=== ps2_rx ===
Fig. 1: ps2_rx, routed metal, one colour a layer
(4 px per µm) Two of the layers only.
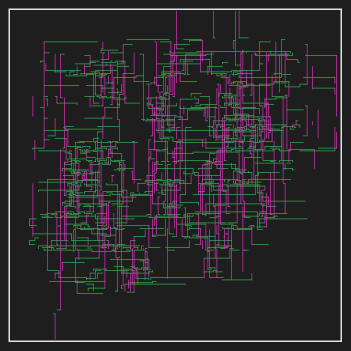

`src/rtl/ps2_pkg.sv`:
```
// Shared definitions for the PS/2 keyboard receiver: frame states, prefix codes
// and default timing parameters.
package ps2_pkg;

    typedef enum logic [1:0] {
        ST_IDLE,
        ST_DATA,
        ST_PARITY,
        ST_STOP
    } ps2_state_e;

    localparam logic [7:0] BREAK_CODE      = 8'hF0;
    localparam logic [7:0] EXT_CODE        = 8'hE0;
    localparam int         DEF_FILTER_LEN  = 8;
    localparam int         DEF_TIMEOUT_CYC = 100000;

    // Data bits plus parity bit must contain an odd number of ones.
    function automatic logic odd_parity_ok(input logic [7:0] byte_i, input logic par_i);
        return ^{byte_i, par_i};
    endfunction

endpackage

```
`src/rtl/ps2_sync_filter.sv`:
```
// Two-flop synchronizer, FILTER_LEN-sample glitch filter and registered
// falling-edge strobe for the raw PS/2 clock line.
module ps2_sync_filter
    import ps2_pkg::*;
#(
    parameter int FILTER_LEN = DEF_FILTER_LEN
) (
    input  logic clk,
    input  logic rst_n,
    input  logic raw_i,
    output logic fall_o
);

    localparam int CW = (FILTER_LEN > 1) ? $clog2(FILTER_LEN + 1) : 1;

    logic          meta_q;
    logic          sync_q;
    logic          filt_q;
    logic          fall_q;
    logic [CW-1:0] cnt_q;

    // NOTE: the line idles high, so every stage resets to 1; resetting to 0
    // would fake a falling edge right after reset release.
    always_ff @(posedge clk or negedge rst_n) begin
        if (!rst_n) begin
            meta_q <= 1'b1;
            sync_q <= 1'b1;
            filt_q <= 1'b1;
            fall_q <= 1'b0;
            cnt_q  <= '0;
        end else begin
            meta_q <= raw_i;
            sync_q <= meta_q;
            fall_q <= 1'b0;
            if (sync_q == filt_q) begin
                cnt_q <= '0;
            end else if (cnt_q == CW'(FILTER_LEN - 1)) begin
                filt_q <= sync_q;
                cnt_q  <= '0;
                fall_q <= filt_q;
            end else begin
                cnt_q <= cnt_q + CW'(1);
            end
        end
    end

    assign fall_o = fall_q;

endmodule

```
`src/rtl/ps2_rx.sv`:
```
// PS/2 keyboard receiver: frames 11-bit serial words, checks odd parity and
// stop bit, folds F0/E0 prefixes into is_break/is_ext qualifiers.
module ps2_rx
    import ps2_pkg::*;
#(
    parameter int FILTER_LEN  = DEF_FILTER_LEN,
    parameter int TIMEOUT_CYC = DEF_TIMEOUT_CYC
) (
    input  logic       clk,
    input  logic       btnC,
    input  logic       PS2Clk,
    input  logic       data,
    output logic [7:0] scan_code,
    output logic       code_valid,
    output logic       is_break,
    output logic       is_ext,
    output logic       frame_err
);

    localparam int TW = $clog2(TIMEOUT_CYC + 1);

    logic          rst_n;
    logic          strobe;
    logic          data_meta_q;
    logic          data_sync_q;
    ps2_state_e    state_q;
    logic [2:0]    bit_cnt_q;
    logic [7:0]    shift_q;
    logic          par_q;
    logic [TW-1:0] to_cnt_q;
    logic          pend_brk_q;
    logic          pend_ext_q;
    logic [7:0]    scan_q;
    logic          valid_q;
    logic          brk_q;
    logic          ext_q;
    logic          err_q;

    assign rst_n = btnC;

    ps2_sync_filter #(
        .FILTER_LEN (FILTER_LEN)
    ) u_clk_filter (
        .clk    (clk),
        .rst_n  (rst_n),
        .raw_i  (PS2Clk),
        .fall_o (strobe)
    );

    // Data is only sampled mid-bit on the filtered clock strobe, so a plain
    // synchronizer is enough here.
    always_ff @(posedge clk or negedge rst_n) begin
        if (!rst_n) begin
            data_meta_q <= 1'b1;
            data_sync_q <= 1'b1;
        end else begin
            data_meta_q <= data;
            data_sync_q <= data_meta_q;
        end
    end

    always_ff @(posedge clk or negedge rst_n) begin
        if (!rst_n) begin
            state_q    <= ST_IDLE;
            bit_cnt_q  <= '0;
            shift_q    <= '0;
            par_q      <= 1'b0;
            to_cnt_q   <= '0;
            pend_brk_q <= 1'b0;
            pend_ext_q <= 1'b0;
            scan_q     <= '0;
            valid_q    <= 1'b0;
            brk_q      <= 1'b0;
            ext_q      <= 1'b0;
            err_q      <= 1'b0;
        end else begin
            // NOTE: pulse outputs default low each cycle so they stay one clock wide.
            valid_q <= 1'b0;
            err_q   <= 1'b0;
            if (state_q == ST_IDLE) begin
                to_cnt_q <= '0;
                if (strobe && !data_sync_q) begin
                    state_q   <= ST_DATA;
                    bit_cnt_q <= '0;
                end
            end else if (strobe) begin
                to_cnt_q <= '0;
                case (state_q)
                    ST_DATA: begin
                        shift_q[bit_cnt_q] <= data_sync_q;
                        bit_cnt_q          <= bit_cnt_q + 3'd1;
                        if (bit_cnt_q == 3'd7) state_q <= ST_PARITY;
                    end
                    ST_PARITY: begin
                        par_q   <= data_sync_q;
                        state_q <= ST_STOP;
                    end
                    ST_STOP: begin
                        state_q <= ST_IDLE;
                        if (data_sync_q && odd_parity_ok(shift_q, par_q)) begin
                            if (shift_q == BREAK_CODE) begin
                                pend_brk_q <= 1'b1;
                            end else if (shift_q == EXT_CODE) begin
                                pend_ext_q <= 1'b1;
                            end else begin
                                scan_q     <= shift_q;
                                brk_q      <= pend_brk_q;
                                ext_q      <= pend_ext_q;
                                valid_q    <= 1'b1;
                                pend_brk_q <= 1'b0;
                                pend_ext_q <= 1'b0;
                            end
                        end else begin
                            err_q      <= 1'b1;
                            pend_brk_q <= 1'b0;
                            pend_ext_q <= 1'b0;
                        end
                    end
                    default: ;
                endcase
            end else if (to_cnt_q == TW'(TIMEOUT_CYC - 1)) begin
                // Keyboard stalled mid-frame: drop it and any pending prefix.
                state_q    <= ST_IDLE;
                to_cnt_q   <= '0;
                err_q      <= 1'b1;
                pend_brk_q <= 1'b0;
                pend_ext_q <= 1'b0;
            end else begin
                to_cnt_q <= to_cnt_q + TW'(1);
            end
        end
    end

    assign scan_code  = scan_q;
    assign code_valid = valid_q;
    assign is_break   = brk_q;
    assign is_ext     = ext_q;
    assign frame_err  = err_q;

endmodule

```
`config.mk`:
```
export PLATFORM = sky130hd
export DESIGN_NAME = ps2_rx
export DESIGN_NICKNAME = d
export VERILOG_FILES = /design/src/rtl/ps2_pkg.sv /design/src/rtl/ps2_sync_filter.sv /design/src/rtl/ps2_rx.sv
export SDC_FILE = /design/constraint.sdc
export NUM_CORES = 1
export LEC_CHECK = 0
export ABC_AREA = 1
export CAP_MARGIN = 15
export CORE_MARGIN = 5
export CORE_UTILIZATION = 50
export CTS_CLUSTER_DIAMETER = 80
export CTS_CLUSTER_SIZE = 14
export DETAILED_ROUTE_END_ITERATION = 6
export PLACE_DENSITY = 0.76
export SLEW_MARGIN = 20
export SYNTH_ARGS = -nofsm -noshare
export SYNTH_HDL_FRONTEND = slang
export SYNTH_SLANG_ARGS = --single-unit
```
`constraint.sdc`:
```
create_clock -name clk -period 2.1 [get_ports clk]
set_input_delay 0.315 -clock clk [delete_from_list [all_inputs] [get_ports clk]]
set_output_delay 0.315 -clock clk [all_outputs]
set_load 0.03 [all_outputs]
```
=== xor_flip_bank_flat ===
File: config.mk
export PLATFORM = sky130hd
export DESIGN_NAME = xor_flip_bank_flat
export DESIGN_NICKNAME = d
export VERILOG_FILES = /design/src/rtl/xor_flip_pkg.sv /design/src/rtl/xor_flip_bank_if.sv /design/src/rtl/xor_flip_dec.sv /design/src/rtl/xor_flip_bank.sv /design/src/flat_wrapper.sv
export SDC_FILE = /design/constraint.sdc
export NUM_CORES = 1
export LEC_CHECK = 0
export ABC_AREA = 1
export CELL_PAD_IN_SITES_DETAIL_PLACEMENT = 0
export CELL_PAD_IN_SITES_GLOBAL_PLACEMENT = 1
export CORE_UTILIZATION = 36
export DETAILED_ROUTE_END_ITERATION = 10
export PLACE_DENSITY_LB_ADDON = 0.1
export SYNTH_ARGS = -nofsm -noshare
export SYNTH_HDL_FRONTEND = slang
export SYNTH_SLANG_ARGS = --single-unit
File: constraint.sdc
create_clock -name clk -period 2.96 [get_ports clk]
set_input_delay 0.444 -clock clk [delete_from_list [all_inputs] [get_ports clk]]
set_output_delay 0.444 -clock clk [all_outputs]
set_load 0.03 [all_outputs]
File: src/rtl/xor_flip_pkg.sv
// Shared definitions for the XOR flip bank.
//   DEF_*       : default parameter values for the top and decoder
//   MAX_*       : upper bounds used to size the slot typedef and helper
//   idx_slot_t  : one bit-index slot, wide enough for the largest WIDTH
//   popcount_par: parity of an enable vector (odd count -> 1)
package xor_flip_pkg;
  localparam int DEF_WIDTH = 32;
  localparam int DEF_NFLIP = 2;
  localparam int DEF_CNTW  = 16;
  localparam int MAX_NFLIP = 8;
  localparam int MAX_IDXW  = 8;

  typedef logic [MAX_IDXW-1:0] idx_slot_t;

  function automatic logic popcount_par(input logic [MAX_NFLIP-1:0] en);
    return ^en;
  endfunction
endpackage

File: src/rtl/xor_flip_bank_if.sv
// Request channel of the XOR flip bank.
//   req_valid : request present          (master -> slave)
//   req_ready : request can be accepted  (slave -> master)
//   req_idx   : packed bit indices, slot k at [k*IDXW +: IDXW]
//   req_en    : per-slot enable
interface xor_flip_bank_if #(
  parameter int WIDTH = 32,
  parameter int NFLIP = 2
);
  localparam int IDXW = $clog2(WIDTH);

  logic                  req_valid;
  logic                  req_ready;
  logic [NFLIP*IDXW-1:0] req_idx;
  logic [NFLIP-1:0]      req_en;

  modport master (output req_valid, req_idx, req_en, input req_ready);
  modport slave  (input req_valid, req_idx, req_en, output req_ready);
endinterface

File: src/rtl/xor_flip_dec.sv
// Combinational stage-1 decode for the flip bank.
//   idx_i  : packed slot indices
//   en_i   : per-slot enable
//   mask_o : OR of one-hot(idx) over enabled slots
//   dup_o  : two enabled slots carry the same index
//   npar_o : parity of the enabled-slot count
module xor_flip_dec
  import xor_flip_pkg::*;
#(
  parameter  int WIDTH = DEF_WIDTH,
  parameter  int NFLIP = DEF_NFLIP,
  localparam int IDXW  = $clog2(WIDTH)
) (
  input  logic [NFLIP*IDXW-1:0] idx_i,
  input  logic [NFLIP-1:0]      en_i,
  output logic [WIDTH-1:0]      mask_o,
  output logic                  dup_o,
  output logic                  npar_o
);
  idx_slot_t                       slot [NFLIP];
  logic [NFLIP-1:0][NFLIP-1:0]     pair_eq;

  for (genvar gk = 0; gk < NFLIP; gk++) begin : g_slot
    assign slot[gk] = idx_slot_t'(idx_i[gk*IDXW +: IDXW]);
  end

  // Upper triangle only: one comparator per unordered slot pair.
  for (genvar gi = 0; gi < NFLIP; gi++) begin : g_row
    for (genvar gj = 0; gj < NFLIP; gj++) begin : g_col
      if (gj > gi) begin : g_cmp
        assign pair_eq[gi][gj] = en_i[gi] & en_i[gj] & (slot[gi] == slot[gj]);
      end else begin : g_nil
        assign pair_eq[gi][gj] = 1'b0;
      end
    end
  end

  assign dup_o  = |pair_eq;
  assign npar_o = popcount_par(MAX_NFLIP'(en_i));

  always_comb begin
    mask_o = '0;
    for (int k = 0; k < NFLIP; k++)
      if (en_i[k]) mask_o[idx_i[k*IDXW +: IDXW]] = 1'b1;
  end
endmodule

File: src/rtl/xor_flip_bank.sv
// XOR flip bank: a WIDTH-bit register whose bits are toggled by indexed
// requests through a two-stage pipeline, with parity tracking and counters.
//   clk, rst  : clock, async active-high reset
//   clr       : synchronous clear (q, parity state, pipeline; not counters)
//   req       : request channel (slave side)
//   q         : flip register
//   par_exp   : expected parity of q
//   par_err   : sticky parity mismatch flag
//   dup_err   : one-cycle pulse on a rejected (duplicate-index) request
//   flip_cnt  : applied requests, wraps
//   dup_cnt   : rejected requests, saturates
module xor_flip_bank
  import xor_flip_pkg::*;
#(
  parameter  int WIDTH = DEF_WIDTH,
  parameter  int NFLIP = DEF_NFLIP,
  parameter  int CNTW  = DEF_CNTW,
  localparam int IDXW  = $clog2(WIDTH)
) (
  input  logic              clk,
  input  logic              rst,
  input  logic              clr,
  xor_flip_bank_if.slave    req,
  output logic [WIDTH-1:0]  q,
  output logic              par_exp,
  output logic              par_err,
  output logic              dup_err,
  output logic [CNTW-1:0]   flip_cnt,
  output logic [CNTW-1:0]   dup_cnt
);
  logic [NFLIP*IDXW-1:0] idx_w;
  logic [WIDTH-1:0]      dec_mask;
  logic                  dec_dup, dec_npar, accept, apply, reject;

  logic                  s1_vld_q, s1_vld_d, s1_dup_q, s1_dup_d, s1_par_q, s1_par_d;
  logic [WIDTH-1:0]      s1_mask_q, s1_mask_d, q_q, q_d;
  logic                  par_exp_q, par_exp_d, par_err_q, par_err_d, dup_err_q, dup_err_d;
  logic [CNTW-1:0]       flip_cnt_q, flip_cnt_d, dup_cnt_q, dup_cnt_d;

  assign req.req_ready = ~clr;
  assign accept        = req.req_valid & req.req_ready;
  assign idx_w         = req.req_idx;

  xor_flip_dec #(.WIDTH(WIDTH), .NFLIP(NFLIP)) u_dec (
    .idx_i (idx_w),
    .en_i  (req.req_en),
    .mask_o(dec_mask),
    .dup_o (dec_dup),
    .npar_o(dec_npar)
  );

  assign apply  = s1_vld_q & ~s1_dup_q;
  assign reject = s1_vld_q &  s1_dup_q;

  always_comb begin
    s1_vld_d   = accept;
    s1_mask_d  = dec_mask;
    s1_dup_d   = dec_dup;
    s1_par_d   = dec_npar;
    q_d        = apply ? (q_q ^ s1_mask_q) : q_q;
    par_exp_d  = par_exp_q ^ (apply & s1_par_q);
    // Compare the current register with its expected parity; latch on miss.
    par_err_d  = par_err_q | ((^q_q) ^ par_exp_q);
    dup_err_d  = reject;
    flip_cnt_d = flip_cnt_q + CNTW'(apply);
    dup_cnt_d  = (reject && !(&dup_cnt_q)) ? dup_cnt_q + 1'b1 : dup_cnt_q;
    if (clr) begin
      // In-flight work is discarded uncounted; counters keep history.
      s1_vld_d   = 1'b0;
      q_d        = '0;
      par_exp_d  = 1'b0;
      par_err_d  = 1'b0;
      dup_err_d  = 1'b0;
      flip_cnt_d = flip_cnt_q;
      dup_cnt_d  = dup_cnt_q;
    end
  end

  always_ff @(posedge clk or posedge rst) begin
    if (rst) begin
      s1_vld_q   <= 1'b0;
      s1_mask_q  <= '0;
      s1_dup_q   <= 1'b0;
      s1_par_q   <= 1'b0;
      q_q        <= '0;
      par_exp_q  <= 1'b0;
      par_err_q  <= 1'b0;
      dup_err_q  <= 1'b0;
      flip_cnt_q <= '0;
      dup_cnt_q  <= '0;
    end else begin
      s1_vld_q   <= s1_vld_d;
      s1_mask_q  <= s1_mask_d;
      s1_dup_q   <= s1_dup_d;
      s1_par_q   <= s1_par_d;
      q_q        <= q_d;
      par_exp_q  <= par_exp_d;
      par_err_q  <= par_err_d;
      dup_err_q  <= dup_err_d;
      flip_cnt_q <= flip_cnt_d;
      dup_cnt_q  <= dup_cnt_d;
    end
  end

  assign q        = q_q;
  assign par_exp  = par_exp_q;
  assign par_err  = par_err_q;
  assign dup_err  = dup_err_q;
  assign flip_cnt = flip_cnt_q;
  assign dup_cnt  = dup_cnt_q;
endmodule

File: src/flat_wrapper.sv
// flat-port wrapper written by rule: the top's interface ports become plain ports
module xor_flip_bank_flat import xor_flip_pkg::*;
#(
  parameter  int WIDTH = DEF_WIDTH,
  parameter  int NFLIP = DEF_NFLIP,
  parameter  int CNTW  = DEF_CNTW,
  localparam int IDXW  = $clog2(WIDTH)
)
  (clk, rst, clr, q, par_exp, par_err, dup_err, flip_cnt, dup_cnt, req_req_valid, req_req_idx, req_req_en, req_req_ready);
  xor_flip_bank_if #(.WIDTH(WIDTH), .NFLIP(NFLIP)) req_i ();
  input  logic clk;
  input  logic rst;
  input  logic clr;
  output logic [WIDTH-1:0] q;
  output logic par_exp;
  output logic par_err;
  output logic dup_err;
  output logic [CNTW-1:0] flip_cnt;
  output logic [CNTW-1:0] dup_cnt;
  input wire logic [$bits(req_i.req_valid)-1:0] req_req_valid;
  input wire logic [$bits(req_i.req_idx)-1:0] req_req_idx;
  input wire logic [$bits(req_i.req_en)-1:0] req_req_en;
  output wire logic [$bits(req_i.req_ready)-1:0] req_req_ready;
  assign req_i.req_valid = req_req_valid;
  assign req_i.req_idx = req_req_idx;
  assign req_i.req_en = req_req_en;
  assign req_req_ready = req_i.req_ready;
  xor_flip_bank #(.WIDTH(WIDTH), .NFLIP(NFLIP), .CNTW(CNTW)) u_core (.clk(clk), .rst(rst), .clr(clr), .req(req_i), .q(q), .par_exp(par_exp), .par_err(par_err), .dup_err(dup_err), .flip_cnt(flip_cnt), .dup_cnt(dup_cnt));
endmodule
=== led_pattern_player ===
## src/rtl/led_pattern_player.sv

```systemverilog
// LED pattern sequencer: walks a synchronous block ROM up or down, presents each
// word on the LEDs and holds it for a programmable number of clocks.
//
// Ports:
//   clk_i        system clock (also clocks the ROM)
//   rst_i        synchronous active-high reset
//   start_i      1-cycle start request, honoured only when idle
//   stop_i       1-cycle abort request, wins over start and over completion
//   loop_i       1 = restart at first address after the end address
//   dir_i        0 = ascend 0..last_addr_i, 1 = descend last_addr_i..0
//   last_addr_i  highest ROM index used in a pass
//   period_i     hold length minus one, in clocks
//   rom_addr_o   registered ROM address
//   rom_data_i   ROM word, valid one clock after rom_addr_o changes
//   led_o        registered LED pattern
//   busy_o       high whenever a run is in progress
//   step_o       1-cycle pulse coincident with led_o taking a new value
//   done_o       1-cycle pulse when a one-shot run completes
module led_pattern_player #(
   parameter int unsigned ADDR_WIDTH   = 5,
   parameter int unsigned DATA_WIDTH   = 4,
   parameter int unsigned PERIOD_WIDTH = 26
) (
   input  logic                    clk_i,
   input  logic                    rst_i,
   input  logic                    start_i,
   input  logic                    stop_i,
   input  logic                    loop_i,
   input  logic                    dir_i,
   input  logic [ADDR_WIDTH-1:0]   last_addr_i,
   input  logic [PERIOD_WIDTH-1:0] period_i,
   output logic [ADDR_WIDTH-1:0]   rom_addr_o,
   input  logic [DATA_WIDTH-1:0]   rom_data_i,
   output logic [DATA_WIDTH-1:0]   led_o,
   output logic                    busy_o,
   output logic                    step_o,
   output logic                    done_o
);

   typedef enum logic [1:0] {
      S_IDLE  = 2'd0,
      S_FETCH = 2'd1,
      S_LATCH = 2'd2,
      S_HOLD  = 2'd3
   } state_e;

   state_e                  state_q, state_d;
   logic [ADDR_WIDTH-1:0]   addr_q, addr_d;
   logic [DATA_WIDTH-1:0]   led_q, led_d;
   logic [PERIOD_WIDTH-1:0] cnt_q, cnt_d;
   logic                    busy_q, busy_d;
   logic                    step_q, step_d;
   logic                    done_q, done_d;

   // Run configuration, captured at start so mid-run input changes are ignored
   logic                    loop_q, loop_d;
   logic                    dir_q, dir_d;
   logic [ADDR_WIDTH-1:0]   last_q, last_d;
   logic [PERIOD_WIDTH-1:0] period_q, period_d;

   logic [ADDR_WIDTH-1:0]   first_addr;
   logic [ADDR_WIDTH-1:0]   end_addr;

   // First/end address of a pass follow the latched direction
   assign first_addr = dir_q ? last_q : '0;
   assign end_addr   = dir_q ? '0 : last_q;

   // State and output registers
   always_ff @(posedge clk_i) begin
      if (rst_i) begin
         state_q  <= S_IDLE;
         addr_q   <= '0;
         led_q    <= '0;
         cnt_q    <= '0;
         busy_q   <= 1'b0;
         step_q   <= 1'b0;
         done_q   <= 1'b0;
         loop_q   <= 1'b0;
         dir_q    <= 1'b0;
         last_q   <= '0;
         period_q <= '0;
      end else begin
         state_q  <= state_d;
         addr_q   <= addr_d;
         led_q    <= led_d;
         cnt_q    <= cnt_d;
         busy_q   <= busy_d;
         step_q   <= step_d;
         done_q   <= done_d;
         loop_q   <= loop_d;
         dir_q    <= dir_d;
         last_q   <= last_d;
         period_q <= period_d;
      end
   end

   // Next-state and next-output logic
   always_comb begin
      state_d  = state_q;
      addr_d   = addr_q;
      led_d    = led_q;
      cnt_d    = cnt_q;
      step_d   = 1'b0;
      done_d   = 1'b0;
      loop_d   = loop_q;
      dir_d    = dir_q;
      last_d   = last_q;
      period_d = period_q;

      unique case (state_q)
         S_IDLE: begin
            if (start_i && !stop_i) begin
               loop_d   = loop_i;
               dir_d    = dir_i;
               last_d   = last_addr_i;
               period_d = period_i;
               addr_d   = dir_i ? last_addr_i : '0;
               state_d  = S_FETCH;
            end
         end

         // ROM registers the word addressed by addr_q this cycle
         S_FETCH: begin
            state_d = stop_i ? S_IDLE : S_LATCH;
         end

         S_LATCH: begin
            if (stop_i) begin
               state_d = S_IDLE;
            end else begin
               led_d   = rom_data_i;
               step_d  = 1'b1;
               cnt_d   = '0;
               state_d = S_HOLD;
            end
         end

         S_HOLD: begin
            if (stop_i) begin
               state_d = S_IDLE;
            end else if (cnt_q == period_q) begin
               // End check precedes inc/dec, so the address never wraps
               if (addr_q == end_addr) begin
                  if (loop_q) begin
                     addr_d  = first_addr;
                     state_d = S_FETCH;
                  end else begin
                     done_d  = 1'b1;
                     state_d = S_IDLE;
                  end
               end else begin
                  addr_d  = dir_q ? (addr_q - ADDR_WIDTH'(1)) : (addr_q + ADDR_WIDTH'(1));
                  state_d = S_FETCH;
               end
            end else begin
               cnt_d = cnt_q + PERIOD_WIDTH'(1);
            end
         end

         default: state_d = S_IDLE;
      endcase

      busy_d = (state_d != S_IDLE);
   end

   assign rom_addr_o = addr_q;
   assign led_o      = led_q;
   assign busy_o     = busy_q;
   assign step_o     = step_q;
   assign done_o     = done_q;

endmodule

```

## config.mk

```make
export PLATFORM = sky130hd
export DESIGN_NAME = led_pattern_player
export DESIGN_NICKNAME = d
export VERILOG_FILES = /design/src/rtl/led_pattern_player.sv
export SDC_FILE = /design/constraint.sdc
export NUM_CORES = 1
export LEC_CHECK = 0
export CAP_MARGIN = 20
export CORE_ASPECT_RATIO = 1.2
export CORE_MARGIN = 2
export CORE_UTILIZATION = 51
export CTS_BUF_LIST = sky130_fd_sc_hd__clkbuf_8
export DETAILED_ROUTE_END_ITERATION = 10
export GPL_TIMING_DRIVEN = 1
export PLACE_DENSITY_LB_ADDON = 0.2
export REMOVE_ABC_BUFFERS = 1
export SLEW_MARGIN = 40
export SYNTH_ARGS = -nofsm -noshare
export SYNTH_HDL_FRONTEND = slang
export SYNTH_SLANG_ARGS = --single-unit
```

## constraint.sdc

```tcl
create_clock -name clk_i -period 2.3 [get_ports clk_i]
set_clock_uncertainty 0.15 [all_clocks]
set_input_delay 0.69 -clock clk_i [delete_from_list [all_inputs] [get_ports clk_i]]
set_output_delay 0.69 -clock clk_i [all_outputs]
set_load 0.01 [all_outputs]
```

=== vga_capture ===
File: src/rtl/vga_capture.sv
// vga_capture: recovers VGA timing from hsync/vsync and writes captured green-MSB lines to VRAM
//   dclk       pixel clock (only clock)
//   rst        asynchronous active-high reset
//   hsync      horizontal sync, active low
//   vsync      vertical sync, active low
//   grn        green pixel value; bit 2 is captured
//   wr_en      one-cycle VRAM line write strobe
//   wr_addr    VRAM line address (raw line count)
//   wr_line    captured line, bit k = active column k
//   frame_done pulses with the write of the last active line
//   sync_err   one-cycle pulse on a timing violation
//   locked     high while the timing is locked
module vga_capture #(
  parameter int HTOTAL      = 800,
  parameter int VTOTAL      = 521,
  parameter int H_ACT_START = 144,
  parameter int H_ACT_END   = 784,
  parameter int V_ACT_START = 31,
  parameter int V_ACT_END   = 511
) (
  input  logic                                 dclk,
  input  logic                                 rst,
  input  logic                                 hsync,
  input  logic                                 vsync,
  input  logic [2:0]                           grn,
  output logic                                 wr_en,
  output logic [8:0]                           wr_addr,
  output logic [H_ACT_END-H_ACT_START-1:0]     wr_line,
  output logic                                 frame_done,
  output logic                                 sync_err,
  output logic                                 locked
);
  localparam int LW = H_ACT_END - H_ACT_START;
  typedef enum logic {SEARCH, LOCKED} state_t;
  state_t state, state_nxt;
  logic hsync_d, vsync_d, hfall, vfall, active, last_col, err_nxt;
  logic [9:0] hcnt, vcnt, hpos;
  logic [LW-1:0] line_q, line_nxt;
  assign hfall = hsync_d & ~hsync;
  assign vfall = vsync_d & ~vsync;
  assign hpos = hfall ? 10'd0 : hcnt;
  assign locked = state == LOCKED;
  assign active = locked && hpos >= 10'(H_ACT_START) && hpos < 10'(H_ACT_END)
               && vcnt >= 10'(V_ACT_START) && vcnt < 10'(V_ACT_END);
  assign last_col = active && hpos == 10'(H_ACT_END - 1);
  // vfall always (re)locks; a bad line length only breaks lock when no vfall arrives alongside it
  always_comb begin
    state_nxt = state;
    err_nxt = 1'b0;
    if (vfall) begin
      state_nxt = LOCKED;
      err_nxt = locked && vcnt != 10'(VTOTAL - 1);
    end else if (locked && hfall && hcnt != 10'(HTOTAL)) begin
      state_nxt = SEARCH;
      err_nxt = 1'b1;
    end
  end
  // line_nxt already holds the sample taken this cycle, so the write at the last column includes it
  always_comb begin
    line_nxt = line_q;
    for (int k = 0; k < LW; k++)
      if (active && hpos == 10'(k + H_ACT_START)) line_nxt[k] = grn[2];
  end
  always_ff @(posedge dclk or posedge rst)
    if (rst) state <= SEARCH;
    else state <= state_nxt;
  always_ff @(posedge dclk or posedge rst)
    if (rst) begin
      hsync_d <= 1'b1;
      vsync_d <= 1'b1;
      hcnt <= '0;
      vcnt <= '0;
      line_q <= '0;
      wr_en <= 1'b0;
      frame_done <= 1'b0;
      sync_err <= 1'b0;
      wr_addr <= '0;
      wr_line <= '0;
    end else begin
      hsync_d <= hsync;
      vsync_d <= vsync;
      hcnt <= hpos == 10'd1023 ? hpos : hpos + 10'd1;
      vcnt <= vfall ? 10'd0 : (hfall && vcnt != 10'd1023) ? vcnt + 10'd1 : vcnt;
      line_q <= line_nxt;
      wr_en <= last_col;
      frame_done <= last_col && vcnt == 10'(V_ACT_END - 1);
      sync_err <= err_nxt;
      if (last_col) begin
        wr_addr <= vcnt[8:0];
        wr_line <= line_nxt;
      end
    end
endmodule

File: config.mk
export PLATFORM = sky130hd
export DESIGN_NAME = vga_capture
export DESIGN_NICKNAME = d
export VERILOG_FILES = /design/src/rtl/vga_capture.sv
export SDC_FILE = /design/constraint.sdc
export NUM_CORES = 2
export LEC_CHECK = 0
export CAP_MARGIN = 25
export CORE_AREA = 2 2 374 451
export DETAILED_ROUTE_END_ITERATION = 7
export DIE_AREA = 0 0 376 453
export DONT_BUFFER_PORTS = 1
export MAX_ROUTING_LAYER = met4
export PLACE_DENSITY = 0.5
export SKIP_CTS_REPAIR_TIMING = 1
export SYNTH_ARGS = -nofsm -noshare
export SYNTH_HDL_FRONTEND = slang
export SYNTH_SLANG_ARGS = --single-unit
File: constraint.sdc
create_clock -name dclk -period 41.9 [get_ports dclk]
set_input_delay 4.19 -clock dclk [delete_from_list [all_inputs] [get_ports dclk]]
set_output_delay 4.19 -clock dclk [all_outputs]
set_load 0.02 [all_outputs]
Fig. 2: ps2_rx, ports around the boundary
(6 px per µm) Pins as bars across the die edge, other pins in grey.
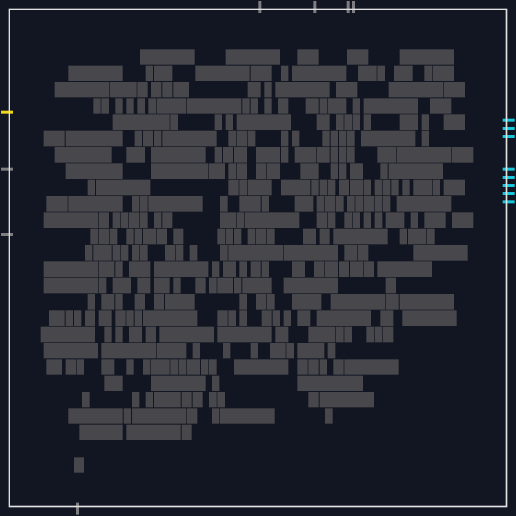
port	colour	pins	direction	edge
`scan_code`	cyan	8	output	right
`clk`	yellow	1	input	left
all pins by edge	8 right, 4 top, 3 left, 1 bottom
vertical die size: 82.6 µm
die width: 82.6 µm
buffers added on ports: 15

About Fig. 1:
layer	colour	wire length
met1	green	2110 µm
met2	magenta	2160 µm
Via Count: 1990
drt total wl: 4470 µm
Total GRT Usage: 14.9%
DR WL/cell: 11.2 µm

==> impl_metrics.env, ps2_rx <==
# flow metrics
export IMPL_status="finished clean"
export IMPL_p_clk_mw=0.708
export IMPL_met1_usage_pct=19.2
export IMPL_startpoint="shift_q[3]"
export IMPL_logic_area_um2=1080
export IMPL_buffers=17
export IMPL_pre_cts_slack_ps=244
export IMPL_flop_count=55
export IMPL_post_cts_buffers=0
export IMPL_dr_wl_met2_um=2160
export IMPL_ff2ff_path_depth=8
export IMPL_p_comb_mw=0.105
export IMPL_finalSetupViolCount=0
export IMPL_hold_ws_ps=5.51
export IMPL_skew_ps=11.2
export IMPL_io_pins=16
export IMPL_drt_iter0_drc=69
export IMPL_cts_resized=0
export IMPL_power_frac_clock_pct=36.5
export IMPL_dp_cells=390
export IMPL_p_per_area_nw_per_um2=649
export IMPL_cts_root_buf="clkbuf_8"
export IMPL_tightest_slew_ps=581
export IMPL_clkTransAtPathRegs_ps=100
export IMPL_synth_flops=55
export IMPL_place_congestion=0.841
export IMPL_top_logic_kind="simple AND/OR/NAND/NOR gates"
export IMPL_grt_pass1_vias=1843
export IMPL_ys_cells=305
export IMPL_r2r_slack_ps=210
[ps2_rx: flip-flops by register name, summed over array words and instances (netlist names)]
signal / count
bit_cnt_q: 3
code_valid: 1
data_meta_q: 1
data_sync_q: 1
frame_err: 1
is_break: 1
is_ext: 1
par_q: 1
pend_brk_q: 1
pend_ext_q: 1
scan_code: 8
shift_q: 8
state_q: 2
to_cnt_q: 17
u_clk_filter.cnt_q: 4
u_clk_filter.fall_o: 1
u_clk_filter.filt_q: 1
u_clk_filter.meta_q: 1
u_clk_filter.sync_q: 1
Fig. 3: xor_flip_bank_flat, cell outlines without signal wires
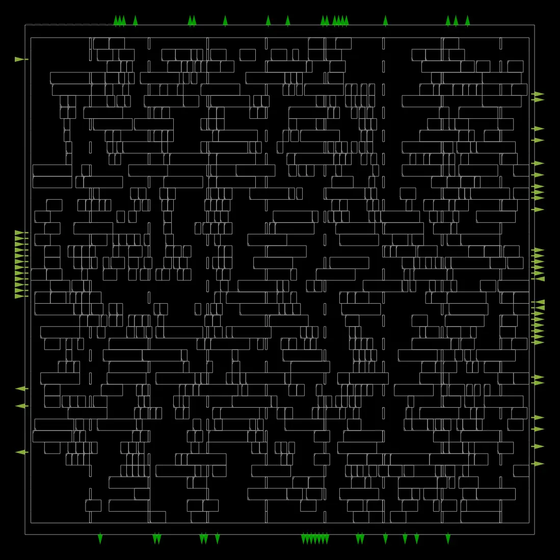
Core ar.: 13400 µm²
Cell Rows: 42
Finished Layout Cells: 888
flop count: 102
Seq area share: 40.0%

==> impl_metrics.env, xor_flip_bank_flat <==
# flow metrics
export IMPL_status="finished clean"
export IMPL_critPathCapture="req_req_ready"
export IMPL_clock_path_buffers=2
export IMPL_io_pins=84
export IMPL_logic_gates=427
export IMPL_dieHeight_um=120
export IMPL_period_used_pct=74.9
export IMPL_area_growth_synth_to_final_pct=27.6
export IMPL_reg2reg_from="u_core.s1_dup_q"
export IMPL_use_met3_pct=4.37
export IMPL_comb_area_share_pct=33.5
export IMPL_synth_top_area_share_pct=51.0
export IMPL_drive_above_1_share_pct=5.48
export IMPL_async_flop_share_pct=100
export IMPL_min_path_type="flip-flop to flip-flop"
export IMPL_cts_resized=0
xor_flip_bank_flat: worst max-delay path: stages:
cell,delay (ps)
clkdlybuf4s50_1,490
inv_2,130
clkdlybuf4s50_1,710
xor_flip_bank_flat: worst min-delay path by stage:
stage | end | slack [ps] | cells after the start
CTS | u_core.flip_cnt[15] | 480 | 1
finish | u_core.flip_cnt[15] | 470 | 1
global placement | u_core.flip_cnt[15] | 460 | 1
floorplan | u_core.q[13] | 510 | 2
global route | u_core.flip_cnt[15] | 510 | 1
detailed placement | u_core.flip_cnt[15] | 470 | 1
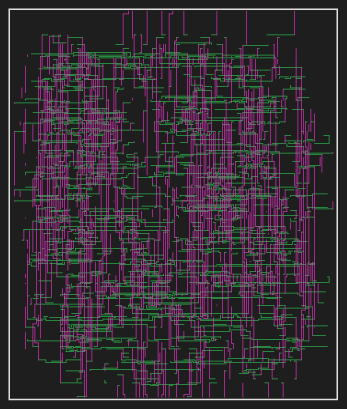
Fig. 4. Routed metal, one colour a layer (led_pattern_player).
(4 px per µm) Two of the layers only.
layer	colour	wire length
met1	green	4140 µm
met2	magenta	5450 µm
Total GRT Usage: 26.5%
drt total wl: 10500 µm
Via Count: 3897

Fig. 5: led_pattern_player, cell outlines without signal wires
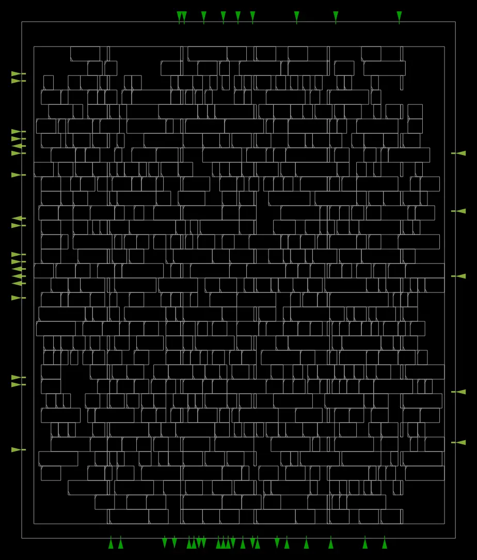
fill count: 545
tap cells: 87

==> impl_metrics.env, led_pattern_player <==
# flow metrics
export IMPL_reg_largest_list="cnt_q (26), period_q (26)"
export IMPL_met1_usage_pct=28.8
export IMPL_top_layer="met4"
export IMPL_wl_met3_um=518
export IMPL_final_area_um2=5110
export IMPL_coreArea_um2=6940
export IMPL_cts_made_buffers=9
export IMPL_vias_per_cell=5.86
export IMPL_io_pins=53
export IMPL_p_total_mw=2.82
export IMPL_crit_reg2reg_capture="cnt_q[18]"
export IMPL_tritoncts="built"
export IMPL_n_antenna_cell=0
export IMPL_fin_ws_ps=29.5
export IMPL_use_met2_pct=47.3
export IMPL_grt_pass1_vias=3714
export IMPL_start_kind="flip-flop"
export IMPL_yosys_warnings=0
export IMPL_synth_seq_share_pct=39.6
export IMPL_routedLengthMet1_um=4140
export IMPL_grt_busiest_layer="met2"
export IMPL_hold_ws_ps=317
export IMPL_finalCriticalPeriod_ps=2270
export IMPL_status="finished clean"
export IMPL_critPathArrivalTime_ps=1430
export IMPL_synth_cell_type_count=52
export IMPL_hpwlAfterDp_um=7620
export IMPL_whs_path_depth=2
export IMPL_use_met3_pct=4.83
export IMPL_p_leak_nw=2.03
led_pattern_player: cell type report:
class	instances	area, µm²	area share (%)
clock buffers	10	138	2.70
multi-input cells	350	2150	42.1
well taps	87	109	2.13
inverters	13	48.8	0.956
flip-flops and latches	73	1490	29.1
clock inverters	6	58.8	1.15
repair buffers	126	1110	21.8
led_pattern_player: critical path: stages (launching register included):
cell	delay [ps]
dfxtp_2	400
buf_4	150
clkdlybuf4s50_1	530
led_pattern_player: where the power goes:
group / leakage, nW / switching (mW) / internal [mW]
clock network: 0.0995 / 0.487 / 0.523
logic: 1.33 / 0.229 / 0.243
registers: 0.600 / 0.0379 / 1.30
Fig. 6: vga_capture, ports around the boundary
(1 px per µm) Pins as bars across the die edge, other pins in grey.
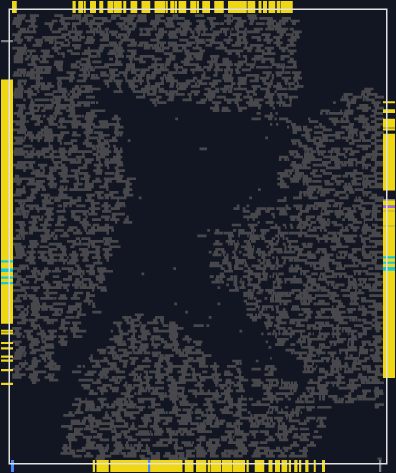
port	colour	pins	direction	edge
`wr_addr`	cyan	9	output	5 left, 4 right
`vsync`	purple	1	input	right
`wr_line`	yellow	640	output	182 left, 173 right, 158 bottom, 127 top
`grn`	blue	3	input	bottom

Fig. 7: vga_capture, routed metal, one colour a layer
(1 px per µm) Two of the layers only.
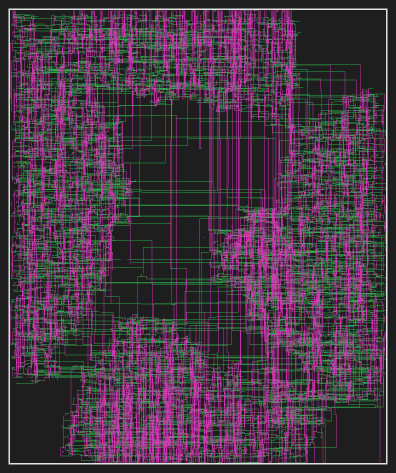
layer	colour	wire length
met2	magenta	85.4 mm
met1	green	73.3 mm
DR WL/cell: 30.1 µm
Via Count: 33200
Total GRT Usage: 21.6%

==> impl_metrics.env, vga_capture <==
# flow metrics
export IMPL_synthesis_area_um2=56100
export IMPL_dominantRegCellSynth="dfrtp_1"
export IMPL_row_count=164
export IMPL_switching_share_pct=24.9
export IMPL_cp_common_cell="buf_4"
export IMPL_clock_path_buffers=3
export IMPL_logic_area_um2=20700
export IMPL_violations="max-slew violations"
export IMPL_slew_violations=225
export IMPL_ys_area_um2=56100
export IMPL_crit_reg2reg_capture="wr_line[576]"
export IMPL_switchingPower_mw=0.674
export IMPL_ir_drop_mv=0.0286
export IMPL_p_int_mw=2.03
export IMPL_status="finished with violations"
export IMPL_slowest_delay_ps=890
export IMPL_critPathCapture="wr_line[576]"
export IMPL_period_used_pct=21.6
export IMPL_start_kind="input pin"
export IMPL_tritoncts="built"
export IMPL_setup_tns_ps=0
export IMPL_maxSlewHeadroom_pct=-49.3
export IMPL_hpwlAfterDp_um=108000
export IMPL_syn_inst=3930
export IMPL_p_clk_mw=1.29
export IMPL_grt_pass1_wl_um=261000
export IMPL_clk_share_pct=7.72
export IMPL_cts_root_buf="clkbuf_16"
export IMPL_cp_required_ps=42580
==> vga_capture: flip-flops by register name, summed over array words and instances, names as in the netlist <==
| register | cells |
|---|---|
| frame_done | 1 |
| hcnt | 10 |
| hsync_d | 1 |
| line_q | 639 |
| locked | 1 |
| sync_err | 1 |
| vcnt | 10 |
| vsync_d | 1 |
| wr_addr | 9 |
| wr_en | 1 |
| wr_line | 640 |
==> vga_capture: routing by layer <==
| layer | GRT usage (%) | part of all wire, % |
|---|---|---|
| met2 | 33.4 | 47 |
| met5 | - | 0 |
| met4 | 5.13 | 2.0 |
| met1 | 25.9 | 41 |
| met3 | 9.29 | 10 |

=== i2c_target ===
**config.mk**
```make
export PLATFORM = sky130hd
export DESIGN_NAME = i2c_target
export DESIGN_NICKNAME = d
export VERILOG_FILES = /design/src/rtl/i2c_target.sv
export SDC_FILE = /design/constraint.sdc
export NUM_CORES = 1
export LEC_CHECK = 0
export CORE_MARGIN = 4
export CORE_UTILIZATION = 51
export CTS_CLUSTER_SIZE = 14
export DETAILED_ROUTE_END_ITERATION = 16
export PLACE_DENSITY = 0.81
export SLEW_MARGIN = 5
export SYNTH_ARGS = -nofsm -noshare
export SYNTH_HDL_FRONTEND = slang
export SYNTH_SLANG_ARGS = --single-unit
export TNS_END_PERCENT = 5
```
**constraint.sdc**
```tcl
create_clock -name clk -period 2 [get_ports clk]
set_clock_uncertainty 0.2 [all_clocks]
set_input_delay 0.2 -clock clk [delete_from_list [all_inputs] [get_ports clk]]
set_output_delay 0.2 -clock clk [all_outputs]
set_load 0.02 [all_outputs]
```
**src/rtl/i2c_target.sv**
```systemverilog
// I2C target (slave) with an 8-bit auto-incrementing register pointer and a
// byte-wide register-file port. 7-bit addressing, repeated START, no clock stretching.
module i2c_target #(
   parameter logic [6:0] TARGET_ADDR = 7'h50
) (
   input  logic       clk,
   input  logic       reset,
   input  logic       scl_i,
   input  logic       sda_i,
   output logic       sda_o,
   output logic       sda_oe,
   output logic [7:0] reg_addr,
   output logic [7:0] reg_wdata,
   output logic       reg_we,
   output logic       reg_re,
   input  logic [7:0] reg_rdata,
   output logic       busy
);
   localparam logic [3:0] S_IDLE = 4'd0, S_DEV  = 4'd1, S_AACK = 4'd2, S_PTR  = 4'd3,
                          S_PACK = 4'd4, S_WR   = 4'd5, S_WACK = 4'd6, S_RD   = 4'd7,
                          S_RACK = 4'd8, S_IGN  = 4'd9;

   logic       r_scl_meta, r_scl_sync, r_scl_prev;
   logic       r_sda_meta, r_sda_sync, r_sda_prev;
   logic [3:0] r_state, r_cnt;
   logic [7:0] r_shift, r_tx, r_ptr, r_wdata;
   logic       r_rw, r_ack_drv, r_oe, r_we, r_re, r_re_pend, r_load, r_busy;
   logic       w_scl_hi, w_start, w_stop, w_rise, w_fall, w_last;
   logic [7:0] w_byte;

   // Synchronizers free-run through reset so a stale pad level never looks like an edge.
   always_ff @(posedge clk) begin
      r_scl_meta <= scl_i;
      r_scl_sync <= r_scl_meta;
      r_scl_prev <= r_scl_sync;
      r_sda_meta <= sda_i;
      r_sda_sync <= r_sda_meta;
      r_sda_prev <= r_sda_sync;
   end

   assign w_scl_hi = r_scl_sync & r_scl_prev;
   assign w_start  = w_scl_hi & r_sda_prev & ~r_sda_sync;
   assign w_stop   = w_scl_hi & ~r_sda_prev & r_sda_sync;
   assign w_rise   = r_scl_sync & ~r_scl_prev;
   assign w_fall   = ~r_scl_sync & r_scl_prev;
   assign w_byte   = {r_shift[6:0], r_sda_sync};
   assign w_last   = (r_cnt == 4'd7);

   always_ff @(posedge clk) begin
      if (reset) begin
         r_state   <= S_IDLE;
         r_cnt     <= 4'd0;
         r_shift   <= 8'h00;
         r_tx      <= 8'h00;
         r_ptr     <= 8'h00;
         r_wdata   <= 8'h00;
         r_rw      <= 1'b0;
         r_ack_drv <= 1'b0;
         r_oe      <= 1'b0;
         r_we      <= 1'b0;
         r_re      <= 1'b0;
         r_re_pend <= 1'b0;
         r_load    <= 1'b0;
         r_busy    <= 1'b0;
      end else begin
         r_we      <= 1'b0;
         r_re      <= r_re_pend;
         r_re_pend <= 1'b0;
         r_load    <= r_re;
         if (r_load) r_tx <= reg_rdata;
         if (r_we)   r_ptr <= r_ptr + 8'd1;
         if (w_start) begin
            r_state <= S_DEV;
            r_cnt   <= 4'd0;
            r_oe    <= 1'b0;
         end else if (w_stop) begin
            r_state   <= S_IDLE;
            r_cnt     <= 4'd0;
            r_oe      <= 1'b0;
            r_busy    <= 1'b0;
            r_re_pend <= 1'b0;
         end else begin
            case (r_state)
               S_DEV, S_PTR, S_WR: if (w_rise) begin
                  r_shift <= w_byte;
                  r_cnt   <= r_cnt + 4'd1;
                  if (w_last) begin
                     r_cnt     <= 4'd0;
                     r_ack_drv <= 1'b0;
                     if (r_state == S_DEV) begin
                        if (w_byte[7:1] == TARGET_ADDR) begin
                           r_state <= S_AACK;
                           r_rw    <= w_byte[0];
                           r_busy  <= 1'b1;
                        end else begin
                           r_state <= S_IGN;
                        end
                     end else if (r_state == S_PTR) begin
                        r_ptr   <= w_byte;
                        r_state <= S_PACK;
                     end else begin
                        r_we    <= 1'b1;
                        r_wdata <= w_byte;
                        r_state <= S_WACK;
                     end
                  end
               end
               // First fall drives ACK, second fall ends the ACK bit.
               S_AACK, S_PACK, S_WACK: if (w_fall) begin
                  if (!r_ack_drv) begin
                     r_oe      <= 1'b1;
                     r_ack_drv <= 1'b1;
                     if (r_state == S_AACK && r_rw) r_re <= 1'b1;
                  end else if (r_state == S_AACK && r_rw) begin
                     r_oe    <= ~r_tx[7];
                     r_tx    <= {r_tx[6:0], 1'b0};
                     r_cnt   <= 4'd1;
                     r_state <= S_RD;
                  end else begin
                     r_oe    <= 1'b0;
                     r_cnt   <= 4'd0;
                     r_state <= (r_state == S_AACK) ? S_PTR : S_WR;
                  end
               end
               S_RD: if (w_fall) begin
                  if (r_cnt == 4'd8) begin
                     r_oe    <= 1'b0;
                     r_state <= S_RACK;
                  end else begin
                     r_oe  <= ~r_tx[7];
                     r_tx  <= {r_tx[6:0], 1'b0};
                     r_cnt <= r_cnt + 4'd1;
                  end
               end
               S_RACK: if (w_rise) begin
                  r_ptr <= r_ptr + 8'd1;
                  if (!r_sda_sync) begin
                     r_re_pend <= 1'b1;
                     r_cnt     <= 4'd0;
                     r_state   <= S_RD;
                  end else begin
                     r_state <= S_IGN;
                  end
               end
               S_IDLE, S_IGN: ;
               default: r_state <= S_IDLE;
            endcase
         end
      end
   end

   assign sda_o     = 1'b0;
   assign sda_oe    = r_oe;
   assign reg_addr  = r_ptr;
   assign reg_wdata = r_wdata;
   assign reg_we    = r_we;
   assign reg_re    = r_re;
   assign busy      = r_busy;
endmodule

```
=== pc_fetch_ctrl ===
--- src/rtl/pc_fetch_ctrl.sv ---
// Instruction fetch sequencer: owns the PC, issues one imem request at a time,
// and holds each fetched word for decode until it is consumed or a redirect arrives.
module pc_fetch_ctrl #(
  parameter int unsigned         REG_BITS     = 32,
  parameter logic [REG_BITS-1:0] RESET_VECTOR = '0
) (
  input  logic                clk,
  input  logic                rst_n,
  input  logic                stall,
  input  logic                redirect_valid,
  input  logic [REG_BITS-1:0] redirect_target,
  output logic                imem_req,
  output logic [REG_BITS-1:0] imem_addr,
  input  logic                imem_ack,
  input  logic [REG_BITS-1:0] imem_rdata,
  output logic                inst_valid,
  output logic [REG_BITS-1:0] inst,
  output logic [REG_BITS-1:0] inst_pc,
  output logic [REG_BITS-1:0] pc_out,
  output logic [31:0]         fetch_count
);

  localparam logic [REG_BITS-1:0] INC        = (REG_BITS == 32) ? REG_BITS'(4) : REG_BITS'(2);
  localparam logic [REG_BITS-1:0] ALIGN_MASK = (REG_BITS == 32) ? ~REG_BITS'(3) : ~REG_BITS'(1);

  typedef enum logic [1:0] {
    BOOT  = 2'd0,
    FETCH = 2'd1,
    HOLD  = 2'd2
  } state_t;

  state_t              state_q, state_d;
  logic [REG_BITS-1:0] pc_q, pc_d;
  logic [REG_BITS-1:0] inst_q, inst_d;
  logic [REG_BITS-1:0] inst_pc_q, inst_pc_d;
  logic                inst_valid_q, inst_valid_d;
  logic [31:0]         count_q, count_d;
  logic [REG_BITS-1:0] target_aligned;

  assign target_aligned = redirect_target & ALIGN_MASK;

  // NOTE: every always_comb output gets a default before the case so no path
  // leaves a variable unassigned, which would otherwise infer a latch.
  always_comb begin
    state_d      = state_q;
    pc_d         = pc_q;
    inst_d       = inst_q;
    inst_pc_d    = inst_pc_q;
    inst_valid_d = inst_valid_q;
    count_d      = count_q;
    case (state_q)
      BOOT: begin
        state_d = FETCH;
        if (redirect_valid) pc_d = target_aligned;
      end
      FETCH: begin
        // A redirect changes the address under the live request; that is the abort.
        if (redirect_valid) begin
          pc_d = target_aligned;
        end else if (imem_ack) begin
          inst_d       = imem_rdata;
          inst_pc_d    = pc_q;
          inst_valid_d = 1'b1;
          pc_d         = pc_q + INC;
          state_d      = HOLD;
        end
      end
      HOLD: begin
        if (redirect_valid) begin
          inst_valid_d = 1'b0;
          pc_d         = target_aligned;
          state_d      = FETCH;
        end else if (!stall) begin
          count_d      = count_q + 32'd1;
          inst_valid_d = 1'b0;
          state_d      = FETCH;
        end
      end
      default: state_d = BOOT;
    endcase
  end

  // NOTE: sequential state uses non-blocking assignments so every register
  // samples the pre-edge values regardless of block evaluation order.
  always_ff @(posedge clk or negedge rst_n) begin
    if (!rst_n) begin
      state_q      <= BOOT;
      pc_q         <= RESET_VECTOR;
      inst_q       <= '0;
      inst_pc_q    <= '0;
      inst_valid_q <= 1'b0;
      count_q      <= '0;
    end else begin
      state_q      <= state_d;
      pc_q         <= pc_d;
      inst_q       <= inst_d;
      inst_pc_q    <= inst_pc_d;
      inst_valid_q <= inst_valid_d;
      count_q      <= count_d;
    end
  end

  assign imem_req    = (state_q == FETCH);
  assign imem_addr   = pc_q;
  assign pc_out      = pc_q;
  assign inst        = inst_q;
  assign inst_pc     = inst_pc_q;
  assign inst_valid  = inst_valid_q;
  assign fetch_count = count_q;

endmodule

--- config.mk ---
export PLATFORM = sky130hd
export DESIGN_NAME = pc_fetch_ctrl
export DESIGN_NICKNAME = d
export VERILOG_FILES = /design/src/rtl/pc_fetch_ctrl.sv
export SDC_FILE = /design/constraint.sdc
export NUM_CORES = 1
export LEC_CHECK = 0
export CELL_PAD_IN_SITES_DETAIL_PLACEMENT = 1
export CELL_PAD_IN_SITES_GLOBAL_PLACEMENT = 1
export CORE_MARGIN = 2
export CORE_UTILIZATION = 35
export CTS_CLUSTER_SIZE = 16
export DETAILED_ROUTE_END_ITERATION = 10
export PLACE_DENSITY = 0.83
export SETUP_SLACK_MARGIN = 0.02
export SLEW_MARGIN = 20
export SYNTH_ARGS = -nofsm -noshare
export SYNTH_HDL_FRONTEND = slang
export SYNTH_SLANG_ARGS = --single-unit
--- constraint.sdc ---
create_clock -name clk -period 3.4 [get_ports clk]
set_clock_uncertainty 0.2 [all_clocks]
set_input_delay 0.68 -clock clk [delete_from_list [all_inputs] [get_ports clk]]
set_output_delay 0.68 -clock clk [all_outputs]
set_load 0.1 [all_outputs]
=== cpu_ctrl_fsm ===
===== config.mk =====
export PLATFORM = sky130hd
export DESIGN_NAME = cpu_ctrl_fsm
export DESIGN_NICKNAME = d
export VERILOG_FILES = /design/src/rtl/cpu_ctrl_fsm.sv
export SDC_FILE = /design/constraint.sdc
export NUM_CORES = 1
export LEC_CHECK = 0
export ABC_AREA = 1
export CORE_MARGIN = 10
export CORE_UTILIZATION = 50
export DETAILED_ROUTE_END_ITERATION = 7
export DONT_BUFFER_PORTS = 1
export HOLD_SLACK_MARGIN = 0.02
export PLACE_DENSITY = 0.77
export SYNTH_ARGS = -nofsm -noshare
export SYNTH_HDL_FRONTEND = slang
export SYNTH_SLANG_ARGS = --single-unit

===== constraint.sdc =====
create_clock -name clk -period 4.15 [get_ports clk]
set_clock_uncertainty 0.2 [all_clocks]
set_input_delay 0.83 -clock clk [delete_from_list [all_inputs] [get_ports clk]]
set_output_delay 0.83 -clock clk [all_outputs]
set_load 0.02 [all_outputs]

===== src/rtl/cpu_ctrl_fsm.sv =====
// Multi-cycle controller for the 16-bit lab CPU: sequences register file, A/B/C,
// status and ALU input muxes for one instruction per accepted start pulse.
module cpu_ctrl_fsm (
  input  logic       clk,
  input  logic       reset,
  input  logic       s,
  input  logic [2:0] opcode,
  input  logic [1:0] op,
  output logic       w,
  output logic [1:0] nsel,
  output logic [1:0] vsel,
  output logic       loada,
  output logic       loadb,
  output logic       loadc,
  output logic       loads,
  output logic       asel,
  output logic       write,
  output logic       err
);

  typedef enum logic [2:0] {
    S_WAIT, S_DECODE, S_WRITE_IMM, S_GET_A, S_GET_B, S_COMPUTE, S_WRITE_REG
  } state_t;

  state_t     state, nxt;
  logic [2:0] opc_q, opc_d;
  logic [1:0] op_q, op_d;

  function automatic logic is_mov_imm(input logic [2:0] oc, input logic [1:0] o);
    return (oc == 3'b110) && (o == 2'b10);
  endfunction

  function automatic logic is_alu_ab(input logic [2:0] oc, input logic [1:0] o);
    return (oc == 3'b101) && (o != 2'b11);
  endfunction

  // MOV reg and MVN only need B; the ALU A input is forced to zero for them.
  function automatic logic is_b_only(input logic [2:0] oc, input logic [1:0] o);
    return ((oc == 3'b110) && (o == 2'b00)) || ((oc == 3'b101) && (o == 2'b11));
  endfunction

  function automatic logic is_cmp(input logic [2:0] oc, input logic [1:0] o);
    return (oc == 3'b101) && (o == 2'b01);
  endfunction

  always_comb begin
    nxt   = state;
    opc_d = opc_q;
    op_d  = op_q;
    case (state)
      S_WAIT: begin
        if (s) begin
          nxt   = S_DECODE;
          opc_d = opcode;
          op_d  = op;
        end
      end
      S_DECODE: begin
        if (is_mov_imm(opc_q, op_q))     nxt = S_WRITE_IMM;
        else if (is_alu_ab(opc_q, op_q)) nxt = S_GET_A;
        else if (is_b_only(opc_q, op_q)) nxt = S_GET_B;
        else                             nxt = S_WAIT;
      end
      S_WRITE_IMM: nxt = S_WAIT;
      S_GET_A:     nxt = S_GET_B;
      S_GET_B:     nxt = S_COMPUTE;
      S_COMPUTE:   nxt = is_cmp(opc_q, op_q) ? S_WAIT : S_WRITE_REG;
      S_WRITE_REG: nxt = S_WAIT;
      default:     nxt = S_WAIT;
    endcase
  end

  // Outputs are registered from the next state so they line up with the state register.
  always_ff @(posedge clk) begin
    if (reset) begin
      state <= S_WAIT;
      w     <= 1'b1;
      nsel  <= 2'b00;
      vsel  <= 2'b00;
      loada <= 1'b0;
      loadb <= 1'b0;
      loadc <= 1'b0;
      loads <= 1'b0;
      asel  <= 1'b0;
      write <= 1'b0;
      err   <= 1'b0;
    end else begin
      state <= nxt;
      opc_q <= opc_d;
      op_q  <= op_d;
      w     <= 1'b0;
      nsel  <= 2'b00;
      vsel  <= 2'b00;
      loada <= 1'b0;
      loadb <= 1'b0;
      loadc <= 1'b0;
      loads <= 1'b0;
      asel  <= 1'b0;
      write <= 1'b0;
      err   <= 1'b0;
      case (nxt)
        S_WAIT:      w <= 1'b1;
        S_DECODE:    err <= !(is_mov_imm(opc_d, op_d) || is_alu_ab(opc_d, op_d) ||
                              is_b_only(opc_d, op_d));
        S_WRITE_IMM: begin
          vsel  <= 2'b10;
          write <= 1'b1;
        end
        S_GET_A:     loada <= 1'b1;
        S_GET_B: begin
          nsel  <= 2'b10;
          loadb <= 1'b1;
        end
        S_COMPUTE: begin
          asel  <= is_b_only(opc_d, op_d);
          loads <= is_cmp(opc_d, op_d);
          loadc <= !is_cmp(opc_d, op_d);
        end
        S_WRITE_REG: begin
          nsel  <= 2'b01;
          write <= 1'b1;
        end
        default: ;
      endcase
    end
  end

endmodule


Fig. 8: cpu_ctrl_fsm, routed metal, one colour a layer
(6 px per µm) Two of the layers only.
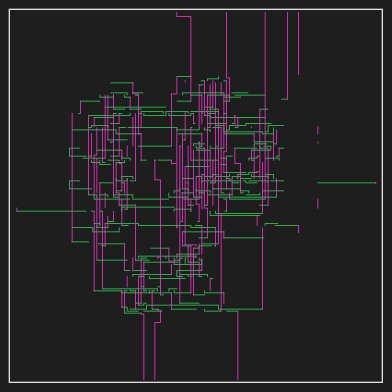
layer	colour	wire length
met2	magenta	869 µm
met1	green	696 µm

Fig. 9: cpu_ctrl_fsm, signal wires on met2
(6 px per µm)
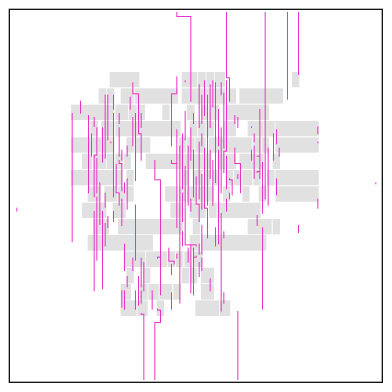
share of all routed wire	51%
longest straight run	31.1 µm
nets with wire on the layer	95
wire length on this layer	869 µm
main direction	vertical
drt total wl: 1720 µm
Via Count: 670
M2 GR Usage: 17.4%

==> impl_metrics.env, cpu_ctrl_fsm <==
# flow metrics
export IMPL_logic_area_um2=394
export IMPL_ys_cells=112
export IMPL_ys_sh_adder_pct=0
export IMPL_drt_iter0_drc=10
export IMPL_status="finished clean"
export IMPL_row_count=15
export IMPL_period_used_pct=45.5
export IMPL_dieHeight_um=61.9
export IMPL_topCellsByArea="dfxtp_1, edfxtp_1, nand2_1, nor2_1, nand2_2"
export IMPL_cts_max_level=1
export IMPL_simple_gate_share_pct=39.7
export IMPL_layout_cells_non_filler=130
export IMPL_grt_pass1_vias=679
export IMPL_clkTransAtPathRegs_ps=100
export IMPL_holdCritStartpoint="reset"
export IMPL_antenna_found_initial=0
export IMPL_critPathCapture="nsel[1]"
export IMPL_setup_tns_ps=0
export IMPL_switchingPower_mw=0.101
export IMPL_p_comb_mw=0.0571
export IMPL_most_common_cell="nand2_1"
export IMPL_min_path_type="input pin to flip-flop"
export IMPL_ys_area_um2=880
export IMPL_power_frac_clock_pct=29.1
export IMPL_mappedNetlistNets=120
export IMPL_wl_per_cell_um=13.2
export IMPL_buf_share_pct=0
cpu_ctrl_fsm: per-layer routing:
layer / routed length (µm) / GRT usage [%] / up-vias
met1: 695 / 9.75 / 302
met2: 868 / 17.4 / 13
met5: 0 / 0 / -
met3: 151 / 5.49 / 0
met4: 0 / 2.87 / 0
li1: - / - / 355
cpu_ctrl_fsm: state kept, by name, indices dropped and copies added, names as in the netlist:
| register | count |
|---|---|
| loads | 1 |
| state | 3 |
| op_q | 2 |
| err | 1 |
| write | 1 |
| opc_q | 3 |
| w | 1 |
| loada | 1 |
| nsel | 2 |
| vsel | 1 |
| asel | 1 |
| loadc | 1 |
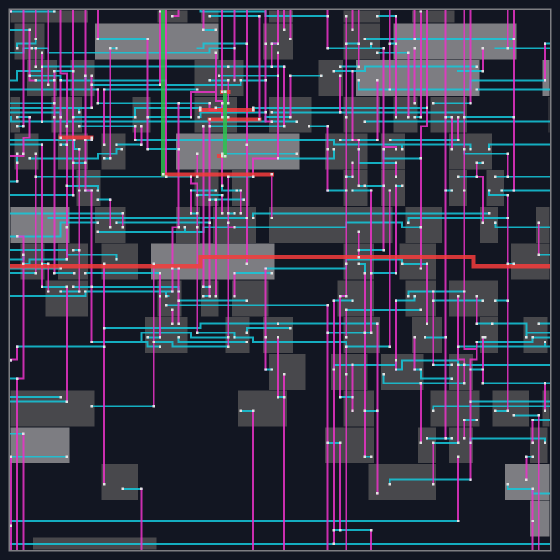
Fig. 10. Zoomed window (pc_fetch_ctrl).
Region (48, 48) to (88, 88) µm. Cells in grey, sequential cells in the stronger grey; small squares are vias.
layer	colour
met2	magenta
met3	red
met4	green
met1	cyan
cells with their middle in the window	72
netlist names of flops here include	`imem_addr` (5)
most frequent	buf_4 (11)
sequential cells in the window	5

Fig. 11: pc_fetch_ctrl, signal wires on met2
(3 px per µm)
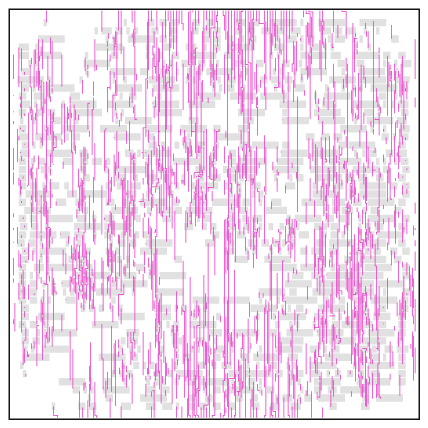
share of all routed wire	50%
main direction	vertical
nets with wire on the layer	825
wire length on this layer	9240 µm
longest straight run	44.7 µm
M2 GR Usage: 35.5%
drt total wl: 18600 µm

==> impl_metrics.env, pc_fetch_ctrl <==
# flow metrics
export IMPL_grt_overflow=0
export IMPL_post_cts_buffers=0
export IMPL_grt_pass1_wl_um=29900
export IMPL_row_count=48
export IMPL_p_int_mw=3.68
export IMPL_powerSeq_mw=2.12
export IMPL_top_layer="met4"
export IMPL_fin_ws_ps=845
export IMPL_ff2ff_path_depth=5
export IMPL_status="finished clean"
export IMPL_clkTransAtPathRegs_ps=60
export IMPL_antenna_found_initial=1
export IMPL_fin_util_pct=49.8
export IMPL_n_antenna_cell=1
export IMPL_start_kind="input pin"
export IMPL_flop_area_um2=3180
export IMPL_most_common_cell="nand2_1"
export IMPL_slowest_delay_ps=470
export IMPL_r2r_slack_ps=1010
export IMPL_lay_top_cells="nand2_1, buf_4, dfrtp_1"
export IMPL_place_area_um2=7990
export IMPL_tightest_slew_ps=617
export IMPL_fill_cells=2009
export IMPL_vias_per_cell=5.05
export IMPL_seq_share_pct=37.2
export IMPL_inverters=6
[pc_fetch_ctrl: cells by family (layout without fill, tap and decap cells)]
group	Yosys count	in the layout
multiplexers	2	2
buffers and inverters	77	276
AND-OR/OR-AND	96	96
adder cells (fa/ha/maj)	2	2
AND/OR/NAND/NOR	338	338
other	1	7
XOR/XNOR	31	31
flip-flops	127	127
[pc_fetch_ctrl: sequential cells by signal, summed over array words and instances, names as in the netlist]
name,cells
inst_valid,1
inst,32
state_q,2
fetch_count,32
imem_addr,30
inst_pc,30
Fig. 12: i2c_target, routed metal, one colour a layer
(4 px per µm) Two of the layers only.
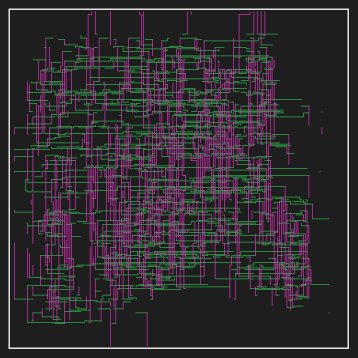
layer	colour	wire length
met2	magenta	3780 µm
met1	green	3490 µm

Fig. 13: i2c_target, cell outlines without signal wires
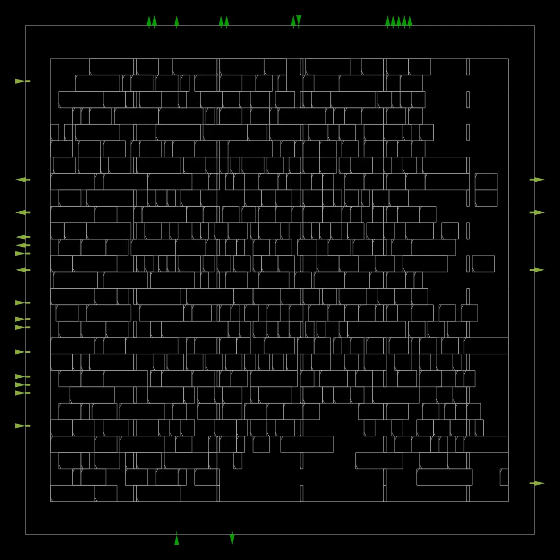
Core ar.: 5570 µm²
Finished Layout Cells: 493
tap cells: 72
Seq area share: 27.8%

==> impl_metrics.env, i2c_target <==
# flow metrics
export IMPL_cts_resized=8
export IMPL_worstPathBufferInverterCount=2
export IMPL_cp_end_kind="flip-flop"
export IMPL_vias=2846
export IMPL_critPathArrivalTime_ps=2000
export IMPL_most_common_cell="dfxtp_1"
export IMPL_drc=0
export IMPL_rsz0062_at_grt="true"
export IMPL_antenna_found_initial=0
export IMPL_p_comb_share_pct=34.7
export IMPL_violations="negative setup slack"
export IMPL_synthTopCellsByCount="dfxtp_1, nor2_1, mux2i_1"
export IMPL_status="finished with violations"
export IMPL_tightest_slew_ps=516
export IMPL_ir_drop_mv=0.541
export IMPL_finalSetupViolCount=2
export IMPL_synth_flops=53
export IMPL_fin_ws_ps=-1.47
i2c_target: area by class of cell:
cell class	instances	area (µm²)
Clock inverter	3	47.5
Sequential cell	53	1080
Clock buffer	5	68.8
Inverter	10	37.5
Fill cell	458	1710
Multi-Input combinational cell	267	1830
Timing Repair Buffer	83	717
Tap cell	72	90.1
i2c_target: routing by layer:
metal	up-vias	routed length, µm	track usage, %
li1	1407	-	-
met1	1335	3490	28.7
met2	92	3780	37.1
met3	12	408	4.12
met4	0	119	7.48
met5	-	0	0

==> notes/layouts.md <==
Pictures saved along the way, in no particular order.

Ports around the boundary.
(a)
(8 px per µm) Pins as bars across the die edge, other pins in grey.
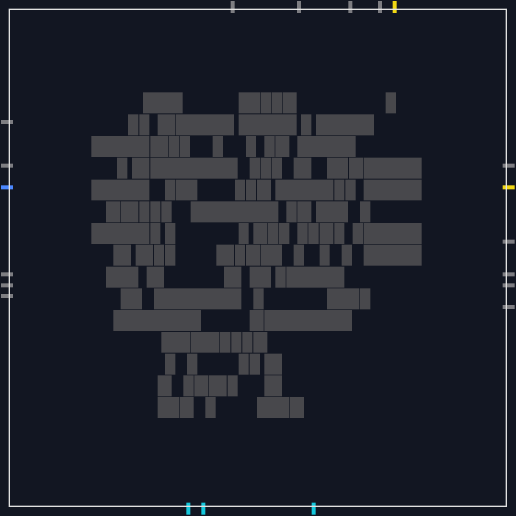
(b)
(6 px per µm) Pins as bars across the die edge, other pins in grey.
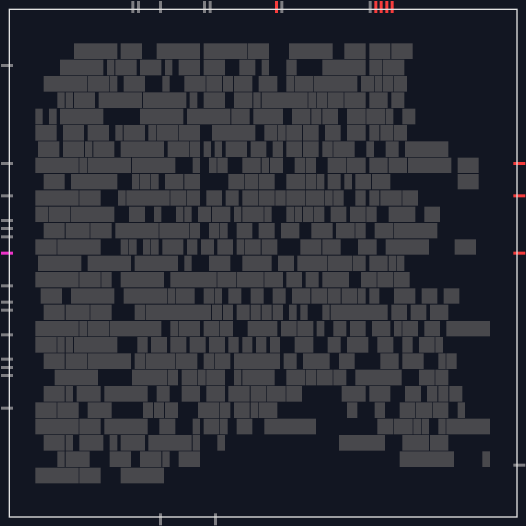
(c)
(3 px per µm) Pins as bars across the die edge, other pins in grey.
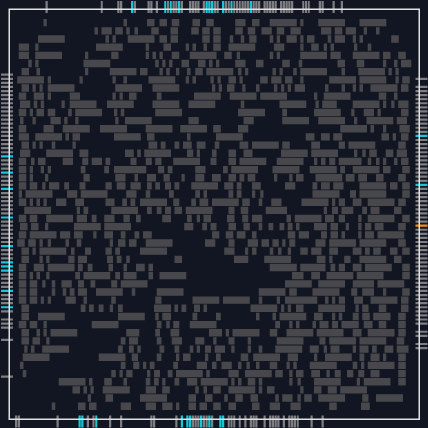
(b): i2c_target
(a): cpu_ctrl_fsm
(c): pc_fetch_ctrl


=== cla_nibble_serial_adder ===
Fig. 14: cla_nibble_serial_adder, routed metal, one colour a layer
(3 px per µm) Two of the layers only.
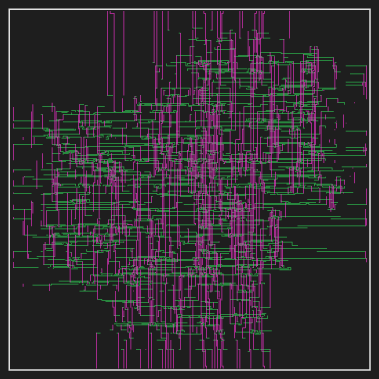

### src/rtl/cla_pkg.sv
// Shared types and constants for the carry-lookahead adder family.
package cla_pkg;

  typedef enum logic [1:0] {IDLE, BUSY, DONE} cla_ser_state_t;

  localparam int CLA_BLK_W = 4;

endpackage

### src/rtl/cla_4bit.sv
// 4-bit carry-lookahead slice with block propagate/generate outputs.
module cla_4bit
  import cla_pkg::*;
(
  input  logic [CLA_BLK_W-1:0] a,
  input  logic [CLA_BLK_W-1:0] b,
  input  logic                 cin,
  output logic [CLA_BLK_W-1:0] sum,
  output logic                 cout,
  output logic                 P_blk,
  output logic                 G_blk
);

  logic [CLA_BLK_W-1:0] w_p;
  logic [CLA_BLK_W-1:0] w_g;
  logic [CLA_BLK_W:0]   w_c;

  assign w_p = a ^ b;
  assign w_g = a & b;

  // Every carry is expanded from c0 directly, so there is no ripple inside the slice.
  assign w_c[0] = cin;
  assign w_c[1] = w_g[0] | (w_p[0] & cin);
  assign w_c[2] = w_g[1] | (w_p[1] & w_g[0]) | (w_p[1] & w_p[0] & cin);
  assign w_c[3] = w_g[2] | (w_p[2] & w_g[1]) | (w_p[2] & w_p[1] & w_g[0])
                | (w_p[2] & w_p[1] & w_p[0] & cin);
  assign w_c[4] = G_blk | (P_blk & cin);

  assign P_blk = &w_p;
  assign G_blk = w_g[3] | (w_p[3] & w_g[2]) | (w_p[3] & w_p[2] & w_g[1])
               | (w_p[3] & w_p[2] & w_p[1] & w_g[0]);

  assign sum  = w_p ^ w_c[CLA_BLK_W-1:0];
  assign cout = w_c[CLA_BLK_W];

endmodule

### src/rtl/cla_nibble_serial_adder.sv
// Digit-serial adder: one 4-bit CLA slice per clock, carry rippled through a register.
module cla_nibble_serial_adder
  import cla_pkg::*;
#(
  parameter int WIDTH = 32
) (
  input  logic             clk,
  input  logic             rst,
  input  logic             in_valid,
  output logic             in_ready,
  input  logic [WIDTH-1:0] a,
  input  logic [WIDTH-1:0] b,
  input  logic             cin,
  output logic             out_valid,
  input  logic             out_ready,
  output logic [WIDTH-1:0] sum,
  output logic             cout,
  output logic             ovf
);

  localparam int NIB   = WIDTH / CLA_BLK_W;
  localparam int CNT_W = (NIB > 1) ? $clog2(NIB) : 1;

  generate
    if (WIDTH < CLA_BLK_W || (WIDTH % CLA_BLK_W) != 0) begin : g_bad_width
      $error("cla_nibble_serial_adder: WIDTH must be a multiple of 4 and >= 4");
    end
  endgenerate

  cla_ser_state_t r_state, w_next;

  logic [NIB-1:0][CLA_BLK_W-1:0] r_a, r_b, r_res;
  logic [CNT_W-1:0]              r_cnt;
  logic                          r_carry, r_cout, r_ovf;

  logic [CLA_BLK_W-1:0] w_sum;
  logic                 w_cout, w_last, w_accept, w_ovf;
  logic                 w_unused_p, w_unused_g;

  cla_4bit u_cla (
    .a     (r_a[r_cnt]),
    .b     (r_b[r_cnt]),
    .cin   (r_carry),
    .sum   (w_sum),
    .cout  (w_cout),
    .P_blk (w_unused_p),
    .G_blk (w_unused_g)
  );

  assign w_last   = (r_cnt == CNT_W'(NIB - 1));
  assign in_ready = (r_state == IDLE) | ((r_state == DONE) & out_ready);
  assign w_accept = in_valid & in_ready;
  assign w_ovf    = (r_a[NIB-1][CLA_BLK_W-1] == r_b[NIB-1][CLA_BLK_W-1])
                  & (w_sum[CLA_BLK_W-1] != r_a[NIB-1][CLA_BLK_W-1]);

  assign out_valid = (r_state == DONE);
  assign sum       = r_res;
  assign cout      = r_cout;
  assign ovf       = r_ovf;

  always_ff @(posedge clk) begin
    if (rst) r_state <= IDLE;
    else     r_state <= w_next;
  end

  always_comb begin
    w_next = r_state;
    case (r_state)
      IDLE:    if (in_valid) w_next = BUSY;
      BUSY:    if (w_last)   w_next = DONE;
      DONE:    if (out_ready) w_next = in_valid ? BUSY : IDLE;
      default: w_next = IDLE;
    endcase
  end

  always_ff @(posedge clk) begin
    if (rst) begin
      r_a     <= '0;
      r_b     <= '0;
      r_res   <= '0;
      r_cnt   <= '0;
      r_carry <= 1'b0;
      r_cout  <= 1'b0;
      r_ovf   <= 1'b0;
    end else if (w_accept) begin
      r_a     <= a;
      r_b     <= b;
      r_carry <= cin;
      r_cnt   <= '0;
    end else if (r_state == BUSY) begin
      r_res[r_cnt] <= w_sum;
      r_carry      <= w_cout;
      // Counter parks on the last slice; the accept path rewinds it.
      if (w_last) begin
        r_cout <= w_cout;
        r_ovf  <= w_ovf;
      end else begin
        r_cnt <= r_cnt + 1'b1;
      end
    end
  end

endmodule

### config.mk
export PLATFORM = sky130hd
export DESIGN_NAME = cla_nibble_serial_adder
export DESIGN_NICKNAME = d
export VERILOG_FILES = /design/src/rtl/cla_pkg.sv /design/src/rtl/cla_4bit.sv /design/src/rtl/cla_nibble_serial_adder.sv
export SDC_FILE = /design/constraint.sdc
export NUM_CORES = 1
export LEC_CHECK = 0
export ABC_AREA = 1
export ABC_CLOCK_PERIOD_IN_PS = 3690
export CAP_MARGIN = 10
export CORE_MARGIN = 4
export CORE_UTILIZATION = 35
export CTS_CLUSTER_SIZE = 10
export DETAILED_ROUTE_END_ITERATION = 7
export PLACE_DENSITY = 0.69
export SYNTH_ARGS = -nofsm -noshare
export SYNTH_HDL_FRONTEND = slang
export SYNTH_SLANG_ARGS = --single-unit
### constraint.sdc
create_clock -name clk -period 3.69 [get_ports clk]
set_clock_uncertainty 0.15 [all_clocks]
set_input_delay 0.738 -clock clk [delete_from_list [all_inputs] [get_ports clk]]
set_output_delay 0.738 -clock clk [all_outputs]
set_load 0.05 [all_outputs]
=== endian_swap_ctrl_flat ===
## src/rtl/endian_swap_ctrl_pkg.sv

```systemverilog
// -----------------------------------------------------------------------------
// endian_swap_ctrl_pkg
// Shared types and constants for the endian swap sequencer.
//   state_e       : controller FSM states
//   MODE_*        : cfg_mode encodings (3 is treated as pass)
//   DATA_W_LEGAL  : the only supported data width
// -----------------------------------------------------------------------------
package endian_swap_ctrl_pkg;

  typedef enum logic [1:0] {
    StIdle  = 2'd0,
    StRun   = 2'd1,
    StDrain = 2'd2,
    StDone  = 2'd3
  } state_e;

  localparam logic [1:0] MODE_PASS   = 2'd0;
  localparam logic [1:0] MODE_SWAP32 = 2'd1;
  localparam logic [1:0] MODE_SWAP16 = 2'd2;

  localparam int unsigned DATA_W_LEGAL = 32;

endpackage

```

## src/rtl/endian_swap_ctrl_if.sv

```systemverilog
// -----------------------------------------------------------------------------
// endian_swap_ctrl_if
// Valid/ready word stream.
//   valid : producer has a word on data
//   data  : DATA_W-bit word
//   ready : consumer accepts data this cycle
// Modports: master drives valid/data, slave drives ready.
// -----------------------------------------------------------------------------
interface endian_swap_ctrl_if #(
  parameter int unsigned DATA_W = 32
) ();

  logic              valid;
  logic [DATA_W-1:0] data;
  logic              ready;

  modport master (output valid, output data, input ready);
  modport slave  (input valid, input data, output ready);

endinterface

```

## src/rtl/endian_swap_ctrl_lane.sv

```systemverilog
// -----------------------------------------------------------------------------
// byte_swap_lane
// Combinational byte permutation selected by mode. The caller registers o_data.
//   i_mode : 0 pass, 1 swap32, 2 swap16 (or pass), 3 pass
//   i_data : input word
//   o_data : permuted word
// Build option: ENDIAN_SWAP_CTRL_SWAP16_EN enables the halfword swap for mode 2;
// without it mode 2 is pass and no swap16 mux exists.
// -----------------------------------------------------------------------------
module byte_swap_lane
  import endian_swap_ctrl_pkg::*;
(
  input  logic [1:0]  i_mode,
  input  logic [31:0] i_data,
  output logic [31:0] o_data
);

  always_comb begin
    o_data = i_data;
    case (i_mode)
      MODE_SWAP32: o_data = {i_data[7:0], i_data[15:8], i_data[23:16], i_data[31:24]};
`ifdef ENDIAN_SWAP_CTRL_SWAP16_EN
      MODE_SWAP16: o_data = {i_data[23:16], i_data[31:24], i_data[7:0], i_data[15:8]};
`endif
      default:     o_data = i_data;
    endcase
  end

endmodule

```

## src/rtl/endian_swap_ctrl.sv

```systemverilog
// -----------------------------------------------------------------------------
// endian_swap_ctrl
// Run sequencer for the byte-swap datapath: on an accepted run it latches a word
// count and swap mode, streams exactly that many words through a registered
// swap stage, and pulses o_done after the last output handshake.
//   clk        : clock, rising edge
//   rst_n      : asynchronous active-low reset
//   i_run      : start pulse, only sampled in idle
//   i_cfg_len  : word count (0 = empty run)
//   i_cfg_mode : 0 pass, 1 swap32, 2 swap16, 3 pass
//   s_in       : upstream stream (slave)
//   m_out      : downstream stream (master), registered
//   o_busy     : high outside idle
//   o_done     : one-cycle end-of-run pulse
// Build option: ENDIAN_SWAP_CTRL_SWAP16_EN (see byte_swap_lane).
// -----------------------------------------------------------------------------
module endian_swap_ctrl
  import endian_swap_ctrl_pkg::*;
#(
  parameter int unsigned DATA_W = 32,
  parameter int unsigned LEN_W  = 16
) (
  input  logic                clk,
  input  logic                rst_n,
  input  logic                i_run,
  input  logic [LEN_W-1:0]    i_cfg_len,
  input  logic [1:0]          i_cfg_mode,
  endian_swap_ctrl_if.slave   s_in,
  endian_swap_ctrl_if.master  m_out,
  output logic                o_busy,
  output logic                o_done
);

  if (DATA_W != DATA_W_LEGAL) begin : g_bad_data_w
    $error("endian_swap_ctrl: DATA_W must be 32");
  end

  state_e             r_state;
  state_e             w_state_d;
  logic [LEN_W-1:0]   r_len;
  logic [1:0]         r_mode;
  logic [LEN_W-1:0]   r_in_cnt;
  logic [LEN_W-1:0]   r_out_cnt;
  logic               r_out_valid;
  logic [31:0]        r_out_data;

  logic               w_in_ready;
  logic               w_load;
  logic               w_out_hs;
  logic               w_run_accept;
  logic [LEN_W-1:0]   w_in_cnt_inc;
  logic [LEN_W-1:0]   w_len_m1;
  logic [31:0]        w_swapped;

  assign w_run_accept = (r_state == StIdle) && i_run;
  assign w_load       = s_in.valid && w_in_ready;
  assign w_out_hs     = r_out_valid && m_out.ready;
  assign w_in_cnt_inc = r_in_cnt + LEN_W'(1);
  assign w_len_m1     = r_len - LEN_W'(1);

  byte_swap_lane u_lane (
    .i_mode (r_mode),
    .i_data (s_in.data),
    .o_data (w_swapped)
  );

  // State register
  always_ff @(posedge clk or negedge rst_n) begin
    if (!rst_n) begin
      r_state <= StIdle;
    end else begin
      r_state <= w_state_d;
    end
  end

  // Next-state logic
  always_comb begin
    w_state_d = r_state;
    unique case (r_state)
      StIdle:  if (i_run) w_state_d = (i_cfg_len == '0) ? StDone : StRun;
      StRun:   if (w_load && (w_in_cnt_inc == r_len)) w_state_d = StDrain;
      StDrain: if (w_out_hs && (r_out_cnt == w_len_m1)) w_state_d = StDone;
      StDone:  w_state_d = StIdle;
      default: w_state_d = StIdle;
    endcase
  end

  // Outputs. in_ready looks at out_ready so a full output stage can be
  // refilled in the same cycle it empties.
  always_comb begin
    o_busy     = (r_state != StIdle);
    o_done     = (r_state == StDone);
    w_in_ready = (r_state == StRun) && (r_in_cnt != r_len) && (!r_out_valid || m_out.ready);
    s_in.ready = w_in_ready;
    m_out.valid = r_out_valid;
    m_out.data  = r_out_data;
  end

  // Config, counters and the output stage
  always_ff @(posedge clk or negedge rst_n) begin
    if (!rst_n) begin
      r_len       <= '0;
      r_mode      <= '0;
      r_in_cnt    <= '0;
      r_out_cnt   <= '0;
      r_out_valid <= 1'b0;
      r_out_data  <= '0;
    end else begin
      if (w_run_accept) begin
        r_len     <= i_cfg_len;
        r_mode    <= i_cfg_mode;
        r_in_cnt  <= '0;
        r_out_cnt <= '0;
      end else begin
        if (w_load)   r_in_cnt  <= w_in_cnt_inc;
        if (w_out_hs) r_out_cnt <= r_out_cnt + LEN_W'(1);
      end
      // A load in the same cycle as an output handshake replaces the word.
      if (w_load) begin
        r_out_valid <= 1'b1;
        r_out_data  <= w_swapped;
      end else if (w_out_hs) begin
        r_out_valid <= 1'b0;
      end
    end
  end

endmodule

```

## src/flat_wrapper.sv

```systemverilog
// flat-port wrapper written by rule: the top's interface ports become plain ports
module endian_swap_ctrl_flat import endian_swap_ctrl_pkg::*;
#(
  parameter int unsigned DATA_W = 32,
  parameter int unsigned LEN_W  = 16
)
  (clk, rst_n, i_run, i_cfg_len, i_cfg_mode, o_busy, o_done, s_in_valid, s_in_data, s_in_ready, m_out_valid, m_out_data, m_out_ready);
  endian_swap_ctrl_if #(.DATA_W(DATA_W)) s_in_i ();
  endian_swap_ctrl_if #(.DATA_W(DATA_W)) m_out_i ();
  input  logic clk;
  input  logic rst_n;
  input  logic i_run;
  input  logic [LEN_W-1:0] i_cfg_len;
  input  logic [1:0] i_cfg_mode;
  output logic o_busy;
  output logic o_done;
  input wire logic [$bits(s_in_i.valid)-1:0] s_in_valid;
  input wire logic [$bits(s_in_i.data)-1:0] s_in_data;
  output wire logic [$bits(s_in_i.ready)-1:0] s_in_ready;
  output wire logic [$bits(m_out_i.valid)-1:0] m_out_valid;
  output wire logic [$bits(m_out_i.data)-1:0] m_out_data;
  input wire logic [$bits(m_out_i.ready)-1:0] m_out_ready;
  assign s_in_i.valid = s_in_valid;
  assign s_in_i.data = s_in_data;
  assign s_in_ready = s_in_i.ready;
  assign m_out_valid = m_out_i.valid;
  assign m_out_data = m_out_i.data;
  assign m_out_i.ready = m_out_ready;
  endian_swap_ctrl #(.DATA_W(DATA_W), .LEN_W(LEN_W)) u_core (.clk(clk), .rst_n(rst_n), .i_run(i_run), .i_cfg_len(i_cfg_len), .i_cfg_mode(i_cfg_mode), .s_in(s_in_i), .m_out(m_out_i), .o_busy(o_busy), .o_done(o_done));
endmodule
```

## config.mk

```make
export PLATFORM = sky130hd
export DESIGN_NAME = endian_swap_ctrl_flat
export DESIGN_NICKNAME = d
export VERILOG_FILES = /design/src/rtl/endian_swap_ctrl_pkg.sv /design/src/rtl/endian_swap_ctrl_if.sv /design/src/rtl/endian_swap_ctrl_lane.sv /design/src/rtl/endian_swap_ctrl.sv /design/src/flat_wrapper.sv
export SDC_FILE = /design/constraint.sdc
export NUM_CORES = 1
export LEC_CHECK = 0
export CAP_MARGIN = 20
export CORE_ASPECT_RATIO = 0.8
export CORE_MARGIN = 1.5
export CORE_UTILIZATION = 40
export DETAILED_ROUTE_END_ITERATION = 6
export PLACE_DENSITY_LB_ADDON = 0.08
export SYNTH_ARGS = -nofsm -noshare
export SYNTH_HDL_FRONTEND = slang
export SYNTH_SLANG_ARGS = --single-unit
```

## constraint.sdc

```tcl
create_clock -name clk -period 8.4 [get_ports clk]
set_input_delay 0.84 -clock clk [delete_from_list [all_inputs] [get_ports clk]]
set_output_delay 0.84 -clock clk [all_outputs]
set_load 0.05 [all_outputs]
```

Fig. 15: cla_nibble_serial_adder, signal wires on met2
(3 px per µm)
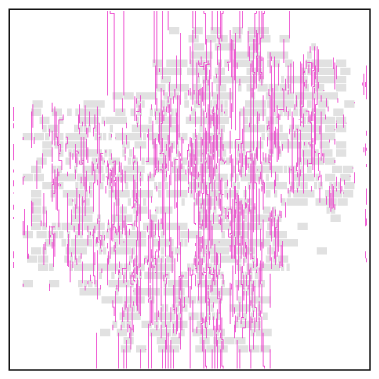
wire length on this layer	5740 µm
main direction	vertical
share of all routed wire	48%
nets with wire on the layer	608
M2 GR Usage: 28.6%
drt total wl: 12000 µm
Via Count: 4139

Fig. 16: cla_nibble_serial_adder, ports around the boundary
(4 px per µm) Pins as bars across the die edge, other pins in grey.
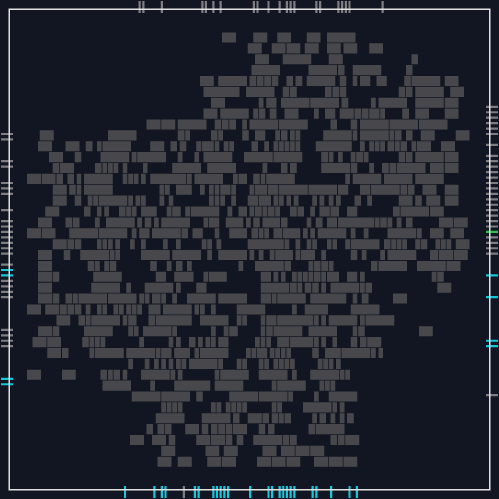
port	colour	pins	direction	edge
`b`	cyan	32	input	24 bottom, 4 left, 4 right
`out_valid`	green	1	output	right
die width: 120 µm
buffers added on ports: 104

Notes on Fig. 14 above:
layer	colour	wire length
met2	magenta	5740 µm
met1	green	5320 µm

==> impl_metrics.env, cla_nibble_serial_adder <==
# flow metrics
export IMPL_chip_area_um2=14300
export IMPL_cts_resized=0
export IMPL_grt_pass1_wl_um=19500
export IMPL_fp_util_pct=36.1
export IMPL_syn_inst=600
export IMPL_finalSetupViolCount=0
export IMPL_cp_required_ps=3790
export IMPL_lay_top_cells="nor2_1, dfxtp_1, clkdlybuf4s50_1"
export IMPL_mux_share_pct=0
export IMPL_synth_top_area_share_pct=47.6
export IMPL_yosys_warnings=0
export IMPL_ys_sh_adder_pct=2.18
export IMPL_warning_count=26
export IMPL_p_int_mw=1.85
export IMPL_place_area_um2=5580
export IMPL_whs_path_depth=2
export IMPL_buf_share_pct=18.8
export IMPL_worstSetupPathType="flip-flop to flip-flop"
export IMPL_status="finished clean"
export IMPL_tightest_slew_ps=581
export IMPL_coreArea_um2=12100
export IMPL_crit_reg2reg_capture="ovf"
## cla_nibble_serial_adder: per-layer routing
layer | share of wire, % | vias up | global-route usage (%) | routed length, µm
met1 | 44 | 1860 | 21.0 | 5320
met3 | 6.2 | 12 | 3.39 | 746
met5 | 0 | - | 0 | 0
met4 | 1.5 | 0 | 6.01 | 183
li1 | - | 2135 | - | -
met2 | 48 | 132 | 28.6 | 5740
## cla_nibble_serial_adder: sequential cells by signal (all words and copies together), names as in the netlist
name,flops
ovf,1
r_state,2
sum,32
cout,1
r_cnt,3
r_a,32
r_b,32
r_carry,1
Fig. 17: endian_swap_ctrl_flat, cell outlines without signal wires
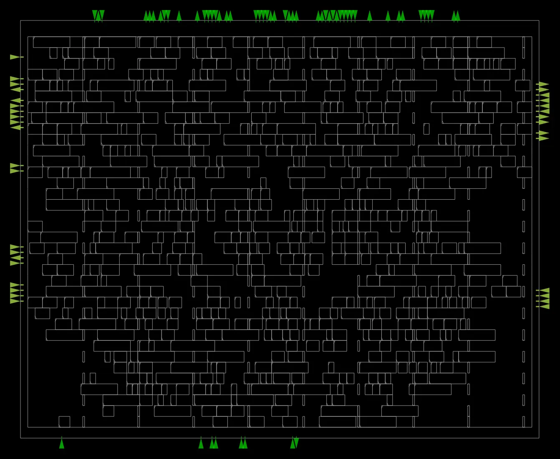
tap cells: 171
Final Core Density: 52.3%
Core ar.: 12400 µm²

==> impl_metrics.env, endian_swap_ctrl_flat <==
# flow metrics
export IMPL_status="finished clean"
export IMPL_vias_per_cell=5.37
export IMPL_p_total_mw=2.32
export IMPL_min_path_type="input pin to asynchronous set/reset pin"
export IMPL_layout_cells_non_filler=786
export IMPL_comb_area_share_pct=43.3
export IMPL_cp_cell_sequence="xnor2_1 > nand2_1 > or4_1 > o211a_1 > clkdlybuf4s50_1"
export IMPL_p_leak_nw=2.69
export IMPL_lay_top_cells="clkdlybuf4s50_1, dfrtp_1, nand2_1"
export IMPL_tightest_slew_ps=890
export IMPL_warning_count=30
export IMPL_vias=4220
export IMPL_edf_count=0
export IMPL_p_int_mw=1.28
export IMPL_power_group_top="combinational cells"
export IMPL_setup_tns_ps=0
export IMPL_fin_nets=673
export IMPL_hpwlAfterDp_um=9440
==> endian_swap_ctrl_flat: per-layer routing <==
layer	up-vias	wire length, µm	share of wire [%]
met1	2031	6480	49
met2	114	5860	45
li1	2066	-	-
met3	9	665	5.1
met4	0	151	1.1
met5	-	0	0
==> endian_swap_ctrl_flat: logic make-up (layout without fill, tap and decap cells) <==
family	after synthesis	count (layout)	synth area share, %
xor+xnor	65	65	11.0
fa+ha+maj	8	8	1.94
buf+inv	56	123	5.01
mux	51	51	10.2
simple gates	194	194	19.5
flops	85	85	41.1
compound gates	89	89	11.2

==> screenshots <==
Zoomed window.
image #1
Region (45, 32) to (85, 72) µm. Cells in grey, sequential cells in the stronger grey; small squares are vias.
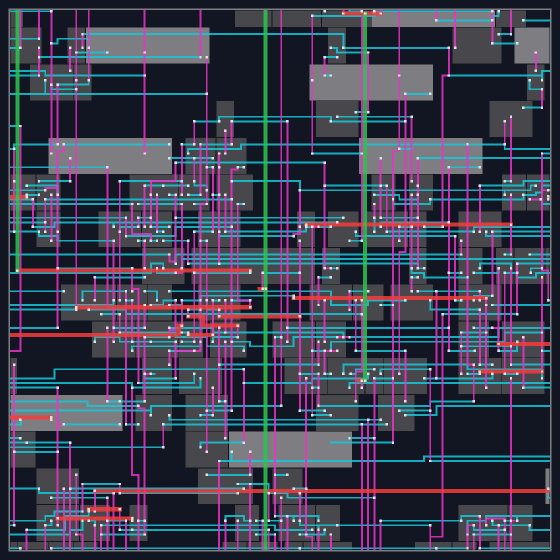
image #2
Region (40, 40) to (80, 80) µm. Cells in grey, sequential cells in the stronger grey; small squares are vias.
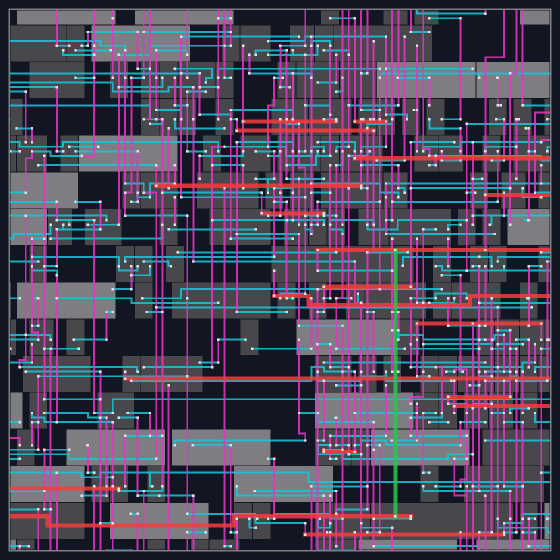
endian_swap_ctrl_flat is image #1.
cla_nibble_serial_adder is image #2.


=== gshare_spec_predictor ===
Fig. 18: gshare_spec_predictor, routed metal, one colour a layer
(1.5 px per µm) Two of the layers only.
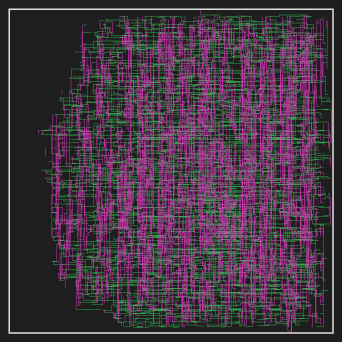

===== src/rtl/gshare_pkg.sv =====
// Shared opcode constants, counter encodings and the saturating counter step
// for the gshare branch predictor.
package gshare_pkg;

    localparam logic [6:0] OPC_BRANCH = 7'b1100011;
    localparam logic [6:0] OPC_JAL    = 7'b1101111;
    localparam logic [6:0] OPC_JALR   = 7'b1100111;

    typedef enum logic [1:0] {
        SNT = 2'b00,
        WNT = 2'b01,
        WT  = 2'b10,
        ST  = 2'b11
    } ctr_e;

    typedef enum logic {
        S_INIT  = 1'b0,
        S_READY = 1'b1
    } state_e;

    function automatic logic [1:0] ctr_next(input logic [1:0] ctr, input logic taken);
        if (taken) begin
            return (ctr == ST) ? ST : ctr + 2'b01;
        end
        return (ctr == SNT) ? SNT : ctr - 2'b01;
    endfunction

endpackage


===== src/rtl/gshare_pht_ram.sv =====
// Pattern history table: 2-bit counters, one combinational read port and one
// synchronous write port shared between the init sweep and training updates.
module gshare_pht_ram
    import gshare_pkg::*;
#(
    parameter int          IDX_BITS = 8,
    parameter logic [1:0]  CTR_INIT = WNT
) (
    input  logic                clk,
    input  logic [IDX_BITS-1:0] rd_idx,
    output logic [1:0]          rd_ctr,
    input  logic                init_en,
    input  logic [IDX_BITS-1:0] init_idx,
    input  logic                upd_en,
    input  logic [IDX_BITS-1:0] upd_idx,
    input  logic                upd_taken
);

    localparam int ENTRIES = 1 << IDX_BITS;

    logic [1:0]          mem_q [ENTRIES];
    logic                wr_en_d;
    logic [IDX_BITS-1:0] wr_idx_d;
    logic [1:0]          wr_data_d;

    // The sweep owns the write port; updates only get it once the table is ready.
    always_comb begin
        wr_en_d   = init_en | upd_en;
        wr_idx_d  = upd_idx;
        wr_data_d = ctr_next(mem_q[upd_idx], upd_taken);
        if (init_en) begin
            wr_idx_d  = init_idx;
            wr_data_d = CTR_INIT;
        end
    end

    assign rd_ctr = mem_q[rd_idx];

    always_ff @(posedge clk) begin
        if (wr_en_d) begin
            mem_q[wr_idx_d] <= wr_data_d;
        end
    end

endmodule


===== src/rtl/gshare_spec_predictor.sv =====
// gshare direction predictor with speculative global history, per-prediction
// history checkpoints, mispredict recovery and a sequential PHT init sweep.
module gshare_spec_predictor
    import gshare_pkg::*;
#(
    parameter int         PC_BITS  = 32,
    parameter int         IDX_BITS = 8,
    parameter int         GHR_BITS = 8,
    parameter logic [1:0] CTR_INIT = 2'b01
) (
    input  logic                clk,
    input  logic                rst,
    output logic                pred_ready,
    input  logic                pred_valid,
    input  logic [PC_BITS-1:0]  pred_pc,
    input  logic [6:0]          pred_opcode,
    output logic                pred_taken,
    output logic [GHR_BITS-1:0] pred_ghr,
    input  logic                upd_valid,
    input  logic [PC_BITS-1:0]  upd_pc,
    input  logic [GHR_BITS-1:0] upd_ghr,
    input  logic                upd_taken,
    input  logic                upd_mispredict
);

    state_e              state_q, state_d;
    logic [IDX_BITS-1:0] init_ptr_q, init_ptr_d;
    logic [GHR_BITS-1:0] ghr_spec_q, ghr_spec_d;
    logic                ready_q, ready_d;

    logic [IDX_BITS-1:0] ghr_spec_ext, upd_ghr_ext;
    logic [IDX_BITS-1:0] pred_idx, upd_idx;
    logic [1:0]          pht_rd_ctr;
    logic                pht_init_en, pht_upd_en;
    logic                is_branch;
    logic                pred_taken_c;

    always_comb begin
        ghr_spec_ext = '0;
        upd_ghr_ext  = '0;
        ghr_spec_ext[GHR_BITS-1:0] = ghr_spec_q;
        upd_ghr_ext[GHR_BITS-1:0]  = upd_ghr;
    end

    assign pred_idx = pred_pc[IDX_BITS+1:2] ^ ghr_spec_ext;
    assign upd_idx  = upd_pc[IDX_BITS+1:2] ^ upd_ghr_ext;

    gshare_pht_ram #(
        .IDX_BITS (IDX_BITS),
        .CTR_INIT (CTR_INIT)
    ) u_pht (
        .clk       (clk),
        .rd_idx    (pred_idx),
        .rd_ctr    (pht_rd_ctr),
        .init_en   (pht_init_en),
        .init_idx  (init_ptr_q),
        .upd_en    (pht_upd_en),
        .upd_idx   (upd_idx),
        .upd_taken (upd_taken)
    );

    // Same-cycle collisions read the pre-update counter: there is no bypass.
    always_comb begin
        is_branch    = (pred_opcode == OPC_BRANCH);
        pred_taken_c = 1'b0;
        if (state_q == S_READY) begin
            if (pred_opcode == OPC_JAL || pred_opcode == OPC_JALR) begin
                pred_taken_c = 1'b1;
            end else if (is_branch) begin
                pred_taken_c = pht_rd_ctr[1];
            end
        end
    end

    always_comb begin
        state_d     = state_q;
        init_ptr_d  = init_ptr_q;
        ghr_spec_d  = ghr_spec_q;
        ready_d     = ready_q;
        pht_init_en = 1'b0;
        pht_upd_en  = 1'b0;
        case (state_q)
            S_INIT: begin
                pht_init_en = 1'b1;
                init_ptr_d  = init_ptr_q + IDX_BITS'(1);
                if (init_ptr_q == '1) begin
                    state_d = S_READY;
                    ready_d = 1'b1;
                end
            end
            S_READY: begin
                pht_upd_en = upd_valid;
                // Recovery outranks a speculative shift in the same cycle.
                if (upd_valid && upd_mispredict) begin
                    ghr_spec_d = {upd_ghr[GHR_BITS-2:0], upd_taken};
                end else if (pred_valid && is_branch) begin
                    ghr_spec_d = {ghr_spec_q[GHR_BITS-2:0], pred_taken_c};
                end
            end
            default: state_d = S_INIT;
        endcase
    end

    always_ff @(posedge clk or posedge rst) begin
        if (rst) begin
            state_q    <= S_INIT;
            init_ptr_q <= '0;
            ghr_spec_q <= '0;
            ready_q    <= 1'b0;
        end else begin
            state_q    <= state_d;
            init_ptr_q <= init_ptr_d;
            ghr_spec_q <= ghr_spec_d;
            ready_q    <= ready_d;
        end
    end

    assign pred_ready = ready_q;
    assign pred_taken = pred_taken_c;
    assign pred_ghr   = ghr_spec_q;

    logic unused_bits;
    assign unused_bits = ^{pred_pc[PC_BITS-1:IDX_BITS+2], pred_pc[1:0],
                           upd_pc[PC_BITS-1:IDX_BITS+2], upd_pc[1:0], pht_rd_ctr[0]};

endmodule


===== config.mk =====
export PLATFORM = sky130hd
export DESIGN_NAME = gshare_spec_predictor
export DESIGN_NICKNAME = d
export VERILOG_FILES = /design/src/rtl/gshare_pkg.sv /design/src/rtl/gshare_pht_ram.sv /design/src/rtl/gshare_spec_predictor.sv
export SDC_FILE = /design/constraint.sdc
export NUM_CORES = 1
export LEC_CHECK = 0
export ABC_AREA = 0
export CORE_MARGIN = 2
export CORE_UTILIZATION = 55
export DETAILED_ROUTE_END_ITERATION = 6
export HOLD_SLACK_MARGIN = 0.1
export PLACE_DENSITY = 0.71
export SYNTH_ARGS = -nofsm -noshare
export SYNTH_HDL_FRONTEND = slang
export SYNTH_SLANG_ARGS = --single-unit

===== constraint.sdc =====
create_clock -name clk -period 19 [get_ports clk]
set_input_delay 5.7 -clock clk [delete_from_list [all_inputs] [get_ports clk]]
set_output_delay 5.7 -clock clk [all_outputs]
set_load 0.02 [all_outputs]

=== ecc_patrol_scrubber ===
==> src/rtl/safety_ecc_pkg.sv <==
// Shared types for the ECC patrol scrubber: FSM state encoding, AXI response
// codes and the counter width used by the event counters.
package safety_ecc_pkg;

   typedef enum logic [2:0] {
      ST_IDLE    = 3'd0,
      ST_WAIT    = 3'd1,
      ST_RD_ADDR = 3'd2,
      ST_RD_DATA = 3'd3,
      ST_WR_REQ  = 3'd4,
      ST_WR_RESP = 3'd5
   } scrub_state_e;

   // Downstream ECC reports a corrected word as EXOKAY, uncorrectable as SLVERR/DECERR.
   localparam logic [1:0] RESP_OKAY   = 2'b00;
   localparam logic [1:0] RESP_EXOKAY = 2'b01;
   localparam logic [1:0] RESP_SLVERR = 2'b10;
   localparam logic [1:0] RESP_DECERR = 2'b11;

   localparam int CNT_WIDTH = 16;

   function automatic logic resp_is_ue(input logic [1:0] resp);
      return resp[1];
   endfunction

endpackage

==> src/rtl/scrub_sat_counter.sv <==
// 16-bit event counter that sticks at all-ones; a synchronous clear takes
// priority over a coincident increment.
module scrub_sat_counter
   import safety_ecc_pkg::*;
(
   input  logic                 clk_i,
   input  logic                 rst_n_i,
   input  logic                 clr_i,
   input  logic                 inc_i,
   output logic [CNT_WIDTH-1:0] count_o
);

   always_ff @(posedge clk_i or negedge rst_n_i) begin
      if (!rst_n_i) begin
         count_o <= '0;
      end else if (clr_i) begin
         count_o <= '0;
      end else if (inc_i && (count_o != '1)) begin
         count_o <= count_o + CNT_WIDTH'(1);
      end
   end

endmodule

==> src/rtl/ecc_patrol_scrubber.sv <==
// Background patrol scrubber: walks base..limit reading one word per interval,
// writes corrected words back and records uncorrectable events.
module ecc_patrol_scrubber
   import safety_ecc_pkg::*;
#(
   parameter int ADDR_WIDTH = 32,
   parameter int DATA_WIDTH = 64
) (
   input  logic                    clk_i,
   input  logic                    rst_n_i,
   input  logic                    scrub_en_i,
   input  logic [ADDR_WIDTH-1:0]   base_addr_i,
   input  logic [ADDR_WIDTH-1:0]   limit_addr_i,
   input  logic [15:0]             interval_i,
   output logic [ADDR_WIDTH-1:0]   m_araddr_o,
   output logic                    m_arvalid_o,
   input  logic                    m_arready_i,
   input  logic [DATA_WIDTH-1:0]   m_rdata_i,
   input  logic [1:0]              m_rresp_i,
   input  logic                    m_rvalid_i,
   output logic                    m_rready_o,
   output logic [ADDR_WIDTH-1:0]   m_awaddr_o,
   output logic                    m_awvalid_o,
   input  logic                    m_awready_i,
   output logic [DATA_WIDTH-1:0]   m_wdata_o,
   output logic [DATA_WIDTH/8-1:0] m_wstrb_o,
   output logic                    m_wlast_o,
   output logic                    m_wvalid_o,
   input  logic                    m_wready_i,
   input  logic [1:0]              m_bresp_i,
   input  logic                    m_bvalid_i,
   output logic                    m_bready_o,
   output logic [15:0]             ce_count_o,
   output logic [15:0]             ue_count_o,
   output logic [ADDR_WIDTH-1:0]   ue_addr_o,
   output logic                    ue_irq_o,
   input  logic                    ue_clr_i,
   output logic                    pass_done_o,
   output logic                    busy_o,
   output scrub_state_e            dbg_state_o
);

   localparam logic [ADDR_WIDTH-1:0] STRIDE = ADDR_WIDTH'(DATA_WIDTH / 8);

   // Handshake: a beat transfers on a rising edge with valid and ready both high;
   // every valid/ready driven here comes straight from a flop and, once raised,
   // holds with a stable payload until its transfer edge.
   scrub_state_e          state_q, state_d;
   logic [ADDR_WIDTH-1:0] cur_addr_q, cur_addr_d;
   logic [15:0]           cnt_q, cnt_d;
   logic                  arvalid_q, arvalid_d;
   logic                  rready_q, rready_d;
   logic                  awvalid_q, awvalid_d;
   logic                  wvalid_q, wvalid_d;
   logic                  bready_q, bready_d;
   logic [ADDR_WIDTH-1:0] araddr_q, araddr_d;
   logic [ADDR_WIDTH-1:0] awaddr_q, awaddr_d;
   logic [DATA_WIDTH-1:0] wdata_q, wdata_d;
   logic [ADDR_WIDTH-1:0] ue_addr_q, ue_addr_d;
   logic                  ue_irq_q, ue_irq_d;
   logic                  pass_done_q, pass_done_d;
   logic                  ce_inc, ue_inc, advance;

   always_ff @(posedge clk_i or negedge rst_n_i) begin
      if (!rst_n_i) begin
         state_q     <= ST_IDLE;
         cur_addr_q  <= '0;
         cnt_q       <= '0;
         arvalid_q   <= 1'b0;
         rready_q    <= 1'b0;
         awvalid_q   <= 1'b0;
         wvalid_q    <= 1'b0;
         bready_q    <= 1'b0;
         araddr_q    <= '0;
         awaddr_q    <= '0;
         wdata_q     <= '0;
         ue_addr_q   <= '0;
         ue_irq_q    <= 1'b0;
         pass_done_q <= 1'b0;
      end else begin
         state_q     <= state_d;
         cur_addr_q  <= cur_addr_d;
         cnt_q       <= cnt_d;
         arvalid_q   <= arvalid_d;
         rready_q    <= rready_d;
         awvalid_q   <= awvalid_d;
         wvalid_q    <= wvalid_d;
         bready_q    <= bready_d;
         araddr_q    <= araddr_d;
         awaddr_q    <= awaddr_d;
         wdata_q     <= wdata_d;
         ue_addr_q   <= ue_addr_d;
         ue_irq_q    <= ue_irq_d;
         pass_done_q <= pass_done_d;
      end
   end

   always_comb begin
      state_d     = state_q;
      cur_addr_d  = cur_addr_q;
      cnt_d       = cnt_q;
      arvalid_d   = arvalid_q;
      rready_d    = rready_q;
      awvalid_d   = awvalid_q;
      wvalid_d    = wvalid_q;
      bready_d    = bready_q;
      araddr_d    = araddr_q;
      awaddr_d    = awaddr_q;
      wdata_d     = wdata_q;
      ue_addr_d   = ue_addr_q;
      ue_irq_d    = ue_irq_q;
      pass_done_d = 1'b0;
      ce_inc      = 1'b0;
      ue_inc      = 1'b0;
      advance     = 1'b0;

      case (state_q)
         ST_IDLE: begin
            if (scrub_en_i) begin
               state_d    = ST_WAIT;
               cur_addr_d = base_addr_i;
               cnt_d      = interval_i;
            end
         end
         ST_WAIT: begin
            if (cnt_q == '0) begin
               state_d   = ST_RD_ADDR;
               arvalid_d = 1'b1;
               araddr_d  = cur_addr_q;
            end else begin
               cnt_d = cnt_q - 16'd1;
            end
         end
         ST_RD_ADDR: begin
            if (m_arready_i) begin
               arvalid_d = 1'b0;
               rready_d  = 1'b1;
               state_d   = ST_RD_DATA;
            end
         end
         ST_RD_DATA: begin
            if (m_rvalid_i) begin
               rready_d = 1'b0;
               if (m_rresp_i == RESP_EXOKAY) begin
                  ce_inc    = 1'b1;
                  wdata_d   = m_rdata_i;
                  awaddr_d  = cur_addr_q;
                  awvalid_d = 1'b1;
                  wvalid_d  = 1'b1;
                  state_d   = ST_WR_REQ;
               end else begin
                  ue_inc  = resp_is_ue(m_rresp_i);
                  advance = 1'b1;
               end
            end
         end
         ST_WR_REQ: begin
            // AW and W complete independently; leave only once both have gone.
            if (awvalid_q && m_awready_i) awvalid_d = 1'b0;
            if (wvalid_q && m_wready_i)   wvalid_d  = 1'b0;
            if (!awvalid_d && !wvalid_d) begin
               bready_d = 1'b1;
               state_d  = ST_WR_RESP;
            end
         end
         ST_WR_RESP: begin
            if (m_bvalid_i) begin
               bready_d = 1'b0;
               ue_inc   = (m_bresp_i != RESP_OKAY);
               advance  = 1'b1;
            end
         end
         default: state_d = ST_IDLE;
      endcase

      if (advance) begin
         cnt_d = interval_i;
         // A limit below base also lands here, so such a pass is base only.
         if (cur_addr_q >= limit_addr_i) begin
            cur_addr_d  = base_addr_i;
            pass_done_d = 1'b1;
         end else begin
            cur_addr_d = cur_addr_q + STRIDE;
         end
         state_d = scrub_en_i ? ST_WAIT : ST_IDLE;
      end

      if (ue_clr_i) begin
         ue_irq_d = 1'b0;
      end else if (ue_inc) begin
         ue_irq_d  = 1'b1;
         ue_addr_d = cur_addr_q;
      end
   end

   scrub_sat_counter u_ce_cnt (
      .clk_i   (clk_i),
      .rst_n_i (rst_n_i),
      .clr_i   (ue_clr_i),
      .inc_i   (ce_inc),
      .count_o (ce_count_o)
   );

   scrub_sat_counter u_ue_cnt (
      .clk_i   (clk_i),
      .rst_n_i (rst_n_i),
      .clr_i   (ue_clr_i),
      .inc_i   (ue_inc),
      .count_o (ue_count_o)
   );

   assign m_araddr_o  = araddr_q;
   assign m_arvalid_o = arvalid_q;
   assign m_rready_o  = rready_q;
   assign m_awaddr_o  = awaddr_q;
   assign m_awvalid_o = awvalid_q;
   assign m_wdata_o   = wdata_q;
   assign m_wstrb_o   = '1;
   assign m_wlast_o   = 1'b1;
   assign m_wvalid_o  = wvalid_q;
   assign m_bready_o  = bready_q;
   assign ue_addr_o   = ue_addr_q;
   assign ue_irq_o    = ue_irq_q;
   assign pass_done_o = pass_done_q;
   assign busy_o      = (state_q != ST_IDLE);
   assign dbg_state_o = state_q;

endmodule

==> config.mk <==
export PLATFORM = sky130hd
export DESIGN_NAME = ecc_patrol_scrubber
export DESIGN_NICKNAME = d
export VERILOG_FILES = /design/src/rtl/safety_ecc_pkg.sv /design/src/rtl/scrub_sat_counter.sv /design/src/rtl/ecc_patrol_scrubber.sv
export SDC_FILE = /design/constraint.sdc
export NUM_CORES = 1
export LEC_CHECK = 0
export CAP_MARGIN = 20
export CORE_UTILIZATION = 30
export DETAILED_ROUTE_END_ITERATION = 10
export GPL_ROUTABILITY_DRIVEN = 0
export SYNTH_ARGS = -nofsm -noshare
export SYNTH_HDL_FRONTEND = slang
export SYNTH_SLANG_ARGS = --single-unit
export TNS_END_PERCENT = 50
==> constraint.sdc <==
create_clock -name clk_i -period 7.1 [get_ports clk_i]
set_input_delay 0.71 -clock clk_i [delete_from_list [all_inputs] [get_ports clk_i]]
set_output_delay 0.71 -clock clk_i [all_outputs]
set_load 0.005 [all_outputs]

==> layout pictures side by side <==
Ports around the boundary.
(2 px per µm) Pins as bars across the die edge, other pins in grey.
picture 1
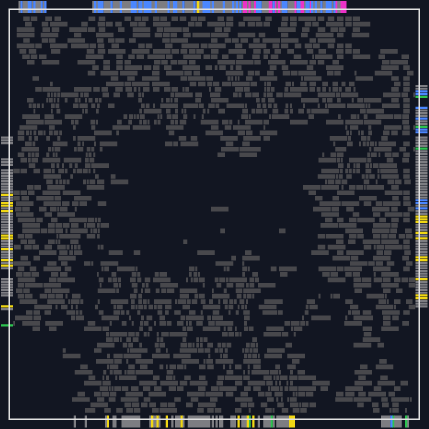
picture 2
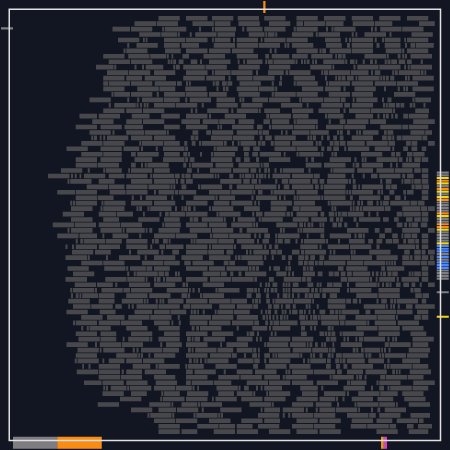
| from | picture |
|---|---|
| gshare_spec_predictor | picture 2 |
| ecc_patrol_scrubber | picture 1 |
Of these, most pins: picture 1

Key to picture 1:
port	colour	pins	direction	edge
`ce_count_o`	magenta	16	output	top
`m_wstrb_o`	green	8	output	4 bottom, 3 right, 1 left
`m_rdata_i`	blue	64	input	54 top, 9 right, 1 bottom
`ue_addr_o`	yellow	32	output	11 bottom, 10 right, 10 left, 1 top
all pins by edge	153 top, 85 bottom, 78 right, 53 left

Fig. 19: gshare_spec_predictor, cell outlines without signal wires
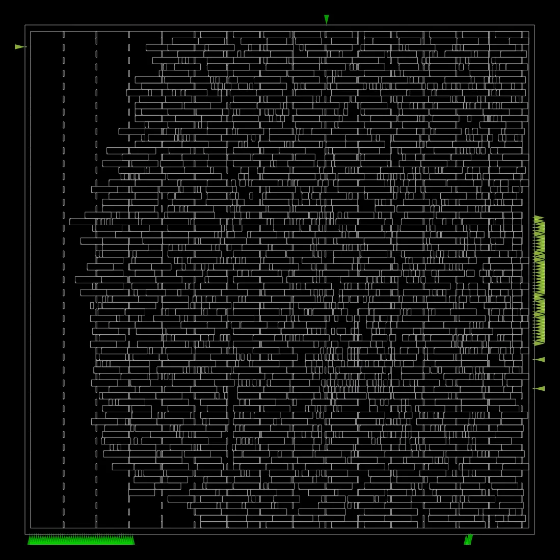
flop count: 530
Core ar.: 44000 µm²
Finished Layout Cells: 2346
tap cells: 592
Cell Rows: 77

About Fig. 18:
layer	colour	wire length
met1	green	26.0 mm
met2	magenta	32.2 mm
drt total wl: 71500 µm
Via Count: 16200
Total GRT Usage: 31.1%

==> impl_metrics.env, gshare_spec_predictor <==
# flow metrics
export IMPL_buffers=90
export IMPL_clock_sinks=530
export IMPL_fin_util_pct=61.9
export IMPL_p_comb_mw=0.265
export IMPL_yosys_warnings=0
export IMPL_synth_cell_type_count=67
export IMPL_skew_ps=11.8
export IMPL_logic_gates=1033
export IMPL_warning_count=86
export IMPL_min_path_type="flip-flop to flip-flop"
export IMPL_die_x_um=215
export IMPL_dp_cells=2250
export IMPL_clk_share_pct=6.19
export IMPL_syn_inst=1665
export IMPL_area_growth_synth_to_final_pct=11.3
export IMPL_postRouteAntennaNets=0
export IMPL_period_used_pct=82.8
export IMPL_clock_path_buffers=3
export IMPL_edf_count=512
export IMPL_critPathArrivalTime_ps=10030
export IMPL_setup_tns_ps=0
export IMPL_buf_share_pct=3.04
export IMPL_hold_ws_ps=500
export IMPL_p_comb_share_pct=10.3
export IMPL_whs_path_depth=1
export IMPL_switching_share_pct=23.6
export IMPL_fin_nets=1799
export IMPL_powerSeq_mw=1.26
export IMPL_status="finished clean"
## gshare_spec_predictor: cells in the mapped netlist (5+ instances only)
master,number
dfrtp_1,18
nand4_1,23
mux4_1,9
inv_1,5
buf_6,14
a32oi_1,9
o211ai_1,7
a21oi_1,30
xor2_1,15
a31oi_1,22
mux2i_1,34
edfxtp_1,512
a221oi_1,7
buf_2,33
o21ai_0,13
buf_4,7
nor3_1,8
clkbuf_1,38
nor2_1,309
mux4_2,146
xnor2_1,19
nand3_1,69
a311oi_1,5
a22oi_1,22
nand2_1,221
and3_1,6
Fig. 20: ecc_patrol_scrubber, signal wires on met2
(2 px per µm)
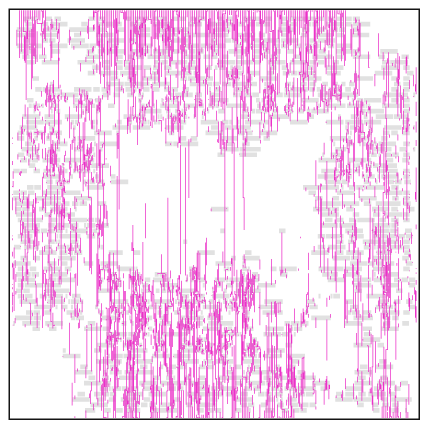
main direction	vertical
wire length on this layer	17900 µm
Via Count: 9785
M2 GR Usage: 28.7%
drt total wl: 37000 µm

==> impl_metrics.env, ecc_patrol_scrubber <==
# flow metrics
export IMPL_clkLatencyLatePin_ps=570
export IMPL_ir_drop_mv=0.200
export IMPL_synthTopCellsByCount="dfrtp_1, mux2_2, nand2_1"
export IMPL_flop_area_um2=6260
export IMPL_p_total_mw=6.41
export IMPL_ys_sh_adder_pct=3.67
export IMPL_r2r_slack_ps=3790
export IMPL_p_per_area_nw_per_um2=369
export IMPL_buffers=370
export IMPL_comb_area_share_pct=31.8
export IMPL_drive_above_1_share_pct=17.3
export IMPL_fmax_mhz=302
export IMPL_ff2ff_path_depth=5
export IMPL_fin_util_pct=43.4
export IMPL_status="finished clean"
export IMPL_avgSynthCellArea_um2=11.2
export IMPL_clock_path_buffers=3
export IMPL_post_cts_buffers=0
export IMPL_use_met3_pct=2.61
export IMPL_largest_class="flip-flops and latches"
export IMPL_power_group_top="registers"
export IMPL_place_area_um2=16300
export IMPL_cts_max_level=1
ecc_patrol_scrubber: worst min-delay path by stage:
stage	startpoint	to	slack (ps)	cells after the start
final	rst_n_i	ue_addr_o[16]	190	1
after global placement	cnt_q[14]	cnt_q[14]	490	2
after global routing	rst_n_i	m_araddr_o[18]	300	1
after detailed placement	m_wdata_o[11]	m_wdata_o[11]	490	1
after floorplan	rst_n_i	cnt_q[0]	410	0
after CTS	rst_n_i	m_araddr_o[19]	260	1

=== fetch_ctrl_flat ===
Fig. 21: fetch_ctrl_flat, signal wires on met2
(4 px per µm)
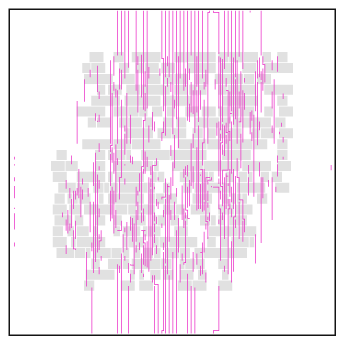

`src/rtl/picomips_pkg.sv`:
```
`default_nettype none
// ============================================================================
// Module      : picomips_pkg
// Description : Shared types and constants for the picoMIPS fetch path.
// Revision    : 1.0 - initial release
// ============================================================================
package picomips_pkg;

    typedef enum logic [1:0] {
        IDLE = 2'd0,
        RUN  = 2'd1,
        HALT = 2'd2
    } fetch_state_t;

    localparam int unsigned PSIZE         = 5;
    localparam int unsigned ISIZE         = 16;
    localparam logic [15:0] HALT_WORD_DEF = 16'hFFFF;

endpackage : picomips_pkg
`default_nettype wire

```
`src/rtl/fetch_ctrl_if.sv`:
```
`default_nettype none
// ============================================================================
// Module      : fetch_ctrl_if
// Description : Fetch-side bundle: program memory, decode handshake, redirects.
// Revision    : 1.0 - initial release
// ============================================================================
interface fetch_ctrl_if
    import picomips_pkg::*;
#(
    parameter int Psize = PSIZE,
    parameter int Isize = ISIZE
) ();

    logic             start;
    logic [Psize-1:0] pm_addr;
    logic [Isize-1:0] pm_instr;
    logic [Isize-1:0] instr;
    logic [Psize-1:0] instr_pc;
    logic             instr_valid;
    logic             instr_ready;
    logic             br_abs;
    logic             br_rel;
    logic [Psize-1:0] br_target;
    logic [Psize-1:0] br_offset;
    logic             halted;

    modport master (
        input  start, pm_instr, instr_ready, br_abs, br_rel, br_target, br_offset,
        output pm_addr, instr, instr_pc, instr_valid, halted
    );

    modport slave (
        output start, pm_instr, instr_ready, br_abs, br_rel, br_target, br_offset,
        input  pm_addr, instr, instr_pc, instr_valid, halted
    );

endinterface : fetch_ctrl_if
`default_nettype wire

```
`src/rtl/fetch_ctrl_pc_next.sv`:
```
`default_nettype none
// ============================================================================
// Module      : pc_next
// Description : Next-PC selection: absolute branch > relative branch > increment.
// Revision    : 1.0 - initial release
// ============================================================================
module pc_next
    import picomips_pkg::*;
#(
    parameter int Psize = PSIZE
) (
    input  logic [Psize-1:0] i_pc,
    input  logic [Psize-1:0] i_instr_pc,
    input  logic             i_br_abs,
    input  logic             i_br_rel,
    input  logic [Psize-1:0] i_br_target,
    input  logic [Psize-1:0] i_br_offset,
    input  logic             i_inc,
    output logic [Psize-1:0] o_pc_next,
    output logic             o_redirect
);

    // Psize-bit modular add equals sign-extend-then-truncate for the offset.
    always_comb begin
        o_pc_next  = i_pc;
        o_redirect = 1'b0;
        if (i_br_abs) begin
            o_pc_next  = i_br_target;
            o_redirect = 1'b1;
        end else if (i_br_rel) begin
            o_pc_next  = i_instr_pc + i_br_offset;
            o_redirect = 1'b1;
        end else if (i_inc) begin
            o_pc_next  = i_pc + 1'b1;
        end
    end

endmodule : pc_next
`default_nettype wire

```
`src/rtl/fetch_ctrl.sv`:
```
`default_nettype none
// ============================================================================
// Module      : fetch_ctrl
// Description : picoMIPS instruction-fetch sequencer with single-entry IR.
// Revision    : 1.0 - initial release
// ============================================================================
module fetch_ctrl
    import picomips_pkg::*;
#(
    parameter int               Psize     = PSIZE,
    parameter int               Isize     = ISIZE,
    parameter logic [Isize-1:0] HALT_WORD = HALT_WORD_DEF
) (
    input  logic         clk,
    input  logic         n_reset,
    fetch_ctrl_if.master bus
);

    fetch_state_t     r_state;
    logic [Psize-1:0] r_pc;
    logic [Isize-1:0] r_instr;
    logic [Psize-1:0] r_instr_pc;
    logic             r_valid;
    logic             r_halted;

    logic             w_active;
    logic             w_load;
    logic             w_is_halt;
    logic             w_inc;
    logic [Psize-1:0] w_pc_next;
    logic             w_redirect;

    // Redirects are only honoured once fetch has been started.
    assign w_active  = (r_state != IDLE);
    assign w_load    = (r_state == RUN) && (!r_valid || bus.instr_ready);
    assign w_is_halt = (bus.pm_instr == HALT_WORD);
    assign w_inc     = w_load && !w_is_halt;

    pc_next #(
        .Psize (Psize)
    ) u_pc_next (
        .i_pc        (r_pc),
        .i_instr_pc  (r_instr_pc),
        .i_br_abs    (w_active && bus.br_abs),
        .i_br_rel    (w_active && bus.br_rel),
        .i_br_target (bus.br_target),
        .i_br_offset (bus.br_offset),
        .i_inc       (w_inc),
        .o_pc_next   (w_pc_next),
        .o_redirect  (w_redirect)
    );

    always_ff @(posedge clk) begin
        if (!n_reset) begin
            r_state    <= IDLE;
            r_pc       <= '0;
            r_instr    <= '0;
            r_instr_pc <= '0;
            r_valid    <= 1'b0;
            r_halted   <= 1'b0;
        end else begin
            r_pc <= w_pc_next;
            case (r_state)
                IDLE: begin
                    if (bus.start) begin
                        r_state <= RUN;
                    end
                end
                RUN, HALT: begin
                    if (w_redirect) begin
                        r_valid  <= 1'b0;
                        r_halted <= 1'b0;
                        r_state  <= RUN;
                    end else if (w_load) begin
                        r_instr    <= bus.pm_instr;
                        r_instr_pc <= r_pc;
                        r_valid    <= 1'b1;
                        if (w_is_halt) begin
                            r_state  <= HALT;
                            r_halted <= 1'b1;
                        end
                    end else if ((r_state == HALT) && bus.instr_ready) begin
                        r_valid <= 1'b0;
                    end
                end
                default: begin
                    r_state <= IDLE;
                end
            endcase
        end
    end

    assign bus.pm_addr     = r_pc;
    assign bus.instr       = r_instr;
    assign bus.instr_pc    = r_instr_pc;
    assign bus.instr_valid = r_valid;
    assign bus.halted      = r_halted;

endmodule : fetch_ctrl
`default_nettype wire

```
`src/flat_wrapper.sv`:
```
// flat-port wrapper written by rule: the top's interface ports become plain ports
module fetch_ctrl_flat import picomips_pkg::*;
#(
    parameter int               Psize     = PSIZE,
    parameter int               Isize     = ISIZE,
    parameter logic [Isize-1:0] HALT_WORD = HALT_WORD_DEF
)
  (clk, n_reset, bus_start, bus_pm_instr, bus_instr_ready, bus_br_abs, bus_br_rel, bus_br_target, bus_br_offset, bus_pm_addr, bus_instr, bus_instr_pc, bus_instr_valid, bus_halted);
  fetch_ctrl_if #(.Psize(Psize), .Isize(Isize)) bus_i ();
  input  logic clk;
  input  logic n_reset;
  input wire logic [$bits(bus_i.start)-1:0] bus_start;
  input wire logic [$bits(bus_i.pm_instr)-1:0] bus_pm_instr;
  input wire logic [$bits(bus_i.instr_ready)-1:0] bus_instr_ready;
  input wire logic [$bits(bus_i.br_abs)-1:0] bus_br_abs;
  input wire logic [$bits(bus_i.br_rel)-1:0] bus_br_rel;
  input wire logic [$bits(bus_i.br_target)-1:0] bus_br_target;
  input wire logic [$bits(bus_i.br_offset)-1:0] bus_br_offset;
  output wire logic [$bits(bus_i.pm_addr)-1:0] bus_pm_addr;
  output wire logic [$bits(bus_i.instr)-1:0] bus_instr;
  output wire logic [$bits(bus_i.instr_pc)-1:0] bus_instr_pc;
  output wire logic [$bits(bus_i.instr_valid)-1:0] bus_instr_valid;
  output wire logic [$bits(bus_i.halted)-1:0] bus_halted;
  assign bus_i.start = bus_start;
  assign bus_i.pm_instr = bus_pm_instr;
  assign bus_i.instr_ready = bus_instr_ready;
  assign bus_i.br_abs = bus_br_abs;
  assign bus_i.br_rel = bus_br_rel;
  assign bus_i.br_target = bus_br_target;
  assign bus_i.br_offset = bus_br_offset;
  assign bus_pm_addr = bus_i.pm_addr;
  assign bus_instr = bus_i.instr;
  assign bus_instr_pc = bus_i.instr_pc;
  assign bus_instr_valid = bus_i.instr_valid;
  assign bus_halted = bus_i.halted;
  fetch_ctrl #(.Psize(Psize), .Isize(Isize), .HALT_WORD(HALT_WORD)) u_core (.clk(clk), .n_reset(n_reset), .bus(bus_i));
endmodule
```
`config.mk`:
```
export PLATFORM = sky130hd
export DESIGN_NAME = fetch_ctrl_flat
export DESIGN_NICKNAME = d
export VERILOG_FILES = /design/src/rtl/picomips_pkg.sv /design/src/rtl/fetch_ctrl_if.sv /design/src/rtl/fetch_ctrl_pc_next.sv /design/src/rtl/fetch_ctrl.sv /design/src/flat_wrapper.sv
export SDC_FILE = /design/constraint.sdc
export NUM_CORES = 1
export LEC_CHECK = 0
export CORE_MARGIN = 10
export CORE_UTILIZATION = 44
export CTS_BUF_LIST = sky130_fd_sc_hd__clkbuf_16
export CTS_CLUSTER_SIZE = 8
export DETAILED_ROUTE_END_ITERATION = 12
export PLACE_DENSITY = 0.79
export SYNTH_ARGS = -nofsm -noshare
export SYNTH_HDL_FRONTEND = slang
export SYNTH_HIERARCHICAL = 1
export SYNTH_SLANG_ARGS = --single-unit
```
`constraint.sdc`:
```
create_clock -name clk -period 2.6 [get_ports clk]
set_input_delay 0.52 -clock clk [delete_from_list [all_inputs] [get_ports clk]]
set_output_delay 0.52 -clock clk [all_outputs]
set_load 0.1 [all_outputs]
```
=== mk_fifo ===
===== src/rtl/mk_fifo_pkg.sv =====
// Shared sizing helpers for the mk_fifo library: the ceil-log2 constant function
// and the zero-width-safe MSB index used to size data vectors.
package mk_fifo_pkg;

  // Ceiling log2; clog2(1) == 0.
  function automatic int unsigned clog2(input int unsigned v);
    int unsigned r;
    r = 0;
    while ((64'd1 << r) < 64'(v)) begin
      r++;
    end
    return r;
  endfunction

  // MSB index for a vector of w bits; a zero-width field degrades to one unused bit.
  function automatic int unsigned zw_msb(input int unsigned w);
    return (w == 0) ? 0 : w - 1;
  endfunction

  // Pointer width for a ring of the given depth; at least one bit.
  function automatic int unsigned ptr_width(input int unsigned depth);
    return (depth > 1) ? clog2(depth) : 1;
  endfunction

endpackage


===== src/rtl/mk_fifo_ptr.sv =====
// Wrap-around ring pointer: counts 0..Depth-1 and wraps by explicit compare, so
// Depth need not be a power of two.
module mk_fifo_ptr
  import mk_fifo_pkg::*;
#(
  parameter int unsigned Depth = 2,
  parameter int unsigned Width = ptr_width(Depth)
) (
  input  logic             clk_i,
  input  logic             rst_ni,
  input  logic             clr_i,
  input  logic             inc_i,
  output logic [Width-1:0] ptr_o
);

  localparam logic [Width-1:0] Last = Width'(Depth - 1);

  logic [Width-1:0] ptr_q, ptr_d;

  always_comb begin
    ptr_d = ptr_q;
    if (clr_i) begin
      ptr_d = '0;
    end else if (inc_i) begin
      ptr_d = (ptr_q == Last) ? '0 : ptr_q + Width'(1);
    end
  end

  always_ff @(posedge clk_i or negedge rst_ni) begin
    if (!rst_ni) begin
      ptr_q <= '0;
    end else begin
      ptr_q <= ptr_d;
    end
  end

  assign ptr_o = ptr_q;

endmodule


===== src/rtl/mk_fifo.sv =====
// Synchronous circular-buffer FIFO with registered full/empty, synchronous clear
// and sticky overflow/underflow flags. All outputs come from registered state.
module mk_fifo
  import mk_fifo_pkg::*;
#(
  parameter int unsigned width = 1,
  parameter int unsigned depth = 2
) (
  input  logic                       CLK,
  input  logic                       RST_N,
  input  logic [zw_msb(width):0]     IN_ENQ_WRITE,
  input  logic                       IN_EN_ENQ_WRITE,
  output logic                       OUT_ENQ_READ,
  output logic [zw_msb(width):0]     OUT_FIRST_READ,
  output logic                       OUT_DEQ_READ,
  input  logic                       IN_EN_DEQ_WRITE,
  input  logic                       IN_EN_CLEAR_WRITE,
  output logic [clog2(depth+1)-1:0]  OUT_COUNT_READ,
  output logic                       OUT_OVERFLOW_READ,
  output logic                       OUT_UNDERFLOW_READ
);

  localparam int unsigned DataW = zw_msb(width) + 1;
  localparam int unsigned PtrW  = ptr_width(depth);
  localparam int unsigned CntW  = clog2(depth + 1);

  logic [PtrW-1:0]  head, tail;
  logic [CntW-1:0]  count_q, count_d;
  logic [DataW-1:0] mem_q [depth];
  logic [DataW-1:0] first;
  logic             ovf_q, ovf_d, unf_q, unf_d;
  logic             full, empty, clear, enq_ok, deq_ok;

  assign full   = (count_q == CntW'(depth));
  assign empty  = (count_q == '0);
  assign clear  = IN_EN_CLEAR_WRITE;
  // Acceptance is judged on registered occupancy only: no full-bypass.
  assign enq_ok = IN_EN_ENQ_WRITE && !full && !clear;
  assign deq_ok = IN_EN_DEQ_WRITE && !empty && !clear;

  always_comb begin
    count_d = count_q;
    if (clear) begin
      count_d = '0;
    end else begin
      unique case ({enq_ok, deq_ok})
        2'b10:   count_d = count_q + CntW'(1);
        2'b01:   count_d = count_q - CntW'(1);
        default: count_d = count_q;
      endcase
    end
  end

  always_comb begin
    ovf_d = clear ? 1'b0 : (ovf_q | (IN_EN_ENQ_WRITE & full));
    unf_d = clear ? 1'b0 : (unf_q | (IN_EN_DEQ_WRITE & empty));
  end

  always_ff @(posedge CLK or negedge RST_N) begin
    if (!RST_N) begin
      count_q <= '0;
      ovf_q   <= 1'b0;
      unf_q   <= 1'b0;
    end else begin
      count_q <= count_d;
      ovf_q   <= ovf_d;
      unf_q   <= unf_d;
    end
  end

  mk_fifo_ptr #(
    .Depth (depth),
    .Width (PtrW)
  ) u_head (
    .clk_i  (CLK),
    .rst_ni (RST_N),
    .clr_i  (clear),
    .inc_i  (deq_ok),
    .ptr_o  (head)
  );

  mk_fifo_ptr #(
    .Depth (depth),
    .Width (PtrW)
  ) u_tail (
    .clk_i  (CLK),
    .rst_ni (RST_N),
    .clr_i  (clear),
    .inc_i  (enq_ok),
    .ptr_o  (tail)
  );

  // Storage survives clear and dequeue; only reset zeroes it.
  always_ff @(posedge CLK or negedge RST_N) begin
    if (!RST_N) begin
      for (int unsigned i = 0; i < depth; i++) begin
        mem_q[i] <= '0;
      end
    end else begin
      for (int unsigned i = 0; i < depth; i++) begin
        if (enq_ok && (tail == PtrW'(i))) begin
          mem_q[i] <= IN_ENQ_WRITE;
        end
      end
    end
  end

  always_comb begin
    first = '0;
    for (int unsigned i = 0; i < depth; i++) begin
      if (head == PtrW'(i)) begin
        first = mem_q[i];
      end
    end
  end

  assign OUT_ENQ_READ       = !full;
  assign OUT_DEQ_READ       = !empty;
  assign OUT_FIRST_READ     = first;
  assign OUT_COUNT_READ     = count_q;
  assign OUT_OVERFLOW_READ  = ovf_q;
  assign OUT_UNDERFLOW_READ = unf_q;

endmodule

===== config.mk =====
export PLATFORM = sky130hd
export DESIGN_NAME = mk_fifo
export DESIGN_NICKNAME = d
export VERILOG_FILES = /design/src/rtl/mk_fifo_pkg.sv /design/src/rtl/mk_fifo_ptr.sv /design/src/rtl/mk_fifo.sv
export SDC_FILE = /design/constraint.sdc
export NUM_CORES = 1
export LEC_CHECK = 0
export CELL_PAD_IN_SITES_DETAIL_PLACEMENT = 1
export CELL_PAD_IN_SITES_GLOBAL_PLACEMENT = 2
export CORE_ASPECT_RATIO = 1.2
export CORE_MARGIN = 4
export CORE_UTILIZATION = 23
export CTS_CLUSTER_SIZE = 25
export DETAILED_ROUTE_END_ITERATION = 10
export PLACE_DENSITY = 0.73
export RECOVER_POWER = 25
export SYNTH_ARGS = -nofsm -noshare
export SYNTH_HDL_FRONTEND = slang
export SYNTH_SLANG_ARGS = --single-unit

===== constraint.sdc =====
create_clock -name CLK -period 1.13 [get_ports CLK]
set_input_delay 0.339 -clock CLK [delete_from_list [all_inputs] [get_ports CLK]]
set_output_delay 0.339 -clock CLK [all_outputs]
set_load 0.01 [all_outputs]

Fig. 22: fetch_ctrl_flat, zoomed window
Region (21, 21) to (61, 61) µm. Cells in grey, sequential cells in the stronger grey; small squares are vias.
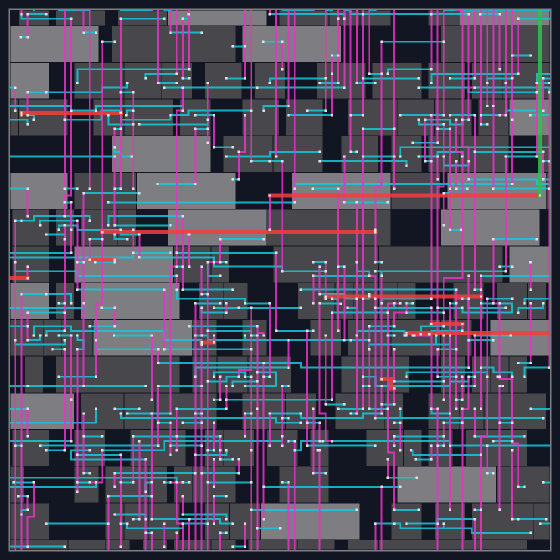
layer	colour
met3	red
met4	green
met1	cyan
met2	magenta
netlist names of flops here include	`u_core/bus.instr` (6), `u_core/bus.instr_pc` (4), `u_core/bus.pm_addr` (3)
cells with their middle in the window	124
most frequent	dfxtp_1 (16), nand2_1 (11), nor2b_1 (9)
sequential cells in the window	16

About Fig. 21:
share of all routed wire	55%
main direction	vertical
wire length on this layer	2440 µm
nets with wire on the layer	240
longest straight run	32.8 µm

==> impl_metrics.env, fetch_ctrl_flat <==
# flow metrics
export IMPL_status="finished clean"
export IMPL_clock_sinks=30
export IMPL_cts_resized=0
export IMPL_topCellsByArea="dfxtp_1, mux2i_1, nor2b_1, ha_1, nand2_1"
export IMPL_io_buffers=59
export IMPL_holdCritStartpoint="u_core/bus.halted"
export IMPL_met1_usage_pct=15.0
export IMPL_cp_end_kind="flip-flop"
export IMPL_syn_inst=175
export IMPL_postRouteAntennaNets=0
export IMPL_routedLengthMet1_um=1730
export IMPL_dominantRegCellSynth="dfxtp_1"
export IMPL_p_clk_mw=0.628
export IMPL_r2r_slack_ps=420
export IMPL_cts_root_buf="clkbuf_16"
export IMPL_tritoncts="built"
export IMPL_wl_met3_um=197
export IMPL_fin_nets=281
export IMPL_clock_path_buffers=2
export IMPL_p_leak_nw=1.06
==> fetch_ctrl_flat: final cells by class <==
type | count | area (µm²) | share of cell area [%]
flip-flops and latches | 30 | 601 | 25.3
clock buffers | 5 | 125 | 5.28
multi-input cells | 131 | 970 | 40.9
inverters | 8 | 30.0 | 1.27
repair buffers | 63 | 551 | 23.2
clock inverters | 2 | 33.8 | 1.43
well taps | 48 | 60.1 | 2.53
==> fetch_ctrl_flat: worst max-delay path, cell delays in order <==
cell	delay, ps
clkdlybuf4s50_1	390
nor2b_1	130
or2_2	370
nor2b_4	260
o211ai_4	340
mux2i_1	300
nor2b_1	60
Fig. 23: mk_fifo, cell outlines without signal wires
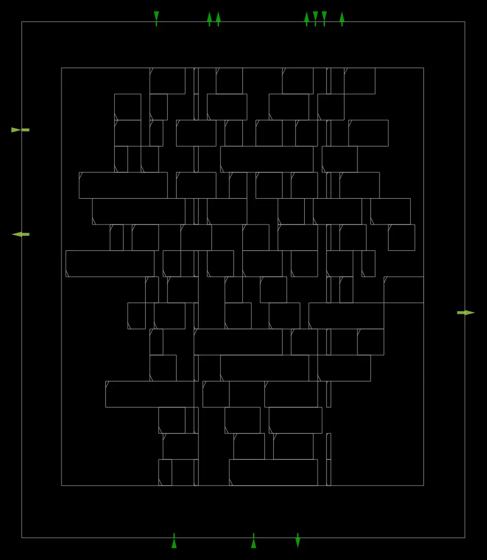
Core ar.: 1640 µm²
Finished Layout Cells: 92
Cell Rows: 16

==> impl_metrics.env, mk_fifo <==
# flow metrics
export IMPL_status="finished with violations"
export IMPL_critPathArrivalTime_ps=1070
export IMPL_simple_gate_share_pct=19.3
export IMPL_area_growth_synth_to_final_pct=93.8
export IMPL_final_common_cell="buf_4"
export IMPL_antenna_found_initial=0
export IMPL_violations="negative setup slack"
export IMPL_logic_area_um2=229
export IMPL_clock_sinks=8
export IMPL_dieHeight_um=53.8
export IMPL_finalSetupViolCount=11
export IMPL_grt_pass1_vias=488
export IMPL_drt_iter0_drc=2
export IMPL_final_area_um2=778
export IMPL_io_pins=13
export IMPL_clock_path_buffers=2
export IMPL_fin_ws_ps=-279
export IMPL_vias=423
export IMPL_cts_max_level=1
export IMPL_r2r_slack_ps=-220
export IMPL_avgSynthCellArea_um2=10.6
export IMPL_setup_tns_ps=-2030
export IMPL_fin_nets=81
export IMPL_grt_pass1_wl_um=2130
export IMPL_use_met3_pct=3.34
export IMPL_rsz0062_at_grt="true"
export IMPL_ff2ff_path_depth=6
export IMPL_n_antenna_cell=0
[mk_fifo: synth_stat cells]
cell      n
nand4b_1  1
xor2_1    1
mux2_1    3
inv_1     1
a21oi_1   6
clkbuf_2  1
o21ai_0   1
mux2i_1   1
nand3b_1  1
nor2_1    4
nor2b_4   1
a21o_1    1
dfrtp_1   8
nor4_2    1
or2_0     1
o211ai_1  1
o21ai_1   1
or3_1     1
nor3b_1   1
inv_2     2
[mk_fifo: worst max-delay path: stages (launching register included)]
cell	delay [ps]
dfrtp_1	390
mux2_4	310
buf_6	120

=== range_frame_sequencer ===
File: config.mk
export PLATFORM = sky130hd
export DESIGN_NAME = range_frame_sequencer
export DESIGN_NICKNAME = d
export VERILOG_FILES = /design/src/rtl/rfs_pkg.sv /design/src/rtl/rfs_frame_buffer.sv /design/src/rtl/range_frame_sequencer.sv
export SDC_FILE = /design/constraint.sdc
export NUM_CORES = 1
export LEC_CHECK = 0
export CAP_MARGIN = 0
export CELL_PAD_IN_SITES_DETAIL_PLACEMENT = 2
export CELL_PAD_IN_SITES_GLOBAL_PLACEMENT = 2
export CORE_ASPECT_RATIO = 2
export CORE_MARGIN = 2
export CORE_UTILIZATION = 41
export CTS_BUF_LIST = sky130_fd_sc_hd__clkbuf_16
export DETAILED_ROUTE_END_ITERATION = 10
export HOLD_SLACK_MARGIN = 0.1
export PLACE_DENSITY = 0.75
export SYNTH_ARGS = -nofsm -noshare
export SYNTH_HDL_FRONTEND = slang
export SYNTH_SLANG_ARGS = --single-unit
File: constraint.sdc
create_clock -name clock -period 2.3 [get_ports clock]
set_input_delay 0.46 -clock clock [delete_from_list [all_inputs] [get_ports clock]]
set_output_delay 0.46 -clock clock [all_outputs]
set_load 0.005 [all_outputs]
File: src/rtl/rfs_pkg.sv
// Shared types and sizing helpers for the range frame sequencer.
// No logic, so no latency. No flow control of its own.
// Users of this package do the backpressure.
package rfs_pkg;

    typedef enum logic [1:0] {
        FILL  = 2'd0,
        BURST = 2'd1,
        GAP   = 2'd2,
        DRAIN = 2'd3
    } rfs_state_t;

    localparam int RFS_DEPTH_DEFAULT = 16;
    localparam int RFS_PTR_W         = $clog2(RFS_DEPTH_DEFAULT);

    function automatic int rfs_ptr_w(input int depth);
        return $clog2(depth);
    endfunction

endpackage

File: src/rtl/rfs_frame_buffer.sv
// Frame store: DEPTH x WIDTH registers, one synchronous write port and one asynchronous read port.
// Write lands at the next edge. Reads are combinational from the register array.
// No backpressure; the caller sequences writes and reads. Contents are not reset.
module rfs_frame_buffer
    import rfs_pkg::*;
#(
    parameter int WIDTH = 8,
    parameter int DEPTH = RFS_DEPTH_DEFAULT,
    parameter int PW    = rfs_ptr_w(DEPTH)
) (
    input  logic             clock,
    input  logic             i_wr_en,
    input  logic [PW-1:0]    i_wr_addr,
    input  logic [WIDTH-1:0] i_wr_dat,
    input  logic [PW-1:0]    i_rd_addr,
    output logic [WIDTH-1:0] o_rd_dat
);

    logic [WIDTH-1:0] r_mem [DEPTH];

    always_ff @(posedge clock) begin
        if (i_wr_en) begin
            r_mem[i_wr_addr] <= i_wr_dat;
        end
    end

    assign o_rd_dat = r_mem[i_rd_addr];

endmodule

File: src/rtl/range_frame_sequencer.sv
// Buffers one valid/ready frame and replays it as an unbroken burst to the range finder.
// rf_go in the cycle after the closing sample is accepted; N burst cycles + 1 gap cycle.
// s_ready is low during burst and gap. RFS_FRAME_COUNT_EN builds the burst counter.
module range_frame_sequencer
    import rfs_pkg::*;
#(
    parameter int WIDTH = 8,
    parameter int DEPTH = 16
) (
    input  logic             clock,
    input  logic             rst_n,
    input  logic [WIDTH-1:0] s_data,
    input  logic             s_valid,
    input  logic             s_last,
    output logic             s_ready,
    output logic [WIDTH-1:0] rf_data,
    output logic             rf_go,
    output logic             rf_finish,
    output logic             overflow,
    output logic             short_frame,
    output logic [7:0]       frame_count
);

    localparam int            PW       = rfs_ptr_w(DEPTH);
    localparam logic [PW-1:0] PTR_MAX  = PW'(DEPTH - 1);
    localparam logic [PW-1:0] PTR_ONE  = PW'(1);
    localparam logic [PW:0]   LEN_ONE  = (PW + 1)'(1);
    localparam logic [PW:0]   LEN_FULL = (PW + 1)'(DEPTH);

    rfs_state_t       r_state;
    rfs_state_t       w_state_nxt;
    logic [PW-1:0]    r_wr_ptr;
    logic [PW-1:0]    r_rd_ptr;
    logic [PW:0]      r_len;
    logic             r_drain;
    logic             r_overflow;
    logic             r_short;
    logic [WIDTH-1:0] w_rd_dat;
    logic             w_xfer;
    logic             w_fill_xfer;
    logic             w_short;
    logic             w_close;
    logic             w_trunc;
    logic             w_rd_last;

    assign s_ready     = rst_n && ((r_state == FILL) || (r_state == DRAIN));
    assign w_xfer      = s_valid && s_ready;
    assign w_fill_xfer = w_xfer && (r_state == FILL);
    assign w_short     = w_fill_xfer && s_last && (r_wr_ptr == '0);
    assign w_close     = w_fill_xfer && s_last && (r_wr_ptr != '0);
    assign w_trunc     = w_fill_xfer && !s_last && (r_wr_ptr == PTR_MAX);
    assign w_rd_last   = ({1'b0, r_rd_ptr} == (r_len - LEN_ONE));

    rfs_frame_buffer #(
        .WIDTH (WIDTH),
        .DEPTH (DEPTH),
        .PW    (PW)
    ) u_buf (
        .clock     (clock),
        .i_wr_en   (w_fill_xfer),
        .i_wr_addr (r_wr_ptr),
        .i_wr_dat  (s_data),
        .i_rd_addr (r_rd_ptr),
        .o_rd_dat  (w_rd_dat)
    );

    always_ff @(posedge clock) begin
        if (!rst_n) begin
            r_state <= FILL;
        end else begin
            r_state <= w_state_nxt;
        end
    end

    always_comb begin
        w_state_nxt = r_state;
        rf_data     = '0;
        rf_go       = 1'b0;
        rf_finish   = 1'b0;
        unique case (r_state)
            FILL: begin
                if (w_close || w_trunc) begin
                    w_state_nxt = BURST;
                end
            end
            BURST: begin
                rf_data   = w_rd_dat;
                rf_go     = (r_rd_ptr == '0);
                rf_finish = w_rd_last;
                if (w_rd_last) begin
                    w_state_nxt = GAP;
                end
            end
            GAP: begin
                w_state_nxt = r_drain ? DRAIN : FILL;
            end
            DRAIN: begin
                if (w_xfer && s_last) begin
                    w_state_nxt = FILL;
                end
            end
            default: w_state_nxt = FILL;
        endcase
    end

    always_ff @(posedge clock) begin
        if (!rst_n) begin
            r_wr_ptr   <= '0;
            r_rd_ptr   <= '0;
            r_len      <= '0;
            r_drain    <= 1'b0;
            r_overflow <= 1'b0;
            r_short    <= 1'b0;
        end else begin
            r_overflow <= w_trunc;
            r_short    <= w_short;
            unique case (r_state)
                FILL: begin
                    if (w_close) begin
                        r_len <= {1'b0, r_wr_ptr} + LEN_ONE;
                    end else if (w_trunc) begin
                        r_len   <= LEN_FULL;
                        r_drain <= 1'b1;
                    end else if (w_fill_xfer && !w_short) begin
                        r_wr_ptr <= r_wr_ptr + PTR_ONE;
                    end
                end
                BURST: begin
                    r_rd_ptr <= r_rd_ptr + PTR_ONE;
                end
                GAP: begin
                    r_wr_ptr <= '0;
                    r_rd_ptr <= '0;
                end
                DRAIN: begin
                    if (w_xfer && s_last) begin
                        r_drain <= 1'b0;
                    end
                end
                default: ;
            endcase
        end
    end

    assign overflow    = r_overflow;
    assign short_frame = r_short;

`ifdef RFS_FRAME_COUNT_EN
    logic [7:0] r_frame_count;

    always_ff @(posedge clock) begin
        if (!rst_n) begin
            r_frame_count <= 8'd0;
        end else if (rf_finish) begin
            r_frame_count <= r_frame_count + 8'd1;
        end
    end

    assign frame_count = r_frame_count;
`else
    assign frame_count = 8'd0;
`endif

endmodule

=== voter_if ===
### src/rtl/voter_if.sv
// voter_if: 4-input vote classifier (WIN/TIE/LOSE) behind an input-stability filter.
// Define VOTER_IF_STATS_EN to add saturating per-verdict counters.
module voter_if #(
    parameter int STABLE_CYCLES = 1,
    parameter int CNT_W         = 8
) (
    input  logic             clk,
    input  logic             rst_n,
    input  logic [3:0]       I,
    output logic [3:1]       O
`ifdef VOTER_IF_STATS_EN
    ,
    output logic [CNT_W-1:0] win_cnt,
    output logic [CNT_W-1:0] tie_cnt,
    output logic [CNT_W-1:0] lose_cnt
`endif
);
    localparam logic [3:0] THRESH = 4'(STABLE_CYCLES);

    logic [3:0] i_s_q, stab_q, stab_d;
    logic [3:1] o_q, o_d, verdict;
    logic [2:0] votes;
    logic       load;

    // Run length of identical samples saturates at 15; reset value 0 makes the first edge count as 1.
    always_comb begin
        votes   = 3'(I[0]) + 3'(I[1]) + 3'(I[2]) + 3'(I[3]);
        verdict = votes >= 3'd3 ? 3'b100 : votes == 3'd2 ? 3'b010 : 3'b001;
        stab_d  = I != i_s_q ? 4'd1 : stab_q == 4'd15 ? 4'd15 : stab_q + 4'd1;
        load    = stab_d >= THRESH;
        o_d     = load ? verdict : o_q;
    end

    always_ff @(posedge clk or negedge rst_n) begin
        if (!rst_n) begin
            i_s_q  <= 4'b0000;
            stab_q <= 4'd0;
            o_q    <= 3'b000;
        end else begin
            i_s_q  <= I;
            stab_q <= stab_d;
            o_q    <= o_d;
        end
    end

    assign O = o_q;

`ifdef VOTER_IF_STATS_EN
    // Index 2 = WIN, 1 = TIE, 0 = LOSE, matching verdict bits [3:1].
    logic [2:0][CNT_W-1:0] cnt_q, cnt_d;

    always_comb begin
        for (int k = 0; k < 3; k++)
            cnt_d[k] = load && verdict[k+1] && cnt_q[k] != {CNT_W{1'b1}} ? cnt_q[k] + 1'b1 : cnt_q[k];
    end

    always_ff @(posedge clk or negedge rst_n) begin
        if (!rst_n) cnt_q <= '0;
        else        cnt_q <= cnt_d;
    end

    assign win_cnt  = cnt_q[2];
    assign tie_cnt  = cnt_q[1];
    assign lose_cnt = cnt_q[0];
`endif
endmodule

### config.mk
export PLATFORM = sky130hd
export DESIGN_NAME = voter_if
export DESIGN_NICKNAME = d
export VERILOG_FILES = /design/src/rtl/voter_if.sv
export SDC_FILE = /design/constraint.sdc
export NUM_CORES = 1
export LEC_CHECK = 0
export ABC_AREA = 1
export CAP_MARGIN = 20
export CORE_AREA = 3 3 40 42
export DETAILED_ROUTE_END_ITERATION = 6
export DIE_AREA = 0 0 43 45
export HOLD_SLACK_MARGIN = 0.12
export PLACE_DENSITY = 0.71
export SLEW_MARGIN = 5
export SYNTH_ARGS = -nofsm -noshare
export SYNTH_HDL_FRONTEND = slang
export SYNTH_SLANG_ARGS = --single-unit
### constraint.sdc
create_clock -name clk -period 1.4 [get_ports clk]
set_input_delay 0.28 -clock clk [delete_from_list [all_inputs] [get_ports clk]]
set_output_delay 0.28 -clock clk [all_outputs]
set_load 0.02 [all_outputs]
=== ysyx_22050598_ifu ===
<file path="config.mk">
export PLATFORM = sky130hd
export DESIGN_NAME = ysyx_22050598_ifu
export DESIGN_NICKNAME = d
export VERILOG_FILES = /design/src/rtl/ysyx_22050598_ifu_pkg.sv /design/src/rtl/ysyx_22050598_ifu_fifo.sv /design/src/rtl/ysyx_22050598_ifu.sv
export SDC_FILE = /design/constraint.sdc
export NUM_CORES = 1
export LEC_CHECK = 0
export CAP_MARGIN = 5
export CORE_MARGIN = 3
export CORE_UTILIZATION = 62
export CTS_CLUSTER_DIAMETER = 150
export DETAILED_ROUTE_END_ITERATION = 12
export DONT_BUFFER_PORTS = 1
export PLACE_DENSITY = 0.83
export SETUP_SLACK_MARGIN = 0.5
export SLEW_MARGIN = 20
export SYNTH_ARGS = -nofsm -noshare
export SYNTH_HDL_FRONTEND = slang
export SYNTH_SLANG_ARGS = --single-unit
</file>
<file path="constraint.sdc">
create_clock -name clk -period 15.2 [get_ports clk]
set_input_delay 1.52 -clock clk [delete_from_list [all_inputs] [get_ports clk]]
set_output_delay 1.52 -clock clk [all_outputs]
set_load 0.03 [all_outputs]
</file>
<file path="src/rtl/ysyx_22050598_ifu_pkg.sv">
// Shared constants and FSM state encoding for the ysyx_22050598 instruction fetch unit.
package ysyx_22050598_ifu_pkg;

  localparam int unsigned INST_W = 32;
  localparam int unsigned PC_W   = 64;

  localparam logic [PC_W-1:0] IFU_RESET_PC = 64'h0000_0000_8000_0000;
  localparam logic [PC_W-1:0] PC_STEP      = 64'd4;

  typedef enum logic [1:0] {
    ST_IDLE = 2'd0,
    ST_REQ  = 2'd1,
    ST_WAIT = 2'd2,
    ST_DROP = 2'd3
  } ifu_state_e;

  // Fetches are word-aligned; the byte offset of a target is ignored.
  function automatic logic [PC_W-1:0] align_pc(input logic [PC_W-1:0] pc);
    return {pc[PC_W-1:2], 2'b00};
  endfunction

endpackage

</file>
<file path="src/rtl/ysyx_22050598_ifu_fifo.sv">
// Synchronous FIFO holding fetched {pc, inst} pairs; flush empties it in one cycle.
// Empty/full are registered from the next-cycle occupancy.
module ysyx_22050598_ifu_fifo #(
  parameter int unsigned WIDTH = 96,
  parameter int unsigned DEPTH = 2,
  localparam int unsigned CW   = $clog2(DEPTH) + 1
) (
  input  logic             clk,
  input  logic             rst_n,
  input  logic             push,
  input  logic [WIDTH-1:0] push_data,
  input  logic             pop,
  input  logic             flush,
  output logic             full,
  output logic             empty,
  output logic [CW-1:0]    count,
  output logic [WIDTH-1:0] head_data
);

  localparam int unsigned AW = $clog2(DEPTH);

  logic [WIDTH-1:0] mem_r [DEPTH];
  logic [AW-1:0]    wr_ptr_r;
  logic [AW-1:0]    rd_ptr_r;
  logic [CW-1:0]    count_r;
  logic [CW-1:0]    count_nxt_s;
  logic             empty_r;
  logic             full_r;
  logic             push_s;
  logic             pop_s;

  assign push_s      = push & ~full_r;
  assign pop_s       = pop & ~empty_r;
  assign count_nxt_s = flush ? {CW{1'b0}} : (count_r + CW'(push_s) - CW'(pop_s));

  // Storage, pointers and occupancy flags
  always_ff @(posedge clk) begin
    if (!rst_n) begin
      for (int unsigned i = 0; i < DEPTH; i++) begin
        mem_r[i] <= {WIDTH{1'b0}};
      end
      wr_ptr_r <= {AW{1'b0}};
      rd_ptr_r <= {AW{1'b0}};
      count_r  <= {CW{1'b0}};
      empty_r  <= 1'b1;
      full_r   <= 1'b0;
    end else begin
      if (push_s && !flush) begin
        mem_r[wr_ptr_r] <= push_data;
      end
      if (flush) begin
        wr_ptr_r <= {AW{1'b0}};
        rd_ptr_r <= {AW{1'b0}};
      end else begin
        if (push_s) wr_ptr_r <= wr_ptr_r + AW'(1);
        if (pop_s)  rd_ptr_r <= rd_ptr_r + AW'(1);
      end
      count_r <= count_nxt_s;
      empty_r <= (count_nxt_s == {CW{1'b0}});
      full_r  <= (count_nxt_s == CW'(DEPTH));
    end
  end

  assign full      = full_r;
  assign empty     = empty_r;
  assign count     = count_r;
  assign head_data = mem_r[rd_ptr_r];

endmodule

</file>
<file path="src/rtl/ysyx_22050598_ifu.sv">
// Instruction fetch unit: PC, single-outstanding imem fetch FSM and decode-side buffer.
// Optional perf counters enabled by YSYX_22050598_IFU_PERF_CNT_EN.
module ysyx_22050598_ifu
  import ysyx_22050598_ifu_pkg::*;
#(
  parameter logic [63:0] RESET_PC   = IFU_RESET_PC,
  parameter int unsigned FIFO_DEPTH = 2
) (
  input  logic        clk,
  input  logic        rst_n,
  input  logic        redirect_valid,
  input  logic [63:0] redirect_pc,
  output logic        imem_req_valid,
  input  logic        imem_req_ready,
  output logic [63:0] imem_req_addr,
  input  logic        imem_resp_valid,
  input  logic [31:0] imem_resp_data,
  output logic        inst_valid,
  input  logic        inst_ready,
  output logic [31:0] inst,
  output logic [63:0] inst_pc
`ifdef YSYX_22050598_IFU_PERF_CNT_EN
  ,
  output logic [63:0] perf_fetch_cnt,
  output logic [63:0] perf_stall_cnt
`endif
);

  localparam int unsigned CW = $clog2(FIFO_DEPTH) + 1;

  ifu_state_e             state_r;
  logic [PC_W-1:0]        pc_r;
  logic                   req_valid_r;
  logic                   req_hs_s;
  logic                   push_s;
  logic                   pop_s;
  logic                   room_s;
  logic                   fifo_full_s;
  logic                   fifo_empty_s;
  logic [CW-1:0]          fifo_count_s;
  logic [CW-1:0]          occ_nxt_s;
  logic [PC_W+INST_W-1:0] head_s;

  assign req_hs_s = req_valid_r & imem_req_ready;
  assign pop_s    = ~fifo_empty_s & inst_ready;
  assign push_s   = (state_r == ST_WAIT) & imem_resp_valid & ~redirect_valid & ~fifo_full_s;

  // A request may be raised next cycle only if a slot will be free for its response.
  assign occ_nxt_s = redirect_valid ? {CW{1'b0}}
                                    : (fifo_count_s + CW'(push_s) - CW'(pop_s));
  assign room_s    = (occ_nxt_s < CW'(FIFO_DEPTH));

  // Fetch FSM, PC and registered request-valid; redirect outranks every other event
  always_ff @(posedge clk) begin
    if (!rst_n) begin
      state_r     <= ST_IDLE;
      pc_r        <= RESET_PC;
      req_valid_r <= 1'b0;
    end else if (redirect_valid) begin
      pc_r <= align_pc(redirect_pc);
      case (state_r)
        ST_IDLE: begin state_r <= ST_REQ; req_valid_r <= room_s; end
        ST_REQ: begin
          if (req_hs_s) begin state_r <= ST_DROP; req_valid_r <= 1'b0; end
          else begin state_r <= ST_REQ; req_valid_r <= room_s; end
        end
        ST_WAIT: begin
          if (imem_resp_valid) begin state_r <= ST_REQ; req_valid_r <= room_s; end
          else begin state_r <= ST_DROP; req_valid_r <= 1'b0; end
        end
        ST_DROP: begin state_r <= ST_DROP; req_valid_r <= 1'b0; end
        default: begin state_r <= ST_IDLE; req_valid_r <= 1'b0; end
      endcase
    end else begin
      case (state_r)
        ST_IDLE: begin state_r <= ST_REQ; req_valid_r <= room_s; end
        ST_REQ: begin
          if (req_hs_s) begin state_r <= ST_WAIT; req_valid_r <= 1'b0; end
          else begin state_r <= ST_REQ; req_valid_r <= room_s; end
        end
        ST_WAIT: begin
          if (imem_resp_valid) begin
            state_r     <= ST_REQ;
            pc_r        <= pc_r + PC_STEP;
            req_valid_r <= room_s;
          end else begin
            state_r     <= ST_WAIT;
            req_valid_r <= 1'b0;
          end
        end
        ST_DROP: begin
          if (imem_resp_valid) begin state_r <= ST_REQ; req_valid_r <= room_s; end
          else begin state_r <= ST_DROP; req_valid_r <= 1'b0; end
        end
        default: begin state_r <= ST_IDLE; req_valid_r <= 1'b0; end
      endcase
    end
  end

  ysyx_22050598_ifu_fifo #(
    .WIDTH (PC_W + INST_W),
    .DEPTH (FIFO_DEPTH)
  ) u_fifo (
    .clk       (clk),
    .rst_n     (rst_n),
    .push      (push_s),
    .push_data ({pc_r, imem_resp_data}),
    .pop       (pop_s),
    .flush     (redirect_valid),
    .full      (fifo_full_s),
    .empty     (fifo_empty_s),
    .count     (fifo_count_s),
    .head_data (head_s)
  );

`ifdef YSYX_22050598_IFU_PERF_CNT_EN
  // Delivered instructions and cycles where fetch is active but decode has nothing
  always_ff @(posedge clk) begin
    if (!rst_n) begin
      perf_fetch_cnt <= 64'd0;
      perf_stall_cnt <= 64'd0;
    end else begin
      if (pop_s) perf_fetch_cnt <= perf_fetch_cnt + 64'd1;
      if (fifo_empty_s && (state_r != ST_IDLE)) perf_stall_cnt <= perf_stall_cnt + 64'd1;
    end
  end
`endif

  assign imem_req_valid = req_valid_r;
  assign imem_req_addr  = pc_r;
  assign inst_valid     = ~fifo_empty_s;
  assign inst           = head_s[INST_W-1:0];
  assign inst_pc        = head_s[PC_W+INST_W-1:INST_W];

endmodule

</file>
Fig. 24: range_frame_sequencer, ports around the boundary
(3 px per µm) Pins as bars across the die edge, other pins in grey.
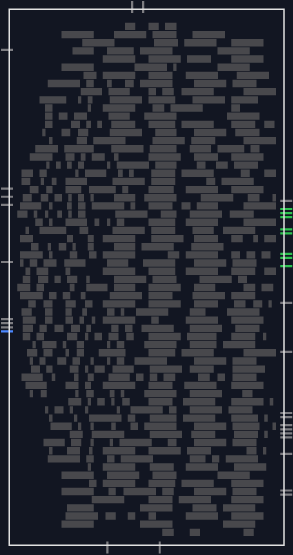
port	colour	pins	direction	edge
`rf_data`	green	8	output	right
`short_frame`	blue	1	output	left
buffers added on ports: 24
vertical die size: 178 µm
die width: 91.1 µm

==> impl_metrics.env, range_frame_sequencer <==
# flow metrics
export IMPL_flop_count=150
export IMPL_io_pins=33
export IMPL_grt_busiest_layer="met2"
export IMPL_synthesis_area_um2=6220
export IMPL_fin_nets=475
export IMPL_violations="negative setup slack"
export IMPL_p_per_area_nw_per_um2=857
export IMPL_fin_ws_ps=-596
export IMPL_worstSetupPathType="flip-flop to output pin"
export IMPL_pre_cts_slack_ps=-448
export IMPL_finalSetupViolCount=9
export IMPL_crit_reg2reg_capture="r_state[1]"
export IMPL_antenna_found_initial=0
export IMPL_vias_per_cell=5.37
export IMPL_cp_end_kind="output pin"
export IMPL_maxSlewHeadroom_pct=57.2
export IMPL_status="finished with violations"
export IMPL_ff2ff_path_depth=7
export IMPL_clkLatencyLatePin_ps=420
-- range_frame_sequencer: worst max-delay path, stage by stage, from the launching register on --
cell and delay, ps:
dfxtp_4 450, buf_12 150, buf_4 110, mux4_2 490, mux4_2 520, and2_4 160
buf_2 120
-- range_frame_sequencer: power groups by stage --
stage          Clock [mW]  Combinational (mW)  Sequential, mW
6_report             2.87               0.953            3.04
5_1_grt              3.02                1.02            3.04
4_1_cts              2.90               0.969            3.04
3_5_place_dp            0               0.706            3.08
3_3_place_gp            0               0.672            3.07
2_1_floorplan           0               0.423            3.06
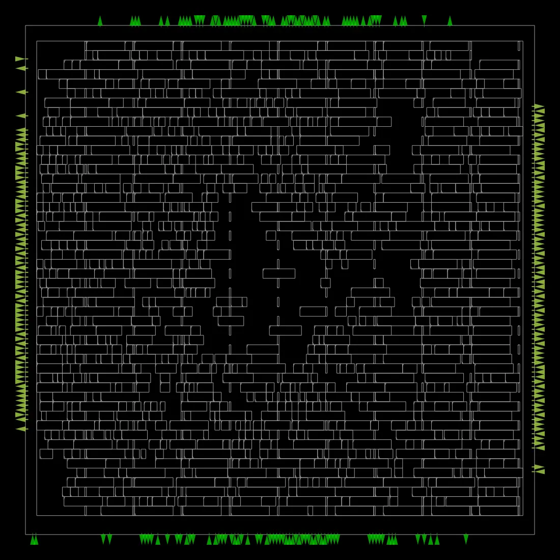
Fig. 25. Cell outlines without signal wires (ysyx_22050598_ifu).
Finished Layout Cells: 1253
tap cells: 260
Cell Rows: 50
fill count: 1362
flop count: 260

Fig. 26: ysyx_22050598_ifu, ports around the boundary
(3 px per µm) Pins as bars across the die edge, other pins in grey.
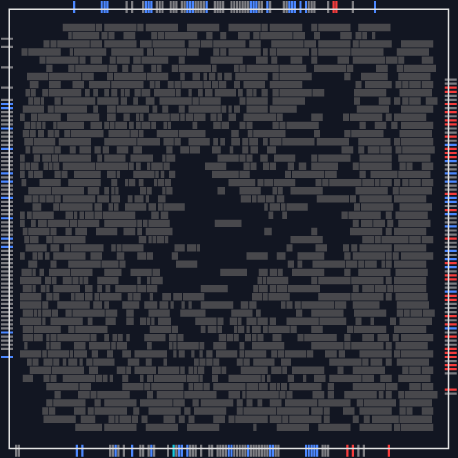
port	colour	pins	direction	edge
`inst_ready`	cyan	1	input	bottom
`inst`	red	32	output	27 right, 3 bottom, 2 top
`inst_pc`	blue	64	output	21 top, 18 bottom, 13 right, 12 left
all pins by edge	75 right, 67 left, 63 bottom, 59 top
buffers added on ports: 0
vertical die size: 146 µm
die width: 146 µm

==> impl_metrics.env, ysyx_22050598_ifu <==
# flow metrics
export IMPL_rsz0062_at_grt="false"
export IMPL_dp_cells=1203
export IMPL_regMostFlops="u_fifo.mem_r"
export IMPL_finalSetupViolCount=0
export IMPL_ff2ff_path_depth=5
export IMPL_cts_hold_buf=0
export IMPL_io_pins=264
export IMPL_drive_above_1_share_pct=17.8
export IMPL_most_common_cell="and2_1"
export IMPL_topCellsByArea="edfxtp_1, dfxtp_1, and2_1, mux2_2, o21ai_0"
export IMPL_grtUsageTotal_pct=25.7
export IMPL_grt_pass1_vias=7636
export IMPL_flop_area_um2=7090
export IMPL_whs_path_depth=2
export IMPL_antenna_found_initial=3
export IMPL_status="finished clean"
export IMPL_chip_area_um2=21300
export IMPL_wl_per_cell_um=22.3
export IMPL_critPathCapture="inst_pc[31]"
export IMPL_cp_end_kind="output pin"
export IMPL_use_met3_pct=8.16
export IMPL_met1_usage_pct=32.4
[ysyx_22050598_ifu: report_power, final]
| part | internal, mW | switching, mW | total [mW] |
|---|---|---|---|
| registers | 0.787 | 0.0513 | 0.838 |
| clock network | 0.364 | 0.256 | 0.620 |
| logic | 0.0235 | 0.0530 | 0.0765 |
| total | 1.17 | 0.360 | 1.53 |
[ysyx_22050598_ifu: worst register-to-register path: stages (launching register included)]
cell and delay (ps):
dfxtp_1 420, nand3b_1 490, nor3_1 640, nand2_1 180, nand2_4 510, buf_4 710
Fig. 27: voter_if, signal wires on met2
(8 px per µm)
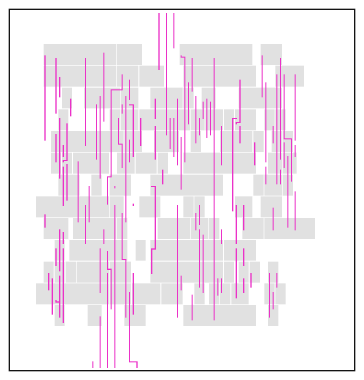
main direction	vertical
nets with wire on the layer	85
share of all routed wire	55%

==> impl_metrics.env, voter_if <==
# flow metrics
export IMPL_cp_common_cell="nand2_1"
export IMPL_slew_violations=0
export IMPL_row_count=13
export IMPL_min_path_type="input pin to flip-flop"
export IMPL_grt_busiest_layer="met2"
export IMPL_maxSlewHeadroom_pct=85.6
export IMPL_fin_ws_ps=-17.6
export IMPL_p_comb_share_pct=27.4
export IMPL_clkTransAtPathRegs_ps=70
export IMPL_ys_sh_adder_pct=11.0
export IMPL_drc=0
export IMPL_layout_cells_non_filler=110
export IMPL_vias_per_cell=4.63
export IMPL_final_area_um2=863
export IMPL_final_common_cell="nand2_1"
export IMPL_met1_usage_pct=17.4
export IMPL_wl_per_cell_um=10.1
export IMPL_area_growth_synth_to_final_pct=36.1
export IMPL_crit_reg2reg_capture="O[2]"
export IMPL_use_met2_pct=23.1
export IMPL_switching_share_pct=28.8
export IMPL_status="finished with violations"
export IMPL_violations="negative setup slack"
export IMPL_clock_path_buffers=2
export IMPL_cts_root_buf="clkbuf_4"
export IMPL_topCellsByArea="dfrtp_1, nand2_1, inv_1, ha_1, nor2_4"
export IMPL_finalSetupViolCount=2
## voter_if: worst max path at each step
stage | from | slack, ps | end
2_1_floorplan | I[0] | -140 | O[3]
3_3_place_gp | I[0] | -650 | O[3]
5_1_grt | I[1] | -70 | O[3]
4_1_cts | I[1] | -20 | O[3]
3_5_place_dp | I[0] | -660 | O[3]
6_report | I[1] | -20 | O[3]
## voter_if: layout make-up
type                            count  area share (%)
Tap cell                           15            2.17
Timing Repair Buffer               17            15.5
Inverter                           15            6.52
Multi-Input combinational cell     48            40.9
Sequential cell                    11            31.9
Clock buffer                        4            3.04

=== imem_loader_flat ===
Fig. 28: imem_loader_flat, ports around the boundary
(1 px per µm) Pins as bars across the die edge, other pins in grey.
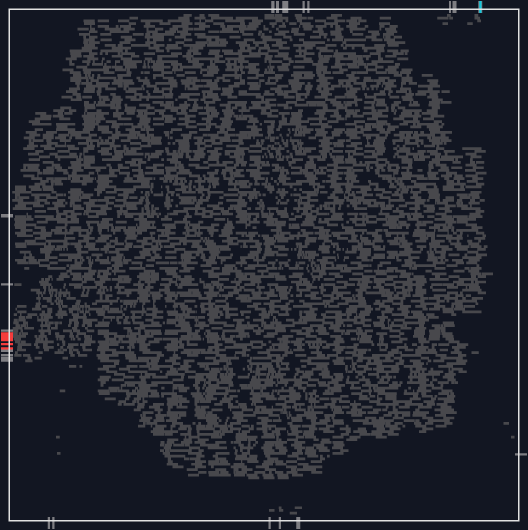

<file path="config.mk">
export PLATFORM = sky130hd
export DESIGN_NAME = imem_loader_flat
export DESIGN_NICKNAME = d
export VERILOG_FILES = /design/src/rtl/imem_loader_if.sv /design/src/rtl/imem_loader.sv /design/src/flat_wrapper.sv
export SDC_FILE = /design/constraint.sdc
export NUM_CORES = 2
export LEC_CHECK = 0
export ABC_AREA = 0
export CAP_MARGIN = 20
export CORE_AREA = 2 2 506 508
export CTS_BUF_LIST = sky130_fd_sc_hd__clkbuf_2 sky130_fd_sc_hd__clkbuf_4 sky130_fd_sc_hd__clkbuf_8
export DETAILED_ROUTE_END_ITERATION = 16
export DIE_AREA = 0 0 508 510
export PLACE_DENSITY = 0.48
export SKIP_CTS_REPAIR_TIMING = 1
export SLEW_MARGIN = 5
export SYNTH_ARGS = -nofsm -noshare
export SYNTH_HDL_FRONTEND = slang
export SYNTH_SLANG_ARGS = --single-unit
</file>
<file path="constraint.sdc">
create_clock -name clk -period 2.2 [get_ports clk]
set_input_delay 0.44 -clock clk [delete_from_list [all_inputs] [get_ports clk]]
set_output_delay 0.44 -clock clk [all_outputs]
set_load 0.1 [all_outputs]
</file>
<file path="src/rtl/imem_loader_if.sv">
`default_nettype none
// ============================================================================
//  Module      : imem_loader_if
//  Description : Byte-stream load handshake between a program source and the
//                imem_loader instruction store.
//                  load_start  - one-cycle request to begin a frame
//                  byte_in     - load data byte
//                  byte_valid  - byte_in carries a byte this cycle
//                  byte_ready  - loader accepts a byte this cycle
//                A byte transfers on a rising edge with byte_valid & byte_ready.
//  Revision    : 1.0 - initial release
// ============================================================================
interface imem_loader_if #(
    parameter int DATA_W = 8
);
    logic              load_start;
    logic [DATA_W-1:0] byte_in;
    logic              byte_valid;
    logic              byte_ready;

    // Program source side.
    modport master (
        output load_start,
        output byte_in,
        output byte_valid,
        input  byte_ready
    );

    // Loader side.
    modport slave (
        input  load_start,
        input  byte_in,
        input  byte_valid,
        output byte_ready
    );
endinterface
`default_nettype wire

</file>
<file path="src/rtl/imem_loader.sv">
`default_nettype none
// ============================================================================
//  Module      : imem_loader
//  Description : 2^ADDR_W x DATA_W instruction store with a framed byte-stream
//                loader. The read side (Read_Address -> Instruction) replaces
//                a read-only instruction memory. A frame is
//                  length (0 = 2^DATA_W), data bytes, checksum
//                where length + data + checksum must sum to 0 mod 2^DATA_W.
//                The CPU is held off from frame start until a frame ends with
//                a good checksum.
//  Ports       : clk          - system clock, rising edge
//                Reset        - asynchronous active-low reset
//                Read_Address - CPU fetch address
//                Instruction  - mem[Read_Address], FILL while cpu_hold=1
//                ld           - load handshake (slave side)
//                busy         - frame in progress
//                done         - one-cycle pulse, frame checksum good
//                error        - sticky, last frame checksum bad
//                cpu_hold     - CPU must stay in reset / not fetch
//                words_loaded - data bytes written in current/last frame
//  Revision    : 1.0 - initial release
// ============================================================================
module imem_loader #(
    parameter int                ADDR_W = 8,
    parameter int                DATA_W = 8,
    parameter logic [DATA_W-1:0] FILL   = 8'h00
) (
    input  wire logic              clk,
    input  wire logic              Reset,
    input  wire logic [ADDR_W-1:0] Read_Address,
    output logic      [DATA_W-1:0] Instruction,
    imem_loader_if.slave           ld,
    output logic                   busy,
    output logic                   done,
    output logic                   error,
    output logic                   cpu_hold,
    output logic      [ADDR_W-1:0] words_loaded
);

    localparam logic [2:0] c_IDLE = 3'd0;
    localparam logic [2:0] c_LEN  = 3'd1;
    localparam logic [2:0] c_DATA = 3'd2;
    localparam logic [2:0] c_CSUM = 3'd3;
    localparam logic [2:0] c_FIN  = 3'd4;

    localparam logic [ADDR_W-1:0] c_ADDR_ONE = {{(ADDR_W-1){1'b0}}, 1'b1};
    localparam logic [DATA_W:0]   c_REM_ONE  = {{DATA_W{1'b0}}, 1'b1};
    // A length byte of zero stands for a full 2^DATA_W byte payload.
    localparam logic [DATA_W:0]   c_REM_FULL = {1'b1, {DATA_W{1'b0}}};

    logic [2:0]        state_q, state_d;
    logic [ADDR_W-1:0] addr_q;
    logic [ADDR_W-1:0] words_q;
    logic [DATA_W-1:0] sum_q;
    logic [DATA_W:0]   rem_q;
    logic              error_q;
    logic              hold_q;

    logic [DATA_W-1:0] mem_q [0:(2**ADDR_W)-1];

    logic              w_accept;
    logic              w_last_data;
    logic [DATA_W-1:0] w_sum_next;

    assign w_accept    = ld.byte_valid & ld.byte_ready;
    assign w_last_data = (rem_q == c_REM_ONE);
    assign w_sum_next  = sum_q + ld.byte_in;

    // ------------------------------------------------------------------
    // FSM: state register
    // ------------------------------------------------------------------
    always_ff @(posedge clk or negedge Reset) begin
        if (!Reset) begin
            state_q <= c_IDLE;
        end else begin
            state_q <= state_d;
        end
    end

    // ------------------------------------------------------------------
    // FSM: next state
    // ------------------------------------------------------------------
    always_comb begin
        state_d = state_q;
        case (state_q)
            c_IDLE: if (ld.load_start)              state_d = c_LEN;
            c_LEN:  if (w_accept)                   state_d = c_DATA;
            c_DATA: if (w_accept && w_last_data)    state_d = c_CSUM;
            c_CSUM: if (w_accept)                   state_d = c_FIN;
            c_FIN:                                  state_d = c_IDLE;
            default:                                state_d = c_IDLE;
        endcase
    end

    // ------------------------------------------------------------------
    // FSM: outputs (pure decodes of the registered state)
    // ------------------------------------------------------------------
    always_comb begin
        ld.byte_ready = (state_q == c_LEN) || (state_q == c_DATA) ||
                        (state_q == c_CSUM);
        busy          = (state_q != c_IDLE);
        // error_q was resolved on the checksum edge, so in FIN it tells
        // whether this frame was good.
        done          = (state_q == c_FIN) && !error_q;
    end

    // ------------------------------------------------------------------
    // Frame datapath
    // ------------------------------------------------------------------
    always_ff @(posedge clk or negedge Reset) begin
        if (!Reset) begin
            addr_q  <= '0;
            words_q <= '0;
            sum_q   <= '0;
            rem_q   <= '0;
            error_q <= 1'b0;
            hold_q  <= 1'b0;
        end else begin
            case (state_q)
                c_IDLE: begin
                    if (ld.load_start) begin
                        addr_q  <= '0;
                        words_q <= '0;
                        sum_q   <= '0;
                        error_q <= 1'b0;
                        hold_q  <= 1'b1;
                    end
                end
                c_LEN: begin
                    if (w_accept) begin
                        sum_q <= w_sum_next;
                        rem_q <= (ld.byte_in == '0) ? c_REM_FULL
                                                    : {1'b0, ld.byte_in};
                    end
                end
                c_DATA: begin
                    if (w_accept) begin
                        addr_q  <= addr_q + c_ADDR_ONE;
                        words_q <= words_q + c_ADDR_ONE;
                        sum_q   <= w_sum_next;
                        rem_q   <= rem_q - c_REM_ONE;
                    end
                end
                c_CSUM: begin
                    // Good frame: everything including the checksum sums to 0.
                    if (w_accept) begin
                        error_q <= (w_sum_next != '0);
                    end
                end
                c_FIN: begin
                    // A bad frame keeps the CPU held until a good frame lands.
                    if (!error_q) begin
                        hold_q <= 1'b0;
                    end
                end
                default: ;
            endcase
        end
    end

    // Storage is never reset; a write only happens while a frame is in DATA,
    // which an asserted Reset rules out.
    always_ff @(posedge clk) begin
        if ((state_q == c_DATA) && w_accept) begin
            mem_q[addr_q] <= ld.byte_in;
        end
    end

    assign Instruction  = hold_q ? FILL : mem_q[Read_Address];
    assign error        = error_q;
    assign cpu_hold     = hold_q;
    assign words_loaded = words_q;

endmodule
`default_nettype wire

</file>
<file path="src/flat_wrapper.sv">
// flat-port wrapper written by rule: the top's interface ports become plain ports
module imem_loader_flat 
#(
    parameter int                ADDR_W = 8,
    parameter int                DATA_W = 8,
    parameter logic [DATA_W-1:0] FILL   = 8'h00
)
  (clk, Reset, Read_Address, Instruction, busy, done, error, cpu_hold, words_loaded, ld_load_start, ld_byte_in, ld_byte_valid, ld_byte_ready);
  imem_loader_if #(.DATA_W(DATA_W)) ld_i ();
  input  wire logic clk;
  input  wire logic Reset;
  input  wire logic [ADDR_W-1:0] Read_Address;
  output logic      [DATA_W-1:0] Instruction;
  output logic busy;
  output logic done;
  output logic error;
  output logic cpu_hold;
  output logic      [ADDR_W-1:0] words_loaded;
  input wire logic [$bits(ld_i.load_start)-1:0] ld_load_start;
  input wire logic [$bits(ld_i.byte_in)-1:0] ld_byte_in;
  input wire logic [$bits(ld_i.byte_valid)-1:0] ld_byte_valid;
  output wire logic [$bits(ld_i.byte_ready)-1:0] ld_byte_ready;
  assign ld_i.load_start = ld_load_start;
  assign ld_i.byte_in = ld_byte_in;
  assign ld_i.byte_valid = ld_byte_valid;
  assign ld_byte_ready = ld_i.byte_ready;
  imem_loader #(.ADDR_W(ADDR_W), .DATA_W(DATA_W), .FILL(FILL)) u_core (.clk(clk), .Reset(Reset), .Read_Address(Read_Address), .Instruction(Instruction), .ld(ld_i), .busy(busy), .done(done), .error(error), .cpu_hold(cpu_hold), .words_loaded(words_loaded));
endmodule
</file>
=== riscv_bp_update_ctrl ===
==> src/rtl/riscv_bp_pkg.sv <==
// Shared types for the branch-predictor update path.
// Holds the predictor geometry, the update record and the controller state encoding.
// No ports; imported by riscv_bp_upd_fifo and riscv_bp_update_ctrl.
package riscv_bp_pkg;

  localparam int BP_INDEX_WIDTH = 8;
  localparam int BP_TABLE_SIZE  = 256;

  typedef struct packed {
    logic [63:0] pc;
    logic        taken;
    logic [63:0] target;
  } bp_update_t;

  typedef enum logic {
    BPC_IDLE,
    BPC_FLUSH
  } bp_ctrl_state_e;

endpackage

==> src/rtl/riscv_bp_upd_fifo.sv <==
// Update FIFO: up to NUM_PUSH writes per cycle (packed in ascending slot order), one read per cycle.
// Latency: a pushed entry is visible at head the cycle after the push; head is combinational.
// Backpressure: none internally; the caller must not push more than free_slots. clear empties it synchronously.
// Ports: clk, rst_n, clear, push[NUM_PUSH], push_data[NUM_PUSH], pop -> head, empty, free_slots.
module riscv_bp_upd_fifo
  import riscv_bp_pkg::*;
#(
  parameter  int NUM_PUSH = 2,
  parameter  int DEPTH    = 4,
  localparam int CNT_W    = $clog2(DEPTH + 1)
) (
  input  logic                clk,
  input  logic                rst_n,
  input  logic                clear,
  input  logic [NUM_PUSH-1:0] push,
  input  bp_update_t          push_data [NUM_PUSH],
  input  logic                pop,
  output bp_update_t          head,
  output logic                empty,
  output logic [CNT_W-1:0]    free_slots
);

  localparam int PTR_W = $clog2(DEPTH);
  localparam logic [CNT_W-1:0] CNT_ONE = 1;
  localparam logic [PTR_W-1:0] PTR_ONE = 1;

  bp_update_t       mem [DEPTH];
  logic [PTR_W-1:0] wr_ptr;
  logic [PTR_W-1:0] rd_ptr;
  logic [CNT_W-1:0] count;
  logic [CNT_W-1:0] push_cnt;
  logic [PTR_W-1:0] wr_idx [NUM_PUSH];
  logic             pop_ok;

  // Each active push slot lands right after the active slots below it, so
  // simultaneous pushes keep ascending requester order with no holes.
  always_comb begin
    push_cnt = '0;
    for (int i = 0; i < NUM_PUSH; i++) begin
      wr_idx[i] = wr_ptr + push_cnt[PTR_W-1:0];
      if (push[i]) push_cnt = push_cnt + CNT_ONE;
    end
  end

  assign empty      = (count == '0);
  assign pop_ok     = pop && !empty;
  assign head       = mem[rd_ptr];
  assign free_slots = CNT_W'(DEPTH) - count;

  always_ff @(posedge clk) begin
    for (int i = 0; i < NUM_PUSH; i++) begin
      if (push[i] && !clear) mem[wr_idx[i]] <= push_data[i];
    end
  end

  always_ff @(posedge clk or negedge rst_n) begin
    if (!rst_n) begin
      wr_ptr <= '0;
      rd_ptr <= '0;
      count  <= '0;
    end else if (clear) begin
      wr_ptr <= '0;
      rd_ptr <= '0;
      count  <= '0;
    end else begin
      // DEPTH is a power of two, so pointer wrap is plain truncation.
      wr_ptr <= wr_ptr + push_cnt[PTR_W-1:0];
      if (pop_ok) rd_ptr <= rd_ptr + PTR_ONE;
      count  <= count + push_cnt - CNT_W'(pop_ok);
    end
  end

endmodule

==> src/rtl/riscv_bp_update_ctrl.sv <==
// Sequences every write into the branch predictor update port: buffered resolutions and flush-walk clears.
// Latency: handshake in cycle t -> upd_valid in t+2 on an empty queue; a flush walk is 2**INDEX_WIDTH cycles.
// Backpressure: req_ready (same on all bits) drops while flushing, on flush_req, or when fewer than NUM_REQ slots are free.
// Ports: req_valid/req_ready/req_pc/req_taken/req_target (per requester), flush_req/flush_busy,
//        upd_valid/upd_pc/upd_taken/upd_target/upd_clear toward the predictor.
module riscv_bp_update_ctrl
  import riscv_bp_pkg::*;
#(
  parameter int NUM_REQ     = 2,
  parameter int FIFO_DEPTH  = 4,
  parameter int INDEX_WIDTH = BP_INDEX_WIDTH
) (
  input  logic                  clk,
  input  logic                  rst_n,
  input  logic [NUM_REQ-1:0]    req_valid,
  output logic [NUM_REQ-1:0]    req_ready,
  input  logic [NUM_REQ*64-1:0] req_pc,
  input  logic [NUM_REQ-1:0]    req_taken,
  input  logic [NUM_REQ*64-1:0] req_target,
  input  logic                  flush_req,
  output logic                  flush_busy,
  output logic                  upd_valid,
  output logic [63:0]           upd_pc,
  output logic                  upd_taken,
  output logic [63:0]           upd_target,
  output logic                  upd_clear
);

  localparam int CNT_W = $clog2(FIFO_DEPTH + 1);
  localparam logic [INDEX_WIDTH:0] IDX_ONE = 1;

  bp_ctrl_state_e       state;
  logic [INDEX_WIDTH:0] idx;
  logic [INDEX_WIDTH:0] idx_inc;
  logic                 last_idx;
  logic                 ready_en;
  logic                 accept;
  logic                 pop;
  logic [NUM_REQ-1:0]   push;
  bp_update_t           push_data [NUM_REQ];
  bp_update_t           fifo_head;
  logic                 fifo_empty;
  logic [CNT_W-1:0]     free_slots;

  always_comb begin
    for (int i = 0; i < NUM_REQ; i++) begin
      push_data[i].pc     = req_pc[64*i +: 64];
      push_data[i].taken  = req_taken[i];
      push_data[i].target = req_target[64*i +: 64];
    end
  end

  // ready_en keeps req_ready low while in reset and until the first clock after release.
  assign accept     = ready_en && (state == BPC_IDLE) && !flush_req &&
                      (free_slots >= CNT_W'(NUM_REQ));
  assign req_ready  = {NUM_REQ{accept}};
  assign push       = req_valid & req_ready;
  assign pop        = (state == BPC_IDLE) && !flush_req && !fifo_empty;
  assign flush_busy = (state == BPC_FLUSH);

  // The walk index has a spare MSB; terminal detection looks only at the low bits.
  assign idx_inc  = idx + IDX_ONE;
  assign last_idx = &idx[INDEX_WIDTH-1:0];

  riscv_bp_upd_fifo #(
    .NUM_PUSH (NUM_REQ),
    .DEPTH    (FIFO_DEPTH)
  ) u_fifo (
    .clk        (clk),
    .rst_n      (rst_n),
    .clear      (flush_req),
    .push       (push),
    .push_data  (push_data),
    .pop        (pop),
    .head       (fifo_head),
    .empty      (fifo_empty),
    .free_slots (free_slots)
  );

  // Outputs are registered: each cycle defaults to an idle output stage, then
  // either loads the FIFO head or the next flush clear.
  always_ff @(posedge clk or negedge rst_n) begin
    if (!rst_n) begin
      state      <= BPC_IDLE;
      idx        <= '0;
      ready_en   <= 1'b0;
      upd_valid  <= 1'b0;
      upd_pc     <= '0;
      upd_taken  <= 1'b0;
      upd_target <= '0;
      upd_clear  <= 1'b0;
    end else begin
      ready_en   <= 1'b1;
      upd_valid  <= 1'b0;
      upd_pc     <= '0;
      upd_taken  <= 1'b0;
      upd_target <= '0;
      upd_clear  <= 1'b0;
      if (state == BPC_IDLE) begin
        if (flush_req) begin
          // Queued entries are dropped (FIFO clears); first clear is index 0.
          state     <= BPC_FLUSH;
          idx       <= '0;
          upd_valid <= 1'b1;
          upd_clear <= 1'b1;
        end else if (pop) begin
          upd_valid  <= 1'b1;
          upd_pc     <= fifo_head.pc;
          upd_taken  <= fifo_head.taken;
          upd_target <= fifo_head.target;
        end
      end else begin
        if (flush_req) begin
          // Restart the walk from index 0 with no gap.
          idx       <= '0;
          upd_valid <= 1'b1;
          upd_clear <= 1'b1;
        end else if (last_idx) begin
          state <= BPC_IDLE;
        end else begin
          idx       <= idx_inc;
          upd_valid <= 1'b1;
          upd_clear <= 1'b1;
          upd_pc    <= 64'({idx_inc, 2'b00});
        end
      end
    end
  end

endmodule

==> config.mk <==
export PLATFORM = sky130hd
export DESIGN_NAME = riscv_bp_update_ctrl
export DESIGN_NICKNAME = d
export VERILOG_FILES = /design/src/rtl/riscv_bp_pkg.sv /design/src/rtl/riscv_bp_upd_fifo.sv /design/src/rtl/riscv_bp_update_ctrl.sv
export SDC_FILE = /design/constraint.sdc
export NUM_CORES = 1
export LEC_CHECK = 0
export CAP_MARGIN = 5
export CORE_MARGIN = 2
export CORE_UTILIZATION = 56
export CTS_CLUSTER_SIZE = 30
export DETAILED_ROUTE_END_ITERATION = 10
export PLACE_DENSITY = 0.89
export SYNTH_ARGS = -nofsm -noshare
export SYNTH_HDL_FRONTEND = slang
export SYNTH_HIERARCHICAL = 1
export SYNTH_SLANG_ARGS = --single-unit
==> constraint.sdc <==
create_clock -name clk -period 13.9 [get_ports clk]
set_input_delay 2.78 -clock clk [delete_from_list [all_inputs] [get_ports clk]]
set_output_delay 2.78 -clock clk [all_outputs]
set_load 0.1 [all_outputs]
=== bcd_countdown_timer ===
[config.mk]
export PLATFORM = sky130hd
export DESIGN_NAME = bcd_countdown_timer
export DESIGN_NICKNAME = d
export VERILOG_FILES = /design/src/rtl/timer_pkg.sv /design/src/rtl/bcd_digit_down.sv /design/src/rtl/bcd_countdown_timer.sv
export SDC_FILE = /design/constraint.sdc
export NUM_CORES = 1
export LEC_CHECK = 0
export ABC_CLOCK_PERIOD_IN_PS = 5400
export CORE_MARGIN = 2
export CORE_UTILIZATION = 52
export CTS_CLUSTER_DIAMETER = 40
export DETAILED_ROUTE_END_ITERATION = 16
export HOLD_SLACK_MARGIN = 0.12
export PLACE_DENSITY = 0.81
export SETUP_SLACK_MARGIN = 0.4
export SLEW_MARGIN = 10
export SYNTH_ARGS = -nofsm -noshare
export SYNTH_HDL_FRONTEND = slang
export SYNTH_SLANG_ARGS = --single-unit
[constraint.sdc]
create_clock -name clk -period 5.4 [get_ports clk]
set_input_delay 0.81 -clock clk [delete_from_list [all_inputs] [get_ports clk]]
set_output_delay 0.81 -clock clk [all_outputs]
set_load 0.005 [all_outputs]
[src/rtl/timer_pkg.sv]
// Shared types and helpers for the BCD countdown timer: FSM state encoding and BCD digit limits.
package timer_pkg;

    typedef enum logic [1:0] {
        IDLE  = 2'd0,
        RUN   = 2'd1,
        PAUSE = 2'd2,
        DONE  = 2'd3
    } state_t;

    localparam logic [3:0] BCD_MAX = 4'd9;

    function automatic logic is_bcd(input logic [3:0] digit);
        return (digit <= BCD_MAX);
    endfunction

endpackage

[src/rtl/bcd_digit_down.sv]
// One BCD decade of the countdown chain: parallel load for entry/clear, decrement with wrap on borrow.
module bcd_digit_down (
    input  logic       clk,
    input  logic       clearn,
    input  logic       en,
    input  logic       shift_en,
    input  logic [3:0] shift_in,
    input  logic [3:0] wrap_val,
    input  logic       borrow_in,
    output logic [3:0] value,
    output logic       borrow_out,
    output logic       is_zero
);

    logic [3:0] value_q;
    logic [3:0] value_d;

    assign is_zero    = (value_q == 4'd0);
    // A decade passes the borrow upward only when it is itself at zero and must wrap.
    assign borrow_out = borrow_in & is_zero;
    assign value      = value_q;

    always_comb begin
        value_d = value_q;
        if (shift_en) begin
            value_d = shift_in;
        end else if (en && borrow_in) begin
            value_d = is_zero ? wrap_val : (value_q - 4'd1);
        end
    end

    always_ff @(posedge clk or negedge clearn) begin
        if (!clearn) begin
            value_q <= 4'd0;
        end else begin
            value_q <= value_d;
        end
    end

endmodule

[src/rtl/bcd_countdown_timer.sv]
// M:SS BCD countdown timer: keypad digit entry, 1 Hz countdown, pause/cancel and completion flag.
// Optional DOOR_INTERLOCK_EN adds a door_open input that forces PAUSE and blocks start.
module bcd_countdown_timer
    import timer_pkg::*;
#(
    parameter int MIN_DIGITS   = 1,
    parameter int SEC_TENS_MAX = 5
) (
    input  logic                          clk,
    input  logic                          clearn,
    input  logic [3:0]                    digit,
    input  logic                          load,
    input  logic                          pgt_1hz,
    input  logic                          start,
    input  logic                          stop,
`ifdef DOOR_INTERLOCK_EN
    input  logic                          door_open,
`endif
    output logic [4*(MIN_DIGITS+2)-1:0]   time_bcd,
    output logic                          running,
    output logic                          done,
    output state_t                        state_dbg
);

    localparam int         ND       = MIN_DIGITS + 2;
    localparam logic [3:0] SEC_WRAP = 4'(SEC_TENS_MAX);

    state_t        state_q;
    logic          running_q;
    logic          done_q;
    logic          load_q;
    logic          pgt_q;

    logic          load_rise;
    logic          tick;
    logic          door_block;
    logic          load_ok;
    logic          clear_time;
    logic          shift_en;
    logic          dec_go;
    logic          time_nz;
    logic          last_sec;
    logic [ND:0]   borrow;
    logic [ND-1:0] zero_vec;
    logic          unused_borrow;

`ifdef DOOR_INTERLOCK_EN
    assign door_block = door_open;
`else
    assign door_block = 1'b0;
`endif

    assign load_rise = load & ~load_q;
    assign tick      = pgt_1hz & ~pgt_q;

    always_ff @(posedge clk or negedge clearn) begin
        if (!clearn) begin
            load_q <= 1'b0;
            pgt_q  <= 1'b0;
        end else begin
            load_q <= load;
            pgt_q  <= pgt_1hz;
        end
    end

    // Entry and cancel both use the decade load path; cancel forces zeros into every decade.
    assign load_ok    = (state_q == IDLE) & load_rise & is_bcd(digit);
    assign clear_time = (state_q == PAUSE) & stop;
    assign shift_en   = load_ok | clear_time;
    assign dec_go     = (state_q == RUN) & tick & ~stop & ~door_block;

    assign time_nz       = ~(&zero_vec);
    assign last_sec      = (&zero_vec[ND-1:1]) & (time_bcd[3:0] == 4'd1);
    assign borrow[0]     = 1'b1;
    assign unused_borrow = borrow[ND];

    for (genvar i = 0; i < ND; i++) begin : g_digit
        logic [3:0] shift_src;
        if (i == 0) begin : g_lsd
            assign shift_src = digit;
        end else begin : g_upper
            assign shift_src = time_bcd[4*(i-1) +: 4];
        end

        bcd_digit_down u_digit (
            .clk        (clk),
            .clearn     (clearn),
            .en         (dec_go),
            .shift_en   (shift_en),
            .shift_in   (clear_time ? 4'd0 : shift_src),
            .wrap_val   ((i == 1) ? SEC_WRAP : BCD_MAX),
            .borrow_in  (borrow[i]),
            .value      (time_bcd[4*i +: 4]),
            .borrow_out (borrow[i+1]),
            .is_zero    (zero_vec[i])
        );
    end

    always_ff @(posedge clk or negedge clearn) begin
        if (!clearn) begin
            state_q   <= IDLE;
            running_q <= 1'b0;
            done_q    <= 1'b0;
        end else begin
            case (state_q)
                IDLE: begin
                    // A key edge owns the cycle; a coincident start is dropped.
                    if (!load_rise && start && time_nz && !door_block) begin
                        state_q   <= RUN;
                        running_q <= 1'b1;
                    end
                end
                RUN: begin
                    if (stop || door_block) begin
                        state_q   <= PAUSE;
                        running_q <= 1'b0;
                    end else if (tick && last_sec) begin
                        state_q   <= DONE;
                        running_q <= 1'b0;
                        done_q    <= 1'b1;
                    end
                end
                PAUSE: begin
                    if (stop) begin
                        state_q <= IDLE;
                    end else if (start && !door_block) begin
                        state_q   <= RUN;
                        running_q <= 1'b1;
                    end
                end
                DONE: begin
                    if (start || stop) begin
                        state_q <= IDLE;
                        done_q  <= 1'b0;
                    end
                end
                default: begin
                    state_q   <= IDLE;
                    running_q <= 1'b0;
                    done_q    <= 1'b0;
                end
            endcase
        end
    end

    assign running   = running_q;
    assign done      = done_q;
    assign state_dbg = state_q;

endmodule

Fig. 29: bcd_countdown_timer, ports around the boundary
(10 px per µm) Pins as bars across the die edge, other pins in grey.
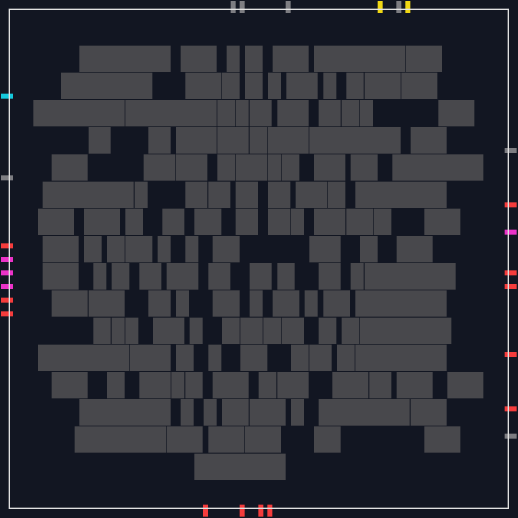
port	colour	pins	direction	edge
`digit`	magenta	4	input	3 left, 1 right
`clk`	cyan	1	input	left
`state_dbg`	yellow	2	output	top
`time_bcd`	red	12	output	5 right, 4 bottom, 3 left

==> impl_metrics.env, bcd_countdown_timer <==
# flow metrics
export IMPL_status="finished clean"
export IMPL_yosysTopAreaCell="dfrtp_1"
export IMPL_avgSynthCellArea_um2=8.71
export IMPL_tightest_slew_ps=894
export IMPL_xor_area_share_pct=3.22
export IMPL_simple_gate_share_pct=27.9
export IMPL_antenna_found_initial=0
export IMPL_postRouteAntennaNets=0
export IMPL_slowest_delay_ps=570
export IMPL_clock_path_buffers=2
export IMPL_cts_resized=0
export IMPL_place_congestion=0.944
export IMPL_chip_area_um2=2480
export IMPL_inverters=3
export IMPL_row_count=16
export IMPL_grt_max_degree=20
export IMPL_cp_end_kind="flip-flop"
export IMPL_wl_met3_um=211
export IMPL_top_logic_kind="simple AND/OR/NAND/NOR gates"
export IMPL_fin_ws_ps=2680
export IMPL_met1_usage_pct=31.3
export IMPL_place_area_um2=1330
bcd_countdown_timer: registers in the layout (all words and copies together) (netlist names):
name and count:
load_q 1, pgt_q 1, done 1, g_digit.u_digit.value 12, state_dbg 2, running 1
bcd_countdown_timer: kinds of logic (layout without fill, tap and decap cells):
kind of cell,after synthesis,count (layout)
AOI/OAI and AO/OA,34,34
xor gates and xnor gates,4,4
buffers and inverters,11,31
DFF,18,18
muxes,3,3
and+or+nand+nor,55,55
bcd_countdown_timer: power by group:
part,switching [mW],internal (mW),total (mW)
clock,0.0395,0.0259,0.0654
combinational,0.151,0.194,0.346
sequential,0.0956,0.187,0.283
Fig. 30: riscv_bp_update_ctrl, routed metal, one colour a layer
(1.5 px per µm) Two of the layers only.
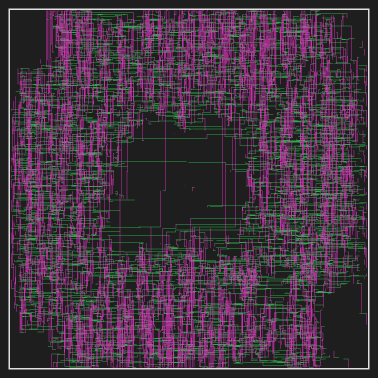
layer	colour	wire length
met2	magenta	37.8 mm
met1	green	28.5 mm
drt total wl: 74100 µm
Via Count: 17000
Total GRT Usage: 26.2%
DR WL/cell: 26.3 µm

Fig. 31: riscv_bp_update_ctrl, ports around the boundary
(2 px per µm) Pins as bars across the die edge, other pins in grey.
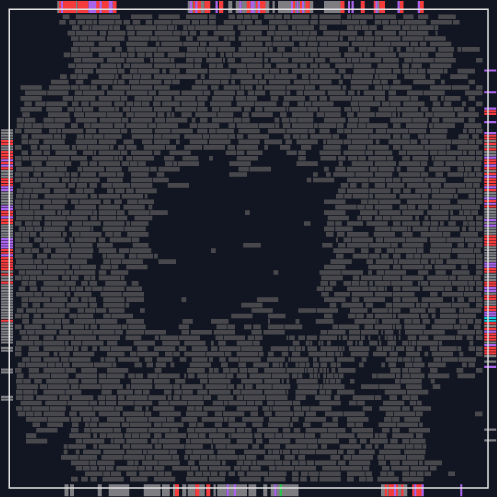
port	colour	pins	direction	edge
`req_valid`	cyan	2	input	right
`upd_taken`	green	1	output	bottom
`upd_target`	purple	64	output	23 top, 22 right, 12 left, 7 bottom
`req_target`	red	128	input	52 top, 36 right, 24 left, 16 bottom
all pins by edge	114 top, 105 bottom, 93 right, 85 left
die width: 239 µm
vertical die size: 239 µm
buffers added on ports: 396

==> impl_metrics.env, riscv_bp_update_ctrl <==
# flow metrics
export IMPL_fmax_mhz=128
export IMPL_fp_util_pct=56.3
export IMPL_coreArea_um2=54800
export IMPL_rsz0062_at_grt="false"
export IMPL_whs_endpoint="idx[8]"
export IMPL_cts_hold_buf=0
export IMPL_routedLengthMet1_um=28500
export IMPL_clkTransAtPathRegs_ps=60
export IMPL_status="finished clean"
export IMPL_slowest_stage="clkdlybuf4s50_1"
export IMPL_startpoint="flush_req"
export IMPL_fin_nets=2316
export IMPL_crit_reg2reg_capture="u_fifo/mem[2][103]"
export IMPL_finalSetupViolCount=0
export IMPL_p_leak_nw=13.8
export IMPL_place_congestion=0.797
export IMPL_drt_iter0_drc=1252
export IMPL_worstPathBufferInverterCount=3
export IMPL_final_area_um2=37700
export IMPL_clkLatencyLatePin_ps=610
export IMPL_fin_util_pct=68.8
export IMPL_top_layer="met5"
export IMPL_lay_top_cells="edfxtp_1, clkdlybuf4s50_1, mux2_2"
export IMPL_io_pins=397
export IMPL_syn_inst=1656
export IMPL_cts_made_buffers=70
export IMPL_cts_root_buf="clkbuf_16"
riscv_bp_update_ctrl: final cells by class:
type                    instances  area [µm²]
flip-flops and latches        664       19200
fillers                      3315       17100
multi-input cells             872       11000
repair buffers                421        4170
clock buffers                  93        2000
well taps                     704         881
clock inverters                35         394
inverters                      13        48.8
diodes                         12        30.0
riscv_bp_update_ctrl: report_power, final:
part | switching (mW) | internal, mW
Sequential | 0.00138 | 2.14
Combinational | 0.0837 | 0.134
Clock | 0.772 | 1.17
Fig. 32: imem_loader_flat, zoomed window
Region (234, 235) to (274, 275) µm. Cells in grey, sequential cells in the stronger grey; small squares are vias.
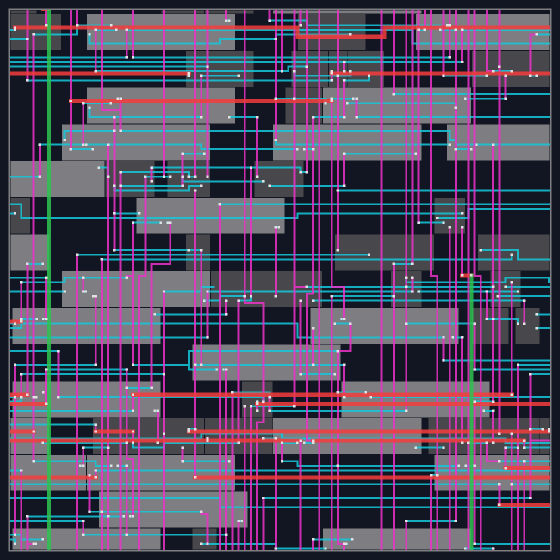
layer	colour
met4	green
met3	red
met1	cyan
met2	magenta
netlist names of flops here include	`u_core.mem_q` (22)
sequential cells in the window	22
cells with their middle in the window	47
most frequent	edfxtp_1 (22), mux4_2 (4), clkbuf_8 (4)

## Picture notes: Fig. 28
port	colour	pins	direction	edge
`words_loaded`	red	8	output	left
`clk`	cyan	1	input	top
die width: 508 µm
vertical die size: 510 µm
buffers added on ports: 40

==> impl_metrics.env, imem_loader_flat <==
# flow metrics
export IMPL_fin_ws_ps=-1790
export IMPL_cp_end_kind="output pin"
export IMPL_syn_inst=3787
export IMPL_finalHoldViolCount=0
export IMPL_slew_violations=0
export IMPL_chip_area_um2=259000
export IMPL_clk_share_pct=6.76
export IMPL_antenna_found_initial=9
export IMPL_buffers=891
export IMPL_status="finished with violations"
export IMPL_final_area_um2=102000
export IMPL_finalSetupViolCount=11
export IMPL_dr_wl_met2_um=116000
export IMPL_wl_met3_um=14100
export IMPL_p_int_mw=66.0
export IMPL_min_path_type="input pin to asynchronous set/reset pin"
export IMPL_pre_cts_slack_ps=-1870
export IMPL_p_leak_nw=33.1
export IMPL_setup_tns_ps=-14110
export IMPL_critPathArrivalTime_ps=3550
export IMPL_violations="negative setup slack"
export IMPL_critPathCapture="Instruction[5]"
export IMPL_p_clk_mw=34.2
export IMPL_tightest_slew_ps=934
imem_loader_flat: cells by family (layout without fill, tap and decap cells):
logic type | Yosys count | after routing | share of synthesized area [%]
AND-OR/OR-AND | 295 | 295 | 2.33
XOR/XNOR | 21 | 21 | 0.228
adder cells (fa/ha/maj) | 15 | 15 | 0.242
buffers and inverters | 228 | 1544 | 1.73
flip-flops | 2086 | 2086 | 77.3
multiplexers | 600 | 600 | 15.1
other | 0 | 6 | 0
AND/OR/NAND/NOR | 542 | 542 | 3.04

==> gallery <==
Signal wires on met2.
panel A
(1.5 px per µm)
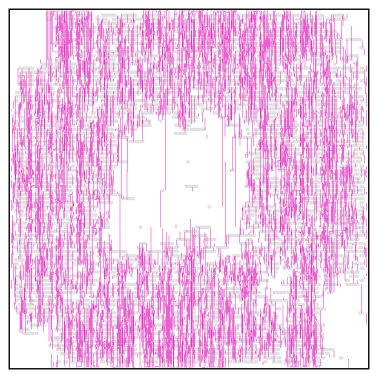
panel B
(8 px per µm)
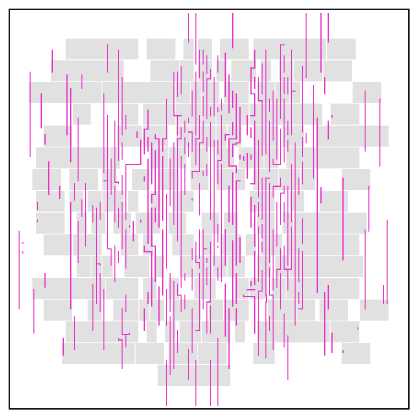
panel C
(1 px per µm)
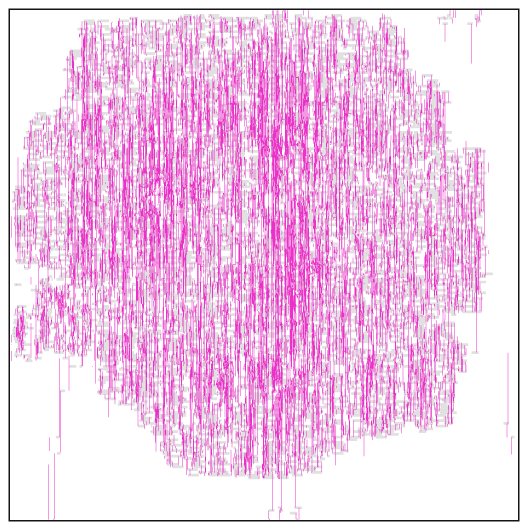
Panel C is imem_loader_flat.
Panel B is bcd_countdown_timer.
Panel A is riscv_bp_update_ctrl.

Key to panel C:
longest straight run	186 µm
wire length on this layer	116 mm
share of all routed wire	48%
main direction	vertical
nets with wire on the layer	4407


=== pll_reset_sequencer_flat ===
Fig. 33: pll_reset_sequencer_flat, signal wires on met2
(6 px per µm)
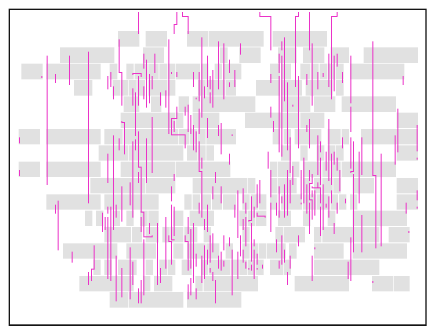

===== src/rtl/pll_reset_sequencer_if.sv =====
// -----------------------------------------------------------------------------
// pll_reset_sequencer_if
//
// Purpose:
//   Bundles the signals exchanged between the PLL reset sequencer and its
//   surroundings: the PLL lock flag and user button going in, and the staged
//   resets and debug status coming out.
//
// Signals:
//   pll_locked       PLL LOCK, asynchronous to the sequencer clock
//   btn_reset        user reset button, active-high, asynchronous
//   reset_core       active-high reset for the CPU/core domain
//   reset_periph     active-high reset for video/GPU/peripherals
//   ready            high when both resets are released
//   lock_loss_count  saturating count of filtered lock losses seen in RUN
//   state            debug: 0 WAIT_LOCK, 1 STABILIZE, 2 STAGGER, 3 RUN
//
// Modports:
//   master  the sequencer (consumes lock/button, drives resets/status)
//   slave   the environment (drives lock/button, consumes resets/status)
// -----------------------------------------------------------------------------
interface pll_reset_sequencer_if;
    logic       pll_locked;
    logic       btn_reset;
    logic       reset_core;
    logic       reset_periph;
    logic       ready;
    logic [7:0] lock_loss_count;
    logic [1:0] state;

    modport master (
        input  pll_locked,
        input  btn_reset,
        output reset_core,
        output reset_periph,
        output ready,
        output lock_loss_count,
        output state
    );

    modport slave (
        output pll_locked,
        output btn_reset,
        input  reset_core,
        input  reset_periph,
        input  ready,
        input  lock_loss_count,
        input  state
    );
endinterface


===== src/rtl/pll_reset_sequencer.sv =====
// -----------------------------------------------------------------------------
// pll_reset_sequencer
//
// Purpose:
//   Generates the core and peripheral resets from the PLL lock flag. Lock must
//   be continuously present for LOCK_STABLE_CYCLES before reset_core releases,
//   and reset_periph/ready follow STAGGER_CYCLES later. A filtered loss of lock
//   while running (LOSS_FILTER consecutive unlocked cycles) or a filtered user
//   button press (BTN_FILTER consecutive cycles) sends everything back to
//   WAIT_LOCK. Filtered lock losses are counted (saturating at 255).
//
// Ports:
//   i_clock    PLL clk50 output, all logic on its rising edge
//   i_reset_n  asynchronous active-low block reset
//   io_seq     pll_reset_sequencer_if.master
//                in : pll_locked, btn_reset (both asynchronous)
//                out: reset_core, reset_periph, ready, lock_loss_count, state
//
// All outputs come straight from flops; the raw inputs are only seen by the
// synchroniser chains.
// -----------------------------------------------------------------------------
module pll_reset_sequencer #(
    parameter int SYNC_STAGES        = 2,
    parameter int LOCK_STABLE_CYCLES = 1024,
    parameter int STAGGER_CYCLES     = 16,
    parameter int LOSS_FILTER        = 4,
    parameter int BTN_FILTER         = 4
) (
    input  logic                  i_clock,
    input  logic                  i_reset_n,
    pll_reset_sequencer_if.master io_seq
);

    // The main counter is shared between STABILIZE and STAGGER, so it is
    // sized for the larger of the two intervals.
    localparam int MAIN_MAX = (LOCK_STABLE_CYCLES > STAGGER_CYCLES) ?
                              LOCK_STABLE_CYCLES : STAGGER_CYCLES;
    localparam int CNT_W    = (MAIN_MAX    > 1) ? $clog2(MAIN_MAX)    : 1;
    localparam int LOSS_W   = (LOSS_FILTER > 1) ? $clog2(LOSS_FILTER) : 1;
    localparam int BTN_W    = (BTN_FILTER  > 1) ? $clog2(BTN_FILTER)  : 1;

    localparam logic [CNT_W-1:0]  LOCK_LAST    = CNT_W'(LOCK_STABLE_CYCLES - 1);
    localparam logic [CNT_W-1:0]  STAGGER_LAST = CNT_W'(STAGGER_CYCLES - 1);
    localparam logic [LOSS_W-1:0] LOSS_LAST    = LOSS_W'(LOSS_FILTER - 1);
    localparam logic [BTN_W-1:0]  BTN_LAST     = BTN_W'(BTN_FILTER - 1);

    typedef enum logic [1:0] {
        ST_WAIT_LOCK = 2'd0,
        ST_STABILIZE = 2'd1,
        ST_STAGGER   = 2'd2,
        ST_RUN       = 2'd3
    } state_t;

    // ---------------------------------------------------------------------
    // Input synchronisers
    // ---------------------------------------------------------------------
    logic [SYNC_STAGES-1:0] r_lock_sync;
    logic [SYNC_STAGES-1:0] r_btn_sync;
    logic                   w_lock_s;
    logic                   w_btn_s;

    always_ff @(posedge i_clock or negedge i_reset_n) begin
        if (!i_reset_n) begin
            r_lock_sync <= '0;
            r_btn_sync  <= '0;
        end else begin
            r_lock_sync <= {r_lock_sync[SYNC_STAGES-2:0], io_seq.pll_locked};
            r_btn_sync  <= {r_btn_sync[SYNC_STAGES-2:0],  io_seq.btn_reset};
        end
    end

    assign w_lock_s = r_lock_sync[SYNC_STAGES-1];
    assign w_btn_s  = r_btn_sync[SYNC_STAGES-1];

    // ---------------------------------------------------------------------
    // Button filter: counts consecutive high cycles and parks at the last
    // value, so the request stays asserted for as long as the button is held.
    // ---------------------------------------------------------------------
    logic [BTN_W-1:0] r_btn_cnt;
    logic [BTN_W-1:0] w_btn_cnt_next;
    logic             w_btn_req;

    assign w_btn_req = w_btn_s && (r_btn_cnt == BTN_LAST);

    always_comb begin
        w_btn_cnt_next = '0;
        if (w_btn_s) begin
            w_btn_cnt_next = (r_btn_cnt == BTN_LAST) ? r_btn_cnt
                                                     : r_btn_cnt + BTN_W'(1);
        end
    end

    always_ff @(posedge i_clock or negedge i_reset_n) begin
        if (!i_reset_n) begin
            r_btn_cnt <= '0;
        end else begin
            r_btn_cnt <= w_btn_cnt_next;
        end
    end

    // ---------------------------------------------------------------------
    // Sequencer FSM
    // ---------------------------------------------------------------------
    state_t            r_state;
    state_t            w_state_next;
    logic [CNT_W-1:0]  r_cnt;
    logic [CNT_W-1:0]  w_cnt_next;
    logic [LOSS_W-1:0] r_loss_cnt;
    logic [LOSS_W-1:0] w_loss_cnt_next;
    logic [7:0]        r_loss_count;
    logic [7:0]        w_loss_count_next;
    logic              w_loss_event;
    logic              r_reset_core;
    logic              r_reset_periph;
    logic              r_ready;

    // A loss that expires on the same edge as a button request is still
    // counted, so the event is evaluated independently of the button.
    assign w_loss_event = (r_state == ST_RUN) && !w_lock_s && (r_loss_cnt == LOSS_LAST);

    always_comb begin
        w_state_next      = r_state;
        w_cnt_next        = r_cnt;
        w_loss_cnt_next   = '0;
        w_loss_count_next = r_loss_count;

        if (w_loss_event && (r_loss_count != 8'hFF)) begin
            w_loss_count_next = r_loss_count + 8'd1;
        end

        unique case (r_state)
            ST_WAIT_LOCK: begin
                w_cnt_next = '0;
                if (w_lock_s) begin
                    w_state_next = ST_STABILIZE;
                end
            end
            ST_STABILIZE: begin
                if (!w_lock_s) begin
                    w_state_next = ST_WAIT_LOCK;
                    w_cnt_next   = '0;
                end else if (r_cnt == LOCK_LAST) begin
                    w_state_next = ST_STAGGER;
                    w_cnt_next   = '0;
                end else begin
                    w_cnt_next = r_cnt + CNT_W'(1);
                end
            end
            ST_STAGGER: begin
                if (!w_lock_s) begin
                    w_state_next = ST_WAIT_LOCK;
                    w_cnt_next   = '0;
                end else if (r_cnt == STAGGER_LAST) begin
                    w_state_next = ST_RUN;
                    w_cnt_next   = '0;
                end else begin
                    w_cnt_next = r_cnt + CNT_W'(1);
                end
            end
            ST_RUN: begin
                w_cnt_next = '0;
                if (!w_lock_s) begin
                    if (w_loss_event) begin
                        w_state_next = ST_WAIT_LOCK;
                    end else begin
                        w_loss_cnt_next = r_loss_cnt + LOSS_W'(1);
                    end
                end
            end
            default: begin
                w_state_next = ST_WAIT_LOCK;
                w_cnt_next   = '0;
            end
        endcase

        // The button overrides every other transition.
        if (w_btn_req) begin
            w_state_next    = ST_WAIT_LOCK;
            w_cnt_next      = '0;
            w_loss_cnt_next = '0;
        end
    end

    always_ff @(posedge i_clock or negedge i_reset_n) begin
        if (!i_reset_n) begin
            r_state        <= ST_WAIT_LOCK;
            r_cnt          <= '0;
            r_loss_cnt     <= '0;
            r_loss_count   <= '0;
            r_reset_core   <= 1'b1;
            r_reset_periph <= 1'b1;
            r_ready        <= 1'b0;
        end else begin
            r_state        <= w_state_next;
            r_cnt          <= w_cnt_next;
            r_loss_cnt     <= w_loss_cnt_next;
            r_loss_count   <= w_loss_count_next;
            // Resets are registered from the next state so they change on
            // the same edge as the state transition.
            r_reset_core   <= (w_state_next == ST_WAIT_LOCK) ||
                              (w_state_next == ST_STABILIZE);
            r_reset_periph <= (w_state_next != ST_RUN);
            r_ready        <= (w_state_next == ST_RUN);
        end
    end

    assign io_seq.reset_core      = r_reset_core;
    assign io_seq.reset_periph    = r_reset_periph;
    assign io_seq.ready           = r_ready;
    assign io_seq.lock_loss_count = r_loss_count;
    assign io_seq.state           = r_state;

endmodule


===== src/flat_wrapper.sv =====
// flat-port wrapper written by rule: the top's interface ports become plain ports
module pll_reset_sequencer_flat 
#(
    parameter int SYNC_STAGES        = 2,
    parameter int LOCK_STABLE_CYCLES = 1024,
    parameter int STAGGER_CYCLES     = 16,
    parameter int LOSS_FILTER        = 4,
    parameter int BTN_FILTER         = 4
)
  (i_clock, i_reset_n, io_seq_pll_locked, io_seq_btn_reset, io_seq_reset_core, io_seq_reset_periph, io_seq_ready, io_seq_lock_loss_count, io_seq_state);
  pll_reset_sequencer_if io_seq_i ();
  input  logic i_clock;
  input  logic i_reset_n;
  input wire logic [$bits(io_seq_i.pll_locked)-1:0] io_seq_pll_locked;
  input wire logic [$bits(io_seq_i.btn_reset)-1:0] io_seq_btn_reset;
  output wire logic [$bits(io_seq_i.reset_core)-1:0] io_seq_reset_core;
  output wire logic [$bits(io_seq_i.reset_periph)-1:0] io_seq_reset_periph;
  output wire logic [$bits(io_seq_i.ready)-1:0] io_seq_ready;
  output wire logic [$bits(io_seq_i.lock_loss_count)-1:0] io_seq_lock_loss_count;
  output wire logic [$bits(io_seq_i.state)-1:0] io_seq_state;
  assign io_seq_i.pll_locked = io_seq_pll_locked;
  assign io_seq_i.btn_reset = io_seq_btn_reset;
  assign io_seq_reset_core = io_seq_i.reset_core;
  assign io_seq_reset_periph = io_seq_i.reset_periph;
  assign io_seq_ready = io_seq_i.ready;
  assign io_seq_lock_loss_count = io_seq_i.lock_loss_count;
  assign io_seq_state = io_seq_i.state;
  pll_reset_sequencer #(.SYNC_STAGES(SYNC_STAGES), .LOCK_STABLE_CYCLES(LOCK_STABLE_CYCLES), .STAGGER_CYCLES(STAGGER_CYCLES), .LOSS_FILTER(LOSS_FILTER), .BTN_FILTER(BTN_FILTER)) u_core (.i_clock(i_clock), .i_reset_n(i_reset_n), .io_seq(io_seq_i));
endmodule

===== config.mk =====
export PLATFORM = sky130hd
export DESIGN_NAME = pll_reset_sequencer_flat
export DESIGN_NICKNAME = d
export VERILOG_FILES = /design/src/rtl/pll_reset_sequencer_if.sv /design/src/rtl/pll_reset_sequencer.sv /design/src/flat_wrapper.sv
export SDC_FILE = /design/constraint.sdc
export NUM_CORES = 1
export LEC_CHECK = 0
export ABC_AREA = 1
export CORE_ASPECT_RATIO = 0.75
export CORE_UTILIZATION = 45
export DETAILED_ROUTE_END_ITERATION = 12
export PLACE_DENSITY = 0.71
export SYNTH_ARGS = -nofsm -noshare
export SYNTH_HDL_FRONTEND = slang
export SYNTH_SLANG_ARGS = --single-unit

===== constraint.sdc =====
create_clock -name i_clock -period 2.2 [get_ports i_clock]
set_clock_uncertainty 0.1 [all_clocks]
set_input_delay 0.66 -clock i_clock [delete_from_list [all_inputs] [get_ports i_clock]]
set_output_delay 0.66 -clock i_clock [all_outputs]
set_load 0.01 [all_outputs]

=== sram_port_arb ===
### src/rtl/sram_port_arb.sv
// Shares one SRAM port between two round-robin clients and the BIST engine (SRAM_ARB_FIXED_PRIO_EN: C0 always wins).
// Latency: grant comb, SRAM command 1 cycle after grant, read data RD_LAT cycles after command.
// Backpressure: an ungranted request just waits; BIST entry drains in-flight reads first.
module sram_port_arb #(
    parameter int ADDR_W = 8,
    parameter int DATA_W = 10,
    parameter int RD_LAT = 1
) (
    input  logic              i_clock,
    input  logic              i_reset,
    input  logic              i_req0,
    input  logic              i_wen0,
    input  logic [ADDR_W-1:0] i_addr0,
    input  logic [DATA_W-1:0] i_wdata0,
    input  logic              i_req1,
    input  logic              i_wen1,
    input  logic [ADDR_W-1:0] i_addr1,
    input  logic [DATA_W-1:0] i_wdata1,
    output logic              o_gnt0,
    output logic              o_gnt1,
    output logic              o_rvalid0,
    output logic              o_rvalid1,
    output logic [DATA_W-1:0] o_rdata0,
    output logic [DATA_W-1:0] o_rdata1,
    input  logic              i_bist_en,
    input  logic              i_bist_csn,
    input  logic              i_bist_wen,
    input  logic [ADDR_W-1:0] i_bist_addr,
    input  logic [DATA_W-1:0] i_bist_wdata,
    output logic              o_bist_owned,
    output logic              o_csn,
    output logic              o_wen,
    output logic [ADDR_W-1:0] o_addr,
    output logic [DATA_W-1:0] o_wdata,
    input  logic [DATA_W-1:0] i_rd_data
);

    typedef enum logic [1:0] {
        ST_ARB   = 2'd0,
        ST_DRAIN = 2'd1,
        ST_BIST  = 2'd2
    } state_t;

    state_t              r_state;
    logic                r_bist_owned;
    logic                r_cmd_vld;
    logic                r_cmd_id;
    logic                r_wen;
    logic [ADDR_W-1:0]   r_addr;
    logic [DATA_W-1:0]   r_wdata;
    logic [RD_LAT-1:0]   r_tag_vld;
    logic [RD_LAT-1:0]   r_tag_id;

    logic w_grant_ok;
    logic w_gnt0;
    logic w_gnt1;
    logic w_bist;
    logic w_rd_issue;
    logic w_tags_pending;
    logic w_drain_done;
    logic w_ret_vld;
    logic w_ret_id;

    // Grants are gated by reset so every output reads 0 while reset is held.
    assign w_grant_ok = i_reset & (r_state == ST_ARB) & ~i_bist_en;

`ifdef SRAM_ARB_FIXED_PRIO_EN
    assign w_gnt0 = w_grant_ok & i_req0;
    assign w_gnt1 = w_grant_ok & i_req1 & ~i_req0;
`else
    logic r_prio1;

    assign w_gnt0 = w_grant_ok & i_req0 & (~i_req1 | ~r_prio1);
    assign w_gnt1 = w_grant_ok & i_req1 & (~i_req0 | r_prio1);

    always_ff @(posedge i_clock or negedge i_reset) begin
        if (!i_reset) begin
            r_prio1 <= 1'b0;
        end else if (w_gnt0) begin
            r_prio1 <= 1'b1;
        end else if (w_gnt1) begin
            r_prio1 <= 1'b0;
        end
    end
`endif

    assign o_gnt0 = w_gnt0;
    assign o_gnt1 = w_gnt1;

    always_ff @(posedge i_clock or negedge i_reset) begin
        if (!i_reset) begin
            r_cmd_vld <= 1'b0;
            r_cmd_id  <= 1'b0;
            r_wen     <= 1'b0;
            r_addr    <= '0;
            r_wdata   <= '0;
        end else begin
            r_cmd_vld <= w_gnt0 | w_gnt1;
            if (w_gnt0) begin
                r_cmd_id <= 1'b0;
                r_wen    <= i_wen0;
                r_addr   <= i_addr0;
                r_wdata  <= i_wdata0;
            end else if (w_gnt1) begin
                r_cmd_id <= 1'b1;
                r_wen    <= i_wen1;
                r_addr   <= i_addr1;
                r_wdata  <= i_wdata1;
            end
        end
    end

    assign w_rd_issue = r_cmd_vld & ~r_wen;

    always_ff @(posedge i_clock or negedge i_reset) begin
        if (!i_reset) begin
            r_tag_vld <= '0;
            r_tag_id  <= '0;
        end else begin
            r_tag_vld[0] <= w_rd_issue;
            r_tag_id[0]  <= r_cmd_id;
            for (int i = 1; i < RD_LAT; i++) begin
                r_tag_vld[i] <= r_tag_vld[i-1];
                r_tag_id[i]  <= r_tag_id[i-1];
            end
        end
    end

    // The last stage returns this cycle, so it does not hold up the drain.
    always_comb begin
        w_tags_pending = 1'b0;
        for (int i = 0; i < RD_LAT - 1; i++) begin
            w_tags_pending = w_tags_pending | r_tag_vld[i];
        end
    end

    assign w_drain_done = ~r_cmd_vld & ~w_tags_pending;

    always_ff @(posedge i_clock or negedge i_reset) begin
        if (!i_reset) begin
            r_state      <= ST_ARB;
            r_bist_owned <= 1'b0;
        end else begin
            case (r_state)
                ST_ARB: begin
                    if (i_bist_en) begin
                        r_state <= ST_DRAIN;
                    end
                    r_bist_owned <= 1'b0;
                end
                ST_DRAIN: begin
                    if (w_drain_done) begin
                        r_state      <= i_bist_en ? ST_BIST : ST_ARB;
                        r_bist_owned <= i_bist_en;
                    end
                end
                ST_BIST: begin
                    if (!i_bist_en) begin
                        r_state      <= ST_ARB;
                        r_bist_owned <= 1'b0;
                    end
                end
                default: begin
                    r_state      <= ST_ARB;
                    r_bist_owned <= 1'b0;
                end
            endcase
        end
    end

    assign w_bist       = (r_state == ST_BIST);
    assign o_bist_owned = r_bist_owned;
    assign o_csn        = w_bist ? i_bist_csn   : r_cmd_vld;
    assign o_wen        = w_bist ? i_bist_wen   : (r_cmd_vld & r_wen);
    assign o_addr       = w_bist ? i_bist_addr  : r_addr;
    assign o_wdata      = w_bist ? i_bist_wdata : r_wdata;

    assign w_ret_vld = r_tag_vld[RD_LAT-1];
    assign w_ret_id  = r_tag_id[RD_LAT-1];
    assign o_rvalid0 = w_ret_vld & ~w_ret_id;
    assign o_rvalid1 = w_ret_vld & w_ret_id;
    assign o_rdata0  = o_rvalid0 ? i_rd_data : '0;
    assign o_rdata1  = o_rvalid1 ? i_rd_data : '0;

endmodule

### config.mk
export PLATFORM = sky130hd
export DESIGN_NAME = sram_port_arb
export DESIGN_NICKNAME = d
export VERILOG_FILES = /design/src/rtl/sram_port_arb.sv
export SDC_FILE = /design/constraint.sdc
export NUM_CORES = 1
export LEC_CHECK = 0
export ABC_AREA = 0
export ABC_CLOCK_PERIOD_IN_PS = 2200
export CAP_MARGIN = 20
export CORE_AREA = 4 4 67 69
export DETAILED_ROUTE_END_ITERATION = 12
export DIE_AREA = 0 0 71 73
export DONT_BUFFER_PORTS = 1
export GPL_TIMING_DRIVEN = 1
export PLACE_DENSITY_LB_ADDON = 0.12
export SLEW_MARGIN = 20
export SYNTH_ARGS = -nofsm -noshare
export SYNTH_HDL_FRONTEND = slang
export SYNTH_SLANG_ARGS = --single-unit
### constraint.sdc
create_clock -name i_clock -period 2.2 [get_ports i_clock]
set_input_delay 0.55 -clock i_clock [delete_from_list [all_inputs] [get_ports i_clock]]
set_output_delay 0.55 -clock i_clock [all_outputs]
set_load 0.05 [all_outputs]
Fig. 34: pll_reset_sequencer_flat, cell outlines without signal wires
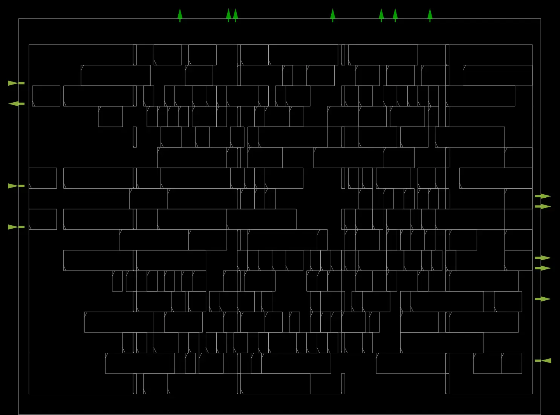
Core ar.: 3080 µm²
Cell Rows: 17
flop count: 31

Fig. 35: pll_reset_sequencer_flat, ports around the boundary
(6 px per µm) Pins as bars across the die edge, other pins in grey.
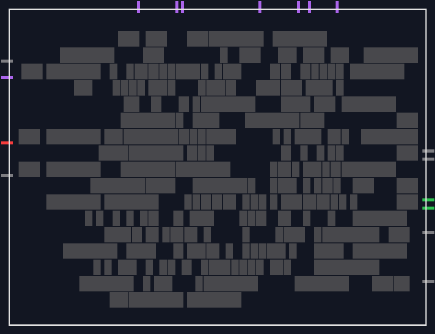
port	colour	pins	direction	edge
`io_seq_state`	green	2	output	right
`io_seq_btn_reset`	red	1	input	left
`io_seq_lock_loss_count`	purple	8	output	7 top, 1 left
all pins by edge	7 top, 6 right, 4 left
buffers added on ports: 16
die width: 69.2 µm
vertical die size: 52.4 µm

About Fig. 33:
longest straight run	25.2 µm
wire length on this layer	1100 µm

==> impl_metrics.env, pll_reset_sequencer_flat <==
# flow metrics
export IMPL_min_path_type="flip-flop to flip-flop"
export IMPL_p_comb_share_pct=13.0
export IMPL_async_flop_share_pct=100
export IMPL_area_growth_synth_to_final_pct=21.8
export IMPL_top_logic_kind="simple AND/OR/NAND/NOR gates"
export IMPL_final_area_um2=1860
export IMPL_simple_gate_share_pct=31.2
export IMPL_finalSetupViolCount=0
export IMPL_vias_per_cell=4.95
export IMPL_synth_flops=31
export IMPL_first_pass_iters=4
export IMPL_flop_area_um2=778
export IMPL_vias=1153
export IMPL_place_area_um2=1740
export IMPL_status="finished clean"
export IMPL_p_int_mw=1.03
export IMPL_most_common_cell="nand2_1"
export IMPL_xor_area_share_pct=6.90
export IMPL_setup_tns_ps=0
export IMPL_worstSetupPathType="flip-flop to output pin"
export IMPL_dominantRegCellSynth="dfrtp_1"
export IMPL_fp_util_pct=49.4
export IMPL_worstPathBufferInverterCount=1
export IMPL_path_max_fanout=7
export IMPL_period_used_pct=95.3
export IMPL_lay_top_cells="nand2_1, dfrtp_1, nor2_1"
pll_reset_sequencer_flat: routing by layer:
| layer | share of wire, % | GRT usage, % | routed length (µm) |
|---|---|---|---|
| met5 | 0 | 0 | 0 |
| met4 | 1.3 | 8.16 | 34 |
| met3 | 5.2 | 6.73 | 139 |
| met2 | 41 | 25.2 | 1100 |
| met1 | 53 | 23.5 | 1420 |
pll_reset_sequencer_flat: layout make-up:
cell class,count,share of cell area (%)
sequential,31,41.9
multi-input combinational,120,36.3
timing repair buffer,17,9.03
clock buffer,6,4.45
inverter,19,3.84
tap,38,2.56
clock inverter,2,1.89
Fig. 36: sram_port_arb, ports around the boundary
(6 px per µm) Pins as bars across the die edge, other pins in grey.
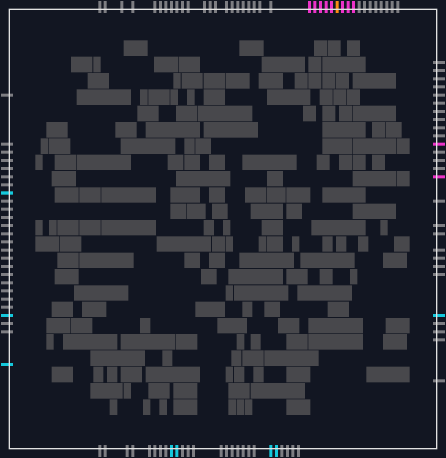
port	colour	pins	direction	edge
`o_addr`	cyan	8	output	4 bottom, 3 left, 1 right
`o_rvalid1`	orange	1	output	top
`i_rd_data`	magenta	10	input	8 top, 2 right
all pins by edge	39 top, 27 right, 26 left, 26 bottom
die width: 71 µm
buffers added on ports: 0
vertical die size: 73 µm

==> impl_metrics.env, sram_port_arb <==
# flow metrics
export IMPL_status="finished clean"
export IMPL_buffers=22
export IMPL_dp_cells=221
export IMPL_first_pass_iters=4
export IMPL_wl_met3_um=364
export IMPL_slowest_delay_ps=490
export IMPL_tightest_slew_ps=519
export IMPL_p_comb_share_pct=52.5
export IMPL_r2r_slack_ps=460
export IMPL_cts_root_buf="clkbuf_8"
export IMPL_setup_tns_ps=0
export IMPL_grt_pass1_wl_um=7290
export IMPL_cts_max_level=1
export IMPL_worstPathBufferInverterCount=1
export IMPL_top_layer="met4"
export IMPL_pre_cts_slack_ps=231
export IMPL_critPathCapture="o_wdata[0]"
export IMPL_tritoncts="built"
export IMPL_row_count=23
export IMPL_hpwlAfterDp_um=3590
export IMPL_worstSetupPathType="flip-flop to output pin"
export IMPL_fill_cells=377
export IMPL_wl_per_cell_um=20.4
export IMPL_antenna_found_initial=0
export IMPL_yosys_warnings=0
==> sram_port_arb: sequential cells by signal (all words and copies together) (netlist names) <==
register      count
o_bist_owned      1
r_addr            8
r_cmd_id          1
r_cmd_vld         1
r_prio1           1
r_state           2
r_tag_id          1
r_tag_vld         1
r_wdata          10
r_wen             1
==> sram_port_arb: through the flow <==
step	hold WS [ps]	util (%)	power [mW]	area, µm²
floorplan	254	-	1.89	1690
global placement	255	49.6	2.02	1940
detailed placement	256	49.6	2.04	1940
CTS	82.7	51.5	2.34	2010
global route	68.5	51.8	2.47	2030
finish	78.3	51.8	2.34	2030

=== alu_writeback_flat ===
Fig. 37: alu_writeback_flat, ports around the boundary
(4 px per µm) Pins as bars across the die edge, other pins in grey.
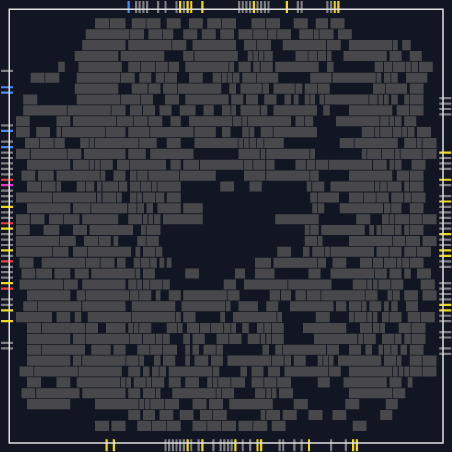

==> src/rtl/alu_pkg.sv <==
// Shared definitions for the ALU writeback stage: opcode constants, condition-flag bit
// positions, datapath widths and the queue entry record.
package alu_pkg;

  localparam int unsigned XLEN = 32;
  localparam int unsigned RA_W = 5;

  typedef logic [3:0] opcode_t;

  localparam opcode_t OP_OUT   = 4'h0;
  localparam opcode_t OP_ADD   = 4'h1;
  localparam opcode_t OP_SUB   = 4'h2;
  localparam opcode_t OP_AND   = 4'h3;
  localparam opcode_t OP_OR    = 4'h4;
  localparam opcode_t OP_NOR   = 4'h5;
  localparam opcode_t OP_XOR   = 4'h6;
  localparam opcode_t OP_SLL   = 4'h7;
  localparam opcode_t OP_SRL   = 4'h8;
  localparam opcode_t OP_SRA   = 4'h9;
  localparam opcode_t OP_MULT  = 4'hA;
  localparam opcode_t OP_DIV   = 4'hB;
  localparam opcode_t OP_MULTU = 4'hC;
  localparam opcode_t OP_DIVU  = 4'hD;
  localparam opcode_t OP_SLT   = 4'hE;
  localparam opcode_t OP_SLTU  = 4'hF;

  // Bit positions inside the 4-bit condition vector {EQ,NE,GT,LT}.
  localparam int unsigned COND_EQ = 3;
  localparam int unsigned COND_NE = 2;
  localparam int unsigned COND_GT = 1;
  localparam int unsigned COND_LT = 0;

  // trap holds the op's trap enable; wen is resolved once at push time.
  typedef struct packed {
    opcode_t         op;
    logic [RA_W-1:0] rd;
    logic [XLEN-1:0] res;
    logic            ovf;
    logic [3:0]      cond;
    logic            trap;
    logic            wen;
  } wb_entry_t;

  function automatic wb_entry_t make_entry(opcode_t op, logic [RA_W-1:0] rd,
                                           logic [XLEN-1:0] res, logic ovf,
                                           logic [3:0] cond, logic trap_en);
    wb_entry_t e;
    e.op   = op;
    e.rd   = rd;
    e.res  = res;
    e.ovf  = ovf;
    e.cond = cond;
    e.trap = trap_en;
    e.wen  = (rd != '0) & ~(ovf & trap_en);
    return e;
  endfunction

endpackage

==> src/rtl/alu_writeback_if.sv <==
// Bundle of all alu_writeback signals other than clock and reset.
//  in_*     : ALU result push channel (valid/ready)
//  rf_*     : register-file retire channel (valid/ready, write enable/address/data)
//  flags    : architectural {EQ,NE,GT,LT}
//  trap_*   : sticky overflow trap and its clear
//  fwd_*    : combinational bypass lookup
// master = ALU/register-file side, slave = the writeback stage.
interface alu_writeback_if;
  import alu_pkg::*;

  logic            in_valid;
  logic            in_ready;
  opcode_t         in_opcode;
  logic [RA_W-1:0] in_rd;
  logic [XLEN-1:0] in_result;
  logic            in_ovf;
  logic [3:0]      in_cond;
  logic            in_trap_en;

  logic            rf_valid;
  logic            rf_ready;
  logic            rf_we;
  logic [RA_W-1:0] rf_waddr;
  logic [XLEN-1:0] rf_wdata;

  logic [3:0]      flags;
  logic            trap_pending;
  logic            trap_clr;

  logic [RA_W-1:0] fwd_rs;
  logic            fwd_hit;
  logic [XLEN-1:0] fwd_data;

  modport master (
    output in_valid, in_opcode, in_rd, in_result, in_ovf, in_cond, in_trap_en,
    output rf_ready, trap_clr, fwd_rs,
    input  in_ready, rf_valid, rf_we, rf_waddr, rf_wdata, flags, trap_pending,
    input  fwd_hit, fwd_data
  );

  modport slave (
    input  in_valid, in_opcode, in_rd, in_result, in_ovf, in_cond, in_trap_en,
    input  rf_ready, trap_clr, fwd_rs,
    output in_ready, rf_valid, rf_we, rf_waddr, rf_wdata, flags, trap_pending,
    output fwd_hit, fwd_data
  );

endinterface

==> src/rtl/wb_queue.sv <==
// In-order FIFO of writeback entries. All storage slots are exposed together with the read
// pointer and occupancy so the parent can do an age-ordered bypass scan.
//  clk_i, rst_ni : clock, async active-low reset
//  push_i/pop_i  : enqueue entry_i / dequeue head (caller guarantees no overflow/underflow)
//  flush_i       : empty the queue; dominates push and pop
//  entries_o     : raw storage, rd_ptr_o : head slot, count_o : valid entries
module wb_queue
  import alu_pkg::*;
#(
  parameter int unsigned Depth = 2,
  localparam int unsigned PtrW = $clog2(Depth),
  localparam int unsigned CntW = PtrW + 1
) (
  input  logic            clk_i,
  input  logic            rst_ni,
  input  logic            push_i,
  input  logic            pop_i,
  input  logic            flush_i,
  input  wb_entry_t       entry_i,
  output wb_entry_t       entries_o [Depth],
  output logic [PtrW-1:0] rd_ptr_o,
  output logic [CntW-1:0] count_o
);

  wb_entry_t       mem_q [Depth];
  logic [PtrW-1:0] wr_ptr_q, wr_ptr_d;
  logic [PtrW-1:0] rd_ptr_q, rd_ptr_d;
  logic [CntW-1:0] count_q, count_d;

  always_comb begin
    wr_ptr_d = wr_ptr_q;
    rd_ptr_d = rd_ptr_q;
    count_d  = count_q;
    if (flush_i) begin
      wr_ptr_d = '0;
      rd_ptr_d = '0;
      count_d  = '0;
    end else begin
      // Depth is a power of two, so pointer overflow is the wrap.
      if (push_i) wr_ptr_d = wr_ptr_q + PtrW'(1);
      if (pop_i)  rd_ptr_d = rd_ptr_q + PtrW'(1);
      unique case ({push_i, pop_i})
        2'b10:   count_d = count_q + CntW'(1);
        2'b01:   count_d = count_q - CntW'(1);
        default: count_d = count_q;
      endcase
    end
  end

  always_ff @(posedge clk_i or negedge rst_ni) begin
    if (!rst_ni) begin
      wr_ptr_q <= '0;
      rd_ptr_q <= '0;
      count_q  <= '0;
    end else begin
      wr_ptr_q <= wr_ptr_d;
      rd_ptr_q <= rd_ptr_d;
      count_q  <= count_d;
    end
  end

  // Payload storage needs no reset; occupancy alone decides validity.
  always_ff @(posedge clk_i) begin
    if (push_i && !flush_i) mem_q[wr_ptr_q] <= entry_i;
  end

  assign entries_o = mem_q;
  assign rd_ptr_o  = rd_ptr_q;
  assign count_o   = count_q;

endmodule

==> src/rtl/alu_writeback.sv <==
// ALU writeback stage: queues ALU results in order, retires them to the register-file write
// port, maintains the {EQ,NE,GT,LT} flags from retired SUBs, raises a sticky overflow trap and
// answers bypass queries from the queued (not yet retired) results.
//  clk   : clock, rising edge
//  rst_n : asynchronous active-low reset
//  bus   : alu_writeback_if.slave (push channel, retire channel, flags, trap, bypass)
// Datapath widths XLEN/RA_W come from alu_pkg.
module alu_writeback
  import alu_pkg::*;
#(
  parameter int unsigned DEPTH = 2
) (
  input  logic           clk,
  input  logic           rst_n,
  alu_writeback_if.slave bus
);

  localparam int unsigned PtrW = $clog2(DEPTH);
  localparam int unsigned CntW = PtrW + 1;

  wb_entry_t       q_entries [DEPTH];
  logic [PtrW-1:0] q_rd_ptr;
  logic [CntW-1:0] q_count;
  wb_entry_t       head;
  wb_entry_t       new_entry;

  logic       push, pop, head_traps;
  logic [3:0] flags_q, flags_d;
  logic       trap_q, trap_d;

  assign head       = q_entries[q_rd_ptr];
  assign head_traps = head.ovf & head.trap;
  assign new_entry  = make_entry(bus.in_opcode, bus.in_rd, bus.in_result, bus.in_ovf,
                                 bus.in_cond, bus.in_trap_en);

  assign bus.in_ready = (q_count != CntW'(DEPTH));
  assign bus.rf_valid = (q_count != '0) & ~trap_q;
  assign bus.rf_we    = bus.rf_valid & head.wen;
  assign bus.rf_waddr = head.rd;
  assign bus.rf_wdata = head.res;

  // Pushes during a pending trap are handshaken but discarded.
  assign push = bus.in_valid & bus.in_ready & ~trap_q;
  assign pop  = bus.rf_valid & bus.rf_ready;

  wb_queue #(
    .Depth (DEPTH)
  ) u_queue (
    .clk_i     (clk),
    .rst_ni    (rst_n),
    .push_i    (push),
    .pop_i     (pop),
    .flush_i   (trap_q),
    .entry_i   (new_entry),
    .entries_o (q_entries),
    .rd_ptr_o  (q_rd_ptr),
    .count_o   (q_count)
  );

  always_comb begin
    flags_d = flags_q;
    trap_d  = trap_q;
    if (bus.trap_clr) trap_d = 1'b0;
    if (pop) begin
      if (head_traps) begin
        trap_d = 1'b1;  // a new trap beats a simultaneous clear
      end else if (head.op == OP_SUB) begin
        flags_d = head.cond;
      end
    end
  end

  always_ff @(posedge clk or negedge rst_n) begin
    if (!rst_n) begin
      flags_q <= 4'b0000;
      trap_q  <= 1'b0;
    end else begin
      flags_q <= flags_d;
      trap_q  <= trap_d;
    end
  end

  assign bus.flags        = flags_q;
  assign bus.trap_pending = trap_q;

  // Walk oldest to youngest so the last match left standing is the youngest.
  always_comb begin
    logic [PtrW-1:0] idx;
    bus.fwd_hit  = 1'b0;
    bus.fwd_data = '0;
    idx          = '0;
    for (int unsigned i = 0; i < DEPTH; i++) begin
      idx = q_rd_ptr + PtrW'(i);
      if ((CntW'(i) < q_count) && q_entries[idx].wen && (q_entries[idx].rd == bus.fwd_rs)) begin
        bus.fwd_hit  = 1'b1;
        bus.fwd_data = q_entries[idx].res;
      end
    end
    if (trap_q || (bus.fwd_rs == '0)) begin
      bus.fwd_hit  = 1'b0;
      bus.fwd_data = '0;
    end
  end

endmodule

==> src/flat_wrapper.sv <==
// flat-port wrapper written by rule: the top's interface ports become plain ports
module alu_writeback_flat import alu_pkg::*;
#(
  parameter int unsigned DEPTH = 2
)
  (clk, rst_n, bus_in_valid, bus_in_opcode, bus_in_rd, bus_in_result, bus_in_ovf, bus_in_cond, bus_in_trap_en, bus_rf_ready, bus_trap_clr, bus_fwd_rs, bus_in_ready, bus_rf_valid, bus_rf_we, bus_rf_waddr, bus_rf_wdata, bus_flags, bus_trap_pending, bus_fwd_hit, bus_fwd_data);
  alu_writeback_if bus_i ();
  input  logic clk;
  input  logic rst_n;
  input wire logic [$bits(bus_i.in_valid)-1:0] bus_in_valid;
  input wire logic [$bits(bus_i.in_opcode)-1:0] bus_in_opcode;
  input wire logic [$bits(bus_i.in_rd)-1:0] bus_in_rd;
  input wire logic [$bits(bus_i.in_result)-1:0] bus_in_result;
  input wire logic [$bits(bus_i.in_ovf)-1:0] bus_in_ovf;
  input wire logic [$bits(bus_i.in_cond)-1:0] bus_in_cond;
  input wire logic [$bits(bus_i.in_trap_en)-1:0] bus_in_trap_en;
  input wire logic [$bits(bus_i.rf_ready)-1:0] bus_rf_ready;
  input wire logic [$bits(bus_i.trap_clr)-1:0] bus_trap_clr;
  input wire logic [$bits(bus_i.fwd_rs)-1:0] bus_fwd_rs;
  output wire logic [$bits(bus_i.in_ready)-1:0] bus_in_ready;
  output wire logic [$bits(bus_i.rf_valid)-1:0] bus_rf_valid;
  output wire logic [$bits(bus_i.rf_we)-1:0] bus_rf_we;
  output wire logic [$bits(bus_i.rf_waddr)-1:0] bus_rf_waddr;
  output wire logic [$bits(bus_i.rf_wdata)-1:0] bus_rf_wdata;
  output wire logic [$bits(bus_i.flags)-1:0] bus_flags;
  output wire logic [$bits(bus_i.trap_pending)-1:0] bus_trap_pending;
  output wire logic [$bits(bus_i.fwd_hit)-1:0] bus_fwd_hit;
  output wire logic [$bits(bus_i.fwd_data)-1:0] bus_fwd_data;
  assign bus_i.in_valid = bus_in_valid;
  assign bus_i.in_opcode = bus_in_opcode;
  assign bus_i.in_rd = bus_in_rd;
  assign bus_i.in_result = bus_in_result;
  assign bus_i.in_ovf = bus_in_ovf;
  assign bus_i.in_cond = bus_in_cond;
  assign bus_i.in_trap_en = bus_in_trap_en;
  assign bus_i.rf_ready = bus_rf_ready;
  assign bus_i.trap_clr = bus_trap_clr;
  assign bus_i.fwd_rs = bus_fwd_rs;
  assign bus_in_ready = bus_i.in_ready;
  assign bus_rf_valid = bus_i.rf_valid;
  assign bus_rf_we = bus_i.rf_we;
  assign bus_rf_waddr = bus_i.rf_waddr;
  assign bus_rf_wdata = bus_i.rf_wdata;
  assign bus_flags = bus_i.flags;
  assign bus_trap_pending = bus_i.trap_pending;
  assign bus_fwd_hit = bus_i.fwd_hit;
  assign bus_fwd_data = bus_i.fwd_data;
  alu_writeback #(.DEPTH(DEPTH)) u_core (.clk(clk), .rst_n(rst_n), .bus(bus_i));
endmodule
==> config.mk <==
export PLATFORM = sky130hd
export DESIGN_NAME = alu_writeback_flat
export DESIGN_NICKNAME = d
export VERILOG_FILES = /design/src/rtl/alu_pkg.sv /design/src/rtl/alu_writeback_if.sv /design/src/rtl/wb_queue.sv /design/src/rtl/alu_writeback.sv /design/src/flat_wrapper.sv
export SDC_FILE = /design/constraint.sdc
export NUM_CORES = 1
export LEC_CHECK = 0
export CORE_UTILIZATION = 58
export CTS_BUF_LIST = sky130_fd_sc_hd__clkbuf_8
export DETAILED_ROUTE_END_ITERATION = 8
export PLACE_DENSITY = 0.92
export SYNTH_ARGS = -nofsm -noshare
export SYNTH_HDL_FRONTEND = slang
export SYNTH_HIERARCHICAL = 1
export SYNTH_SLANG_ARGS = --single-unit
==> constraint.sdc <==
create_clock -name clk -period 14.75 [get_ports clk]
set_clock_uncertainty 0.15 [all_clocks]
set_input_delay 2.95 -clock clk [delete_from_list [all_inputs] [get_ports clk]]
set_output_delay 2.95 -clock clk [all_outputs]
set_load 0.1 [all_outputs]
=== mont_mult_flat ===
--- src/rtl/mont_mult_if.sv ---
// mont_mult_if: operand/result handshake between the exp controller and mont_mult
interface mont_mult_if #(parameter int WIDTH = 256);
  logic             start;
  logic [WIDTH-1:0] a;
  logic [WIDTH-1:0] b;
  logic [WIDTH-1:0] n;
  logic [WIDTH-1:0] result;
  logic             ready;
  logic             busy;
  modport master (output start, a, b, n, input result, ready, busy);
  modport slave  (input start, a, b, n, output result, ready, busy);
endinterface

--- src/rtl/mont_mult.sv ---
// mont_mult: bit-serial Montgomery multiplier, result = a*b*2^-WIDTH mod n
module mont_mult #(
  parameter int WIDTH = 256
) (
  input logic        clk,
  input logic        rst,
  mont_mult_if.slave m
);
  localparam int CW = $clog2(WIDTH) + 1;
  typedef enum logic [1:0] {IDLE, LOOP, FINAL, DONE} state_t;
  state_t           state;
  logic [WIDTH-1:0] a_reg, b_reg, n_reg;
  logic [WIDTH+1:0] acc, t0, t1, acc_sub, n_ext;
  logic [CW-1:0]    cnt;
  // two spare bits keep the sum below 4n without overflow
  always_comb begin
    n_ext   = {2'b00, n_reg};
    t0      = acc + (a_reg[cnt[CW-2:0]] ? {2'b00, b_reg} : '0);
    t1      = t0 + (t0[0] ? n_ext : '0);
    acc_sub = acc - n_ext;
  end
  always_ff @(posedge clk or posedge rst) begin
    if (rst) begin
      state    <= IDLE;
      a_reg    <= '0;
      b_reg    <= '0;
      n_reg    <= '0;
      acc      <= '0;
      cnt      <= '0;
      m.result <= '0;
      m.ready  <= 1'b0;
      m.busy   <= 1'b0;
    end else if (m.start) begin
      state   <= LOOP;
      a_reg   <= m.a;
      b_reg   <= m.b;
      n_reg   <= m.n;
      acc     <= '0;
      cnt     <= '0;
      m.ready <= 1'b0;
      m.busy  <= 1'b1;
    end else begin
      case (state)
        LOOP: begin
          acc   <= t1 >> 1;
          cnt   <= cnt + 1'b1;
          state <= (cnt == CW'(WIDTH - 1)) ? FINAL : LOOP;
        end
        FINAL: begin
          m.result <= (acc >= n_ext) ? acc_sub[WIDTH-1:0] : acc[WIDTH-1:0];
          m.ready  <= 1'b1;
          m.busy   <= 1'b0;
          state    <= DONE;
        end
        default: ;
      endcase
    end
  end
endmodule

--- src/flat_wrapper.sv ---
// flat-port wrapper written by rule: the top's interface ports become plain ports
module mont_mult_flat 
#(
  parameter int WIDTH = 256
)
  (clk, rst, m_start, m_a, m_b, m_n, m_result, m_ready, m_busy);
  mont_mult_if #(.WIDTH(WIDTH)) m_i ();
  input logic clk;
  input logic rst;
  input wire logic [$bits(m_i.start)-1:0] m_start;
  input wire logic [$bits(m_i.a)-1:0] m_a;
  input wire logic [$bits(m_i.b)-1:0] m_b;
  input wire logic [$bits(m_i.n)-1:0] m_n;
  output wire logic [$bits(m_i.result)-1:0] m_result;
  output wire logic [$bits(m_i.ready)-1:0] m_ready;
  output wire logic [$bits(m_i.busy)-1:0] m_busy;
  assign m_i.start = m_start;
  assign m_i.a = m_a;
  assign m_i.b = m_b;
  assign m_i.n = m_n;
  assign m_result = m_i.result;
  assign m_ready = m_i.ready;
  assign m_busy = m_i.busy;
  mont_mult #(.WIDTH(WIDTH)) u_core (.clk(clk), .rst(rst), .m(m_i));
endmodule
--- config.mk ---
export PLATFORM = sky130hd
export DESIGN_NAME = mont_mult_flat
export DESIGN_NICKNAME = d
export VERILOG_FILES = /design/src/rtl/mont_mult_if.sv /design/src/rtl/mont_mult.sv /design/src/flat_wrapper.sv
export SDC_FILE = /design/constraint.sdc
export NUM_CORES = 2
export LEC_CHECK = 0
export ABC_AREA = 0
export ABC_CLOCK_PERIOD_IN_PS = 94300
export CORE_ASPECT_RATIO = 0.6
export CORE_UTILIZATION = 35
export CTS_CLUSTER_SIZE = 28
export DETAILED_ROUTE_END_ITERATION = 6
export SLEW_MARGIN = 20
export SYNTH_ARGS = -nofsm -noshare
export SYNTH_HDL_FRONTEND = slang
export SYNTH_SLANG_ARGS = --single-unit
--- constraint.sdc ---
create_clock -name clk -period 94.3 [get_ports clk]
set_clock_uncertainty 0.15 [all_clocks]
set_input_delay 14.145 -clock clk [delete_from_list [all_inputs] [get_ports clk]]
set_output_delay 14.145 -clock clk [all_outputs]
set_load 0.01 [all_outputs]
=== cmp_window_tracker ===
$ cat config.mk
export PLATFORM = sky130hd
export DESIGN_NAME = cmp_window_tracker
export DESIGN_NICKNAME = d
export VERILOG_FILES = /design/src/rtl/cmp_window_tracker.sv
export SDC_FILE = /design/constraint.sdc
export NUM_CORES = 1
export LEC_CHECK = 0
export CORE_ASPECT_RATIO = 2
export CORE_UTILIZATION = 53
export CTS_CLUSTER_DIAMETER = 80
export DETAILED_ROUTE_END_ITERATION = 12
export PLACE_DENSITY = 0.79
export SLEW_MARGIN = 20
export SYNTH_ARGS = -nofsm -noshare
export SYNTH_HDL_FRONTEND = slang
export SYNTH_SLANG_ARGS = --single-unit
$ cat constraint.sdc
create_clock -name clk -period 2.4 [get_ports clk]
set_clock_uncertainty 0.2 [all_clocks]
set_input_delay 0.6 -clock clk [delete_from_list [all_inputs] [get_ports clk]]
set_output_delay 0.6 -clock clk [all_outputs]
set_load 0.02 [all_outputs]
$ cat src/rtl/cmp_window_tracker.sv
// Windowed tally of comparator results with an on-line flag checker; one report per WINDOW samples.
// Optional CMP_WINDOW_STREAK_EN adds rpt_eq_streak (longest run of equal samples in the window).
module cmp_window_tracker #(
    parameter int WIDTH  = 4,
    parameter int WINDOW = 16,
    localparam int CW    = $clog2(WINDOW + 1)
) (
    input  logic             clk,
    input  logic             rst_n,
    input  logic             in_valid,
    output logic             in_ready,
    input  logic [WIDTH-1:0] in_a,
    input  logic [WIDTH-1:0] in_b,
    input  logic             in_g,
    input  logic             in_l,
    input  logic             in_e,
    output logic             rpt_valid,
    input  logic             rpt_ready,
    output logic [CW-1:0]    rpt_gt_cnt,
    output logic [CW-1:0]    rpt_lt_cnt,
    output logic [CW-1:0]    rpt_eq_cnt,
    output logic [CW-1:0]    rpt_err_cnt
`ifdef CMP_WINDOW_STREAK_EN
    ,
    output logic [CW-1:0]    rpt_eq_streak
`endif
);

    // state  | meaning
    // IDLE   | no samples accepted in the current window
    // ACCUM  | 1..WINDOW-1 samples accepted
    // REPORT | report held on rpt_* until rpt_ready
    typedef enum logic [1:0] {IDLE, ACCUM, REPORT} state_t;

    localparam logic [CW-1:0] WIN_C = CW'(WINDOW);

    state_t        state;
    logic [CW-1:0] idx, gt_cnt, lt_cnt, eq_cnt, err_cnt;
    logic [CW-1:0] idx_nxt, gt_nxt, lt_nxt, eq_nxt, err_nxt;
    logic          cmp_gt, cmp_lt, cmp_eq, flag_err, accept, last;

    assign in_ready = (state != REPORT);
    assign accept   = in_valid & in_ready;

    // Recompute the comparison locally so the upstream flags can be audited.
    assign cmp_gt   = (in_a > in_b);
    assign cmp_lt   = (in_a < in_b);
    assign cmp_eq   = (in_a == in_b);
    assign flag_err = ({in_g, in_l, in_e} != {cmp_gt, cmp_lt, cmp_eq});

    assign idx_nxt = idx + CW'(1);
    assign gt_nxt  = gt_cnt + CW'(cmp_gt);
    assign lt_nxt  = lt_cnt + CW'(cmp_lt);
    assign eq_nxt  = eq_cnt + CW'(cmp_eq);
    assign err_nxt = err_cnt + CW'(flag_err);
    assign last    = (idx_nxt == WIN_C);

`ifdef CMP_WINDOW_STREAK_EN
    logic [CW-1:0] run, best, run_nxt, best_nxt;
    assign run_nxt  = cmp_eq ? run + CW'(1) : '0;
    assign best_nxt = (run_nxt > best) ? run_nxt : best;
`endif

    always_ff @(posedge clk or negedge rst_n) begin
        if (!rst_n) begin
            state       <= IDLE;
            idx         <= '0;
            gt_cnt      <= '0;
            lt_cnt      <= '0;
            eq_cnt      <= '0;
            err_cnt     <= '0;
            rpt_valid   <= 1'b0;
            rpt_gt_cnt  <= '0;
            rpt_lt_cnt  <= '0;
            rpt_eq_cnt  <= '0;
            rpt_err_cnt <= '0;
`ifdef CMP_WINDOW_STREAK_EN
            run           <= '0;
            best          <= '0;
            rpt_eq_streak <= '0;
`endif
        end else begin
            case (state)
                IDLE, ACCUM: begin
                    if (accept) begin
                        idx     <= idx_nxt;
                        gt_cnt  <= gt_nxt;
                        lt_cnt  <= lt_nxt;
                        eq_cnt  <= eq_nxt;
                        err_cnt <= err_nxt;
`ifdef CMP_WINDOW_STREAK_EN
                        run  <= run_nxt;
                        best <= best_nxt;
`endif
                        if (last) begin
                            state       <= REPORT;
                            rpt_valid   <= 1'b1;
                            rpt_gt_cnt  <= gt_nxt;
                            rpt_lt_cnt  <= lt_nxt;
                            rpt_eq_cnt  <= eq_nxt;
                            rpt_err_cnt <= err_nxt;
`ifdef CMP_WINDOW_STREAK_EN
                            rpt_eq_streak <= best_nxt;
`endif
                        end else begin
                            state <= ACCUM;
                        end
                    end
                end
                REPORT: begin
                    // rpt_* values stay put after the handshake; only rpt_valid drops.
                    if (rpt_ready) begin
                        state     <= IDLE;
                        rpt_valid <= 1'b0;
                        idx       <= '0;
                        gt_cnt    <= '0;
                        lt_cnt    <= '0;
                        eq_cnt    <= '0;
                        err_cnt   <= '0;
`ifdef CMP_WINDOW_STREAK_EN
                        run  <= '0;
                        best <= '0;
`endif
                    end
                end
                default: state <= IDLE;
            endcase
        end
    end

endmodule
Fig. 38: cmp_window_tracker, routed metal, one colour a layer
(4 px per µm) Two of the layers only.
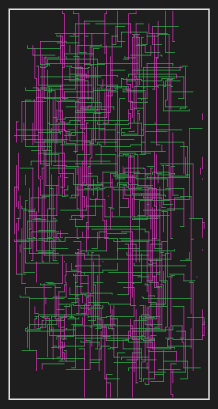
layer	colour	wire length
met2	magenta	2960 µm
met1	green	2140 µm

==> impl_metrics.env, cmp_window_tracker <==
# flow metrics
export IMPL_status="finished with violations"
export IMPL_violations="negative setup slack"
export IMPL_mux_share_pct=12.6
export IMPL_flop_area_um2=1200
export IMPL_yosysTopAreaCell="dfrtp_1"
export IMPL_finalSetupViolCount=17
export IMPL_ys_cells=191
export IMPL_fmax_mhz=364
export IMPL_dp_cells=287
export IMPL_wl_met3_um=96
export IMPL_grt_overflow=0
export IMPL_fin_ws_ps=-344
export IMPL_flop_count=48
export IMPL_period_used_pct=114
export IMPL_clkLatencyLatePin_ps=300
export IMPL_maxCapViolCount=0
export IMPL_place_area_um2=3010
export IMPL_cts_hold_buf=1
export IMPL_final_common_cell="dfrtp_1"
export IMPL_clk_share_pct=2.35
-- cmp_window_tracker: path summary, 6_finish.rpt --
check                          start              to  slack, ps  depth (start not counted)
max in group asynchronous      rst_n   rpt_eq_cnt[3]        950                          3
hold reg to reg            rpt_valid       rpt_valid        290                          1
hold / removal             rpt_valid       rpt_valid        290                          1
setup reg to reg              idx[1]   rpt_gt_cnt[0]        150                          6
min in group asynchronous      rst_n   rpt_lt_cnt[0]        470                          2
setup / recovery             in_b[3]  rpt_err_cnt[4]       -340                         12
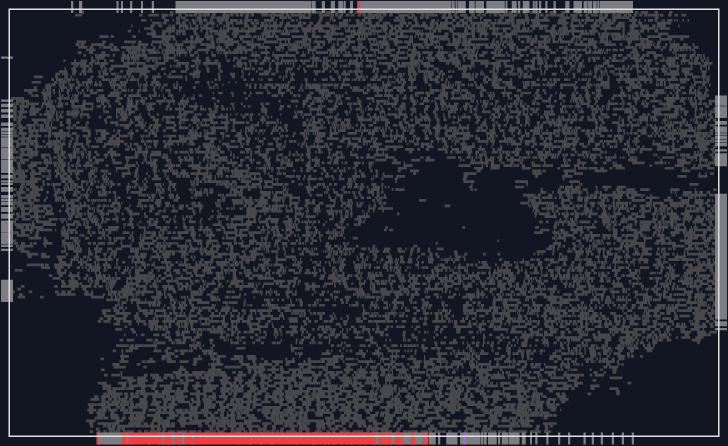
Fig. 39. Ports around the boundary (mont_mult_flat).
Pins as bars across the die edge, other pins in grey.
port	colour	pins	direction	edge
`m_a`	red	256	input	255 bottom, 1 top
`m_busy`	purple	1	output	bottom
buffers added on ports: 1028
vertical die size: 431 µm

Fig. 40: mont_mult_flat, zoomed window
Region (338, 195) to (378, 235) µm. Cells in grey, sequential cells in the stronger grey; small squares are vias.
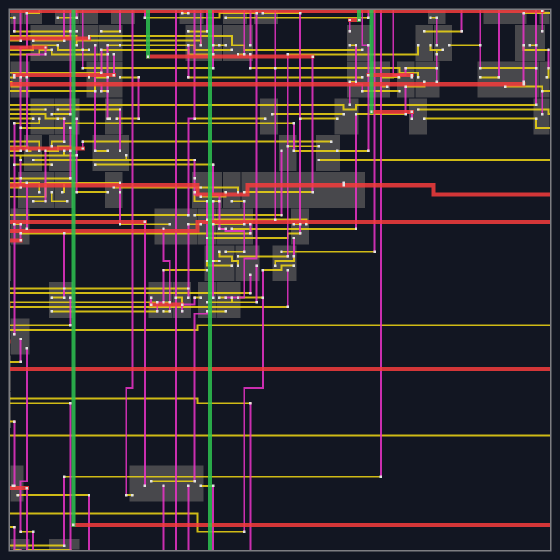
layer	colour
met2	magenta
met4	green
met3	red
met1	yellow
sequential cells in the window	0
most frequent	a21oi_1 (9)
cells with their middle in the window	50

==> impl_metrics.env, mont_mult_flat <==
# flow metrics
export IMPL_met1_usage_pct=51.3
export IMPL_clkLatencyLatePin_ps=900
export IMPL_startpoint="rst"
export IMPL_status="finished with violations"
export IMPL_place_congestion=1.11
export IMPL_n_antenna_cell=42
export IMPL_violations="design-rule violations"
export IMPL_ys_cells=13400
export IMPL_buffers=1141
export IMPL_finalHoldViolCount=0
export IMPL_wl_met3_um=71800
export IMPL_cp_required_ps=95000
export IMPL_async_flop_share_pct=100
export IMPL_cts_hold_buf=0
export IMPL_hold_ws_ps=333
export IMPL_fill_cells=31300
export IMPL_die_x_um=717
export IMPL_postRouteAntennaNets=0
export IMPL_whs_path_depth=2
export IMPL_drc=2
export IMPL_wirelength_um=543000
-- mont_mult_flat: worst max-delay path: stages --
cell and delay (ps):
clkdlybuf4s50_1 490, inv_8 530, buf_4 680, buf_4 880
buf_4 840, buf_4 820
-- mont_mult_flat: cells in the mapped netlist (all sizes together), types with 285 or more instances --
cell type	n
a21o	329
a21oi	1621
and2	536
clkbuf	676
dfrtp	1294
ha	769
inv	565
mux2	513
nand2	1662
nand4	435
nor2	992
o21ai	1529
o21bai	285
xnor2	448
xor2	310
Fig. 41: alu_writeback_flat, zoomed window
Region (34, 34) to (74, 74) µm. Cells in grey, sequential cells in the stronger grey; small squares are vias.
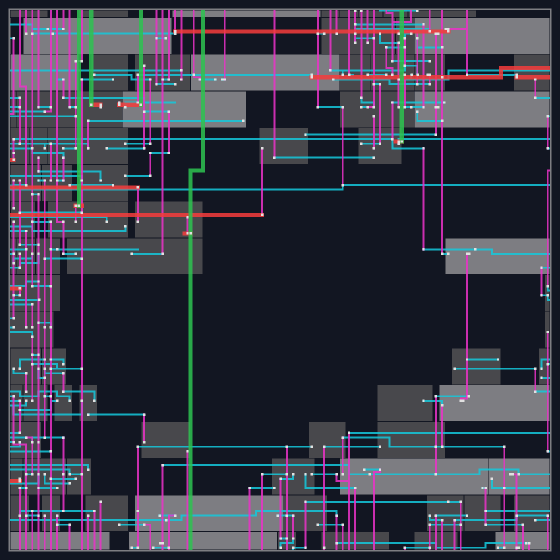
layer	colour
met1	cyan
met2	magenta
met3	red
met4	green
netlist names of flops here include	`u_core/u_queue/entries_o` (10), `u_core/u_queue/count_o` (2)
sequential cells in the window	12
most frequent	edfxtp_1 (10), nor3_1 (6), nand2_1 (6)
cells with their middle in the window	62

Fig. 42: alu_writeback_flat, signal wires on met2
(3 px per µm)
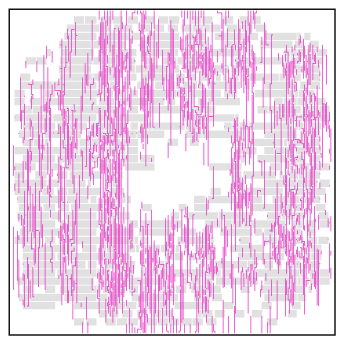
longest straight run	47.9 µm
share of all routed wire	52%
main direction	vertical

## Picture notes: Fig. 37
port	colour	pins	direction	edge
`bus_in_result`	yellow	32	input	10 bottom, 8 top, 8 right, 6 left
`bus_in_rd`	blue	5	input	4 left, 1 top
`bus_trap_clr`	magenta	1	input	left
`bus_in_cond`	red	4	input	left

==> impl_metrics.env, alu_writeback_flat <==
# flow metrics
export IMPL_inverters=2
export IMPL_antenna_found_initial=0
export IMPL_io_pins=135
export IMPL_coreArea_um2=10900
export IMPL_ys_cells=586
export IMPL_hpwlAfterDp_um=9250
export IMPL_fp_util_pct=59.9
export IMPL_synthTopCellsByCount="nand2_1, edfxtp_1, nor3_1"
export IMPL_buffers=144
export IMPL_status="finished clean"
export IMPL_final_common_cell="clkdlybuf4s50_1"
export IMPL_place_congestion=0.834
export IMPL_grtUsageTotal_pct=24.5
export IMPL_cp_depth=7
export IMPL_hold_ws_ps=395
export IMPL_slowest_delay_ps=980
export IMPL_buf_share_pct=18.5
export IMPL_most_common_cell="nand2_1"
==> alu_writeback_flat: per-layer routing <==
metal  global-route usage [%]  part of all wire, %
met1                     28.6                   40
met2                     43.8                   52
met3                     5.97                  6.3
met4                     8.32                  2.1
met5                        0                    0
==> alu_writeback_flat: registers in the layout, summed over array words and instances, names as in the netlist <==
register                  flops
u_core/bus.flags              4
u_core/u_queue/count_o        2
u_core/u_queue/wr_ptr_q       1
u_core/u_queue/entries_o     96
u_core/bus.trap_pending       1
u_core/u_queue/rd_ptr_o       1


==> layout pictures side by side <==
Routed metal, one colour a layer.
shot_01.png
(2 px per µm) Two of the layers only.
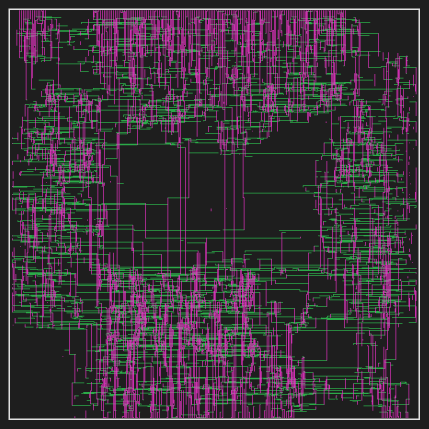
shot_02.png
(3 px per µm) Two of the layers only.
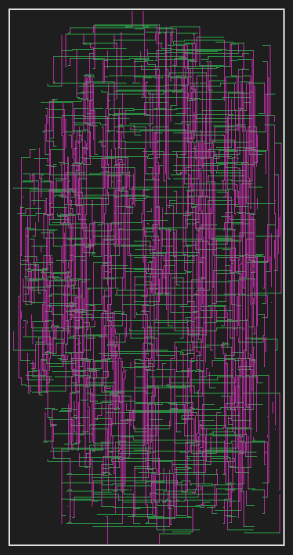
shot_03.png
(4 px per µm) Two of the layers only.
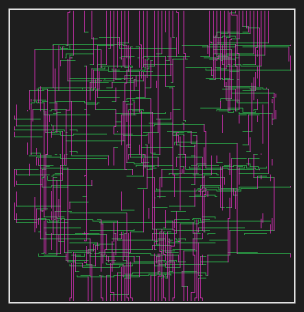
shot_04.png
(4 px per µm) Two of the layers only.
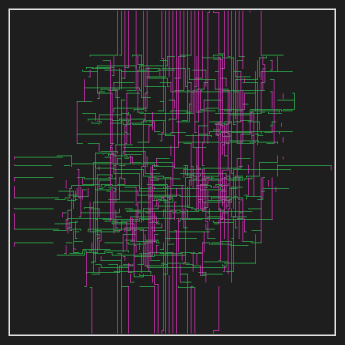
shot_05.png
(8 px per µm) Two of the layers only.
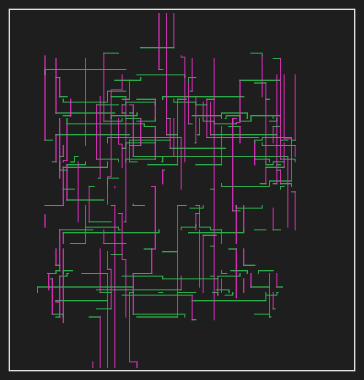
shot_06.png
(3 px per µm) Two of the layers only.
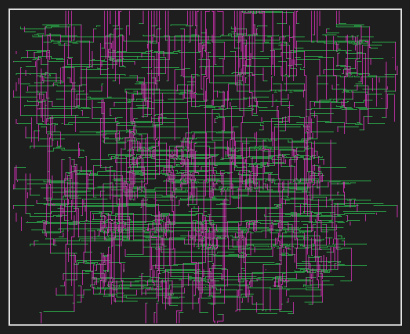
For voter_if, see shot_05.png.
For range_frame_sequencer, see shot_02.png.
For fetch_ctrl_flat, see shot_04.png.
For endian_swap_ctrl_flat, see shot_06.png.
For ecc_patrol_scrubber, see shot_01.png.
For sram_port_arb, see shot_03.png.

Key to shot_03.png:
layer	colour	wire length
met2	magenta	2340 µm
met1	green	1860 µm


==> screenshots <==
Signal wires on met2.
Plate I
(1 px per µm)
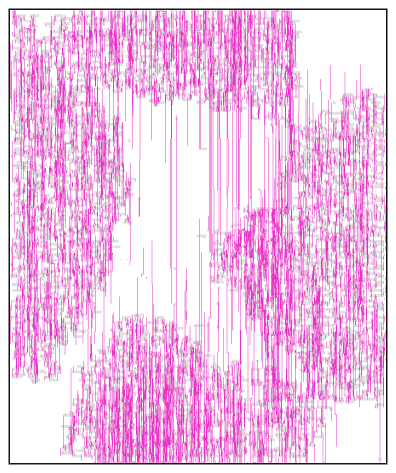
Plate II
(3 px per µm)
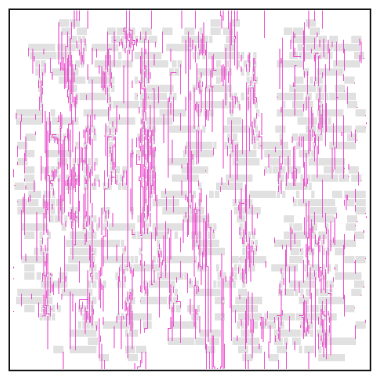
Plate III
(1.5 px per µm)
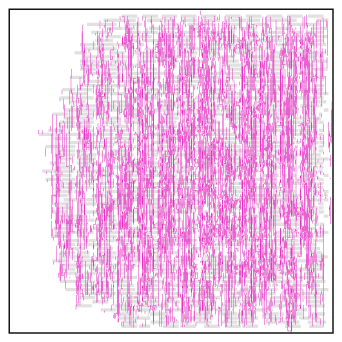
Plate IV
(3 px per µm)
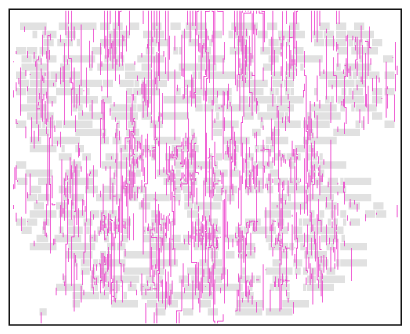
Plate V
(2 px per µm)
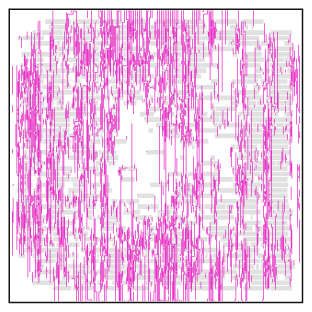
Plate VI
(6 px per µm)
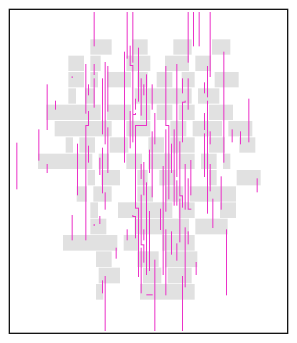
Plate II -> xor_flip_bank_flat
Plate V -> ysyx_22050598_ifu
Plate III -> gshare_spec_predictor
Plate IV -> endian_swap_ctrl_flat
Plate I -> vga_capture
Plate VI -> mk_fifo

Key to Plate VI:
longest straight run	19.0 µm
nets with wire on the layer	76
wire length on this layer	670 µm

Power and IR drop assume default switching activity.
